# ---- fetch_sequencer_flat ----
fetch_sequencer_flat/pins.png
Pins as bars across the die edge, other pins in gray.
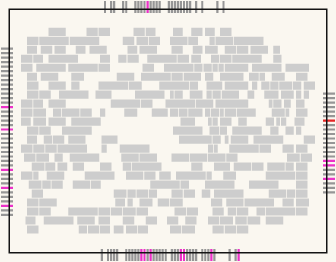

<file path="config.mk">
export PLATFORM = sky130hd
export DESIGN_NAME = fetch_sequencer_flat
export DESIGN_NICKNAME = d
export VERILOG_FILES = /design/src/rtl/fetch_sequencer_if.sv /design/src/rtl/fetch_sequencer.sv /design/src/flat_wrapper.sv
export SDC_FILE = /design/constraint.sdc
export NUM_CORES = 1
export LEC_CHECK = 0
export CORE_ASPECT_RATIO = 0.75
export CORE_MARGIN = 3
export CORE_UTILIZATION = 33
export CTS_CLUSTER_SIZE = 8
export DETAILED_ROUTE_END_ITERATION = 10
export HOLD_SLACK_MARGIN = 0.08
export PLACE_DENSITY = 0.74
export SYNTH_ARGS = -nofsm -noshare
export SYNTH_HDL_FRONTEND = slang
export SYNTH_SLANG_ARGS = --single-unit
</file>
<file path="constraint.sdc">
create_clock -name clk -period 1.6 [get_ports clk]
set_input_delay 0.32 -clock clk [delete_from_list [all_inputs] [get_ports clk]]
set_output_delay 0.32 -clock clk [all_outputs]
set_load 0.01 [all_outputs]
</file>
<file path="src/rtl/fetch_sequencer_if.sv">
// Fetch sequencer bus bundle: PC control, instruction memory port,
// decode handshake, execute redirect and status.
interface fetch_sequencer_if #(
    parameter int unsigned size = 16
);
    logic            start;
    logic [size-1:0] pc;
    logic [size-1:0] pc_in;
    logic            load_pc;
    logic            incr_pc;
    logic [size-1:0] mem_addr;
    logic            mem_rd;
    logic [size-1:0] mem_rdata;
    logic            mem_ack;
    logic [size-1:0] ir;
    logic [size-1:0] ir_pc;
    logic            ir_valid;
    logic            ir_ready;
    logic            redirect;
    logic [size-1:0] redirect_addr;
    logic            halted;

    // Sequencer side
    modport master (
        input  start, pc, mem_rdata, mem_ack, ir_ready, redirect, redirect_addr,
        output pc_in, load_pc, incr_pc, mem_addr, mem_rd, ir, ir_pc, ir_valid, halted
    );

    // Environment side (PC, memory, decode, execute)
    modport slave (
        output start, pc, mem_rdata, mem_ack, ir_ready, redirect, redirect_addr,
        input  pc_in, load_pc, incr_pc, mem_addr, mem_rd, ir, ir_pc, ir_valid, halted
    );
endinterface

</file>
<file path="src/rtl/fetch_sequencer.sv">
// Instruction-fetch sequencer: fetches at pc, resolves JMP/HALT locally,
// hands other instructions to decode, and obeys execute-stage redirects.
module fetch_sequencer #(
    parameter int unsigned size = 16
) (
    input  logic               clk,
    input  logic               reset_n,
    fetch_sequencer_if.master  bus
);

    localparam int unsigned OP_W   = 4;
    localparam int unsigned OP_LSB = size - OP_W;
    localparam logic [OP_W-1:0] OP_JMP  = 4'hF;
    localparam logic [OP_W-1:0] OP_HALT = 4'hE;

    typedef enum logic [1:0] {
        S_IDLE  = 2'd0,
        S_FETCH = 2'd1,
        S_ISSUE = 2'd2,
        S_HALT  = 2'd3
    } state_t;

    state_t          r_state;
    logic            r_abort;
    logic [size-1:0] r_ir;
    logic [size-1:0] r_ir_pc;
    logic            r_ir_valid;
    logic            r_halted;

    logic [OP_W-1:0] w_op;
    logic [size-1:0] w_jmp_target;
    logic            w_req;
    logic            w_ack;
    logic            w_load;
    logic            w_incr;
    logic [size-1:0] w_pc_in;

    // Mealy decode of the PC strobes and memory request
    always_comb begin
        w_op         = bus.mem_rdata[size-1 -: OP_W];
        w_jmp_target = {bus.pc[size-1 -: OP_W], bus.mem_rdata[OP_LSB-1:0]};
        // The cycle after an aborted request is a bubble with no request out
        w_req        = (r_state == S_FETCH) && !r_abort;
        w_ack        = w_req && bus.mem_ack && !bus.redirect;
        w_load       = 1'b0;
        w_incr       = 1'b0;
        if (reset_n) begin
            if (bus.redirect) begin
                w_load = 1'b1;
            end else if (w_ack) begin
                if (w_op == OP_JMP) begin
                    w_load = 1'b1;
                end else begin
                    w_incr = 1'b1;
                end
            end
        end
        w_pc_in = bus.redirect ? bus.redirect_addr : w_jmp_target;
    end

    // Sequencing state and registered outputs
    always_ff @(posedge clk or negedge reset_n) begin
        if (!reset_n) begin
            r_state    <= S_IDLE;
            r_abort    <= 1'b0;
            r_ir       <= '0;
            r_ir_pc    <= '0;
            r_ir_valid <= 1'b0;
            r_halted   <= 1'b0;
        end else begin
            r_abort <= 1'b0;
            case (r_state)
                S_IDLE: begin
                    if (!bus.redirect && bus.start) begin
                        r_state <= S_FETCH;
                    end
                end
                S_FETCH: begin
                    if (bus.redirect) begin
                        r_abort <= 1'b1;
                    end else if (w_ack) begin
                        if (w_op == OP_HALT) begin
                            r_state  <= S_HALT;
                            r_halted <= 1'b1;
                        end else if (w_op != OP_JMP) begin
                            r_ir       <= bus.mem_rdata;
                            r_ir_pc    <= bus.pc;
                            r_ir_valid <= 1'b1;
                            r_state    <= S_ISSUE;
                        end
                    end
                end
                S_ISSUE: begin
                    if (bus.redirect || bus.ir_ready) begin
                        r_ir_valid <= 1'b0;
                        r_state    <= S_FETCH;
                    end
                end
                S_HALT: begin
                    if (!bus.redirect && bus.start) begin
                        r_halted <= 1'b0;
                        r_state  <= S_FETCH;
                    end
                end
                default: begin
                    r_state <= S_IDLE;
                end
            endcase
        end
    end

    assign bus.pc_in    = w_pc_in;
    assign bus.load_pc  = w_load;
    assign bus.incr_pc  = w_incr;
    assign bus.mem_addr = bus.pc;
    assign bus.mem_rd   = w_req;
    assign bus.ir       = r_ir;
    assign bus.ir_pc    = r_ir_pc;
    assign bus.ir_valid = r_ir_valid;
    assign bus.halted   = r_halted;

endmodule

</file>
<file path="src/flat_wrapper.sv">
// flat-port wrapper written by rule: the top's interface ports become plain ports
module fetch_sequencer_flat 
#(
    parameter int unsigned size = 16
)
  (clk, reset_n, bus_start, bus_pc, bus_mem_rdata, bus_mem_ack, bus_ir_ready, bus_redirect, bus_redirect_addr, bus_pc_in, bus_load_pc, bus_incr_pc, bus_mem_addr, bus_mem_rd, bus_ir, bus_ir_pc, bus_ir_valid, bus_halted);
  fetch_sequencer_if #(.size(size)) bus_i ();
  input  logic clk;
  input  logic reset_n;
  input wire logic [$bits(bus_i.start)-1:0] bus_start;
  input wire logic [$bits(bus_i.pc)-1:0] bus_pc;
  input wire logic [$bits(bus_i.mem_rdata)-1:0] bus_mem_rdata;
  input wire logic [$bits(bus_i.mem_ack)-1:0] bus_mem_ack;
  input wire logic [$bits(bus_i.ir_ready)-1:0] bus_ir_ready;
  input wire logic [$bits(bus_i.redirect)-1:0] bus_redirect;
  input wire logic [$bits(bus_i.redirect_addr)-1:0] bus_redirect_addr;
  output wire logic [$bits(bus_i.pc_in)-1:0] bus_pc_in;
  output wire logic [$bits(bus_i.load_pc)-1:0] bus_load_pc;
  output wire logic [$bits(bus_i.incr_pc)-1:0] bus_incr_pc;
  output wire logic [$bits(bus_i.mem_addr)-1:0] bus_mem_addr;
  output wire logic [$bits(bus_i.mem_rd)-1:0] bus_mem_rd;
  output wire logic [$bits(bus_i.ir)-1:0] bus_ir;
  output wire logic [$bits(bus_i.ir_pc)-1:0] bus_ir_pc;
  output wire logic [$bits(bus_i.ir_valid)-1:0] bus_ir_valid;
  output wire logic [$bits(bus_i.halted)-1:0] bus_halted;
  assign bus_i.start = bus_start;
  assign bus_i.pc = bus_pc;
  assign bus_i.mem_rdata = bus_mem_rdata;
  assign bus_i.mem_ack = bus_mem_ack;
  assign bus_i.ir_ready = bus_ir_ready;
  assign bus_i.redirect = bus_redirect;
  assign bus_i.redirect_addr = bus_redirect_addr;
  assign bus_pc_in = bus_i.pc_in;
  assign bus_load_pc = bus_i.load_pc;
  assign bus_incr_pc = bus_i.incr_pc;
  assign bus_mem_addr = bus_i.mem_addr;
  assign bus_mem_rd = bus_i.mem_rd;
  assign bus_ir = bus_i.ir;
  assign bus_ir_pc = bus_i.ir_pc;
  assign bus_ir_valid = bus_i.ir_valid;
  assign bus_halted = bus_i.halted;
  fetch_sequencer #(.size(size)) u_core (.clk(clk), .reset_n(reset_n), .bus(bus_i));
endmodule
</file>
# ---- axi_wr_arbiter ----
**src/rtl/axi_wr_pkg.sv**
```systemverilog
// Shared types and constants for the two-port AXI4 write arbiter.
package axi_wr_pkg;
  localparam int AXI_ADDR_W_DEF = 32;
  localparam int AXI_DATA_W_DEF = 32;
  localparam int AXI_ID_W_DEF   = 16;

  localparam logic [1:0] RESP_OKAY   = 2'd0;
  localparam logic [1:0] RESP_SLVERR = 2'd2;

  typedef enum logic [1:0] {IDLE, ADDR, DATA, RESP} state_e;
endpackage

```
**src/rtl/axi_wr_arbiter_rr.sv**
```systemverilog
// Two-way round-robin picker; pointer moves to the other side after each served burst.
module axi_rr_arb2 (
  input  logic       iclk,
  input  logic       rst_n,
  input  logic [1:0] req,
  input  logic       update,
  input  logic       served,
  output logic       grant
);
  logic ptr_q, ptr_d;

  always_comb begin
    ptr_d = ptr_q;
    if (update) ptr_d = ~served;
  end

  always_ff @(posedge iclk) begin
    if (!rst_n) ptr_q <= 1'b0;
    else        ptr_q <= ptr_d;
  end

  assign grant = req[ptr_q] ? ptr_q : ~ptr_q;
endmodule

```
**src/rtl/axi_wr_arbiter.sv**
```systemverilog
// Shares one AXI4 write port between two requesters, one burst outstanding at a time.
module axi_wr_arbiter
  import axi_wr_pkg::*;
#(
  parameter int AXI4_ADDRESS_WIDTH = AXI_ADDR_W_DEF,
  parameter int AXI4_WDATA_WIDTH   = AXI_DATA_W_DEF,
  parameter int AXI4_ID_WIDTH      = AXI_ID_W_DEF
) (
  input  logic                          iclk,
  input  logic                          rst_n,
  input  logic [AXI4_ID_WIDTH-1:0]      m0_aw_id_i,
  input  logic [AXI4_ADDRESS_WIDTH-1:0] m0_aw_addr_i,
  input  logic [7:0]                    m0_aw_len_i,
  input  logic                          m0_aw_valid_i,
  output logic                          m0_aw_ready_o,
  input  logic [AXI4_WDATA_WIDTH-1:0]   m0_w_data_i,
  input  logic [AXI4_WDATA_WIDTH/8-1:0] m0_w_strb_i,
  input  logic                          m0_w_last_i,
  input  logic                          m0_w_valid_i,
  output logic                          m0_w_ready_o,
  output logic [AXI4_ID_WIDTH-1:0]      m0_b_id_o,
  output logic [1:0]                    m0_b_resp_o,
  output logic                          m0_b_valid_o,
  input  logic                          m0_b_ready_i,
  input  logic [AXI4_ID_WIDTH-1:0]      m1_aw_id_i,
  input  logic [AXI4_ADDRESS_WIDTH-1:0] m1_aw_addr_i,
  input  logic [7:0]                    m1_aw_len_i,
  input  logic                          m1_aw_valid_i,
  output logic                          m1_aw_ready_o,
  input  logic [AXI4_WDATA_WIDTH-1:0]   m1_w_data_i,
  input  logic [AXI4_WDATA_WIDTH/8-1:0] m1_w_strb_i,
  input  logic                          m1_w_last_i,
  input  logic                          m1_w_valid_i,
  output logic                          m1_w_ready_o,
  output logic [AXI4_ID_WIDTH-1:0]      m1_b_id_o,
  output logic [1:0]                    m1_b_resp_o,
  output logic                          m1_b_valid_o,
  input  logic                          m1_b_ready_i,
  output logic [AXI4_ID_WIDTH-1:0]      s_aw_id_o,
  output logic [AXI4_ADDRESS_WIDTH-1:0] s_aw_addr_o,
  output logic [7:0]                    s_aw_len_o,
  output logic                          s_aw_valid_o,
  input  logic                          s_aw_ready_i,
  output logic [AXI4_WDATA_WIDTH-1:0]   s_w_data_o,
  output logic [AXI4_WDATA_WIDTH/8-1:0] s_w_strb_o,
  output logic                          s_w_last_o,
  output logic                          s_w_valid_o,
  input  logic                          s_w_ready_i,
  input  logic [AXI4_ID_WIDTH-1:0]      s_b_id_i,
  input  logic [1:0]                    s_b_resp_i,
  input  logic                          s_b_valid_i,
  output logic                          s_b_ready_o,
  output logic                          grant_o,
  output logic                          busy_o,
  output logic                          err_o
);
  state_e     state_q, state_d;
  logic       grant_q, grant_d;
  logic [7:0] len_q, len_d;
  logic [7:0] beat_q, beat_d;
  logic       err_q, err_d;
  logic       arb_grant;

  logic st_addr, st_data, st_resp;
  logic g_aw_valid, g_w_valid, g_w_last, g_b_ready;
  logic beat_last, aw_hs, w_hs, b_hs;

  assign st_addr = (state_q == ADDR);
  assign st_data = (state_q == DATA);
  assign st_resp = (state_q == RESP);

  assign g_aw_valid = grant_q ? m1_aw_valid_i : m0_aw_valid_i;
  assign g_w_valid  = grant_q ? m1_w_valid_i  : m0_w_valid_i;
  assign g_w_last   = grant_q ? m1_w_last_i   : m0_w_last_i;
  assign g_b_ready  = grant_q ? m1_b_ready_i  : m0_b_ready_i;

  assign s_aw_id_o    = grant_q ? m1_aw_id_i   : m0_aw_id_i;
  assign s_aw_addr_o  = grant_q ? m1_aw_addr_i : m0_aw_addr_i;
  assign s_aw_len_o   = grant_q ? m1_aw_len_i  : m0_aw_len_i;
  assign s_aw_valid_o = st_addr & g_aw_valid;

  // Last is driven from the beat count so a misbehaving requester cannot cut a burst short.
  assign beat_last   = (beat_q == len_q);
  assign s_w_data_o  = grant_q ? m1_w_data_i : m0_w_data_i;
  assign s_w_strb_o  = grant_q ? m1_w_strb_i : m0_w_strb_i;
  assign s_w_last_o  = st_data & beat_last;
  assign s_w_valid_o = st_data & g_w_valid;
  assign s_b_ready_o = st_resp & g_b_ready;

  assign m0_aw_ready_o = st_addr & ~grant_q & s_aw_ready_i;
  assign m1_aw_ready_o = st_addr &  grant_q & s_aw_ready_i;
  assign m0_w_ready_o  = st_data & ~grant_q & s_w_ready_i;
  assign m1_w_ready_o  = st_data &  grant_q & s_w_ready_i;
  assign m0_b_valid_o  = st_resp & ~grant_q & s_b_valid_i;
  assign m1_b_valid_o  = st_resp &  grant_q & s_b_valid_i;
  assign m0_b_id_o     = s_b_id_i;
  assign m1_b_id_o     = s_b_id_i;
  assign m0_b_resp_o   = s_b_resp_i;
  assign m1_b_resp_o   = s_b_resp_i;

  assign aw_hs = s_aw_valid_o & s_aw_ready_i;
  assign w_hs  = s_w_valid_o & s_w_ready_i;
  assign b_hs  = st_resp & s_b_valid_i & g_b_ready;

  axi_rr_arb2 u_arb (
    .iclk   (iclk),
    .rst_n  (rst_n),
    .req    ({m1_aw_valid_i, m0_aw_valid_i}),
    .update (b_hs),
    .served (grant_q),
    .grant  (arb_grant)
  );

  always_comb begin
    state_d = state_q;
    grant_d = grant_q;
    len_d   = len_q;
    beat_d  = beat_q;
    err_d   = err_q;
    unique case (state_q)
      IDLE: if (m0_aw_valid_i | m1_aw_valid_i) begin
        grant_d = arb_grant;
        state_d = ADDR;
      end
      ADDR: if (aw_hs) begin
        len_d   = s_aw_len_o;
        beat_d  = 8'd0;
        state_d = DATA;
      end
      DATA: if (w_hs) begin
        beat_d = beat_q + 8'd1;
        if (g_w_last != beat_last) err_d = 1'b1;
        if (beat_last) state_d = RESP;
      end
      RESP: if (b_hs) state_d = IDLE;
      default: state_d = IDLE;
    endcase
  end

  always_ff @(posedge iclk) begin
    if (!rst_n) begin
      state_q <= IDLE;
      grant_q <= 1'b0;
      len_q   <= 8'd0;
      beat_q  <= 8'd0;
      err_q   <= 1'b0;
    end else begin
      state_q <= state_d;
      grant_q <= grant_d;
      len_q   <= len_d;
      beat_q  <= beat_d;
      err_q   <= err_d;
    end
  end

  assign grant_o = grant_q;
  assign busy_o  = (state_q != IDLE);
  assign err_o   = err_q;
endmodule

```
**config.mk**
```make
export PLATFORM = sky130hd
export DESIGN_NAME = axi_wr_arbiter
export DESIGN_NICKNAME = d
export VERILOG_FILES = /design/src/rtl/axi_wr_pkg.sv /design/src/rtl/axi_wr_arbiter_rr.sv /design/src/rtl/axi_wr_arbiter.sv
export SDC_FILE = /design/constraint.sdc
export NUM_CORES = 1
export LEC_CHECK = 0
export CAP_MARGIN = 20
export CORE_AREA = 2 2 139 141
export CTS_BUF_LIST = sky130_fd_sc_hd__clkbuf_8
export DETAILED_ROUTE_END_ITERATION = 12
export DIE_AREA = 0 0 141 143
export PLACE_DENSITY = 0.62
export RECOVER_POWER = 25
export SLEW_MARGIN = 20
export SYNTH_ARGS = -nofsm -noshare
export SYNTH_HDL_FRONTEND = slang
export SYNTH_SLANG_ARGS = --single-unit
```
**constraint.sdc**
```tcl
create_clock -name iclk -period 1.9 [get_ports iclk]
set_input_delay 0.475 -clock iclk [delete_from_list [all_inputs] [get_ports iclk]]
set_output_delay 0.475 -clock iclk [all_outputs]
set_load 0.05 [all_outputs]
```
fetch_sequencer_flat/met3.png
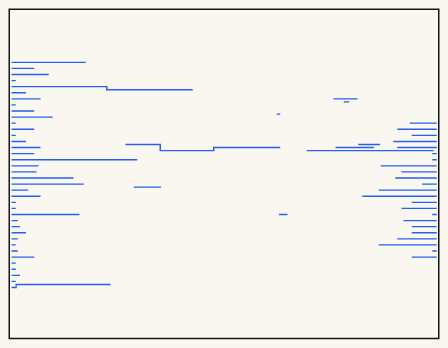
nets with wire on the layer: 66
main direction: horizontal
Vias: 1661
met3 Use GR: 5.46%

About fetch_sequencer_flat/pins.png:
legend:
  red:
    port: bus_mem_rd
    pins: 1
    direction: output
    edge: right
  magenta:
    port: bus_redirect_addr
    pins: 16
    direction: input
    edge: 7 bottom, 5 left, 3 right, 1 top
Die Ht: 73.2 um
IO Port Bufs: 122
chip width: 95.7 um

==> impl_metrics.ini, fetch_sequencer_flat <==
; physical design summary
[timing]
fin_crit_ps = 1760
rsz0062_at_grt = true
fin_ws_ps = -158
setup_violations = 36

[grt]
antenna_found_initial = 0
grt_pass1_vias = 1772
gr-max-usage-layer = met2
met1_usage_pct = 22.0

[place]
dp_hpwl_mm = 4.15

[pwr]
p_sw_mw = 1.61
comb-power_mw = 2.92
power.share.switching_pct = 30.7

[run_status]
status = complete, but fails checks
violations = setup timing

[synth]
yosys_warnings = 0
compound_area_share_pct = 2.89
yosysTopAreaCellShare_pct = 46.5
ys_area_mm2 = 0.00199
ys_sh_mux_pct = 34.0

[job]
cap_violations = 0

[cts]
clock.latency.late_pin_ps = 280
cts_sinks = 37
postCtsHoldBufs = 1

[hold_path]
hold_path.class = flip-flop to flip-flop
whs_path_depth = 1

[routing]
dr.pass1.iters = 4

[worst_setup_path]
cp-end-kind = output port
crit_chain = or3b_4 -> nor2_4 -> and3_1 -> buf_2

[die]
core_mm2 = 0.00558
die_area_mm2 = 0.00701

[finish]
mostFrequentLayoutCell = clkdlybuf4s50_1
antenna_cells = 0
[fetch_sequencer_flat: stage by stage]
stage,hold slack [ps],instances
6_report,508,368
3_3_place_gp,343,354
5_1_grt,517,368
3_5_place_dp,339,354
4_1_cts,505,367
2_1_floorplan,24.4,142
[fetch_sequencer_flat: final timing paths]
path,endpoint,slack (ps),from
max,bus_incr_pc,-160,u_core.r_abort
min,u_core.bus.ir_pc[11],510,u_core.bus.ir_pc[11]
max reg2reg,u_core.r_state[0],-110,u_core.r_abort
min reg2reg,u_core.bus.ir_pc[11],510,u_core.bus.ir_pc[11]
max in group asynchronous,u_core.bus.ir_pc[12],810,reset_n
min in group asynchronous,u_core.bus.ir_valid,570,reset_n
[fetch_sequencer_flat: final cells by class]
| cell class | count | area [um2] |
|---|---|---|
| Fill cell | 444 | 1970 |
| Timing Repair Buffer | 164 | 1550 |
| Multi-Input combinational cell | 79 | 943 |
| Sequential cell | 37 | 926 |
| Tap cell | 75 | 93.8 |
| Clock buffer | 6 | 72.6 |
| Inverter | 5 | 21.3 |
| Clock inverter | 2 | 10.0 |
axi_wr_arbiter/registers.png
Other sequential cells in the stronger gray, the rest of the logic in the fainter gray.
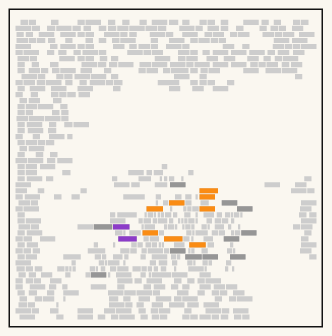
legend:
  orange:
    signal: beat_q
    flops: 8
  purple:
    signal: state_q
    flops: 2
Power Sequential: 0.551 mW
Seq area share: 5.95%
fin util: 39.8%
register area: 440 um2

axi_wr_arbiter/final_congestion.png
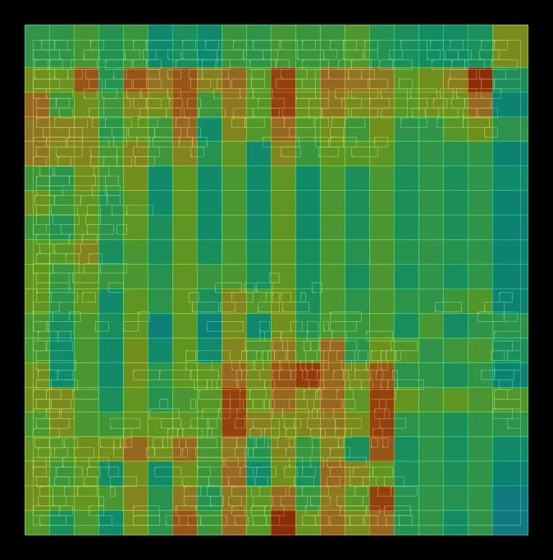
GRT Max-Usage Layer: met2
met2 Use GR: 22.2%
GRT met1 Usage: 13.8%

==> impl_metrics.ini, axi_wr_arbiter <==
; physical design summary
[run_status]
status = complete, but fails checks
violations = setup timing

[hold_path]
whs_path_depth = 2

[routing]
post_drt_wl_per_cell_um = 16.2
drcViolationCount = 0

[timing]
finalSetupTns_ps = -3520
hold_slack_ps = 457
setup_violations = 88
fin_ws_ps = -93.9
rsz0062_at_grt = true
drv_slew = 0

[die]
core_mm2 = 0.0186
die_area_mm2 = 0.0202
fp-utilization_pct = 14.2
die_x_um = 141

[job]
log.warning_count = 33

[pwr]
powerClk_mw = 0.291
power.share.switching_pct = 45.1
maxPowerGroup = combinational logic
comb_power_share_pct = 85.9
sequentialPowerShare_pct = 9.2
p_leak_nw = 3.09

[place]
routabilityCongestion = 0.791
dp_hpwl_mm = 11.4

[synth]
xor_share_pct = 4.96
ys_sh_mux_pct = 41.5
ys_ff = 21
top_cell = mux2_2

[finish]
drive_above_1_share_pct = 46.9

[worst_setup_path]
critical_path_class = flip-flop to output port
r2r_slack_ps = 70
axi_wr_arbiter: layout make-up:
class	count	area (um2)	share of cell area, %
clock buffer	3	41.3	0.558
clock inverter	1	3.75	0.0507
inverter	8	36.3	0.490
multi-input combinational	209	2200	29.7
sequential	21	440	5.95
tap	234	293	3.96
timing repair buffer	334	4390	59.3
axi_wr_arbiter: routing by layer:
metal / vias to the layer above / GRT usage (%) / part of all wire (%) / wire [um]
met5: - / 0 / 0 / 0
met4: 0 / 0.789 / 0.37 / 49
met3: 7 / 3.99 / 7.4 / 970
met2: 145 / 22.2 / 55 / 7240
met1: 1455 / 13.8 / 37 / 4850
li1: 1555 / - / - / -
axi_wr_arbiter: worst max-delay path by stage:
stage,slack [ps],to,from,depth (start not counted)
finish,-90,s_w_data_o[7],grant_o,4
global route,-130,s_w_last_o,beat_q[6],5
CTS,-120,s_aw_len_o[3],grant_o,4
detailed placement,-270,s_w_valid_o,m1_w_valid_i,4
global placement,-250,s_w_valid_o,m1_w_valid_i,4
floorplan,-140,m0_aw_ready_o,grant_o,4
axi_wr_arbiter: critical path: stages (launching register included):
cell     delay [ps]
dfxtp_4         360
buf_12          150
buf_16          210
mux2_4          350
buf_12          160

# ---- instr_fetch_unit ----
instr_fetch_unit/met3.png
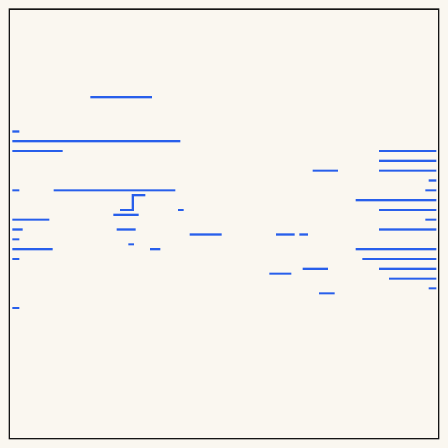

## src/rtl/instr_fetch_unit.sv

```systemverilog
// ---------------------------------------------------------------------------
// instr_fetch_unit
//
// Initiator side of the program-memory read path. This block owns the program
// counter and drives it straight out as the ROM address. It registers the
// instruction that the combinational ROM returns. It then hands that
// instruction to decode over a valid/ready handshake. A redirect input
// performs jumps and flushes. With WRAP=0 the unit halts once END_ADDR has
// been delivered.
//
// Handshake: ins_out/ins_pc are meaningful only while ins_valid=1. A transfer
// happens on a rising edge where ins_valid=1 and ins_ready=1. While ins_valid=1
// and ins_ready=0, ins_out, ins_pc and ins_valid are held unchanged. The
// register slot may take a new instruction when it is empty (!ins_valid) or
// is being emptied this cycle (ins_ready).
//
// Ports
//   clk             in   1       system clock, rising edge
//   rst             in   1       synchronous reset, active-high
//   en              in   1       run enable (0 = no new fetches)
//   pm_addr         out  ADDR_W  program-memory address (the PC register)
//   pm_data         in   INS_W   instruction from program memory, same cycle
//   ins_out         out  INS_W   fetched instruction
//   ins_pc          out  ADDR_W  address ins_out was fetched from
//   ins_valid       out  1       ins_out/ins_pc valid
//   ins_ready       in   1       decode accepts ins_out this cycle
//   redirect_valid  in   1       load PC with redirect_addr, flush output
//   redirect_addr   in   ADDR_W  redirect target
//   halted          out  1       program finished (HALT state)
//   fsm_state       out  2       debug view of the FSM: 0=RUN 1=DRAIN 2=HALT
// ---------------------------------------------------------------------------
module instr_fetch_unit #(
    parameter int ADDR_W   = 5,
    parameter int INS_W    = 6,
    parameter int END_ADDR = 16,
    parameter int WRAP     = 0
) (
    input  logic              clk,
    input  logic              rst,
    input  logic              en,
    output logic [ADDR_W-1:0] pm_addr,
    input  logic [INS_W-1:0]  pm_data,
    output logic [INS_W-1:0]  ins_out,
    output logic [ADDR_W-1:0] ins_pc,
    output logic              ins_valid,
    input  logic              ins_ready,
    input  logic              redirect_valid,
    input  logic [ADDR_W-1:0] redirect_addr,
    output logic              halted,
    output logic [1:0]        fsm_state
);

    typedef enum logic [1:0] {
        S_RUN   = 2'd0,
        S_DRAIN = 2'd1,
        S_HALT  = 2'd2
    } state_t;

    localparam logic [ADDR_W-1:0] END_PC = ADDR_W'(END_ADDR);
    localparam logic [ADDR_W-1:0] PC_ONE = ADDR_W'(1);

    state_t            state;
    logic [ADDR_W-1:0] pc;
    logic              slot_free;
    logic              xfer;

    assign slot_free = !ins_valid || ins_ready;
    assign xfer      = ins_valid && ins_ready;
    assign pm_addr   = pc;
    assign fsm_state = state;

    always_ff @(posedge clk) begin
        if (rst) begin
            state     <= S_RUN;
            pc        <= '0;
            ins_out   <= '0;
            ins_pc    <= '0;
            ins_valid <= 1'b0;
            halted    <= 1'b0;
        end else if (redirect_valid) begin
            // Redirect beats fetch, stall and halt: any pending instruction is
            // discarded, even if decode is accepting it this cycle.
            state     <= S_RUN;
            pc        <= redirect_addr;
            ins_valid <= 1'b0;
            halted    <= 1'b0;
        end else begin
            case (state)
                S_RUN: begin
                    if (slot_free) begin
                        if (en) begin
                            ins_out   <= pm_data;
                            ins_pc    <= pc;
                            ins_valid <= 1'b1;
                            if (pc != END_PC) begin
                                // Targets beyond END_ADDR climb and wrap through 0.
                                pc <= pc + PC_ONE;
                            end else if (WRAP != 0) begin
                                pc <= '0;
                            end else begin
                                // Last word captured; PC parks on END_ADDR.
                                state <= S_DRAIN;
                            end
                        end else if (xfer) begin
                            ins_valid <= 1'b0;
                        end
                    end
                end
                S_DRAIN: begin
                    if (slot_free) begin
                        ins_valid <= 1'b0;
                        halted    <= 1'b1;
                        state     <= S_HALT;
                    end
                end
                S_HALT: begin
                    ins_valid <= 1'b0;
                    halted    <= 1'b1;
                end
                default: begin
                    state <= S_RUN;
                end
            endcase
        end
    end

endmodule
```

## config.mk

```make
export PLATFORM = sky130hd
export DESIGN_NAME = instr_fetch_unit
export DESIGN_NICKNAME = d
export VERILOG_FILES = /design/src/rtl/instr_fetch_unit.sv
export SDC_FILE = /design/constraint.sdc
export NUM_CORES = 1
export LEC_CHECK = 0
export CAP_MARGIN = 20
export CORE_MARGIN = 5
export CORE_UTILIZATION = 44
export DETAILED_ROUTE_END_ITERATION = 10
export MAX_ROUTING_LAYER = met4
export PLACE_DENSITY = 0.87
export RECOVER_POWER = 100
export SLEW_MARGIN = 20
export SYNTH_ARGS = -nofsm -noshare
export SYNTH_HDL_FRONTEND = slang
export SYNTH_SLANG_ARGS = --single-unit
```

## constraint.sdc

```tcl
create_clock -name clk -period 1.7 [get_ports clk]
set_input_delay 0.34 -clock clk [delete_from_list [all_inputs] [get_ports clk]]
set_output_delay 0.34 -clock clk [all_outputs]
set_load 0.005 [all_outputs]
```

# ---- psum_accum_arr ----
[config.mk]
export PLATFORM = sky130hd
export DESIGN_NAME = psum_accum_arr
export DESIGN_NICKNAME = d
export VERILOG_FILES = /design/src/rtl/psum_accum_arr.sv
export SDC_FILE = /design/constraint.sdc
export NUM_CORES = 1
export LEC_CHECK = 0
export CELL_PAD_IN_SITES_DETAIL_PLACEMENT = 1
export CELL_PAD_IN_SITES_GLOBAL_PLACEMENT = 1
export CORE_ASPECT_RATIO = 0.8
export CORE_MARGIN = 5
export CORE_UTILIZATION = 42
export DETAILED_ROUTE_END_ITERATION = 7
export PLACE_DENSITY = 0.74
export SYNTH_ARGS = -nofsm -noshare
export SYNTH_HDL_FRONTEND = slang
export SYNTH_SLANG_ARGS = --single-unit
export TNS_END_PERCENT = 20
[constraint.sdc]
create_clock -name clk -period 5.4 [get_ports clk]
set_clock_uncertainty 0.1 [all_clocks]
set_input_delay 1.35 -clock clk [delete_from_list [all_inputs] [get_ports clk]]
set_output_delay 1.35 -clock clk [all_outputs]
set_load 0.005 [all_outputs]
[src/rtl/psum_accum_arr.sv]
// Per-lane partial-sum accumulator with requantization and a 2-deep result buffer.
// Latency: result visible one cycle after the CNN_FIN beat is accepted (if R0 empty).
// Backpressure: in_ready drops when both result slots are full; beats offered then are dropped and flagged.
package psum_pkg;
   typedef enum logic [1:0] {
      INVALID = 2'd0,
      VALID   = 2'd1,
      CNN_FIN = 2'd2
   } pe_state_t;
endpackage

module psum_accum_arr
   import psum_pkg::*;
#(
   parameter int DATA_WID = 8,
   parameter int ACC_WID  = 20,
   parameter int OUT_WID  = 8,
   parameter int SHIFT    = 0,
   parameter int MUL_NUM  = 4
) (
   input  logic                              clk,
   input  logic                              reset,
   input  pe_state_t                         state_in,
   input  logic [MUL_NUM-1:0][DATA_WID-1:0]  data_in,
   input  logic                              relu_en,
   output logic                              in_ready,
   output logic [MUL_NUM-1:0][OUT_WID-1:0]   out_data,
   output logic                              out_valid,
   input  logic                              out_ready,
   output logic                              ovf_err
);

   typedef enum logic {IDLE = 1'b0, ACCUM = 1'b1} fsm_t;

   // Bounds of the signed output range, expressed at accumulator width for comparison.
   localparam logic signed [ACC_WID-1:0] OUT_MAX = {{(ACC_WID-OUT_WID+1){1'b0}}, {(OUT_WID-1){1'b1}}};
   localparam logic signed [ACC_WID-1:0] OUT_MIN = {{(ACC_WID-OUT_WID+1){1'b1}}, {(OUT_WID-1){1'b0}}};

   // Add a sign-extended product to the accumulator, clamping instead of wrapping.
   function automatic logic [ACC_WID-1:0] sat_add(input logic signed [ACC_WID-1:0] a,
                                                   input logic signed [DATA_WID-1:0] b);
      logic signed [ACC_WID:0] s;
      s = {a[ACC_WID-1], a} + {{(ACC_WID+1-DATA_WID){b[DATA_WID-1]}}, b};
      if (s[ACC_WID] != s[ACC_WID-1])
         return s[ACC_WID] ? {1'b1, {(ACC_WID-1){1'b0}}} : {1'b0, {(ACC_WID-1){1'b1}}};
      return s[ACC_WID-1:0];
   endfunction

   // Shift toward -inf, clamp to output range, then optionally clip negatives.
   function automatic logic [OUT_WID-1:0] requant(input logic signed [ACC_WID-1:0] f,
                                                   input logic relu);
      logic signed [ACC_WID-1:0] q;
      q = f >>> SHIFT;
      if (q > OUT_MAX)      q = OUT_MAX;
      else if (q < OUT_MIN) q = OUT_MIN;
      if (relu && q[ACC_WID-1]) q = '0;
      return q[OUT_WID-1:0];
   endfunction

   fsm_t                              st, st_nxt;
   logic [MUL_NUM-1:0][ACC_WID-1:0]   acc;
   logic [MUL_NUM-1:0][ACC_WID-1:0]   sum;
   logic [MUL_NUM-1:0][OUT_WID-1:0]   res;
   logic [MUL_NUM-1:0][OUT_WID-1:0]   r0_dat, r1_dat;
   logic                              r0_vld, r1_vld;
   logic                              accept, acc_ld, acc_clr, push, drain;

   assign accept    = (state_in != INVALID) && in_ready;
   assign drain     = r0_vld && out_ready;
   assign in_ready  = !r1_vld;
   assign out_valid = r0_vld;
   assign out_data  = r0_dat;

   // Per-lane running sum including the current beat, and its requantized form.
   always_comb begin
      sum = '0;
      res = '0;
      for (int i = 0; i < MUL_NUM; i++) begin
         sum[i] = sat_add((st == ACCUM) ? acc[i] : '0, data_in[i]);
         res[i] = requant(sum[i], relu_en);
      end
   end

   // Window FSM: decides whether this beat loads, clears or pushes a result.
   always_comb begin
      st_nxt  = st;
      acc_ld  = 1'b0;
      acc_clr = 1'b0;
      push    = 1'b0;
      if (accept) begin
         if (state_in == VALID) begin
            st_nxt = ACCUM;
            acc_ld = 1'b1;
         end else begin
            st_nxt  = IDLE;
            acc_clr = 1'b1;
            push    = 1'b1;
         end
      end
   end

   // FSM state, accumulators and the sticky drop flag.
   always_ff @(posedge clk or negedge reset) begin
      if (!reset) begin
         st      <= IDLE;
         acc     <= '0;
         ovf_err <= 1'b0;
      end else begin
         st <= st_nxt;
         if (acc_ld)       acc <= sum;
         else if (acc_clr) acc <= '0;
         if ((state_in != INVALID) && !in_ready) ovf_err <= 1'b1;
      end
   end

   // Two-slot result buffer: R0 faces the consumer, R1 refills it on drain.
   always_ff @(posedge clk or negedge reset) begin
      if (!reset) begin
         r0_vld <= 1'b0;
         r0_dat <= '0;
         r1_vld <= 1'b0;
         r1_dat <= '0;
      end else begin
         if (drain) begin
            r0_vld <= r1_vld;
            r0_dat <= r1_vld ? r1_dat : '0;
            r1_vld <= 1'b0;
            r1_dat <= '0;
         end
         if (push) begin
            if (!r0_vld || (drain && !r1_vld)) begin
               r0_vld <= 1'b1;
               r0_dat <= res;
            end else begin
               r1_vld <= 1'b1;
               r1_dat <= res;
            end
         end
      end
   end

endmodule

instr_fetch_unit/metal_stack.png
Two of the layers only.
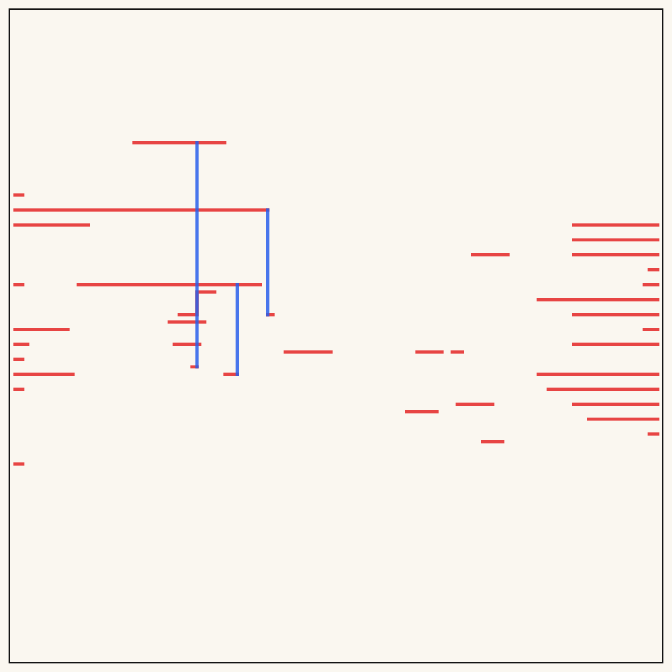
legend:
  red:
    layer: met3
    wire_length: 188 um
  blue:
    layer: met4
    wire_length: 38.1 um
Vias: 1177
Routed Wire Length: 3.00 mm
DR WL/cell: 15.2 um

About instr_fetch_unit/met3.png:
longest straight run: 23.0 um
share of all routed wire: 6.3%
met3 Use GR: 3.70%

==> impl_metrics.ini, instr_fetch_unit <==
; physical design summary
[worst_setup_path]
r2r_cells = 5
r2r_slack_ps = 100
cp-end-kind = output port
critPathLaunch = pm_addr[0]

[synth]
top_cell = dfxtp_1
top_area_cell = dfxtp_1
edf_count = 0
ys_area_mm2 = 0.00107
syn_avg_cell_area_um2 = 8.78

[cts]
clk_pin_slew_ps = 110
htree_levels = 1
clockBufferDepth = 2
cts_tree = yes

[finish]
final_area_mm2 = 0.00159
largest_register_ff_count = 6
filler_cell_count = 202
logic_area_um2 = 612

[pwr]
p_total_mw = 1.01
power_density_mw_per_mm2 = 634
sequentialPowerShare_pct = 50.4

[die]
die_x_um = 59.3
die_area_mm2 = 0.00352
rows = 17

[timing]
fin_ws_ps = 84.3
fin_crit_ps = 1620
tightestPinTransition_ps = 280
layout_worst_path_cycle_share_pct = 95.0
finalSetupTns_ps = 0
drv_slew = 0

[run_status]
status = complete, no violations

[place]
port_buffers = 35

[routing]
drtAntennaViolNets = 0

[job]
log.warning_count = 29
[instr_fetch_unit: final cells by class]
cell class,count,share of cell area [%]
timing repair buffer,53,30.1
sequential,20,25.3
inverter,7,1.65
tap,28,2.20
multi-input combinational,85,38.5
clock buffer,4,2.28
[instr_fetch_unit: cells by family (layout without fill, tap and decap cells)]
kind of cell,Yosys count,after routing,share of synthesized area (%)
DFF,20,20,37.4
AOI/OAI and AO/OA,39,39,25.4
muxes,1,1,0.935
buffers and inverters,17,64,6.77
and+or+nand+nor,40,40,23.7
adders and majority gates,5,5,5.84
[instr_fetch_unit: power groups by stage]
stage,logic (mW),clock network (mW),registers [mW]
2_1_floorplan,0.0905,0,0.520
3_3_place_gp,0.215,0,0.517
3_5_place_dp,0.221,0,0.519
4_1_cts,0.222,0.285,0.508
5_1_grt,0.236,0.301,0.512
6_report,0.217,0.283,0.508
[instr_fetch_unit: metal layers]
layer | track usage (%) | vias to the layer above | wire (um)
li1 | - | 565 | -
met1 | 20.4 | 556 | 1250
met2 | 31.5 | 50 | 1530
met3 | 3.70 | 6 | 187
met4 | 4.85 | 0 | 38
met5 | - | - | 0
psum_accum_arr/metal_stack.png
Two of the layers only.
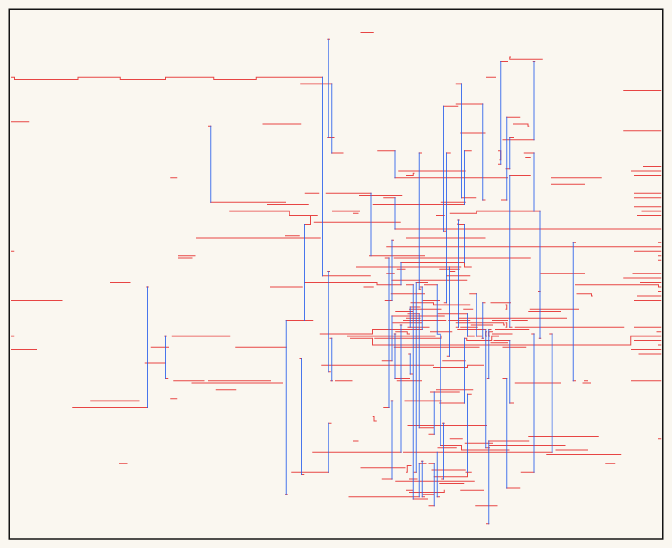
legend:
  red:
    layer: met3
    wire_length: 2470 um
  blue:
    layer: met4
    wire_length: 1660 um
Routed Wire Length: 50.4 mm
Tot GR Track Use: 29.0%

==> impl_metrics.ini, psum_accum_arr <==
; physical design summary
[run_status]
status = complete, but fails checks
violations = setup timing

[pwr]
p_leak_nw = 8.02
p_total_mw = 10.2

[timing]
hold_viol_final = 0
fin_ws_ps = -516
finalSetupTns_ps = -9910
setup_violations = 42

[synth]
synth-main-ff-cell = dfrtp_1

[worst_setup_path]
cp_num_buf_inv = 4
regToRegEndpoint = r1_dat[8]
cp.arrival_ps = 6110

[finish]
final_area_mm2 = 0.0168
n_all_buffers = 406
logic_area_mm2 = 0.00856
comb_share_pct = 51.0

[routing]
drt_iter0_drc = 992

[cts]
root_buffer = clkbuf_16
==> psum_accum_arr: cells in the final DEF, fill, tap and decap left out, types with 9 or more instances in the layout <==
cell type        instances
nor3_1                  16
and2_1                  97
o21ai_0                 93
nand3_1                 33
nor2_2                  12
a31oi_1                 36
nor2b_1                 14
o21a_1                  10
ha_1                    66
inv_1                   26
nor2_1                 100
ha_4                    19
nor4_1                   9
xnor2_1                 20
clkbuf_16               17
clkdlybuf4s50_1         58
a211oi_1                38
nand2_1                167
a21oi_2                 14
a22o_1                  14
dfrtp_1                147
xor2_1                  19
a221o_1                  9
buf_4                  324
a21o_1                  42
a21oi_1                119
nand2b_1                15
and3_1                  37
==> psum_accum_arr: repair_timing <==
item,in CTS,in global routing
hold buffers,0,0
gates resized,70,54
setup buffers,18,7
pin swaps,47,47
setup endpoints to repair,64,64
==> psum_accum_arr: power groups by stage <==
stage / clock [mW] / sequential [mW] / combinational, mW
after floorplan: 0 / 1.81 / 3.45
after global placement: 0 / 1.90 / 5.79
after detailed placement: 0 / 1.93 / 6.02
after CTS: 1.30 / 1.92 / 6.37
after global routing: 1.36 / 2.00 / 7.37
final: 1.31 / 1.96 / 6.90

# ---- capture_thresh_loader_flat ----
capture_thresh_loader_flat/pins.png
Pins as bars across the die edge, other pins in gray.
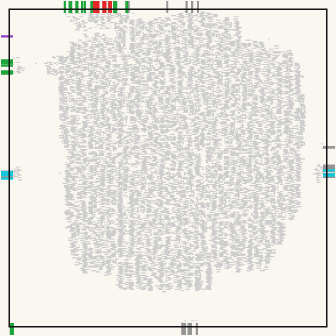

**src/rtl/capture_thresh_loader_if.sv**
```systemverilog
// capture_thresh_loader_if: load register word, channel stream in, threshold stream and load status out
interface capture_thresh_loader_if #(
  parameter int C_CH_BITS  = 8,
  parameter int C_TH_WIDTH = 16
);
  logic [31:0]           load_word;
  logic                  in_valid;
  logic [C_CH_BITS-1:0]  in_ch;
  logic                  out_valid;
  logic [C_CH_BITS-1:0]  out_ch;
  logic [C_TH_WIDTH-1:0] thresh_out;
  logic                  busy;
  logic                  load_done;
  logic                  load_dropped;
  logic [15:0]           load_count;
  modport master (
    output load_word, in_valid, in_ch,
    input  out_valid, out_ch, thresh_out, busy, load_done, load_dropped, load_count
  );
  modport slave (
    input  load_word, in_valid, in_ch,
    output out_valid, out_ch, thresh_out, busy, load_done, load_dropped, load_count
  );
endinterface

```
**src/rtl/capture_thresh_loader.sv**
```systemverilog
// capture_thresh_loader: loads per-channel trigger thresholds from a register word and serves them to a channel stream
module capture_thresh_loader #(
  parameter int                    C_CH_BITS        = 8,
  parameter int                    C_TH_WIDTH       = 16,
  parameter logic [C_TH_WIDTH-1:0] C_DEFAULT_THRESH = 16'h8000
) (
  input logic                    user_clk,
  input logic                    user_rst_n,
  capture_thresh_loader_if.slave bus
);
  localparam int N = 1 << C_CH_BITS;
  typedef enum logic [1:0] {FILL_RST, IDLE, WRITE, FILL} state_t;
  state_t                r_state, w_next;
  logic                  r_strobe, r_strobe_prev, r_all;
  logic [C_CH_BITS-1:0]  r_ch, r_fill_cnt, r_wr_ch, r_rd_addr, r_ch2;
  logic [C_TH_WIDTH-1:0] r_th, r_wr_th, r_rdata;
  logic [C_TH_WIDTH-1:0] r_ram [N];
  logic                  r_v1, r_v2;
  logic [15:0]           r_count;
  logic                  w_edge, w_last, w_busy, w_we, w_done, w_drop;
  logic [C_CH_BITS-1:0]  w_waddr;
  logic [C_TH_WIDTH-1:0] w_wdata;
  logic                  w_unused;
  // Only the strobe, load_all, channel and threshold fields matter
  assign w_unused = ^bus.load_word[29:0];
  assign w_edge   = r_strobe & ~r_strobe_prev;
  assign w_last   = &r_fill_cnt;
  always_ff @(posedge user_clk or negedge user_rst_n)
    if (!user_rst_n) r_state <= FILL_RST;
    else             r_state <= w_next;
  always_comb begin
    w_next = (r_state == IDLE)  ? (w_edge ? (r_all ? FILL : WRITE) : IDLE) :
             (r_state == WRITE) ? IDLE :
             (w_last ? IDLE : r_state);
  end
  always_comb begin
    w_busy  = (r_state == FILL_RST) || (r_state == FILL);
    w_we    = w_busy || (r_state == WRITE);
    w_waddr = (r_state == WRITE) ? r_wr_ch : r_fill_cnt;
    w_wdata = (r_state == FILL_RST) ? C_DEFAULT_THRESH : r_wr_th;
    w_done  = (r_state == WRITE) || ((r_state == FILL) && w_last);
    w_drop  = w_edge && (r_state != IDLE);
  end
  always_ff @(posedge user_clk or negedge user_rst_n)
    if (!user_rst_n) begin
      r_strobe      <= 1'b1;
      r_strobe_prev <= 1'b1;
      r_all         <= 1'b0;
      r_ch          <= '0;
      r_th          <= '0;
      r_fill_cnt    <= '0;
      r_wr_ch       <= '0;
      r_wr_th       <= C_DEFAULT_THRESH;
      r_count       <= '0;
    end else begin
      r_strobe      <= bus.load_word[31];
      r_strobe_prev <= r_strobe;
      r_all         <= bus.load_word[30];
      r_ch          <= bus.load_word[16 +: C_CH_BITS];
      r_th          <= bus.load_word[C_TH_WIDTH-1:0];
      r_fill_cnt    <= w_busy ? r_fill_cnt + 1'b1 : '0;
      if ((r_state == IDLE) && w_edge) begin
        r_wr_ch <= r_ch;
        r_wr_th <= r_th;
      end
      if (w_done) r_count <= r_count + 16'd1;
    end
  always_ff @(posedge user_clk)
    if (w_we) r_ram[w_waddr] <= w_wdata;
  // Read-first: a same-cycle write to the read address is seen on the next read
  always_ff @(posedge user_clk or negedge user_rst_n)
    if (!user_rst_n) begin
      r_v1      <= 1'b0;
      r_v2      <= 1'b0;
      r_rd_addr <= '0;
      r_ch2     <= '0;
      r_rdata   <= '0;
    end else begin
      r_v1      <= bus.in_valid;
      r_rd_addr <= bus.in_ch;
      r_v2      <= r_v1;
      r_ch2     <= r_rd_addr;
      if (r_v1) r_rdata <= r_ram[r_rd_addr];
    end
  assign bus.out_valid    = r_v2;
  assign bus.out_ch       = r_ch2;
  assign bus.thresh_out   = r_rdata;
  assign bus.busy         = w_busy;
  assign bus.load_done    = w_done;
  assign bus.load_dropped = w_drop;
  assign bus.load_count   = r_count;
endmodule
```
**src/flat_wrapper.sv**
```systemverilog
// flat-port wrapper written by rule: the top's interface ports become plain ports
module capture_thresh_loader_flat 
#(
  parameter int                    C_CH_BITS        = 8,
  parameter int                    C_TH_WIDTH       = 16,
  parameter logic [C_TH_WIDTH-1:0] C_DEFAULT_THRESH = 16'h8000
)
  (user_clk, user_rst_n, bus_load_word, bus_in_valid, bus_in_ch, bus_out_valid, bus_out_ch, bus_thresh_out, bus_busy, bus_load_done, bus_load_dropped, bus_load_count);
  capture_thresh_loader_if #(.C_CH_BITS(C_CH_BITS), .C_TH_WIDTH(C_TH_WIDTH)) bus_i ();
  input logic user_clk;
  input logic user_rst_n;
  input wire logic [$bits(bus_i.load_word)-1:0] bus_load_word;
  input wire logic [$bits(bus_i.in_valid)-1:0] bus_in_valid;
  input wire logic [$bits(bus_i.in_ch)-1:0] bus_in_ch;
  output wire logic [$bits(bus_i.out_valid)-1:0] bus_out_valid;
  output wire logic [$bits(bus_i.out_ch)-1:0] bus_out_ch;
  output wire logic [$bits(bus_i.thresh_out)-1:0] bus_thresh_out;
  output wire logic [$bits(bus_i.busy)-1:0] bus_busy;
  output wire logic [$bits(bus_i.load_done)-1:0] bus_load_done;
  output wire logic [$bits(bus_i.load_dropped)-1:0] bus_load_dropped;
  output wire logic [$bits(bus_i.load_count)-1:0] bus_load_count;
  assign bus_i.load_word = bus_load_word;
  assign bus_i.in_valid = bus_in_valid;
  assign bus_i.in_ch = bus_in_ch;
  assign bus_out_valid = bus_i.out_valid;
  assign bus_out_ch = bus_i.out_ch;
  assign bus_thresh_out = bus_i.thresh_out;
  assign bus_busy = bus_i.busy;
  assign bus_load_done = bus_i.load_done;
  assign bus_load_dropped = bus_i.load_dropped;
  assign bus_load_count = bus_i.load_count;
  capture_thresh_loader #(.C_CH_BITS(C_CH_BITS), .C_TH_WIDTH(C_TH_WIDTH), .C_DEFAULT_THRESH(C_DEFAULT_THRESH)) u_core (.user_clk(user_clk), .user_rst_n(user_rst_n), .bus(bus_i));
endmodule
```
**config.mk**
```make
export PLATFORM = sky130hd
export DESIGN_NAME = capture_thresh_loader_flat
export DESIGN_NICKNAME = d
export VERILOG_FILES = /design/src/rtl/capture_thresh_loader_if.sv /design/src/rtl/capture_thresh_loader.sv /design/src/flat_wrapper.sv
export SDC_FILE = /design/constraint.sdc
export NUM_CORES = 2
export LEC_CHECK = 0
export CAP_MARGIN = 40
export CORE_MARGIN = 1
export CORE_UTILIZATION = 30
export CTS_CLUSTER_SIZE = 10
export DETAILED_ROUTE_END_ITERATION = 16
export GPL_ROUTABILITY_DRIVEN = 0
export GPL_TIMING_DRIVEN = 1
export PLACE_DENSITY = 0.51
export SLEW_MARGIN = 20
export SYNTH_ARGS = -nofsm -noshare
export SYNTH_HDL_FRONTEND = slang
export SYNTH_SLANG_ARGS = --single-unit
```
**constraint.sdc**
```tcl
create_clock -name user_clk -period 12 [get_ports user_clk]
set_input_delay 2.4 -clock user_clk [delete_from_list [all_inputs] [get_ports user_clk]]
set_output_delay 2.4 -clock user_clk [all_outputs]
set_load 0.005 [all_outputs]
```
# ---- tri_wave_analyzer_flat ----
[src/rtl/tri_wave_analyzer_pkg.sv]
// ---------------------------------------------------------------------------
// tri_wave_pkg
// Shared definitions for the triangle-wave analyzer slice: the slope-tracking
// FSM state encoding and the default sample / period widths.
// Optional feature macro used by this slice: TRI_WAVE_ANALYZER_STEP_CHECK_EN
// ---------------------------------------------------------------------------
package tri_wave_pkg;

    // Slope tracker states: IDLE waits for the first sample, ACQ waits for the
    // first non-equal sample to learn a direction, RISE/FALL track the slope.
    typedef enum logic [1:0] {
        IDLE = 2'd0,
        ACQ  = 2'd1,
        RISE = 2'd2,
        FALL = 2'd3
    } tri_state_t;

    localparam int DATA_W_DEF = 8;
    localparam int PER_W_DEF  = 16;

endpackage : tri_wave_pkg

[src/rtl/tri_wave_analyzer_if.sv]
// ---------------------------------------------------------------------------
// tri_wave_analyzer_if
// Sample stream into the analyzer.
//   sample_in     DATA_W  incoming sample
//   sample_valid  1       sample_in is valid this cycle
// Modports: master (stream producer), slave (analyzer).
// ---------------------------------------------------------------------------
interface tri_wave_analyzer_if #(
    parameter int DATA_W = 8
);
    logic [DATA_W-1:0] sample_in;
    logic              sample_valid;

    modport master (output sample_in, output sample_valid);
    modport slave  (input  sample_in, input  sample_valid);
endinterface : tri_wave_analyzer_if

[src/rtl/tri_wave_analyzer_period_meter.sv]
// ---------------------------------------------------------------------------
// tri_period_meter
// Counts valid samples between successive peak events, publishes the count as
// the period, and flags lock when two consecutive periods are equal.
// Ports:
//   clk          in   rising-edge clock
//   reset_n      in   asynchronous active-low reset
//   sample_valid in   a sample was consumed this cycle
//   peak_event   in   strobe from the slope FSM, only with sample_valid
//   period       out  PER_W  samples between the last two peaks (saturating)
//   meas_valid   out  one-cycle pulse when period is updated
//   locked       out  last two periods were equal
// ---------------------------------------------------------------------------
module tri_period_meter #(
    parameter int PER_W = 16
) (
    input  logic             clk,
    input  logic             reset_n,
    input  logic             sample_valid,
    input  logic             peak_event,
    output logic [PER_W-1:0] period,
    output logic             meas_valid,
    output logic             locked
);

    localparam logic [PER_W-1:0] CNT_MAX = '1;
    localparam logic [PER_W-1:0] CNT_ONE = PER_W'(1);

    logic [PER_W-1:0] cnt;
    logic             have_peak;

    // The sample that reveals a peak is the first sample of the new period,
    // so the counter restarts at 1. The very first peak only arms the meter
    // because there is no earlier peak to measure from. The counter holds at
    // its maximum instead of wrapping so a stalled waveform reads as "long".
    always_ff @(posedge clk or negedge reset_n) begin
        if (!reset_n) begin
            cnt        <= '0;
            have_peak  <= 1'b0;
            period     <= '0;
            meas_valid <= 1'b0;
            locked     <= 1'b0;
        end else begin
            meas_valid <= 1'b0;
            if (sample_valid) begin
                if (peak_event) begin
                    cnt       <= CNT_ONE;
                    have_peak <= 1'b1;
                    if (have_peak) begin
                        period     <= cnt;
                        meas_valid <= 1'b1;
                        locked     <= (cnt == period);
                    end
                end else if (cnt != CNT_MAX) begin
                    cnt <= cnt + CNT_ONE;
                end
            end
        end
    end

endmodule : tri_period_meter

[src/rtl/tri_wave_analyzer.sv]
// ---------------------------------------------------------------------------
// tri_wave_analyzer
// Measurement end of the triangle-wave stream: tracks slope direction,
// captures peak/trough values and amplitude, and measures the peak-to-peak
// period through tri_period_meter.
// Optional feature: define TRI_WAVE_ANALYZER_STEP_CHECK_EN to build a sticky
// detector for sample steps larger than MAX_STEP; otherwise step_err is 0.
// Ports:
//   clk         in   rising-edge clock
//   reset_n     in   asynchronous active-low reset
//   smp         slave modport of tri_wave_analyzer_if (sample_in/sample_valid)
//   peak_val    out  DATA_W  last captured peak
//   trough_val  out  DATA_W  last captured trough
//   amplitude   out  DATA_W  peak_val - trough_val, 0 if trough is above peak
//   period      out  PER_W   valid samples between the last two peaks
//   meas_valid  out  one-cycle pulse when period updates
//   rising      out  slope FSM is in RISE
//   locked      out  two consecutive equal periods seen
//   step_err    out  sticky step-size violation
// ---------------------------------------------------------------------------
module tri_wave_analyzer
    import tri_wave_pkg::*;
#(
    parameter int DATA_W   = DATA_W_DEF,
    parameter int PER_W    = PER_W_DEF,
    parameter int MAX_STEP = 1
) (
    input  logic                 clk,
    input  logic                 reset_n,
    tri_wave_analyzer_if.slave   smp,
    output logic [DATA_W-1:0]    peak_val,
    output logic [DATA_W-1:0]    trough_val,
    output logic [DATA_W-1:0]    amplitude,
    output logic [PER_W-1:0]     period,
    output logic                 meas_valid,
    output logic                 rising,
    output logic                 locked,
    output logic                 step_err
);

    tri_state_t        state, state_next;
    logic [DATA_W-1:0] prev;
    logic              gt, lt;
    logic              peak_event, trough_event;

    assign gt     = (smp.sample_in > prev);
    assign lt     = (smp.sample_in < prev);
    assign rising = (state == RISE);

    // State register; the FSM only advances on valid samples, which is
    // handled in the next-state logic.
    always_ff @(posedge clk or negedge reset_n) begin
        if (!reset_n) begin
            state <= IDLE;
        end else begin
            state <= state_next;
        end
    end

    // Direction only reverses on a strict compare, so plateaus of equal
    // samples keep the current slope. A reversal out of RISE means the
    // previous sample was the peak; out of FALL, the previous was the trough.
    always_comb begin
        state_next   = state;
        peak_event   = 1'b0;
        trough_event = 1'b0;
        if (smp.sample_valid) begin
            case (state)
                IDLE: state_next = ACQ;
                ACQ: begin
                    if (gt) begin
                        state_next = RISE;
                    end else if (lt) begin
                        state_next = FALL;
                    end
                end
                RISE: begin
                    if (lt) begin
                        peak_event = 1'b1;
                        state_next = FALL;
                    end
                end
                FALL: begin
                    if (gt) begin
                        trough_event = 1'b1;
                        state_next   = RISE;
                    end
                end
                default: state_next = IDLE;
            endcase
        end
    end

    // Capture peak/trough from the held previous sample and refresh the
    // amplitude against the opposite extreme. Early after reset the trough
    // can sit above the (zero) peak; the amplitude is clamped to 0 then.
    always_ff @(posedge clk or negedge reset_n) begin
        if (!reset_n) begin
            prev       <= '0;
            peak_val   <= '0;
            trough_val <= '0;
            amplitude  <= '0;
        end else if (smp.sample_valid) begin
            prev <= smp.sample_in;
            if (peak_event) begin
                peak_val  <= prev;
                amplitude <= (prev > trough_val) ? (prev - trough_val) : '0;
            end
            if (trough_event) begin
                trough_val <= prev;
                amplitude  <= (peak_val > prev) ? (peak_val - prev) : '0;
            end
        end
    end

    tri_period_meter #(
        .PER_W (PER_W)
    ) u_period_meter (
        .clk          (clk),
        .reset_n      (reset_n),
        .sample_valid (smp.sample_valid),
        .peak_event   (peak_event),
        .period       (period),
        .meas_valid   (meas_valid),
        .locked       (locked)
    );

`ifdef TRI_WAVE_ANALYZER_STEP_CHECK_EN
    localparam logic [DATA_W-1:0] MAX_STEP_V = DATA_W'(MAX_STEP);

    logic [DATA_W-1:0] step_mag;

    assign step_mag = gt ? (smp.sample_in - prev) : (prev - smp.sample_in);

    // Sticky flag: in IDLE there is no meaningful previous sample yet.
    always_ff @(posedge clk or negedge reset_n) begin
        if (!reset_n) begin
            step_err <= 1'b0;
        end else if (smp.sample_valid && (state != IDLE) && (step_mag > MAX_STEP_V)) begin
            step_err <= 1'b1;
        end
    end
`else
    // A step limit can never be negative, so this is a constant 0; writing it
    // against MAX_STEP keeps the parameter referenced when no checker exists.
    assign step_err = (MAX_STEP < 0);
`endif

endmodule : tri_wave_analyzer

[src/flat_wrapper.sv]
// flat-port wrapper written by rule: the top's interface ports become plain ports
module tri_wave_analyzer_flat import tri_wave_pkg::*;
#(
    parameter int DATA_W   = DATA_W_DEF,
    parameter int PER_W    = PER_W_DEF,
    parameter int MAX_STEP = 1
)
  (clk, reset_n, peak_val, trough_val, amplitude, period, meas_valid, rising, locked, step_err, smp_sample_in, smp_sample_valid);
  tri_wave_analyzer_if #(.DATA_W(DATA_W)) smp_i ();
  input  logic clk;
  input  logic reset_n;
  output logic [DATA_W-1:0] peak_val;
  output logic [DATA_W-1:0] trough_val;
  output logic [DATA_W-1:0] amplitude;
  output logic [PER_W-1:0] period;
  output logic meas_valid;
  output logic rising;
  output logic locked;
  output logic step_err;
  input wire logic [$bits(smp_i.sample_in)-1:0] smp_sample_in;
  input wire logic [$bits(smp_i.sample_valid)-1:0] smp_sample_valid;
  assign smp_i.sample_in = smp_sample_in;
  assign smp_i.sample_valid = smp_sample_valid;
  tri_wave_analyzer #(.DATA_W(DATA_W), .PER_W(PER_W), .MAX_STEP(MAX_STEP)) u_core (.clk(clk), .reset_n(reset_n), .smp(smp_i), .peak_val(peak_val), .trough_val(trough_val), .amplitude(amplitude), .period(period), .meas_valid(meas_valid), .rising(rising), .locked(locked), .step_err(step_err));
endmodule
[config.mk]
export PLATFORM = sky130hd
export DESIGN_NAME = tri_wave_analyzer_flat
export DESIGN_NICKNAME = d
export VERILOG_FILES = /design/src/rtl/tri_wave_analyzer_pkg.sv /design/src/rtl/tri_wave_analyzer_if.sv /design/src/rtl/tri_wave_analyzer_period_meter.sv /design/src/rtl/tri_wave_analyzer.sv /design/src/flat_wrapper.sv
export SDC_FILE = /design/constraint.sdc
export NUM_CORES = 1
export LEC_CHECK = 0
export ABC_AREA = 1
export CAP_MARGIN = 25
export CORE_MARGIN = 3
export CORE_UTILIZATION = 30
export DETAILED_ROUTE_END_ITERATION = 7
export GPL_TIMING_DRIVEN = 0
export HOLD_SLACK_MARGIN = 0.02
export PLACE_DENSITY = 0.59
export SLEW_MARGIN = 20
export SYNTH_ARGS = -nofsm -noshare
export SYNTH_HDL_FRONTEND = slang
export SYNTH_SLANG_ARGS = --single-unit
[constraint.sdc]
create_clock -name clk -period 4.5 [get_ports clk]
set_input_delay 0.45 -clock clk [delete_from_list [all_inputs] [get_ports clk]]
set_output_delay 0.45 -clock clk [all_outputs]
set_load 0.01 [all_outputs]
tri_wave_analyzer_flat/registers.png
Other sequential cells in the stronger gray, the rest of the logic in the fainter gray.
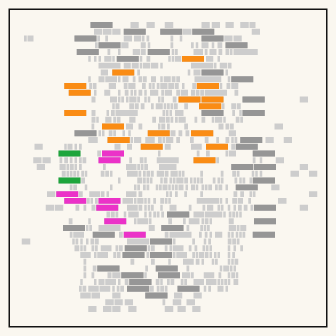
legend:
  magenta:
    signal: u_core.peak_val
    flops: 8
  orange:
    signal: u_core.u_period_meter.cnt
    flops: 16
  green:
    signal: u_core.state
    flops: 2
not colored: 43
register area: 0.00173 mm2
fin util: 38.9%

==> impl_metrics.ini, tri_wave_analyzer_flat <==
; physical design summary
[grt]
grt_pass1_wl_mm = 18.9
track_usage_pct = 14.3

[worst_setup_path]
cp-start-kind = flip-flop
crit_path_max_incr_delay_ps = 430
worstReg2RegStart = u_core.prev[1]
cpMostUsedCell = nand2_1
cp_num_buf_inv = 3
cp.arrival_ps = 2640

[finish]
reg.largest.list = u_core.u_period_meter.cnt: 16 flops, u_core.u_period_meter.period: 16 flops
mostFrequentLayoutCell = nand2_1
seq_area_share_pct = 31.4
logic_gate_count = 430

[synth]
yosysSeqAreaShare_pct = 39.2
simple_gate_share_pct = 30.5
async_flop_share_pct = 100

[routing]
num_vias = 3897
avgViaCountPerCell = 4.63
drcViolationCount = 0
met2_length_mm = 4.84
wl_met1_mm = 5.54
post_drt_wl_per_cell_um = 13.2
wl_met3_um = 534

[timing]
layout_worst_path_cycle_share_pct = 52.9

[cts]
cts_resized = 0
htree_levels = 3
root_buffer = clkbuf_16

[place]
dp_cells = 824
port_buffers = 53
routabilityCongestion = 0.891
place_area_mm2 = 0.00518

[pwr]
p_leak_nw = 2.69

[run_status]
status = complete, no violations
-- tri_wave_analyzer_flat: synthesized netlist by cell type (4+ instances only) --
library cell	count	area, um2
a21oi_1	12	60.1
buf_1	4	15.0
buf_2	5	25.0
clkbuf_1	6	22.5
dfrtp_1	69	1730
ha_1	25	313
inv_1	68	255
inv_2	4	15.0
nand2_1	184	691
nand3_1	44	220
nand3b_1	12	90.1
nand4_1	11	68.8
nor2_1	41	154
nor3_1	7	35.0
o21ai_0	34	170
o21ai_1	6	30.0
o21ai_2	5	43.8
or2_2	4	25.0
xnor2_1	8	70.1
xor2_1	22	193
-- tri_wave_analyzer_flat: per-stage QoR --
| stage | hold slack [ps] | util [%] | worst slack, ps |
|---|---|---|---|
| finish | 477 | 38.9 | 2120 |
| global route | 506 | 38.9 | 1880 |
| CTS | 480 | 38.9 | 2070 |
| detailed placement | 369 | 36.7 | 1810 |
| global placement | 464 | 36.6 | 561 |
| floorplan | 154 | - | 2640 |
-- tri_wave_analyzer_flat: power by group --
part / switching, mW / internal, mW
combinational: 0.917 / 0.733
sequential: 0.180 / 0.811
clock: 0.263 / 0.442
capture_thresh_loader_flat/registers.png
Other sequential cells in the stronger gray, the rest of the logic in the fainter gray.
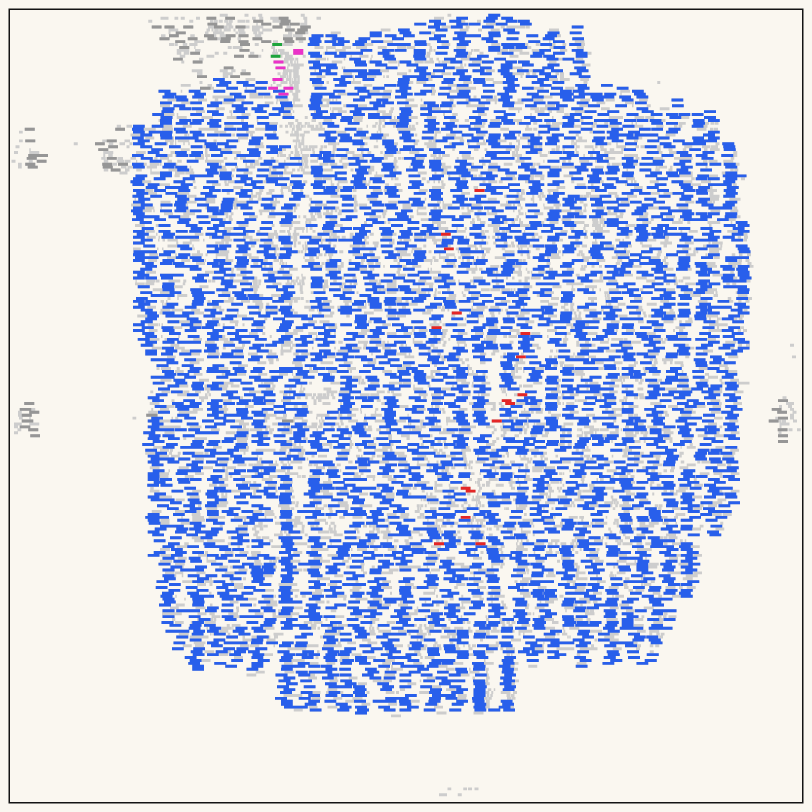
legend:
  red:
    signal: u_core.bus.thresh_out
    flops: 16
    where: center
  green:
    signal: u_core.r_state
    flops: 2
  magenta:
    signal: u_core.r_fill_cnt
    flops: 8
  blue:
    signal: u_core.r_ram
    flops: 4096
not colored: 85
register area: 0.126 mm2
fin util: 35.0%
Seq area share: 66.8%
Power Sequential: 15.9 mW

Notes on capture_thresh_loader_flat/pins.png above:
legend:
  red:
    port: bus_load_count
    pins: 16
    direction: output
    edge: top
  cyan:
    port: bus_out_ch
    pins: 8
    direction: output
    edge: 5 left, 3 right
  purple:
    port: user_clk
    pins: 1
    direction: input
    edge: left
  green:
    port: bus_load_word
    pins: 32
    direction: input
    edge: 17 top, 9 left, 6 bottom
Die Ht: 738 um
chip width: 738 um
IO Port Bufs: 80

==> impl_metrics.ini, capture_thresh_loader_flat <==
; physical design summary
[run_status]
status = complete, no violations

[worst_setup_path]
cpMostUsedCell = inv_1
crit_path_max_incr_delay_ps = 730
worstReg2RegStart = u_core.r_rd_addr[1]
cp_num_buf_inv = 3
critPathLaunch = u_core.r_state[0]

[finish]
clkCellAreaFrac_pct = 6.94
clockBufferCount = 615
stdcell_count = 15844
n_all_buffers = 632
largest_register_ff_count = 4096
filler_cell_count = 49546
ff_count = 4207
area_growth_pct = 16.0

[timing]
drv_slew = 0
tightestPinTransition_ps = 1230
hold_viol_final = 0

[grt]
grt_max_degree = 173
grt_pass1_vias = 82468

[pwr]
p_leak_nw = 51.1
p_total_mw = 29.6

[die]
die_area_mm2 = 0.545
ios = 87

[synth]
synth-main-ff-cell = edfxtp_1
ys_area_mm2 = 0.163
top_logic_kind = multiplexers
yosys_warnings = 0
async_flop_share_pct = 2.64
netlist_instances = 7806
area_leaders = edfxtp_1 (76%), mux4_2 (9.9%), mux2i_1 (3.9%), dfrtp_1 (1.7%), nor2_1 (0.72%)
xor_share_pct = 0.113
syn_avg_cell_area_um2 = 20.8

[cts]
postCtsHoldBufs = 0
root_buffer = clkbuf_16
htree_levels = 5

[routing]
num_vias = 82306
drtAntennaViolNets = 0

[hold_path]
hold_path.class = flip-flop to flip-flop
==> capture_thresh_loader_flat: metrics by stage <==
step           worst slack, ps  hold slack, ps  util, %
2_1_floorplan             3420             349        -
6_report                  6390             374     35.0
3_5_place_dp              6510             365     32.5
3_3_place_gp              6180             363     32.1
4_1_cts                   6280             375     34.9
5_1_grt                   6140             384     35.0
==> capture_thresh_loader_flat: cells in the final DEF (no fill, tap or decap), types with 99 or more instances in the layout <==
| cell | count |
|---|---|
| a21oi_1 | 106 |
| a22oi_1 | 114 |
| buf_4 | 408 |
| clkbuf_1 | 131 |
| clkbuf_16 | 478 |
| dfrtp_1 | 103 |
| edfxtp_1 | 4096 |
| mux2i_1 | 636 |
| mux4_2 | 715 |
| nand2_1 | 249 |
| nor2_1 | 187 |
| nor2_2 | 99 |
| o221ai_1 | 131 |
| o22ai_1 | 179 |
==> capture_thresh_loader_flat: power by group <==
part	switching, mW	internal (mW)
Combinational	0.600	0.291
Clock	5.57	7.22
Sequential	0.0478	15.9
==> capture_thresh_loader_flat: routing by layer <==
layer / track usage, % / vias to the layer above
li1: - / 33721
met1: 24.0 / 44565
met2: 28.0 / 3338
met3: 3.14 / 676
met4: 5.54 / 6
met5: 0 / -

# ---- rv32_fetch ----
rv32_fetch/final_congestion.png
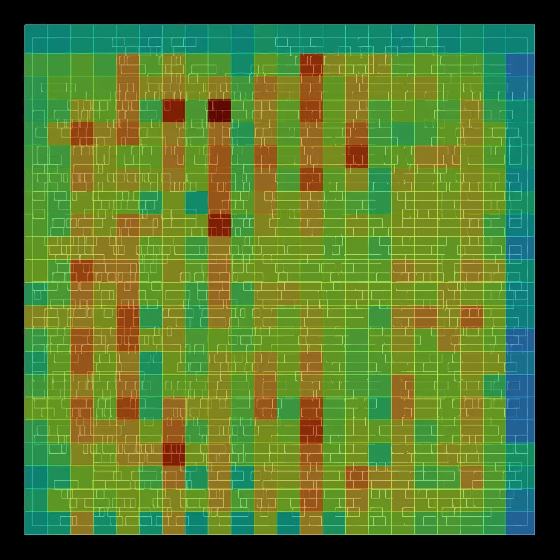

===== src/rtl/rv32_fetch.sv =====
// Instruction-fetch stage: owns the fetch PC, issues in-order word reads to imem and
// buffers returned words with their PCs in a small FIFO feeding the decoder.
module rv32_fetch #(
  parameter logic [31:0] RESET_PC   = 32'h0000_0000,
  parameter int          FIFO_DEPTH = 2
) (
  input  logic        clk,
  input  logic        rst,
  input  logic        halt,
  input  logic        redirect_valid,
  input  logic [31:0] redirect_pc,
  output logic        imem_req_valid,
  input  logic        imem_req_ready,
  output logic [31:0] imem_req_addr,
  input  logic        imem_rsp_valid,
  input  logic [31:0] imem_rsp_data,
  output logic        instr_valid,
  input  logic        instr_ready,
  output logic [31:0] instr,
  output logic [31:0] pc,
  output logic        fetch_trap
);

  localparam int PW = $clog2(FIFO_DEPTH);
  localparam int CW = PW + 1;
  localparam logic [CW-1:0] DEPTH_C = CW'(FIFO_DEPTH);
  localparam logic [31:0] NOP = 32'h0000_0013;

  typedef enum logic [1:0] {S_RUN, S_HALT, S_TRAP} state_t;

  state_t        state, state_nx;
  logic [31:0]   fetch_pc, rsp_pc;
  logic [CW-1:0] count, outstanding, outstanding_nx, drop_cnt;
  logic [CW:0]   credit_used;
  logic [PW-1:0] rd_ptr, wr_ptr;
  logic [31:0]   fifo_instr [FIFO_DEPTH];
  logic [31:0]   fifo_pc    [FIFO_DEPTH];
  logic          misaligned, req_fire, drop, push, pop;

  assign misaligned = redirect_pc[1:0] != 2'b00;

  always_comb begin
    state_nx = state;
    case (state)
      S_RUN:   if (halt) state_nx = S_HALT;
      S_HALT:  if (!halt) state_nx = S_RUN;
      S_TRAP:  if (redirect_valid) state_nx = S_RUN;
      default: state_nx = S_RUN;
    endcase
    if (redirect_valid && misaligned) state_nx = S_TRAP;
  end

  // Credits cover both buffered words and words still in flight, so a push never overflows.
  assign credit_used    = {1'b0, count} + {1'b0, outstanding};
  assign imem_req_valid = !rst && (state == S_RUN) && !redirect_valid
                          && (credit_used < {1'b0, DEPTH_C});
  assign imem_req_addr  = fetch_pc;
  assign req_fire       = imem_req_valid && imem_req_ready;

  // A response arriving in the redirect cycle belongs to the old stream and is discarded too.
  assign drop           = imem_rsp_valid && (redirect_valid || drop_cnt != '0);
  assign push           = imem_rsp_valid && !drop;
  assign pop            = instr_valid && instr_ready && !redirect_valid;
  assign outstanding_nx = outstanding + CW'(req_fire) - CW'(imem_rsp_valid);

  assign instr_valid = count != '0;
  assign instr       = fifo_instr[rd_ptr];
  assign pc          = fifo_pc[rd_ptr];
  assign fetch_trap  = state == S_TRAP;

  always_ff @(posedge clk) begin
    if (rst) begin
      state       <= S_RUN;
      fetch_pc    <= RESET_PC;
      rsp_pc      <= RESET_PC;
      count       <= '0;
      outstanding <= '0;
      drop_cnt    <= '0;
      rd_ptr      <= '0;
      wr_ptr      <= '0;
      for (int i = 0; i < FIFO_DEPTH; i++) begin
        fifo_instr[i] <= NOP;
        fifo_pc[i]    <= RESET_PC;
      end
    end else begin
      state       <= state_nx;
      outstanding <= outstanding_nx;
      if (redirect_valid) begin
        fetch_pc <= redirect_pc;
        rsp_pc   <= redirect_pc;
        drop_cnt <= outstanding_nx;
        count    <= '0;
        rd_ptr   <= '0;
        wr_ptr   <= '0;
      end else begin
        if (req_fire) fetch_pc <= fetch_pc + 32'd4;
        if (imem_rsp_valid && drop_cnt != '0) drop_cnt <= drop_cnt - CW'(1);
        if (push) begin
          fifo_instr[wr_ptr] <= imem_rsp_data;
          fifo_pc[wr_ptr]    <= rsp_pc;
          wr_ptr             <= wr_ptr + PW'(1);
          rsp_pc             <= rsp_pc + 32'd4;
        end
        if (pop) rd_ptr <= rd_ptr + PW'(1);
        count <= count + CW'(push) - CW'(pop);
      end
    end
  end

endmodule


===== config.mk =====
export PLATFORM = sky130hd
export DESIGN_NAME = rv32_fetch
export DESIGN_NICKNAME = d
export VERILOG_FILES = /design/src/rtl/rv32_fetch.sv
export SDC_FILE = /design/constraint.sdc
export NUM_CORES = 1
export LEC_CHECK = 0
export ABC_CLOCK_PERIOD_IN_PS = 5650
export CAP_MARGIN = 20
export CELL_PAD_IN_SITES_DETAIL_PLACEMENT = 0
export CELL_PAD_IN_SITES_GLOBAL_PLACEMENT = 1
export CORE_MARGIN = 2
export CORE_UTILIZATION = 42
export DETAILED_ROUTE_END_ITERATION = 8
export PLACE_DENSITY_LB_ADDON = 0.12
export SETUP_SLACK_MARGIN = 0.1
export SLEW_MARGIN = 20
export SYNTH_ARGS = -nofsm -noshare
export SYNTH_HDL_FRONTEND = slang
export SYNTH_SLANG_ARGS = --single-unit

===== constraint.sdc =====
create_clock -name clk -period 5.65 [get_ports clk]
set_input_delay 1.13 -clock clk [delete_from_list [all_inputs] [get_ports clk]]
set_output_delay 1.13 -clock clk [all_outputs]
set_load 0.05 [all_outputs]

# ---- uart_rx_param ----
`src/rtl/uart_pkg.sv`:
```
// Shared definitions for the parametrised UART receiver.
// Holds the parity-mode codes, the receiver FSM state encoding and a
// constant-evaluable clog2 used to size counters and FIFO pointers.
package uart_pkg;

  localparam logic [1:0] PAR_NONE = 2'b00;
  localparam logic [1:0] PAR_ODD  = 2'b01;
  localparam logic [1:0] PAR_EVEN = 2'b10;

  typedef enum logic [2:0] {
    IDLE    = 3'd0,
    START   = 3'd1,
    DATA    = 3'd2,
    PARITY  = 3'd3,
    STOP    = 3'd4,
    BRKWAIT = 3'd5
  } rx_state_e;

  function automatic int clog2(input int v);
    int r;
    r = 0;
    while ((1 << r) < v) r++;
    return r;
  endfunction

endpackage

```
`src/rtl/uart_rx_fifo.sv`:
```
// Show-ahead receive FIFO.
//   clk, rst        : clock, async active-high reset
//   wr_en, wr_data  : push request; dropped when full unless a pop happens
//                     in the same cycle
//   rd_en           : pop head on next edge; ignored while empty
//   rd_data         : head entry, zero while empty
//   empty, full     : status
module uart_rx_fifo
  import uart_pkg::*;
#(
  parameter int WIDTH = 10,
  parameter int DEPTH = 4
)(
  input  logic             clk,
  input  logic             rst,
  input  logic             wr_en,
  input  logic [WIDTH-1:0] wr_data,
  input  logic             rd_en,
  output logic [WIDTH-1:0] rd_data,
  output logic             empty,
  output logic             full
);

  localparam int AW = clog2(DEPTH);

  logic [WIDTH-1:0] mem_q [DEPTH];
  logic [AW:0]      wr_ptr_q, wr_ptr_d, rd_ptr_q, rd_ptr_d;
  logic             do_wr, do_rd;

  // Extra pointer MSB distinguishes full from empty when the indices match.
  assign empty = (wr_ptr_q == rd_ptr_q);
  assign full  = (wr_ptr_q[AW] != rd_ptr_q[AW]) &&
                 (wr_ptr_q[AW-1:0] == rd_ptr_q[AW-1:0]);

  assign do_rd = rd_en && !empty;
  assign do_wr = wr_en && (!full || do_rd);

  always_comb begin
    wr_ptr_d = do_wr ? wr_ptr_q + 1'b1 : wr_ptr_q;
    rd_ptr_d = do_rd ? rd_ptr_q + 1'b1 : rd_ptr_q;
  end

  always_ff @(posedge clk or posedge rst) begin
    if (rst) begin
      wr_ptr_q <= '0;
      rd_ptr_q <= '0;
    end else begin
      wr_ptr_q <= wr_ptr_d;
      rd_ptr_q <= rd_ptr_d;
    end
  end

  always_ff @(posedge clk) begin
    if (do_wr) mem_q[wr_ptr_q[AW-1:0]] <= wr_data;
  end

  assign rd_data = empty ? '0 : mem_q[rd_ptr_q[AW-1:0]];

endmodule

```
`src/rtl/uart_rx_param.sv`:
```
// Parametrised UART receiver with input synchroniser, 3-sample majority
// vote, false-start rejection, break detection and a show-ahead FIFO.
//   clk, rst          : clock, async active-high reset
//   bd_tick           : OVERSAMPLE x baud strobe
//   rx                : async serial input (idle high)
//   rx_enable         : allow new frame starts
//   d_num/s_num/par   : frame format, latched at start detection
//   rd_en, clr_flags  : FIFO pop, sticky flag clear
//   d_out/par_err/frm_err : FIFO head frame
//   fifo_empty/full, rx_done, is_active, break_flag, overrun_flag : status
module uart_rx_param
  import uart_pkg::*;
#(
  parameter int DATA_W     = 8,
  parameter int OVERSAMPLE = 16,
  parameter int FIFO_DEPTH = 4
)(
  input  logic              clk,
  input  logic              rst,
  input  logic              bd_tick,
  input  logic              rx,
  input  logic              rx_enable,
  input  logic [3:0]        d_num,
  input  logic              s_num,
  input  logic [1:0]        par,
  input  logic              rd_en,
  input  logic              clr_flags,
  output logic [DATA_W-1:0] d_out,
  output logic              par_err,
  output logic              frm_err,
  output logic              fifo_empty,
  output logic              fifo_full,
  output logic              rx_done,
  output logic              is_active,
  output logic              break_flag,
  output logic              overrun_flag
);

  localparam int SW = clog2(OVERSAMPLE);
  localparam int BW = clog2(DATA_W + 1);
  localparam int FW = DATA_W + 2;

  localparam logic [SW-1:0] S_V0   = SW'(OVERSAMPLE/2 - 1);
  localparam logic [SW-1:0] S_V1   = SW'(OVERSAMPLE/2);
  localparam logic [SW-1:0] S_V2   = SW'(OVERSAMPLE/2 + 1);
  localparam logic [SW-1:0] S_LAST = SW'(OVERSAMPLE - 1);

  // Two-flop synchroniser, idle-high so reset does not look like a start.
  logic [1:0] sync_q, sync_d;
  logic       rxs;

  always_comb sync_d = {sync_q[0], rx};
  assign rxs = sync_q[1];

  always_ff @(posedge clk or posedge rst) begin
    if (rst) sync_q <= 2'b11;
    else     sync_q <= sync_d;
  end

  rx_state_e         state_q;
  logic [SW-1:0]     s_cnt_q;
  logic              s0_q, s1_q;
  logic [BW-1:0]     bit_cnt_q, dlen_q;
  logic              stop_cnt_q, two_stop_q;
  logic [1:0]        par_q;
  logic [DATA_W-1:0] data_q;
  logic              par_acc_q, any_one_q, frm_q, perr_q;
  logic              rx_done_q, break_q, overrun_q;
  logic [FW-1:0]     frame_q, fifo_rd;

  logic              vote, tick_v, tick_end, par_en;
  logic [BW-1:0]     d_clamp;
  logic [DATA_W-1:0] aligned;

  always_comb begin
    if (d_num < 4'd5)                d_clamp = BW'(5);
    else if (int'(d_num) > DATA_W)   d_clamp = BW'(DATA_W);
    else                             d_clamp = BW'(d_num);
  end

  // Third sample is taken live, so the vote resolves on the S_V2 tick.
  assign vote     = (s0_q & s1_q) | (s0_q & rxs) | (s1_q & rxs);
  assign tick_v   = bd_tick && (s_cnt_q == S_V2);
  assign tick_end = bd_tick && (s_cnt_q == S_LAST);
  assign par_en   = (par_q == PAR_ODD) || (par_q == PAR_EVEN);
  // Bits were shifted in from the MSB; move the dlen received bits down.
  assign aligned  = data_q >> (BW'(DATA_W) - dlen_q);

  always_ff @(posedge clk or posedge rst) begin
    if (rst) begin
      state_q    <= IDLE;
      s_cnt_q    <= '0;
      s0_q       <= 1'b1;
      s1_q       <= 1'b1;
      bit_cnt_q  <= '0;
      dlen_q     <= BW'(DATA_W);
      stop_cnt_q <= 1'b0;
      two_stop_q <= 1'b0;
      par_q      <= PAR_NONE;
      data_q     <= '0;
      par_acc_q  <= 1'b0;
      any_one_q  <= 1'b0;
      frm_q      <= 1'b0;
      perr_q     <= 1'b0;
      rx_done_q  <= 1'b0;
      frame_q    <= '0;
      break_q    <= 1'b0;
      overrun_q  <= 1'b0;
    end else begin
      rx_done_q <= 1'b0;

      // Clear first so that a set later in this block takes priority.
      if (clr_flags) begin
        break_q   <= 1'b0;
        overrun_q <= 1'b0;
      end
      if (rx_done_q && fifo_full && !rd_en) overrun_q <= 1'b1;

      if (bd_tick && state_q != IDLE) begin
        s_cnt_q <= (s_cnt_q == S_LAST) ? '0 : s_cnt_q + 1'b1;
        if (s_cnt_q == S_V0) s0_q <= rxs;
        if (s_cnt_q == S_V1) s1_q <= rxs;
      end

      case (state_q)
        IDLE: begin
          if (!rxs && rx_enable) begin
            state_q    <= START;
            s_cnt_q    <= '0;
            dlen_q     <= d_clamp;
            two_stop_q <= s_num;
            par_q      <= par;
            data_q     <= '0;
            bit_cnt_q  <= '0;
            stop_cnt_q <= 1'b0;
            par_acc_q  <= 1'b0;
            any_one_q  <= 1'b0;
            frm_q      <= 1'b0;
            perr_q     <= 1'b0;
          end
        end
        START: begin
          if (tick_v && vote) state_q <= IDLE;
          else if (tick_end)  state_q <= DATA;
        end
        DATA: begin
          if (tick_v) begin
            data_q    <= {vote, data_q[DATA_W-1:1]};
            par_acc_q <= par_acc_q ^ vote;
            any_one_q <= any_one_q | vote;
          end
          if (tick_end) begin
            if (bit_cnt_q == dlen_q - 1'b1) state_q <= par_en ? PARITY : STOP;
            else                            bit_cnt_q <= bit_cnt_q + 1'b1;
          end
        end
        PARITY: begin
          if (tick_v) begin
            perr_q    <= (par_q == PAR_ODD) ? !(par_acc_q ^ vote) : (par_acc_q ^ vote);
            any_one_q <= any_one_q | vote;
          end
          if (tick_end) state_q <= STOP;
        end
        STOP: begin
          if (tick_v) begin
            if (!vote && !stop_cnt_q && !any_one_q) begin
              break_q <= 1'b1;
              state_q <= BRKWAIT;
            end else if (stop_cnt_q == two_stop_q) begin
              // Push at mid-stop so the next start edge is never missed.
              frame_q   <= {frm_q | !vote, perr_q, aligned};
              rx_done_q <= 1'b1;
              state_q   <= IDLE;
            end else begin
              frm_q <= frm_q | !vote;
            end
          end
          if (tick_end) stop_cnt_q <= 1'b1;
        end
        BRKWAIT: begin
          if (rxs) state_q <= IDLE;
        end
        default: state_q <= IDLE;
      endcase
    end
  end

  uart_rx_fifo #(
    .WIDTH (FW),
    .DEPTH (FIFO_DEPTH)
  ) u_fifo (
    .clk     (clk),
    .rst     (rst),
    .wr_en   (rx_done_q),
    .wr_data (frame_q),
    .rd_en   (rd_en),
    .rd_data (fifo_rd),
    .empty   (fifo_empty),
    .full    (fifo_full)
  );

  assign d_out        = fifo_rd[DATA_W-1:0];
  assign par_err      = fifo_rd[DATA_W];
  assign frm_err      = fifo_rd[DATA_W+1];
  // rx_done marks every completed frame, including one dropped by overrun.
  assign rx_done      = rx_done_q;
  assign is_active    = (state_q != IDLE);
  assign break_flag   = break_q;
  assign overrun_flag = overrun_q;

endmodule

```
`config.mk`:
```
export PLATFORM = sky130hd
export DESIGN_NAME = uart_rx_param
export DESIGN_NICKNAME = d
export VERILOG_FILES = /design/src/rtl/uart_pkg.sv /design/src/rtl/uart_rx_fifo.sv /design/src/rtl/uart_rx_param.sv
export SDC_FILE = /design/constraint.sdc
export NUM_CORES = 1
export LEC_CHECK = 0
export CORE_ASPECT_RATIO = 0.9
export CORE_MARGIN = 10
export CORE_UTILIZATION = 63
export CTS_CLUSTER_DIAMETER = 120
export DETAILED_ROUTE_END_ITERATION = 8
export PLACE_DENSITY = 0.89
export SLEW_MARGIN = 10
export SYNTH_ARGS = -nofsm -noshare
export SYNTH_HDL_FRONTEND = slang
export SYNTH_SLANG_ARGS = --single-unit
```
`constraint.sdc`:
```
create_clock -name clk -period 6.9 [get_ports clk]
set_clock_uncertainty 0.05 [all_clocks]
set_input_delay 1.725 -clock clk [delete_from_list [all_inputs] [get_ports clk]]
set_output_delay 1.725 -clock clk [all_outputs]
set_load 0.01 [all_outputs]
```
rv32_fetch/registers.png
Other sequential cells in the stronger gray, the rest of the logic in the fainter gray.
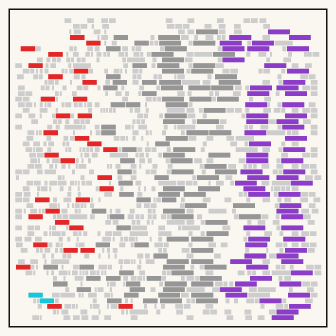
legend:
  cyan:
    signal: state
    flops: 2
  purple:
    signal: fifo_instr
    flops: 64
    where: a column on the right
  red:
    signal: imem_req_addr
    flops: 32
    where: a column on the left
not colored: 105
Power Sequential: 1.73 mW
fin util: 55.1%
register area: 0.00535 mm2
Seq area share: 44.3%

Notes on rv32_fetch/final_congestion.png above:
DR WL/cell: 16.7 um
GRT met1 Usage: 28.2%
met2 Use GR: 25.4%

==> impl_metrics.ini, rv32_fetch <==
; physical design summary
[run_status]
status = complete, no violations

[cts]
cts_tree = yes
cts_resized = 0

[routing]
drtAntennaViolNets = 0

[synth]
yosys_warnings = 0
ys_area_mm2 = 0.00938
top_cell = edfxtp_1
async_flop_share_pct = 0
netlist_instances = 819
synthesis.area_mm2 = 0.00938
area_leaders = edfxtp_1 (41%), dfxtp_1 (16%), mux2_2 (8.5%), and2_1 (8.2%), xor2_1 (3.2%)
common_cells = edfxtp_1 (128), and2_1 (123), dfxtp_1 (75)
ys_sh_mux_pct = 8.63
yosysSeqAreaShare_pct = 57.0
top_area_cell = edfxtp_1
fa_ha_area_share_pct = 1.15

[timing]
max_freq_mhz = 248
fin_skew_ps = 13.1
drv_slew = 0
finalSetupTns_ps = 0

[worst_setup_path]
cp_max_fo = 3
critPathLaunch = count[0]
slowest_stage = clkdlybuf4s50_1
regToRegEndpoint = drop_cnt[1]
crit_chain = and2_1 -> fa_1 -> or4_4 -> nor2_1 -> clkdlybuf4s50_1
r2r_cells = 12

[finish]
area_growth_pct = 28.6
drive_above_1_share_pct = 13.4
final_cell_mix = clkdlybuf4s50_1 (168), edfxtp_1 (128), and2_1 (123)

[pwr]
max-vdd-ir-drop_uv = 175
p_total_mw = 3.74
p_sw_mw = 1.00
sequentialPowerShare_pct = 46.3

[job]
log.warning_count = 26
cap_violations = 0

[place]
dp_hpwl_mm = 13.7
pre_cts_ws_ps = 1540

[grt]
antenna_found_initial = 0
overflow = 0
grt_max_degree = 73
grt_pass1_vias = 6319

[hold_path]
whs_path_depth = 2

[die]
die_x_um = 153
rows = 54
[rv32_fetch: layout make-up]
type / count / area [um2]
flip-flops and latches: 203 / 5350
repair buffers: 180 / 1770
fillers: 1903 / 9830
clock buffers: 28 / 594
multi-input cells: 550 / 3800
well taps: 280 / 350
inverters: 22 / 82.6
clock inverters: 13 / 115
[rv32_fetch: power by group through the flow]
stage               Combinational [mW]  Clock, mW  Sequential [mW]
finish                           0.603       1.41             1.73
floorplan                        0.343          0             1.80
CTS                              0.608       1.44             1.73
global route                     0.644       1.51             1.75
global placement                 0.605          0             1.76
detailed placement               0.604          0             1.76
[rv32_fetch: layer usage]
layer  part of all wire (%)  track usage (%)  vias to the layer above
met4                    1.6             4.50                        0
met3                    5.5             3.09                       22
li1                       -                -                     3236
met5                      0                0                        -
met2                     42             25.4                      193
met1                     51             28.2                     3063
[rv32_fetch: worst max-delay path: cells and delay by family, from the launching register on]
family | cells | cell delay (ps)
adders and majority gates | 1 | 440
DFF | 1 | 320
and+or+nand+nor | 3 | 840
buffers and inverters | 1 | 810
uart_rx_param/metal_stack.png
Two of the layers only.
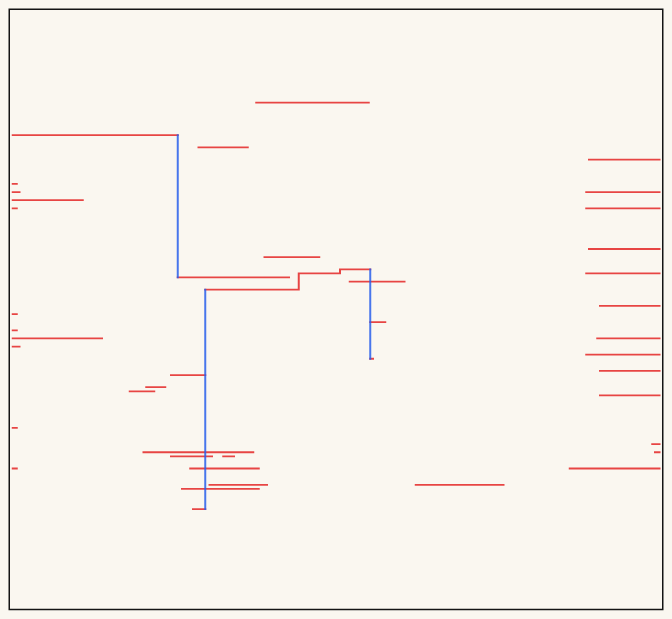
legend:
  blue:
    layer: met4
    wire_length: 75.5 um
  red:
    layer: met3
    wire_length: 380 um
Vias: 2806
DR WL/cell: 16.2 um
Routed Wire Length: 8.04 mm
Tot GR Track Use: 15.6%

==> impl_metrics.ini, uart_rx_param <==
; physical design summary
[cts]
htree_levels = 3
postCtsSetupBuffers = 0

[pwr]
power_density_mw_per_mm2 = 338
clock_power_share_pct = 23.9
comb_power_share_pct = 32.4
sequentialPowerShare_pct = 43.8
powerClk_mw = 0.408
p_int_mw = 1.12
comb-power_mw = 0.554
power.share.switching_pct = 34.3

[worst_setup_path]
crit_chain = xor2_1 -> nor3b_2 -> clkdlybuf4s50_1
cp-start-kind = flip-flop
cp-end-kind = output port
regToRegEndpoint = state_q[0]

[grt]
use_met3_pct = 3.78
antenna_found_initial = 0
overflow = 0

[timing]
drv_slew = 0

[synth]
synthesis.area_mm2 = 0.00450
synth.distinct_cells = 56
async_flop_share_pct = 57.4
top_area_cell = dfrtp_1

[place]
place_area_mm2 = 0.00484

[die]
fp-utilization_pct = 64.2

[routing]
wl_met1_mm = 3.65

[finish]
n_all_buffers = 30
largest_register_ff_count = 40

[run_status]
status = complete, no violations
uart_rx_param: layout by cell type (no fill, tap or decap), types with 2 or more instances in the layout:
cell type	count
inv_6	2
ha_1	12
mux2_1	3
a22o_1	2
a31oi_1	2
a211oi_1	2
dfrtp_1	49
o21ai_0	21
edfxtp_1	40
mux4_2	12
nand4_1	3
nor3_1	5
nand2b_1	8
mux2_2	6
o31ai_1	4
o41ai_1	2
mux2i_1	11
xor2_1	10
or3_1	3
nand3_1	6
inv_1	17
nor2_1	19
a21oi_1	10
clkdlybuf4s50_1	29
xnor2_1	6
nor3b_1	2
nor2b_1	12
clkbuf_8	9
dfstp_2	5
nand2_1	58
bufinv_16	2
uart_rx_param: logic make-up after synthesis:
family	Yosys count	share of synthesized area, %
compound gates	52	7.54
xor+xnor	18	3.98
fa+ha+maj	13	3.59
buf+inv	34	3.09
flops	94	56.9
mux	32	10.7
simple gates	129	14.2
uart_rx_param: metrics by stage:
step	instances	setup WS, ps
2_1_floorplan	372	3750
3_3_place_gp	479	2460
3_5_place_dp	479	2250
4_1_cts	495	1840
5_1_grt	495	2140
6_report	495	2410

# ---- act_requant ----
act_requant/met3.png
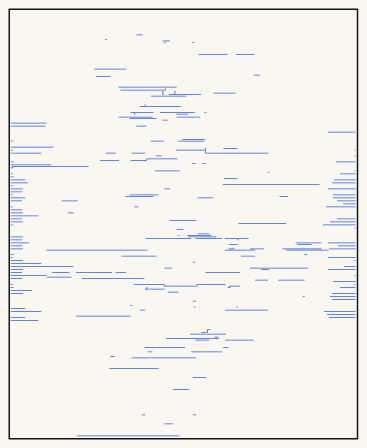

$ cat src/rtl/act_pkg.sv
// Shared types and saturation helpers for the activation/requantization stage.
package act_pkg;

  typedef enum logic [1:0] {
    IDLE   = 2'b00,
    PREP   = 2'b01,
    STREAM = 2'b10
  } state_t;

  // Largest value representable in a w-bit signed word
  function automatic int sat_max(input int unsigned w);
    return (1 << (w - 1)) - 1;
  endfunction

  // Smallest value representable in a w-bit signed word
  function automatic int sat_min(input int unsigned w);
    return -(1 << (w - 1));
  endfunction

endpackage

$ cat src/rtl/act_lane.sv
// One requantization lane: bias add, arithmetic shift, activation, saturation.
// Define ACT_RELU_EN to apply ReLU before saturation; otherwise the lane is linear.
module act_lane
  import act_pkg::*;
#(
  parameter int unsigned IN_WIDTH  = 16,
  parameter int unsigned OUT_WIDTH = 8,
  parameter int unsigned SHIFT     = 2
) (
  input  logic [IN_WIDTH-1:0]  elem,
  input  logic [IN_WIDTH-1:0]  bias,
  output logic [OUT_WIDTH-1:0] result_c
);

  localparam int unsigned SW = IN_WIDTH + 1;
  localparam logic signed [SW-1:0] HI = SW'(sat_max(OUT_WIDTH));
  localparam logic signed [SW-1:0] LO = SW'(sat_min(OUT_WIDTH));

  logic signed [SW-1:0] sum;
  logic signed [SW-1:0] shifted;
  logic signed [SW-1:0] act;

  // One guard bit keeps the bias add overflow-free
  assign sum     = $signed({elem[IN_WIDTH-1], elem}) + $signed({bias[IN_WIDTH-1], bias});
  assign shifted = sum >>> SHIFT;

  // Activation then clamp into the signed output range
  always_comb begin
    act = shifted;
`ifdef ACT_RELU_EN
    if (shifted[SW-1]) act = '0;
`endif
    if (act > HI)      result_c = OUT_WIDTH'(HI);
    else if (act < LO) result_c = OUT_WIDTH'(LO);
    else               result_c = act[OUT_WIDTH-1:0];
  end

endmodule

$ cat src/rtl/act_requant.sv
// Captures a row-result vector plus bias and streams requantized elements over valid/ready.
// Activation mode selected by ACT_RELU_EN (see act_lane).
module act_requant
  import act_pkg::*;
#(
  parameter int unsigned ROWS      = 6,
  parameter int unsigned IN_WIDTH  = 16,
  parameter int unsigned OUT_WIDTH = 8,
  parameter int unsigned SHIFT     = 2
) (
  input  logic                     clk,
  input  logic                     reset,
  input  logic                     start,
  input  logic [ROWS*IN_WIDTH-1:0] in_vector,
  input  logic [ROWS*IN_WIDTH-1:0] bias,
  output logic [OUT_WIDTH-1:0]     out_data,
  output logic                     out_valid,
  input  logic                     out_ready,
  output logic                     out_last,
  output logic                     busy
);

  localparam int unsigned IDX_W = (ROWS > 1) ? $clog2(ROWS) : 1;
  localparam int unsigned SEL_W = IDX_W + 1;
  localparam int unsigned VEC_W = ROWS * IN_WIDTH;
  localparam logic [IDX_W-1:0] LAST_IDX = IDX_W'(ROWS - 1);

  state_t                state;
  logic [IDX_W-1:0]      idx;
  logic [VEC_W-1:0]      vec_q;
  logic [VEC_W-1:0]      bias_q;
  logic [SEL_W-1:0]      sel_c;
  logic [IN_WIDTH-1:0]   elem_c;
  logic [IN_WIDTH-1:0]   bias_c;
  logic [OUT_WIDTH-1:0]  lane_c;
  logic                  handshake_c;

  assign handshake_c = out_valid && out_ready;

  // In STREAM the lane precomputes the element to load on the next handshake
  always_comb begin
    sel_c = {1'b0, idx};
    if (state == STREAM) sel_c = sel_c + SEL_W'(1);
  end

  // Element 0 sits in the most significant slice
  always_comb begin
    elem_c = '0;
    bias_c = '0;
    for (int i = 0; i < int'(ROWS); i++) begin
      if (sel_c == SEL_W'(i)) begin
        elem_c = vec_q[(int'(ROWS) - 1 - i) * int'(IN_WIDTH) +: IN_WIDTH];
        bias_c = bias_q[(int'(ROWS) - 1 - i) * int'(IN_WIDTH) +: IN_WIDTH];
      end
    end
  end

  act_lane #(
    .IN_WIDTH (IN_WIDTH),
    .OUT_WIDTH(OUT_WIDTH),
    .SHIFT    (SHIFT)
  ) u_lane (
    .elem    (elem_c),
    .bias    (bias_c),
    .result_c(lane_c)
  );

  // Capture / prepare / stream control with registered outputs
  always_ff @(posedge clk) begin
    if (reset) begin
      state     <= IDLE;
      idx       <= '0;
      vec_q     <= '0;
      bias_q    <= '0;
      out_data  <= '0;
      out_valid <= 1'b0;
      out_last  <= 1'b0;
      busy      <= 1'b0;
    end else begin
      case (state)
        IDLE: begin
          if (start) begin
            vec_q  <= in_vector;
            bias_q <= bias;
            idx    <= '0;
            busy   <= 1'b1;
            state  <= PREP;
          end
        end
        PREP: begin
          out_data  <= lane_c;
          out_valid <= 1'b1;
          out_last  <= (LAST_IDX == '0);
          state     <= STREAM;
        end
        STREAM: begin
          if (handshake_c) begin
            if (idx == LAST_IDX) begin
              out_valid <= 1'b0;
              out_last  <= 1'b0;
              busy      <= 1'b0;
              state     <= IDLE;
            end else begin
              idx      <= idx + IDX_W'(1);
              out_data <= lane_c;
              out_last <= ((idx + IDX_W'(1)) == LAST_IDX);
            end
          end
        end
        default: state <= IDLE;
      endcase
    end
  end

endmodule

$ cat config.mk
export PLATFORM = sky130hd
export DESIGN_NAME = act_requant
export DESIGN_NICKNAME = d
export VERILOG_FILES = /design/src/rtl/act_pkg.sv /design/src/rtl/act_lane.sv /design/src/rtl/act_requant.sv
export SDC_FILE = /design/constraint.sdc
export NUM_CORES = 1
export LEC_CHECK = 0
export CAP_MARGIN = 20
export CORE_ASPECT_RATIO = 1.25
export CORE_MARGIN = 5
export CORE_UTILIZATION = 35
export CTS_BUF_LIST = sky130_fd_sc_hd__clkbuf_4
export CTS_CLUSTER_DIAMETER = 100
export DETAILED_ROUTE_END_ITERATION = 12
export PLACE_DENSITY = 0.68
export RECOVER_POWER = 25
export SLEW_MARGIN = 5
export SYNTH_ARGS = -nofsm -noshare
export SYNTH_HDL_FRONTEND = slang
export SYNTH_SLANG_ARGS = --single-unit
export TNS_END_PERCENT = 10
$ cat constraint.sdc
create_clock -name clk -period 6.3 [get_ports clk]
set_clock_uncertainty 0.15 [all_clocks]
set_input_delay 0.945 -clock clk [delete_from_list [all_inputs] [get_ports clk]]
set_output_delay 0.945 -clock clk [all_outputs]
set_load 0.02 [all_outputs]
# ---- sd_cmd_seq_flat ----
$ cat config.mk
export PLATFORM = sky130hd
export DESIGN_NAME = sd_cmd_seq_flat
export DESIGN_NICKNAME = d
export VERILOG_FILES = /design/src/rtl/sd_cmd_seq_if.sv /design/src/rtl/sd_cmd_seq.sv /design/src/flat_wrapper.sv
export SDC_FILE = /design/constraint.sdc
export NUM_CORES = 1
export LEC_CHECK = 0
export ABC_AREA = 1
export CAP_MARGIN = 20
export CORE_MARGIN = 3
export CORE_UTILIZATION = 48
export DETAILED_ROUTE_END_ITERATION = 10
export GPL_TIMING_DRIVEN = 0
export PLACE_DENSITY = 0.78
export SETUP_SLACK_MARGIN = 0.3
export SYNTH_ARGS = -nofsm -noshare
export SYNTH_HDL_FRONTEND = slang
export SYNTH_SLANG_ARGS = --single-unit
$ cat constraint.sdc
create_clock -name clk_i -period 2.5 [get_ports clk_i]
set_input_delay 0.5 -clock clk_i [delete_from_list [all_inputs] [get_ports clk_i]]
set_output_delay 0.5 -clock clk_i [all_outputs]
set_load 0.005 [all_outputs]
$ cat src/rtl/sd_cmd_seq_if.sv
// Signal bundle between the MCU command registers, sd_cmd_seq and the SPI byte engine.
// SPI handshake: spi_req_o rises with spi_txd_o8 valid and both hold until the cycle in
// which spi_done_i pulses (spi_rxd_i8 valid only in that cycle). The next byte may be
// requested from the cycle after done, so req may stay high across back-to-back bytes;
// a spi_done_i seen while spi_req_o=0 has no effect.
interface sd_cmd_seq_if;
   logic        cmd_start_i;
   logic [5:0]  cmd_idx_i6;
   logic [31:0] cmd_arg_i32;
   logic [6:0]  cmd_crc_i7;
   logic        cmd_busy_o;
   logic        cmd_done_o;
   logic        cmd_timeout_o;
   logic [7:0]  cmd_resp_o8;
   logic        spi_cs_n_o;
   logic        spi_req_o;
   logic [7:0]  spi_txd_o8;
   logic        spi_done_i;
   logic [7:0]  spi_rxd_i8;

   // Sequencer side: consumes MCU command fields, drives the SPI engine.
   modport master (
      input  cmd_start_i, cmd_idx_i6, cmd_arg_i32, cmd_crc_i7,
      output cmd_busy_o, cmd_done_o, cmd_timeout_o, cmd_resp_o8,
      output spi_cs_n_o, spi_req_o, spi_txd_o8,
      input  spi_done_i, spi_rxd_i8
   );

   // Environment side: MCU register file plus SPI byte engine.
   modport slave (
      output cmd_start_i, cmd_idx_i6, cmd_arg_i32, cmd_crc_i7,
      input  cmd_busy_o, cmd_done_o, cmd_timeout_o, cmd_resp_o8,
      input  spi_cs_n_o, spi_req_o, spi_txd_o8,
      output spi_done_i, spi_rxd_i8
   );
endinterface

$ cat src/rtl/sd_cmd_seq.sv
// Issues one SD command in SPI mode: pre-fill bytes, 6-byte frame, R1 poll, CS release.
// Optional feature macro SD_CRC7_EN: generate the frame CRC7 in hardware instead of cmd_crc_i7.
module sd_cmd_seq #(
   parameter int PRE_BYTES  = 1,
   parameter int POLL_MAX   = 8,
   parameter int POST_BYTES = 1
) (
   input  logic         clk_i,
   input  logic         mcu_rst_i,
   sd_cmd_seq_if.master bus,
   output logic [2:0]   dbg_state_o
);

   typedef enum logic [2:0] {
      S_IDLE = 3'd0,
      S_PRE  = 3'd1,
      S_SEND = 3'd2,
      S_POLL = 3'd3,
      S_POST = 3'd4,
      S_DONE = 3'd5
   } state_t;

   localparam logic [7:0] PRE_LAST  = 8'(PRE_BYTES - 1);
   localparam logic [7:0] POLL_LAST = 8'(POLL_MAX - 1);
   localparam logic [7:0] POST_LAST = 8'(POST_BYTES - 1);

   state_t      r_state, w_state_nxt;
   logic [7:0]  r_cnt, w_cnt_nxt;
   logic [5:0]  r_idx, w_idx_nxt;
   logic [31:0] r_arg, w_arg_nxt;
   logic [6:0]  r_crc, w_crc_nxt;
   logic        r_busy, w_busy_nxt;
   logic        r_done, w_done_nxt;
   logic        r_timeout, w_timeout_nxt;
   logic [7:0]  r_resp, w_resp_nxt;
   logic        r_cs_n, w_cs_n_nxt;
   logic        r_req, w_req_nxt;
   logic [7:0]  r_txd, w_txd_nxt;
   logic [6:0]  w_crc_lat;
   logic        w_byte_done;
   logic        w_poll_exit;

   function automatic logic [7:0] frame_byte(input logic [5:0]  idx,
                                             input logic [31:0] arg,
                                             input logic [6:0]  crc,
                                             input logic [2:0]  n);
      logic [7:0] b;
      case (n)
         3'd0:    b = {2'b01, idx};
         3'd1:    b = arg[31:24];
         3'd2:    b = arg[23:16];
         3'd3:    b = arg[15:8];
         3'd4:    b = arg[7:0];
         3'd5:    b = {crc, 1'b1};
         default: b = 8'hFF;
      endcase
      return b;
   endfunction

`ifdef SD_CRC7_EN
   // CRC7 (x^7+x^3+1, init 0) over frame bytes 0..4, evaluated once at latch time so
   // byte 5 is ready as soon as the frame reaches it.
   function automatic logic [6:0] crc7_calc(input logic [39:0] d);
      logic [6:0] c;
      logic       fb;
      c = 7'd0;
      for (int i = 39; i >= 0; i--) begin
         fb = c[6] ^ d[i];
         c  = {c[5:0], 1'b0};
         if (fb) c = c ^ 7'h09;
      end
      return c;
   endfunction

   assign w_crc_lat = crc7_calc({2'b01, bus.cmd_idx_i6, bus.cmd_arg_i32});
`else
   assign w_crc_lat = bus.cmd_crc_i7;
`endif

   assign w_byte_done = bus.spi_done_i & r_req;

   always_comb begin
      w_state_nxt   = r_state;
      w_cnt_nxt     = r_cnt;
      w_idx_nxt     = r_idx;
      w_arg_nxt     = r_arg;
      w_crc_nxt     = r_crc;
      w_busy_nxt    = r_busy;
      w_done_nxt    = 1'b0;
      w_timeout_nxt = r_timeout;
      w_resp_nxt    = r_resp;
      w_cs_n_nxt    = r_cs_n;
      w_req_nxt     = r_req;
      w_txd_nxt     = r_txd;
      w_poll_exit   = 1'b0;

      case (r_state)
         S_IDLE: begin
            if (bus.cmd_start_i) begin
               w_idx_nxt     = bus.cmd_idx_i6;
               w_arg_nxt     = bus.cmd_arg_i32;
               w_crc_nxt     = w_crc_lat;
               w_busy_nxt    = 1'b1;
               w_timeout_nxt = 1'b0;
               w_resp_nxt    = 8'hFF;
               w_cs_n_nxt    = 1'b0;
               w_req_nxt     = 1'b1;
               w_cnt_nxt     = 8'd0;
               if (PRE_BYTES == 0) begin
                  w_state_nxt = S_SEND;
                  w_txd_nxt   = frame_byte(bus.cmd_idx_i6, bus.cmd_arg_i32, w_crc_lat, 3'd0);
               end else begin
                  w_state_nxt = S_PRE;
                  w_txd_nxt   = 8'hFF;
               end
            end
         end
         S_PRE: begin
            if (w_byte_done) begin
               if (r_cnt == PRE_LAST) begin
                  w_state_nxt = S_SEND;
                  w_cnt_nxt   = 8'd0;
                  w_txd_nxt   = frame_byte(r_idx, r_arg, r_crc, 3'd0);
               end else begin
                  w_cnt_nxt = r_cnt + 8'd1;
               end
            end
         end
         S_SEND: begin
            if (w_byte_done) begin
               if (r_cnt == 8'd5) begin
                  w_state_nxt = S_POLL;
                  w_cnt_nxt   = 8'd0;
                  w_txd_nxt   = 8'hFF;
               end else begin
                  w_cnt_nxt = r_cnt + 8'd1;
                  w_txd_nxt = frame_byte(r_idx, r_arg, r_crc, r_cnt[2:0] + 3'd1);
               end
            end
         end
         S_POLL: begin
            if (w_byte_done) begin
               // An R1 on the final permitted poll byte still wins over the timeout.
               if (!bus.spi_rxd_i8[7]) begin
                  w_resp_nxt  = bus.spi_rxd_i8;
                  w_poll_exit = 1'b1;
               end else if (r_cnt == POLL_LAST) begin
                  w_resp_nxt    = 8'hFF;
                  w_timeout_nxt = 1'b1;
                  w_poll_exit   = 1'b1;
               end else if (r_cnt != 8'hFF) begin
                  w_cnt_nxt = r_cnt + 8'd1;
               end
            end
            if (w_poll_exit) begin
               w_cs_n_nxt = 1'b1;
               w_cnt_nxt  = 8'd0;
               w_txd_nxt  = 8'hFF;
               if (POST_BYTES == 0) begin
                  w_req_nxt   = 1'b0;
                  w_done_nxt  = 1'b1;
                  w_state_nxt = S_DONE;
               end else begin
                  w_state_nxt = S_POST;
               end
            end
         end
         S_POST: begin
            if (w_byte_done) begin
               if (r_cnt == POST_LAST) begin
                  w_req_nxt   = 1'b0;
                  w_done_nxt  = 1'b1;
                  w_state_nxt = S_DONE;
               end else begin
                  w_cnt_nxt = r_cnt + 8'd1;
               end
            end
         end
         S_DONE: begin
            // Busy stays high through the done cycle so a start landing here is dropped.
            w_busy_nxt  = 1'b0;
            w_state_nxt = S_IDLE;
         end
         default: begin
            w_state_nxt = S_IDLE;
            w_busy_nxt  = 1'b0;
            w_cs_n_nxt  = 1'b1;
            w_req_nxt   = 1'b0;
            w_txd_nxt   = 8'hFF;
         end
      endcase
   end

   always_ff @(posedge clk_i or posedge mcu_rst_i) begin
      if (mcu_rst_i) begin
         r_state   <= S_IDLE;
         r_cnt     <= 8'd0;
         r_idx     <= 6'd0;
         r_arg     <= 32'd0;
         r_crc     <= 7'd0;
         r_busy    <= 1'b0;
         r_done    <= 1'b0;
         r_timeout <= 1'b0;
         r_resp    <= 8'hFF;
         r_cs_n    <= 1'b1;
         r_req     <= 1'b0;
         r_txd     <= 8'hFF;
      end else begin
         r_state   <= w_state_nxt;
         r_cnt     <= w_cnt_nxt;
         r_idx     <= w_idx_nxt;
         r_arg     <= w_arg_nxt;
         r_crc     <= w_crc_nxt;
         r_busy    <= w_busy_nxt;
         r_done    <= w_done_nxt;
         r_timeout <= w_timeout_nxt;
         r_resp    <= w_resp_nxt;
         r_cs_n    <= w_cs_n_nxt;
         r_req     <= w_req_nxt;
         r_txd     <= w_txd_nxt;
      end
   end

   assign bus.cmd_busy_o    = r_busy;
   assign bus.cmd_done_o    = r_done;
   assign bus.cmd_timeout_o = r_timeout;
   assign bus.cmd_resp_o8   = r_resp;
   assign bus.spi_cs_n_o    = r_cs_n;
   assign bus.spi_req_o     = r_req;
   assign bus.spi_txd_o8    = r_txd;
   assign dbg_state_o       = r_state;

endmodule
$ cat src/flat_wrapper.sv
// flat-port wrapper written by rule: the top's interface ports become plain ports
module sd_cmd_seq_flat 
#(
   parameter int PRE_BYTES  = 1,
   parameter int POLL_MAX   = 8,
   parameter int POST_BYTES = 1
)
  (clk_i, mcu_rst_i, dbg_state_o, bus_cmd_start_i, bus_cmd_idx_i6, bus_cmd_arg_i32, bus_cmd_crc_i7, bus_cmd_busy_o, bus_cmd_done_o, bus_cmd_timeout_o, bus_cmd_resp_o8, bus_spi_cs_n_o, bus_spi_req_o, bus_spi_txd_o8, bus_spi_done_i, bus_spi_rxd_i8);
  sd_cmd_seq_if bus_i ();
  input  logic clk_i;
  input  logic mcu_rst_i;
  output logic [2:0] dbg_state_o;
  input wire logic [$bits(bus_i.cmd_start_i)-1:0] bus_cmd_start_i;
  input wire logic [$bits(bus_i.cmd_idx_i6)-1:0] bus_cmd_idx_i6;
  input wire logic [$bits(bus_i.cmd_arg_i32)-1:0] bus_cmd_arg_i32;
  input wire logic [$bits(bus_i.cmd_crc_i7)-1:0] bus_cmd_crc_i7;
  output wire logic [$bits(bus_i.cmd_busy_o)-1:0] bus_cmd_busy_o;
  output wire logic [$bits(bus_i.cmd_done_o)-1:0] bus_cmd_done_o;
  output wire logic [$bits(bus_i.cmd_timeout_o)-1:0] bus_cmd_timeout_o;
  output wire logic [$bits(bus_i.cmd_resp_o8)-1:0] bus_cmd_resp_o8;
  output wire logic [$bits(bus_i.spi_cs_n_o)-1:0] bus_spi_cs_n_o;
  output wire logic [$bits(bus_i.spi_req_o)-1:0] bus_spi_req_o;
  output wire logic [$bits(bus_i.spi_txd_o8)-1:0] bus_spi_txd_o8;
  input wire logic [$bits(bus_i.spi_done_i)-1:0] bus_spi_done_i;
  input wire logic [$bits(bus_i.spi_rxd_i8)-1:0] bus_spi_rxd_i8;
  assign bus_i.cmd_start_i = bus_cmd_start_i;
  assign bus_i.cmd_idx_i6 = bus_cmd_idx_i6;
  assign bus_i.cmd_arg_i32 = bus_cmd_arg_i32;
  assign bus_i.cmd_crc_i7 = bus_cmd_crc_i7;
  assign bus_cmd_busy_o = bus_i.cmd_busy_o;
  assign bus_cmd_done_o = bus_i.cmd_done_o;
  assign bus_cmd_timeout_o = bus_i.cmd_timeout_o;
  assign bus_cmd_resp_o8 = bus_i.cmd_resp_o8;
  assign bus_spi_cs_n_o = bus_i.spi_cs_n_o;
  assign bus_spi_req_o = bus_i.spi_req_o;
  assign bus_spi_txd_o8 = bus_i.spi_txd_o8;
  assign bus_i.spi_done_i = bus_spi_done_i;
  assign bus_i.spi_rxd_i8 = bus_spi_rxd_i8;
  sd_cmd_seq #(.PRE_BYTES(PRE_BYTES), .POLL_MAX(POLL_MAX), .POST_BYTES(POST_BYTES)) u_core (.clk_i(clk_i), .mcu_rst_i(mcu_rst_i), .bus(bus_i), .dbg_state_o(dbg_state_o));
endmodule
# ---- mem_store_unit ----
### src/rtl/mem_store_unit_pkg.sv
// Shared constants and types for the M-stage store path.
package mem_store_unit_pkg;

  // Access-length codes shared with the load-extension path.
  localparam logic [7:0] MemLenB = 8'h00;
  localparam logic [7:0] MemLenH = 8'h01;
  localparam logic [7:0] MemLenW = 8'h02;

  // One buffered store: word address, byte enables and lane-replicated data.
  typedef struct packed {
    logic [29:0] waddr;
    logic [3:0]  be;
    logic [31:0] wdata;
  } st_entry_t;

  // Single-byte enable for a byte offset within the word.
  function automatic logic [3:0] byte_be(input logic [1:0] off);
    return 4'b0001 << off;
  endfunction

endpackage

### src/rtl/mem_be_gen.sv
// Store formatting: alignment check, byte-enable generation and lane replication.
module mem_be_gen
  import mem_store_unit_pkg::*;
(
  input  logic [1:0]  addr_lo,
  input  logic [7:0]  len,
  input  logic [31:0] data,
  output logic [3:0]  be,
  output logic [31:0] wdata,
  output logic        err
);

  // Decode length into enables/data; unknown lengths flag an error.
  always_comb begin
    be    = 4'b0000;
    wdata = 32'h0;
    err   = 1'b0;
    case (len)
      MemLenW: begin
        be    = 4'b1111;
        wdata = data;
        err   = (addr_lo != 2'b00);
      end
      MemLenH: begin
        be    = addr_lo[1] ? 4'b1100 : 4'b0011;
        wdata = {data[15:0], data[15:0]};
        err   = addr_lo[0];
      end
      MemLenB: begin
        be    = byte_be(addr_lo);
        wdata = {4{data[7:0]}};
      end
      default: begin
        err = 1'b1;
      end
    endcase
  end

endmodule

### src/rtl/mem_store_unit.sv
// Store buffer: formats accepted stores and drains them in order to the data bus.
module mem_store_unit
  import mem_store_unit_pkg::*;
#(
  parameter int unsigned DEPTH = 2  // power of two, >= 2
) (
  input  logic        clk,
  input  logic        reset,
  input  logic        st_valid,
  output logic        st_ready,
  input  logic [31:0] st_addr,
  input  logic [7:0]  st_len,
  input  logic [31:0] st_data,
  output logic        st_err,
  output logic        bus_req,
  output logic [31:0] bus_addr,
  output logic [3:0]  bus_be,
  output logic [31:0] bus_wdata,
  input  logic        bus_ack,
  output logic        empty
);

  localparam int unsigned AW = $clog2(DEPTH);
  localparam int unsigned PW = AW + 1;

  logic [PW-1:0] wptr_q, rptr_q;
  st_entry_t     mem_q [DEPTH];
  st_entry_t     head;
  logic [3:0]    gen_be;
  logic [31:0]   gen_wdata;
  logic          gen_err;
  logic          full;
  logic          push;
  logic          pop;

  mem_be_gen u_be_gen (
    .addr_lo (st_addr[1:0]),
    .len     (st_len),
    .data    (st_data),
    .be      (gen_be),
    .wdata   (gen_wdata),
    .err     (gen_err)
  );

  // Occupancy flags from pointers only; extra MSB distinguishes full from empty.
  always_comb begin
    empty    = (wptr_q == rptr_q);
    full     = (wptr_q[PW-1] != rptr_q[PW-1]) && (wptr_q[AW-1:0] == rptr_q[AW-1:0]);
    st_ready = !full;
    st_err   = st_valid && gen_err;
    push     = st_valid && !full && !gen_err;
    pop      = bus_ack && !empty;
  end

  // Pointer update; natural PW-bit overflow gives the modulo-2*DEPTH wrap.
  always_ff @(posedge clk or posedge reset) begin
    if (reset) begin
      wptr_q <= '0;
      rptr_q <= '0;
    end else begin
      if (push) wptr_q <= wptr_q + PW'(1);
      if (pop)  rptr_q <= rptr_q + PW'(1);
    end
  end

  // Entry storage; cleared on reset so the bus outputs read back as zero.
  always_ff @(posedge clk or posedge reset) begin
    if (reset) begin
      for (int i = 0; i < int'(DEPTH); i++) begin
        mem_q[i] <= '0;
      end
    end else if (push) begin
      mem_q[wptr_q[AW-1:0]] <= '{waddr: st_addr[31:2], be: gen_be, wdata: gen_wdata};
    end
  end

  // Bus side reads the head slot directly; no path from st_* to bus_*.
  always_comb begin
    head      = mem_q[rptr_q[AW-1:0]];
    bus_req   = !empty;
    bus_addr  = {head.waddr, 2'b00};
    bus_be    = head.be;
    bus_wdata = head.wdata;
  end

endmodule

### config.mk
export PLATFORM = sky130hd
export DESIGN_NAME = mem_store_unit
export DESIGN_NICKNAME = d
export VERILOG_FILES = /design/src/rtl/mem_store_unit_pkg.sv /design/src/rtl/mem_be_gen.sv /design/src/rtl/mem_store_unit.sv
export SDC_FILE = /design/constraint.sdc
export NUM_CORES = 1
export LEC_CHECK = 0
export CAP_MARGIN = 25
export CORE_MARGIN = 2
export CORE_UTILIZATION = 30
export DETAILED_ROUTE_END_ITERATION = 12
export HOLD_SLACK_MARGIN = 0.1
export PLACE_DENSITY = 0.48
export SLEW_MARGIN = 20
export SYNTH_ARGS = -nofsm -noshare
export SYNTH_HDL_FRONTEND = slang
export SYNTH_SLANG_ARGS = --single-unit
### constraint.sdc
create_clock -name clk -period 6.6 [get_ports clk]
set_input_delay 1.65 -clock clk [delete_from_list [all_inputs] [get_ports clk]]
set_output_delay 1.65 -clock clk [all_outputs]
set_load 0.01 [all_outputs]
act_requant/final_congestion.png
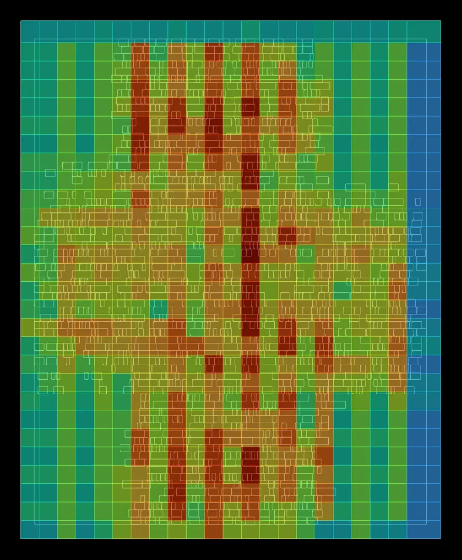
DR WL/cell: 16.7 um
fin util: 46.1%
Tot GR Track Use: 18.5%
met2 Use GR: 29.9%

act_requant/registers.png
Other sequential cells in the stronger gray, the rest of the logic in the fainter gray.
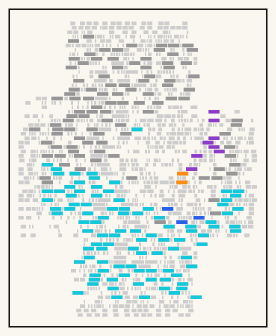
legend:
  purple:
    signal: out_data
    flops: 8
    where: middle right
  blue:
    signal: idx
    flops: 3
  orange:
    signal: state
    flops: 2
  cyan:
    signal: vec_q
    flops: 96
Seq area share: 33.6%
Power Sequential: 1.46 mW

Notes on act_requant/met3.png above:
longest straight run: 46.2 um
wire length on this layer: 1830 um
main direction: horizontal
share of all routed wire: 6.2%
met3 Use GR: 3.31%
Vias: 8938

==> impl_metrics.ini, act_requant <==
; physical design summary
[run_status]
status = complete, but fails checks
violations = capacitance limit, slew limit

[synth]
netlist_instances = 1196
common_cells = nand2_1 (435), a21oi_1 (210), dfxtp_1 (208)
ys_cells = 1196
synth_nets = 1410

[hold_path]
hold_path.class = flip-flop to flip-flop
min_from = bias_q[6]

[worst_setup_path]
cp_max_fo = 24
r2r_slack_ps = 620
critical_path_class = flip-flop to flip-flop

[routing]
wl_mm = 29.3

[job]
cap_violations = 3

[grt]
grt_pass1_wl_mm = 45.5
overflow = 0

[finish]
final_area_mm2 = 0.0124
final_cell_mix = nand2_1 (434), a21oi_1 (210), dfxtp_1 (208)

[timing]
drv_slew = 316
hold_slack_ps = 302

[die]
die-height_um = 195

[pwr]
p_total_mw = 3.03

[place]
pre_cts_ws_ps = 838
==> act_requant: area by class of cell <==
class / count / area, um2
fill: 2680 / 14400
multi-input combinational: 898 / 5060
sequential: 208 / 4160
timing repair buffer: 217 / 2150
clock buffer: 70 / 526
tap: 345 / 432
clock inverter: 6 / 26.3
inverter: 6 / 22.5
antenna: 1 / 2.50
==> act_requant: cells by family after synthesis <==
family	synth area share [%]
compound gates	17.5
xor+xnor	1.09
fa+ha+maj	2.48
buf+inv	3.58
flops	43.7
mux	10.5
simple gates	21.2
==> act_requant: per-layer routing <==
| layer | global-route usage, % | vias to the layer above |
|---|---|---|
| met3 | 3.31 | 56 |
| li1 | - | 4449 |
| met2 | 29.9 | 293 |
| met5 | 0 | - |
| met1 | 24.2 | 4140 |
| met4 | 7.78 | 0 |
==> act_requant: worst max-delay path, stage by stage (launching register included) <==
cell and delay, ps:
dfxtp_1 490, inv_1 150, ha_1 380, mux2i_4 380, buf_4 400, mux4_2 370, nand2_1 80, o21ai_0 80
ha_1 350, a21o_1 220, a21o_1 180, a21o_1 220, a21o_1 190, a21oi_1 170, nor2b_1 180, a211oi_2 90
or3_1 330, nor4_2 330, maj3_2 280, o211a_4 200, a211oi_1 80
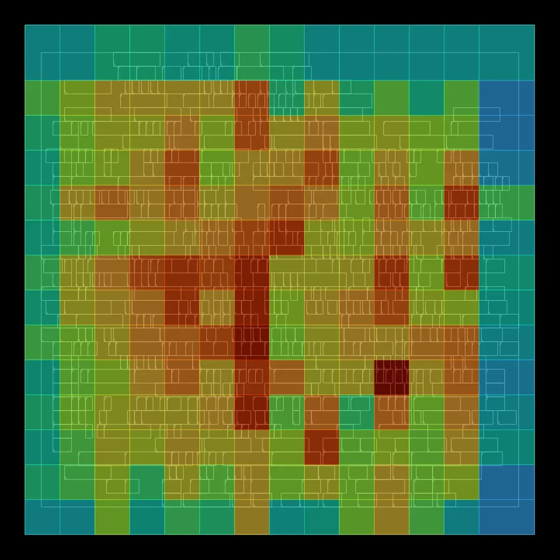
sd_cmd_seq_flat/final_congestion.png
fin util: 64.6%
DR WL/cell: 14.1 um

==> impl_metrics.ini, sd_cmd_seq_flat <==
; physical design summary
[pwr]
comb_power_share_pct = 48.4
p_leak_nw = 2.74
comb-power_mw = 2.92

[timing]
tightestPinTransition_ps = 713
fin_ws_ps = 484
drv_slew = 0
rsz0062_at_grt = false
finalSetupTns_ps = 0

[worst_setup_path]
regToRegEndpoint = u_core.r_cnt[1]
critPathLaunch = u_core.r_cnt[0]

[synth]
yosys_warnings = 0
yosysTopAreaCellShare_pct = 34.9

[cts]
root_buffer = clkbuf_8
cts_inserted_buffers = 9

[die]
fp-utilization_pct = 50.8
die-height_um = 101

[run_status]
status = complete, no violations

[routing]
num_vias = 4007
[sd_cmd_seq_flat: worst max-delay path, stage by stage (launching register included)]
cell and delay, ps:
dfrtp_1 500, inv_1 140, ha_1 210, buf_2 160, nand3_1 130, nor2_1 100
nand2_1 80, nand3_1 120, nor2_4 260, inv_4 90, nand2_1 70, nand2_1 60
[sd_cmd_seq_flat: stage by stage]
stage          std cells  power, mW
6_report             775       6.04
5_1_grt              775       6.54
4_1_cts              775       6.05
3_5_place_dp         759       5.04
3_3_place_gp         758       4.94
2_1_floorplan        573       4.08
[sd_cmd_seq_flat: per-layer routing]
| metal | track usage [%] | part of all wire [%] | wire (um) |
|---|---|---|---|
| met4 | 7.15 | 1.8 | 201 |
| met2 | 37.8 | 49 | 5370 |
| met5 | 0 | 0 | 0 |
| met3 | 3.94 | 5.5 | 600 |
| met1 | 30.4 | 43 | 4740 |
[sd_cmd_seq_flat: layout make-up]
type / instances / area share, %
multi-input cells: 428 / 37.1
flip-flops and latches: 77 / 35.6
repair buffers: 81 / 15.0
inverters: 44 / 3.18
plain buffers: 24 / 2.86
clock buffers: 10 / 2.52
well taps: 105 / 2.40
clock inverters: 6 / 1.30
mem_store_unit/pins.png
Pins as bars across the die edge, other pins in gray.
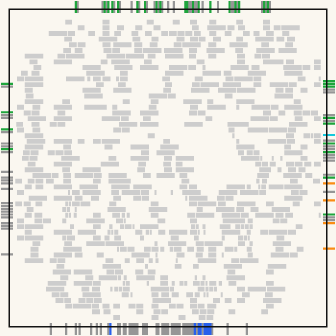
legend:
  green:
    port: bus_addr
    pins: 32
    direction: output
    edge: 19 top, 9 right, 4 left
  orange:
    port: bus_be
    pins: 4
    direction: output
    edge: right
  cyan:
    port: empty
    pins: 1
    direction: output
    edge: right
  blue:
    port: st_len
    pins: 8
    direction: input
    edge: bottom
all pins by edge: 50 bottom, 44 top, 28 right, 26 left
Die Ht: 151 um
chip width: 151 um
IO Port Bufs: 145

==> impl_metrics.ini, mem_store_unit <==
; physical design summary
[run_status]
status = complete, no violations

[grt]
overflow = 0

[synth]
ys_cells = 478
ys_ff = 136
yosysTopAreaCellShare_pct = 52.3

[worst_setup_path]
crit_path_max_incr_delay_ps = 530
cp_num_buf_inv = 3
cp-end-kind = output port
critPathLaunch = st_len[0]

[place]
place_area_mm2 = 0.00819
dp_hpwl_mm = 10.7

[finish]
inv_count = 5
dominant_cells = registers

[pwr]
p_int_mw = 1.70

[timing]
hold_viol_final = 0
relSlewSlack_pct = 34.6

[cts]
cts_sinks = 136
cts_inserted_buffers = 17

[routing]
num_vias = 4263
[mem_store_unit: path summary, 6_finish.rpt]
kind,depth (start not counted),slack [ps],endpoint
max,6,1380,st_err
min,1,480,mem_q[36]
max reg2reg,5,4110,mem_q[64]
min reg2reg,1,480,mem_q[36]
max in group asynchronous,4,3790,mem_q[13]
min in group asynchronous,2,1620,mem_q[112]
[mem_store_unit: metrics by stage]
stage | setup WS [ps] | utilization, %
global placement | 1360 | 38.6
floorplan | 1310 | -
CTS | 1350 | 41.5
finish | 1380 | 41.7
global route | 1250 | 41.7
detailed placement | 1350 | 38.7
[mem_store_unit: cells in the mapped netlist (all sizes together)]
cell	count
nand2b	2
dfrtp	136
xor2	2
or2	9
mux2	198
nor2	10
nand2	19
inv	5
and2	1
a211oi	4
a21oi	29
nor2b	9
nor3	3
nor4	1
xnor2	4
clkbuf	9
nand3	1
mux2i	8
o21ai	2
o211ai	1
conb	1
buf	24
[mem_store_unit: registers in the layout, summed over array words and instances (netlist names)]
signal,count
mem_q,132
rptr_q,2
wptr_q,2

# ---- cart_mem_arbiter ----
cart_mem_arbiter/metal_stack.png
Two of the layers only.
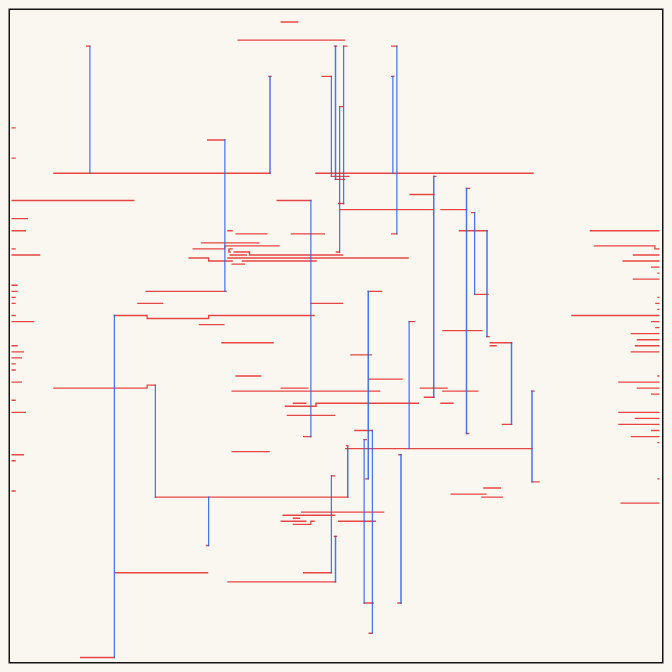

### config.mk
export PLATFORM = sky130hd
export DESIGN_NAME = cart_mem_arbiter
export DESIGN_NICKNAME = d
export VERILOG_FILES = /design/src/rtl/cart_mem_arbiter.sv
export SDC_FILE = /design/constraint.sdc
export NUM_CORES = 1
export LEC_CHECK = 0
export CAP_MARGIN = 10
export CORE_MARGIN = 2
export CORE_UTILIZATION = 50
export DETAILED_ROUTE_END_ITERATION = 16
export MAX_ROUTING_LAYER = met4
export PLACE_DENSITY = 0.76
export SYNTH_ARGS = -nofsm -noshare
export SYNTH_HDL_FRONTEND = slang
export SYNTH_SLANG_ARGS = --single-unit
### constraint.sdc
create_clock -name clk_sys_i -period 3.8 [get_ports clk_sys_i]
set_clock_uncertainty 0.2 [all_clocks]
set_input_delay 0.57 -clock clk_sys_i [delete_from_list [all_inputs] [get_ports clk_sys_i]]
set_output_delay 0.57 -clock clk_sys_i [all_outputs]
set_load 0.01 [all_outputs]
### src/rtl/cart_mem_arbiter.sv
`default_nettype none
// ==========================================================================
// cart_mem_arbiter: shares one SDRAM command port between buffered download
// byte writes (strict priority) and cartridge reads with a one-entry cache.
// Revision: 1.0
// ==========================================================================
module cart_mem_arbiter #(
    parameter int ADDR_W     = 25,
    parameter int FIFO_DEPTH = 4,
    parameter int MEM_CYCLES = 4
) (
    input  logic              clk_sys_i,
    input  logic              reset_i,
    input  logic              dl_active_i,
    input  logic              dl_wr_i,
    input  logic [ADDR_W-1:0] dl_addr_i,
    input  logic [7:0]        dl_data_i,
    output logic              dl_full_o,
    output logic              dl_overflow_o,
    input  logic              cart_rd_i,
    input  logic [ADDR_W-1:0] cart_addr_i,
    output logic [7:0]        cart_dout_o,
    output logic              cart_valid_o,
    output logic [ADDR_W-1:0] mem_addr_o,
    output logic [15:0]       mem_din_o,
    output logic              mem_rd_o,
    output logic              mem_we_o,
    input  logic [15:0]       mem_dout_i,
    output logic              busy_o
);

    localparam int c_PTR_W  = (FIFO_DEPTH > 1) ? $clog2(FIFO_DEPTH) : 1;
    localparam int c_WCNT_W = $clog2(MEM_CYCLES);

    localparam logic [c_PTR_W:0]    c_FULL     = (c_PTR_W+1)'(FIFO_DEPTH);
    localparam logic [c_PTR_W:0]    c_CNT_ONE  = (c_PTR_W+1)'(1);
    localparam logic [c_PTR_W-1:0]  c_PTR_ONE  = c_PTR_W'(1);
    localparam logic [c_WCNT_W-1:0] c_WAIT_END = c_WCNT_W'(MEM_CYCLES-2);
    localparam logic [c_WCNT_W-1:0] c_WAIT_ONE = c_WCNT_W'(1);

    typedef enum logic [1:0] {
        S_IDLE = 2'd0,
        S_CMD  = 2'd1,
        S_WAIT = 2'd2
    } state_t;

    state_t              state_q, state_d;
    logic                is_rd_q, is_rd_d;
    logic [c_WCNT_W-1:0] wcnt_q, wcnt_d;

    logic [ADDR_W-1:0]   fifo_addr_q [FIFO_DEPTH];
    logic [7:0]          fifo_data_q [FIFO_DEPTH];
    logic [c_PTR_W-1:0]  wr_ptr_q, wr_ptr_d;
    logic [c_PTR_W-1:0]  rd_ptr_q, rd_ptr_d;
    logic [c_PTR_W:0]    count_q, count_d;

    logic                ovf_q, ovf_d;
    logic                dl_active_q;

    logic                pend_q, pend_d;
    logic [ADDR_W-1:0]   pend_addr_q, pend_addr_d;

    logic                cache_valid_q, cache_valid_d;
    logic [ADDR_W-1:0]   cache_addr_q, cache_addr_d;
    logic [7:0]          cache_data_q, cache_data_d;

    logic [ADDR_W-1:0]   mem_addr_q, mem_addr_d;
    logic [15:0]         mem_din_q, mem_din_d;
    logic                mem_rd_q, mem_rd_d;
    logic                mem_we_q, mem_we_d;
    logic [7:0]          cart_dout_q, cart_dout_d;
    logic                cart_valid_q, cart_valid_d;
    logic                busy_q, busy_d;

    logic                w_full;
    logic                w_push;
    logic                w_pop;
    logic                w_rd_done;
    logic                w_hit;
    logic                w_miss;
    logic                w_rd_issue;
    logic [ADDR_W-1:0]   w_req_addr;
    logic                w_unused;

    assign w_unused   = ^mem_dout_i[15:8];

    assign w_full     = (count_q == c_FULL);
    assign w_push     = dl_wr_i & ~w_full;
    assign w_pop      = (state_q == S_IDLE) & (count_q != '0);
    assign w_rd_done  = (state_q == S_WAIT) & (wcnt_q == c_WAIT_END) & is_rd_q;
    // A hit coinciding with a read completion is treated as a miss so the
    // cache and cart_dout are never updated from two sources in one edge.
    assign w_hit      = cart_rd_i & cache_valid_q & (cart_addr_i == cache_addr_q) & ~w_rd_done;
    assign w_miss     = cart_rd_i & ~w_hit;
    // A fresh miss in IDLE is issued directly, keeping miss latency minimal.
    assign w_req_addr = w_miss ? cart_addr_i : pend_addr_q;
    assign w_rd_issue = (state_q == S_IDLE) & (count_q == '0) & ~dl_active_i & (pend_q | w_miss);

    always_comb begin
        state_d       = state_q;
        is_rd_d       = is_rd_q;
        wcnt_d        = wcnt_q;
        wr_ptr_d      = wr_ptr_q;
        rd_ptr_d      = rd_ptr_q;
        count_d       = count_q;
        ovf_d         = ovf_q;
        pend_d        = pend_q;
        pend_addr_d   = pend_addr_q;
        cache_valid_d = cache_valid_q;
        cache_addr_d  = cache_addr_q;
        cache_data_d  = cache_data_q;
        mem_addr_d    = mem_addr_q;
        mem_din_d     = mem_din_q;
        mem_rd_d      = 1'b0;
        mem_we_d      = 1'b0;
        cart_dout_d   = cart_dout_q;
        cart_valid_d  = 1'b0;

        if (w_push) begin
            wr_ptr_d = wr_ptr_q + c_PTR_ONE;
        end
        if (w_pop) begin
            rd_ptr_d = rd_ptr_q + c_PTR_ONE;
        end
        case ({w_push, w_pop})
            2'b10:   count_d = count_q + c_CNT_ONE;
            2'b01:   count_d = count_q - c_CNT_ONE;
            default: count_d = count_q;
        endcase

        if (dl_active_i & ~dl_active_q) begin
            ovf_d = 1'b0;
        end
        if (dl_wr_i & w_full) begin
            ovf_d = 1'b1;
        end

        if (w_rd_issue) begin
            pend_d = 1'b0;
        end else if (w_miss) begin
            pend_d      = 1'b1;
            pend_addr_d = cart_addr_i;
        end

        if (w_hit) begin
            cart_valid_d = 1'b1;
            cart_dout_d  = cache_data_q;
        end

        case (state_q)
            S_IDLE: begin
                if (w_pop) begin
                    state_d       = S_CMD;
                    is_rd_d       = 1'b0;
                    mem_we_d      = 1'b1;
                    mem_addr_d    = fifo_addr_q[rd_ptr_q];
                    mem_din_d     = {fifo_data_q[rd_ptr_q], fifo_data_q[rd_ptr_q]};
                    cache_valid_d = 1'b0;
                end else if (w_rd_issue) begin
                    state_d    = S_CMD;
                    is_rd_d    = 1'b1;
                    mem_rd_d   = 1'b1;
                    mem_addr_d = w_req_addr;
                end
            end
            S_CMD: begin
                state_d = S_WAIT;
                wcnt_d  = '0;
            end
            S_WAIT: begin
                if (wcnt_q == c_WAIT_END) begin
                    state_d = S_IDLE;
                    if (is_rd_q) begin
                        cart_dout_d   = mem_dout_i[7:0];
                        cart_valid_d  = 1'b1;
                        cache_valid_d = 1'b1;
                        cache_addr_d  = mem_addr_q;
                        cache_data_d  = mem_dout_i[7:0];
                    end
                end else begin
                    wcnt_d = wcnt_q + c_WAIT_ONE;
                end
            end
            default: begin
                state_d = S_IDLE;
            end
        endcase

        busy_d = (state_d != S_IDLE) | (count_d != '0);
    end

    always_ff @(posedge clk_sys_i or posedge reset_i) begin
        if (reset_i) begin
            state_q       <= S_IDLE;
            is_rd_q       <= 1'b0;
            wcnt_q        <= '0;
            wr_ptr_q      <= '0;
            rd_ptr_q      <= '0;
            count_q       <= '0;
            ovf_q         <= 1'b0;
            dl_active_q   <= 1'b0;
            pend_q        <= 1'b0;
            pend_addr_q   <= '0;
            cache_valid_q <= 1'b0;
            cache_addr_q  <= '0;
            cache_data_q  <= '0;
            mem_addr_q    <= '0;
            mem_din_q     <= '0;
            mem_rd_q      <= 1'b0;
            mem_we_q      <= 1'b0;
            cart_dout_q   <= '0;
            cart_valid_q  <= 1'b0;
            busy_q        <= 1'b0;
        end else begin
            state_q       <= state_d;
            is_rd_q       <= is_rd_d;
            wcnt_q        <= wcnt_d;
            wr_ptr_q      <= wr_ptr_d;
            rd_ptr_q      <= rd_ptr_d;
            count_q       <= count_d;
            ovf_q         <= ovf_d;
            dl_active_q   <= dl_active_i;
            pend_q        <= pend_d;
            pend_addr_q   <= pend_addr_d;
            cache_valid_q <= cache_valid_d;
            cache_addr_q  <= cache_addr_d;
            cache_data_q  <= cache_data_d;
            mem_addr_q    <= mem_addr_d;
            mem_din_q     <= mem_din_d;
            mem_rd_q      <= mem_rd_d;
            mem_we_q      <= mem_we_d;
            cart_dout_q   <= cart_dout_d;
            cart_valid_q  <= cart_valid_d;
            busy_q        <= busy_d;
        end
    end

    // Storage needs no reset: count/pointers define which entries are live.
    always_ff @(posedge clk_sys_i) begin
        if (w_push) begin
            fifo_addr_q[wr_ptr_q] <= dl_addr_i;
            fifo_data_q[wr_ptr_q] <= dl_data_i;
        end
    end

    assign dl_full_o     = w_full;
    assign dl_overflow_o = ovf_q;
    assign cart_dout_o   = cart_dout_q;
    assign cart_valid_o  = cart_valid_q;
    assign mem_addr_o    = mem_addr_q;
    assign mem_din_o     = mem_din_q;
    assign mem_rd_o      = mem_rd_q;
    assign mem_we_o      = mem_we_q;
    assign busy_o        = busy_q;

endmodule
`default_nettype wire

# ---- regfile_wb_arbiter ----
**src/rtl/regfile_wb_arbiter_pkg.sv**
```systemverilog
// Shared constants for the register-file writeback path: widths, FSM encoding
// and the fixed requester ordering.
package regfile_pkg;

    localparam int XLEN     = 32;
    localparam int REG_AW   = 5;
    localparam int NUM_REGS = 32;

    localparam logic [4:0] REG_ZERO = 5'd0;

    typedef enum logic {
        ST_INIT = 1'b0,
        ST_RUN  = 1'b1
    } state_t;

    localparam int REQ_ALU  = 0;
    localparam int REQ_LOAD = 1;
    localparam int REQ_CSR  = 2;

endpackage

```
**src/rtl/regfile_wb_arbiter_rr.sv**
```systemverilog
// Combinational round-robin picker: the first asserted request at or above ptr,
// wrapping modulo NUM_REQ, returned as a one-hot grant and an encoded index.
module rr_arbiter #(
    parameter int NUM_REQ = 3,
    parameter int IDX_W   = $clog2(NUM_REQ)
) (
    input  logic [NUM_REQ-1:0] req,
    input  logic [IDX_W-1:0]   ptr,
    output logic [NUM_REQ-1:0] grant,
    output logic [IDX_W-1:0]   grant_idx,
    output logic               grant_vld
);

    logic [IDX_W:0]   idx_wide;
    logic [IDX_W-1:0] idx;

    // ptr < NUM_REQ, so a single conditional subtract is enough to wrap
    always_comb begin
        grant     = '0;
        grant_idx = '0;
        grant_vld = 1'b0;
        idx_wide  = '0;
        idx       = '0;
        for (int k = 0; k < NUM_REQ; k++) begin
            idx_wide = {1'b0, ptr} + (IDX_W+1)'(k);
            if (idx_wide >= (IDX_W+1)'(NUM_REQ)) begin
                idx_wide = idx_wide - (IDX_W+1)'(NUM_REQ);
            end
            idx = idx_wide[IDX_W-1:0];
            if (!grant_vld && req[idx]) begin
                grant[idx] = 1'b1;
                grant_idx  = idx;
                grant_vld  = 1'b1;
            end
        end
    end

endmodule

```
**src/rtl/regfile_wb_arbiter.sv**
```systemverilog
// Owns the register-file write port: clears x1..x31 after reset or clear_req,
// then shares the port round-robin between the writeback requesters.
module regfile_wb_arbiter #(
    parameter int NUM_REQ = 3,
    parameter int XLEN    = 32,
    parameter int REG_AW  = 5
) (
    input  logic                     clk,
    input  logic                     rst_n,
    input  logic [NUM_REQ-1:0]       req_valid,
    input  logic [NUM_REQ*REG_AW-1:0] req_rd,
    input  logic [NUM_REQ*XLEN-1:0]  req_data,
    output logic [NUM_REQ-1:0]       req_ready,
    input  logic                     clear_req,
    output logic                     write_en,
    output logic [REG_AW-1:0]        dst_reg,
    output logic [XLEN-1:0]          data_in,
    output logic                     init_done
);

    import regfile_pkg::*;

    localparam int IDX_W = $clog2(NUM_REQ);
    localparam logic [REG_AW-1:0] CLR_LAST = REG_AW'(NUM_REGS - 1);

    state_t              state;
    logic [REG_AW-1:0]   clr_idx;
    logic [IDX_W-1:0]    rr_ptr;

    logic [NUM_REQ-1:0]  arb_req;
    logic [NUM_REQ-1:0]  grant;
    logic [IDX_W-1:0]    grant_idx;
    logic                grant_vld;
    logic [REG_AW-1:0]   sel_rd;
    logic [XLEN-1:0]     sel_data;
    logic [IDX_W:0]      ptr_inc;
    logic [IDX_W-1:0]    ptr_next;

    // Requests are invisible while clearing and during a clear_req cycle
    assign arb_req   = (state == ST_RUN && !clear_req) ? req_valid : '0;
    assign req_ready = grant;

    rr_arbiter #(
        .NUM_REQ (NUM_REQ),
        .IDX_W   (IDX_W)
    ) u_rr (
        .req       (arb_req),
        .ptr       (rr_ptr),
        .grant     (grant),
        .grant_idx (grant_idx),
        .grant_vld (grant_vld)
    );

    always_comb begin
        sel_rd   = '0;
        sel_data = '0;
        for (int i = 0; i < NUM_REQ; i++) begin
            if (grant[i]) begin
                sel_rd   = req_rd[i*REG_AW +: REG_AW];
                sel_data = req_data[i*XLEN +: XLEN];
            end
        end
    end

    assign ptr_inc  = {1'b0, grant_idx} + (IDX_W+1)'(1);
    assign ptr_next = (ptr_inc == (IDX_W+1)'(NUM_REQ)) ? '0 : ptr_inc[IDX_W-1:0];

    // Registered write port stage
    always_ff @(posedge clk) begin
        if (!rst_n) begin
            state     <= ST_INIT;
            clr_idx   <= REG_AW'(1);
            rr_ptr    <= '0;
            write_en  <= 1'b0;
            dst_reg   <= '0;
            data_in   <= '0;
            init_done <= 1'b0;
        end else begin
            case (state)
                ST_INIT: begin
                    write_en <= 1'b1;
                    dst_reg  <= clr_idx;
                    data_in  <= '0;
                    if (clr_idx == CLR_LAST) begin
                        state     <= ST_RUN;
                        init_done <= 1'b1;
                    end else begin
                        clr_idx <= clr_idx + REG_AW'(1);
                    end
                end
                ST_RUN: begin
                    if (clear_req) begin
                        state     <= ST_INIT;
                        clr_idx   <= REG_AW'(1);
                        init_done <= 1'b0;
                        write_en  <= 1'b0;
                    end else if (grant_vld) begin
                        rr_ptr <= ptr_next;
                        // A grant to x0 is consumed but never reaches the file
                        if (sel_rd != REG_AW'(REG_ZERO)) begin
                            write_en <= 1'b1;
                            dst_reg  <= sel_rd;
                            data_in  <= sel_data;
                        end else begin
                            write_en <= 1'b0;
                        end
                    end else begin
                        write_en <= 1'b0;
                    end
                end
                default: state <= ST_INIT;
            endcase
        end
    end

endmodule
```
**config.mk**
```make
export PLATFORM = sky130hd
export DESIGN_NAME = regfile_wb_arbiter
export DESIGN_NICKNAME = d
export VERILOG_FILES = /design/src/rtl/regfile_wb_arbiter_pkg.sv /design/src/rtl/regfile_wb_arbiter_rr.sv /design/src/rtl/regfile_wb_arbiter.sv
export SDC_FILE = /design/constraint.sdc
export NUM_CORES = 1
export LEC_CHECK = 0
export ABC_AREA = 1
export CORE_ASPECT_RATIO = 1.4
export CORE_MARGIN = 2
export CORE_UTILIZATION = 36
export CTS_CLUSTER_SIZE = 40
export DETAILED_ROUTE_END_ITERATION = 12
export GPL_TIMING_DRIVEN = 0
export PLACE_DENSITY = 0.87
export SLEW_MARGIN = 20
export SYNTH_ARGS = -nofsm -noshare
export SYNTH_HDL_FRONTEND = slang
export SYNTH_SLANG_ARGS = --single-unit
```
**constraint.sdc**
```tcl
create_clock -name clk -period 2.55 [get_ports clk]
set_input_delay 0.51 -clock clk [delete_from_list [all_inputs] [get_ports clk]]
set_output_delay 0.51 -clock clk [all_outputs]
set_load 0.005 [all_outputs]
```
# ---- free_list ----
## src/rtl/free_list.sv

```systemverilog
// -----------------------------------------------------------------------------
// free_list
//
// Physical-register free list for a renaming front end. Free physical tags
// live in a D-entry circular buffer (D = N_PHYS - N_ARCH). Decode pops tags
// from the head. Retire pushes the previous mapping of each retiring
// destination at the tail. arch_head tracks the head position as seen by
// committed state only, so an interrupt can roll the speculative head back.
//
// Ports
//   clock        : single clock, all state changes on posedge
//   reset        : asynchronous, active-low
//   alloc_en     : decode consumes the head tag this cycle
//   alloc_valid  : head tag is available (free_count != 0)
//   alloc_tag    : physical tag at the head
//   retire_en    : retire commits one instruction this cycle
//   retire_t_old : previous mapping of the retiring destination (0 = none)
//   interrupt    : squash all speculative allocations
//   free_count   : number of free tags, 0..D
//   overflow_err : sticky, set when a push hits a full list
//
// Handshake: alloc_valid/alloc_tag act as valid/data and alloc_en as ready.
// A tag transfers only on a cycle where alloc_valid && alloc_en && !interrupt
// are all true at the clock edge. alloc_en while alloc_valid is low has no
// effect. All outputs come from registered state, so an alloc and a push in
// the same cycle never bypass into each other.
// -----------------------------------------------------------------------------
module free_list #(
    parameter int N_PHYS = 64,
    parameter int N_ARCH = 32,
    parameter int TW     = 6
) (
    input  logic          clock,
    input  logic          reset,
    input  logic          alloc_en,
    output logic          alloc_valid,
    output logic [TW-1:0] alloc_tag,
    input  logic          retire_en,
    input  logic [TW-1:0] retire_t_old,
    input  logic          interrupt,
    output logic [TW-1:0] free_count,
    output logic          overflow_err
);

    localparam int D  = N_PHYS - N_ARCH;
    localparam int DW = $clog2(D);
    // Each pointer carries an extra wrap bit. A full list and an empty list
    // then differ in tail - head.
    localparam int PW = DW + 1;

    logic [PW-1:0] head;
    logic [PW-1:0] tail;
    logic [PW-1:0] arch_head;
    logic [TW-1:0] entries [D];

    logic [PW-1:0] count_w;
    logic          full;
    logic          empty;
    logic          has_dest;
    logic          push;
    logic          pop;
    logic [PW-1:0] arch_head_nxt;

    assign count_w  = tail - head;
    assign full     = (count_w == PW'(D));
    assign empty    = (count_w == '0);
    assign has_dest = retire_en && (retire_t_old != '0);
    assign push     = has_dest && !full;
    assign pop      = alloc_en && !empty && !interrupt;

    // The retiring instruction's own tag was allocated at arch_head. Any
    // retire with a destination therefore moves arch_head, even if the
    // push of t_old is dropped.
    assign arch_head_nxt = has_dest ? arch_head + PW'(1) : arch_head;

    always_ff @(posedge clock or negedge reset) begin
        if (!reset) begin
            head         <= '0;
            arch_head    <= '0;
            tail         <= PW'(D);
            overflow_err <= 1'b0;
            for (int i = 0; i < D; i++) begin
                entries[i] <= TW'(N_ARCH + i);
            end
        end else begin
            arch_head <= arch_head_nxt;

            // On an interrupt, head jumps to the committed position and
            // includes a retire in the same cycle.
            if (interrupt) begin
                head <= arch_head_nxt;
            end else if (pop) begin
                head <= head + PW'(1);
            end

            if (push) begin
                entries[tail[DW-1:0]] <= retire_t_old;
                tail                  <= tail + PW'(1);
            end

            if (has_dest && full) begin
                overflow_err <= 1'b1;
            end
        end
    end

    assign alloc_valid = !empty;
    assign alloc_tag   = entries[head[DW-1:0]];
    assign free_count  = TW'(count_w);

endmodule

```

## config.mk

```make
export PLATFORM = sky130hd
export DESIGN_NAME = free_list
export DESIGN_NICKNAME = d
export VERILOG_FILES = /design/src/rtl/free_list.sv
export SDC_FILE = /design/constraint.sdc
export NUM_CORES = 1
export LEC_CHECK = 0
export CAP_MARGIN = 20
export CORE_MARGIN = 2
export CORE_UTILIZATION = 55
export DETAILED_ROUTE_END_ITERATION = 8
export PLACE_DENSITY = 0.72
export SYNTH_ARGS = -nofsm -noshare
export SYNTH_HDL_FRONTEND = slang
export SYNTH_SLANG_ARGS = --single-unit
```

## constraint.sdc

```tcl
create_clock -name clock -period 6.3 [get_ports clock]
set_clock_uncertainty 0.1 [all_clocks]
set_input_delay 0.63 -clock clock [delete_from_list [all_inputs] [get_ports clock]]
set_output_delay 0.63 -clock clock [all_outputs]
set_load 0.01 [all_outputs]
```

cart_mem_arbiter/final_congestion.png
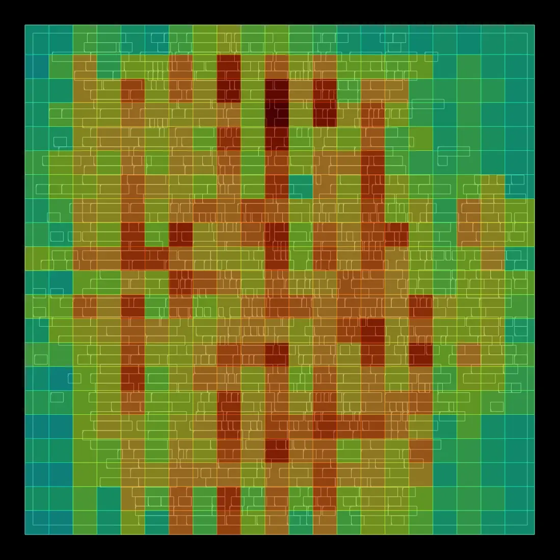
Tot GR Track Use: 21.9%
DR WL/cell: 20.7 um
met2 Use GR: 36.5%
GRT met1 Usage: 27.5%
fin util: 62.4%

Notes on cart_mem_arbiter/metal_stack.png above:
legend:
  blue:
    layer: met4
    wire_length: 849 um
  red:
    layer: met3
    wire_length: 1050 um
Vias: 6007
Routed Wire Length: 22.3 mm

==> impl_metrics.ini, cart_mem_arbiter <==
; physical design summary
[run_status]
status = complete, no violations

[finish]
largest_register_ff_count = 100
clkCellAreaFrac_pct = 6.79
inv_count = 43
mostFrequentLayoutCell = edfxtp_1
regArea_mm2 = 0.00694
dominant_cells = registers
ff_count = 251
comb_share_pct = 22.5

[hold_path]
hold_path.class = primary input to async pin

[synth]
ys_ff = 251
synth.distinct_cells = 43
yosys_warnings = 0
edf_count = 132
syn_avg_cell_area_um2 = 15.5
common_cells = edfxtp_1 (132), dfrtp_1 (119), nand2_1 (57)
top_cell = edfxtp_1
synth_nets = 743
yosysTopAreaCellShare_pct = 39.0

[cts]
cts_inserted_buffers = 26
cts_tree = yes
root_buffer = clkbuf_16
clk_pin_slew_ps = 60

[place]
routabilityCongestion = 0.850
place_area_mm2 = 0.0117
dp_cells = 1030
pre_cts_ws_ps = 214

[worst_setup_path]
cp-start-kind = flip-flop
slowest_stage = nor3_1
cp.arrival_ps = 3290
r2r_slack_ps = 710

[routing]
drcViolationCount = 0
dr.pass1.iters = 5

[pwr]
p_leak_nw = 4.83
sequentialPowerShare_pct = 42.4

[grt]
antenna_found_initial = 0
overflow = 0

[timing]
layout_worst_path_cycle_share_pct = 81.3
setup_violations = 0
relSlewSlack_pct = 26.9
fin_crit_ps = 3090
finalSetupTns_ps = 0
fin_ws_ps = 712

[die]
n_tap_cell = 270
==> cart_mem_arbiter: worst min-delay path by stage <==
stage | startpoint | endpoint | slack, ps | cells past startpoint
final | reset_i | mem_addr_o[15] | 230 | 2
after floorplan | is_rd_q | is_rd_q | 240 | 2
after global placement | is_rd_q | is_rd_q | 260 | 2
after detailed placement | cache_addr_q[0] | cache_addr_q[0] | 270 | 2
after CTS | reset_i | cart_dout_o[4] | 230 | 2
after global routing | reset_i | cache_addr_q[16] | 290 | 2
==> cart_mem_arbiter: routing by layer <==
metal | GRT usage [%] | part of all wire, % | vias up
met3 | 2.88 | 4.7 | 59
met4 | 9.13 | 3.8 | 0
met1 | 27.5 | 41 | 3053
li1 | - | - | 2688
met2 | 36.5 | 51 | 207
met5 | - | 0 | -
==> cart_mem_arbiter: cells by family after synthesis <==
group / Yosys count / synth area share [%]
AND-OR/OR-AND: 93 / 6.11
XOR/XNOR: 23 / 1.98
adder cells (fa/ha/maj): 7 / 0.936
buffers and inverters: 85 / 3.97
flip-flops: 251 / 68.4
multiplexers: 76 / 12.8
AND/OR/NAND/NOR: 122 / 5.84
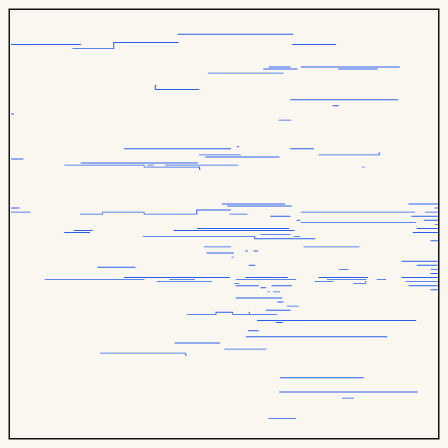
free_list/met3.png
nets with wire on the layer: 69
share of all routed wire: 6.4%
main direction: horizontal
wire length on this layer: 1470 um
Vias: 6106
met3 Use GR: 4.68%
Routed Wire Length: 23.0 mm

free_list/registers.png
Other sequential cells in the stronger gray, the rest of the logic in the fainter gray.
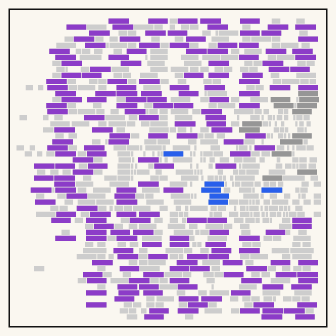
legend:
  blue:
    signal: tail
    flops: 6
  purple:
    signal: entries
    flops: 192
    where: all over the die
not colored: 13
Seq area share: 46.0%
Power Sequential: 2.73 mW
register area: 0.00543 mm2

==> impl_metrics.ini, free_list <==
; physical design summary
[finish]
bufAreaShareNonClock_pct = 3.07
ff_count = 211
area_growth_pct = 11.9
filler_cell_count = 1365
final_cell_mix = mux2_2 (188), dfstp_2 (113), dfrtp_1 (96)
antenna_cells = 0
final_nets = 730
largest_register_ff_count = 192
regMostFlops = entries

[die]
rows = 50
fp-utilization_pct = 56.1
n_tap_cell = 234

[worst_setup_path]
cp.arrival_ps = 3740
cp.required_ps = 5570
regToRegEndpoint = entries[100]
cp-endpoint = alloc_valid
cp-start-kind = flip-flop
crit_chain = inv_1 -> ha_1 -> and2_0 -> o21a_1 -> a31o_2 -> or2_2 -> or3_1 -> clkdlybuf4s50_1
r2r_cells = 9
slowest_stage = inv_1

[timing]
setup_violations = 0
drv_slew = 0
hold_viol_final = 0
max_freq_mhz = 223

[run_status]
status = complete, no violations

[cts]
cts_resized = 0
postCtsHoldBufs = 0
root_buffer = clkbuf_16
cts_tree = yes
clockBufferDepth = 3

[routing]
top_layer = met4
met2_length_mm = 11.1

[synth]
yosysSeqAreaShare_pct = 51.5
synthesis.area_mm2 = 0.0105
fa_ha_area_share_pct = 1.50
async_flop_share_pct = 100

[place]
port_buffers = 24
place_area_mm2 = 0.0110

[pwr]
p_leak_nw = 4.70
maxPowerGroup = combinational logic
clock_power_share_pct = 20.1
p_sw_mw = 2.24
power.share.switching_pct = 32.7

[grt]
grt_pass1_vias = 6378
track_usage_pct = 23.9
## free_list: Yosys cell counts (2+ instances only)
cell	number	area [um2]
a21oi_1	3	15.0
a31oi_1	3	18.8
and3_1	2	12.5
and3b_1	2	17.5
buf_1	2	7.51
buf_2	5	25.0
buf_4	4	30.0
clkbuf_1	36	135
dfrtp_1	98	2450
dfstp_2	113	2970
ha_1	11	138
inv_1	10	37.5
mux2_1	6	67.6
mux2_2	188	2120
mux2i_1	2	20.0
mux4_2	60	1350
nand2_1	44	165
nand2b_1	2	12.5
nand3_1	7	35.0
nand4_1	10	62.6
nand4_2	8	100
nor2_1	9	33.8
nor3_1	4	20.0
nor3_4	15	244
nor3b_1	3	22.5
o21ai_0	3	15.0
o31ai_1	2	15.0
or3_1	3	18.8
or4_1	4	30.0
xnor2_1	10	87.6
xor2_1	5	43.8
## free_list: per-stage QoR
stage	hold WS, ps	cells	power, mW	util (%)	setup slack (ps)
final	25.4	959	6.87	62.8	1830
after global routing	46.5	959	7.23	62.8	1600
after CTS	23.5	958	6.89	62.7	1800
after detailed placement	368	914	5.48	58.4	2300
after global placement	357	914	5.36	58.4	2360
after floorplan	234	692	4.56	-	2820
regfile_wb_arbiter/pins.png
Pins as bars across the die edge, other pins in gray.
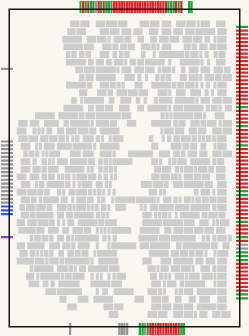
legend:
  green:
    port: data_in
    pins: 32
    direction: output
    edge: 14 top, 13 right, 5 bottom
  red:
    port: req_data
    pins: 96
    direction: input
    edge: 57 right, 27 top, 12 bottom
  blue:
    port: req_valid
    pins: 3
    direction: input
    edge: left
  purple:
    port: clear_req
    pins: 1
    direction: input
    edge: left
all pins by edge: 72 right, 42 top, 23 bottom, 22 left
Die Ht: 112 um
IO Port Bufs: 158
chip width: 81.4 um

regfile_wb_arbiter/metal_stack.png
Two of the layers only.
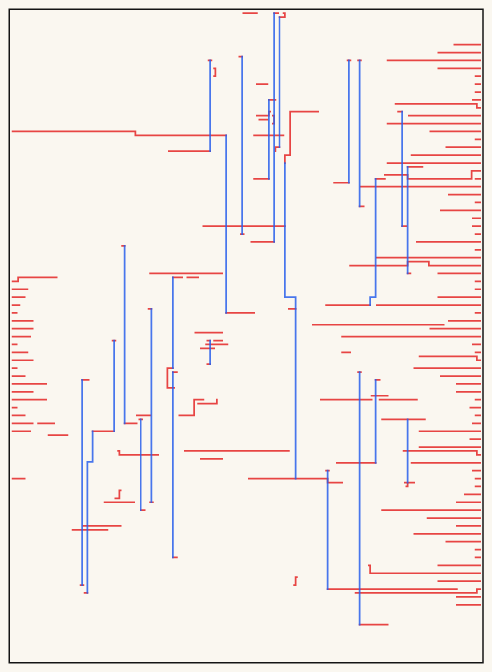
legend:
  blue:
    layer: met4
    wire_length: 616 um
  red:
    layer: met3
    wire_length: 923 um
Tot GR Track Use: 25.1%
Vias: 4006
DR WL/cell: 17.2 um

==> impl_metrics.ini, regfile_wb_arbiter <==
; physical design summary
[pwr]
p_sw_mw = 1.69
sequentialPowerShare_pct = 19.6
power_density_mw_per_mm2 = 712
max-vdd-ir-drop_uv = 451

[synth]
yosysTopAreaCellShare_pct = 31.1
simple_gate_share_pct = 34.4
common_cells = nand2_1 (108), dfxtp_1 (47), o21ai_0 (43)
syn_avg_cell_area_um2 = 6.93
async_flop_share_pct = 0
area_leaders = dfxtp_1 (31%), nand2_1 (13%), a22oi_1 (8.0%), o21ai_0 (7.1%), a21oi_1 (4.8%)
fa_ha_area_share_pct = 2.48

[routing]
met2_length_mm = 6.80
wl_mm = 12.7

[cts]
root_buffer = clkbuf_16

[timing]
fin_ws_ps = -128
tightestPinTransition_ps = 735
layout_worst_path_cycle_share_pct = 105
setup_violations = 38

[place]
routabilityCongestion = 0.950
pre_cts_ws_ps = -963
place_area_mm2 = 0.00473

[finish]
stdcell_count = 740
largest_register_ff_count = 32
filler_cell_count = 608

[worst_setup_path]
critical-path-top-delay-family = simple AND/OR/NAND/NOR gates
r2r_slack_ps = -110
r2r_cells = 19
regToRegEndpoint = data_in[22]
cp_num_buf_inv = 6

[run_status]
status = complete, but fails checks
violations = setup timing

[grt]
use_met3_pct = 6.03
[regfile_wb_arbiter: what timing repair did]
action / 4_1_cts / 5_1_grt
endpoints found under the setup margin: 41 / 41
cloned: 2 / 1
resized: 106 / 72
pin swaps: 46 / 36
buffers inserted: 26 / 9
hold buffers: 0 / 0
[regfile_wb_arbiter: worst reg2reg max path: stages (launching register included)]
cell,delay (ps)
dfxtp_2,330
inv_2,80
ha_4,200
inv_6,70
nand2_4,90
nand3_4,100
nand2_8,130
nand3_2,90
nand2_1,90
inv_2,50
nand2_4,80
buf_6,130
inv_4,40
nor2_1,200
o21bai_1,210
nand2_4,100
nor2_8,250
buf_6,170
nand2_1,70
a21oi_2,120
[regfile_wb_arbiter: area by class of cell]
class | count | area (um2) | share of cell area (%)
Tap cell | 102 | 128 | 2.23
Inverter | 29 | 121 | 2.12
Sequential cell | 47 | 946 | 16.6
Multi-Input combinational cell | 336 | 2240 | 39.2
Buffer | 22 | 173 | 3.02
Timing Repair Buffer | 196 | 1950 | 34.1
Clock buffer | 8 | 156 | 2.74


==> notes/layouts.md <==
Pictures saved along the way, in no particular order.

Wiring by layer.
Two of the layers only.
shot_01.png
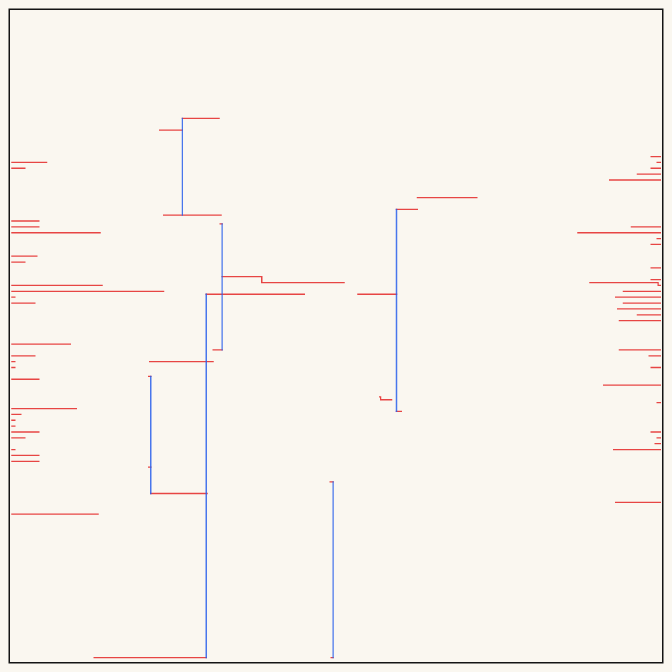
shot_02.png
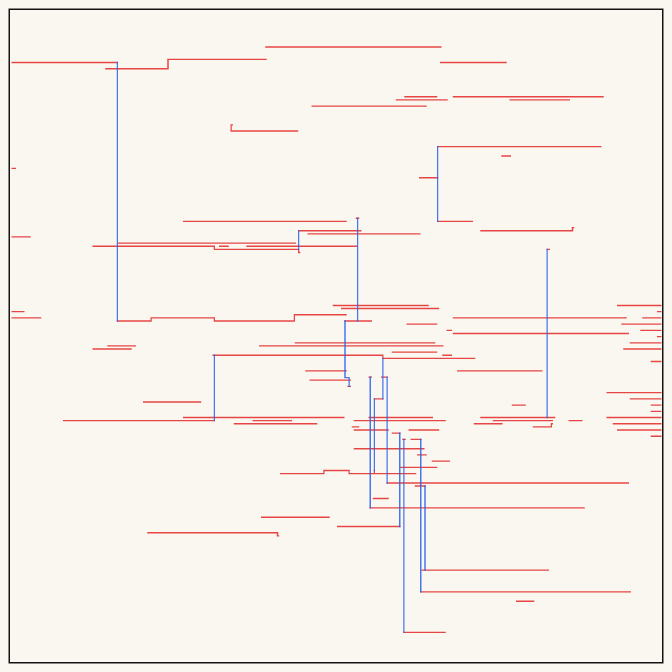
shot_03.png
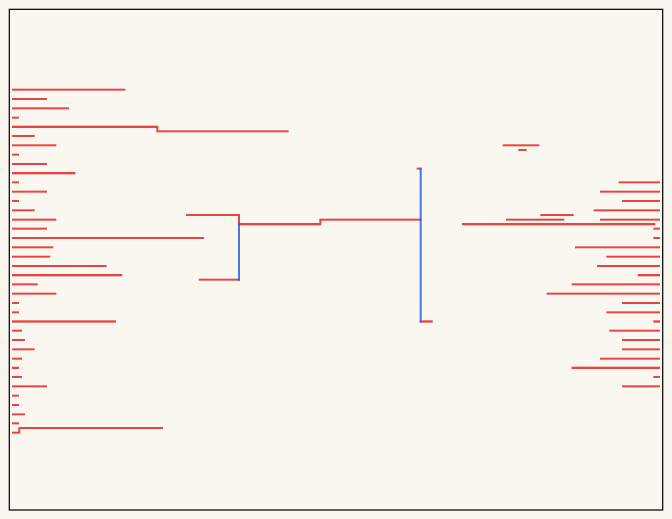
shot_04.png
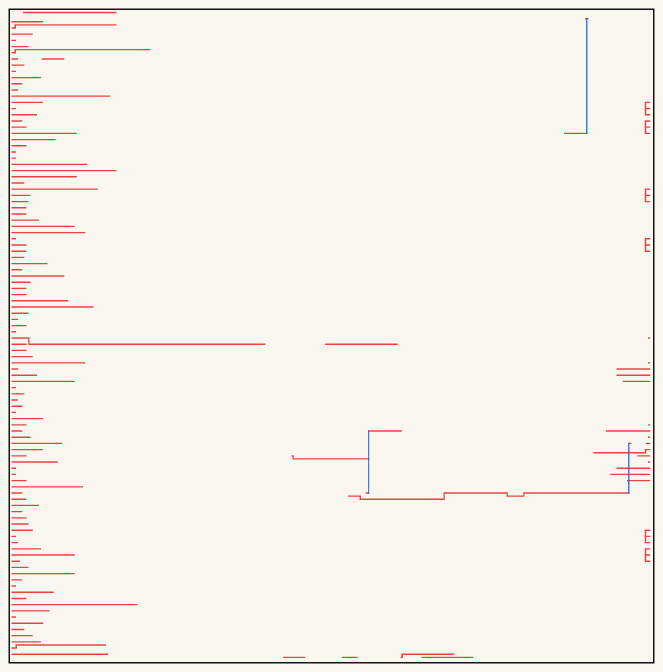
shot_05.png
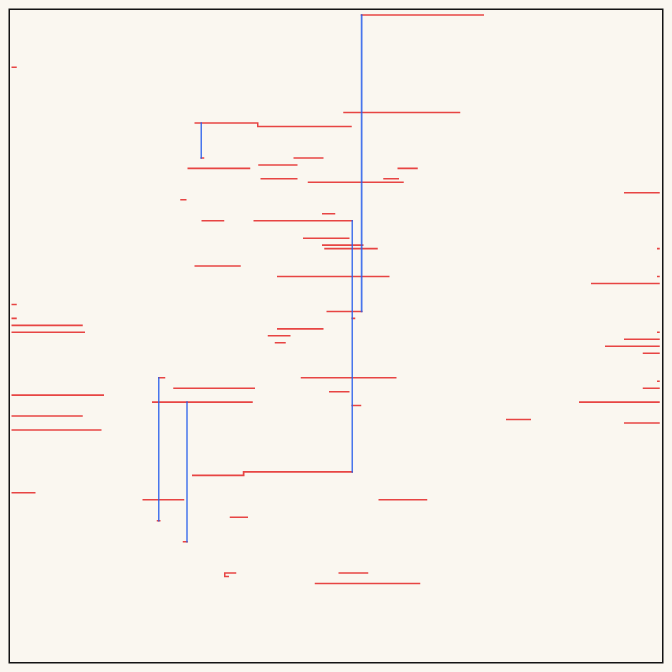
shot_06.png
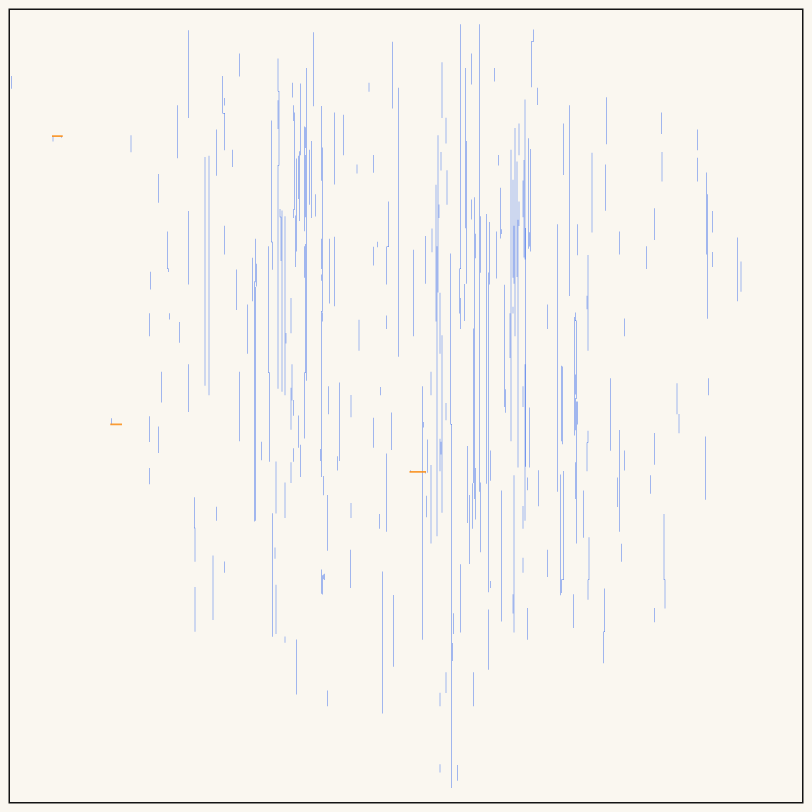
- least wire: shot_03.png
- most wire: shot_06.png
shot_05.png is tri_wave_analyzer_flat.
shot_06.png is capture_thresh_loader_flat.
shot_02.png is free_list.
shot_01.png is mem_store_unit.
shot_03.png is fetch_sequencer_flat.
shot_04.png is axi_wr_arbiter.


## Gallery

Where the registers sit.
Other sequential cells in the stronger gray, the rest of the logic in the fainter gray.
panel A
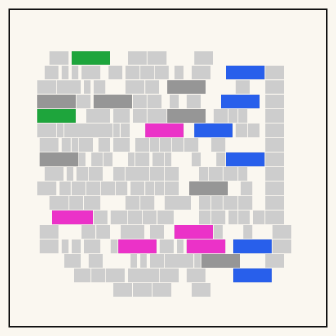
panel B
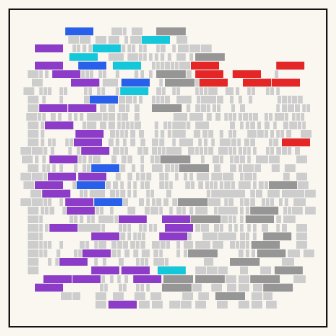
panel C
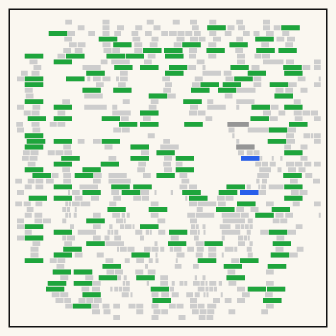
panel D
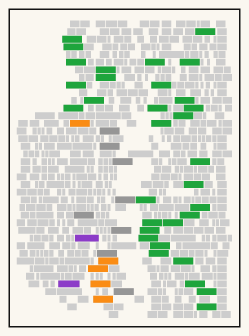
panel E
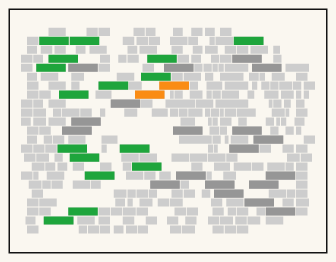
panel F
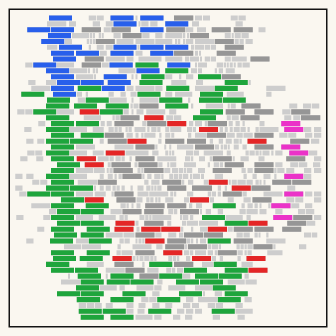
Of these, most cells: panel F
- mem_store_unit = panel C
- instr_fetch_unit = panel A
- fetch_sequencer_flat = panel E
- sd_cmd_seq_flat = panel B
- regfile_wb_arbiter = panel D
- cart_mem_arbiter = panel F

Key to panel D:
legend:
  green:
    signal: data_in
    flops: 32
  purple:
    signal: rr_ptr
    flops: 2
  orange:
    signal: dst_reg
    flops: 5
    where: bottom center
not colored: 8

Power and IR drop assume default switching activity.
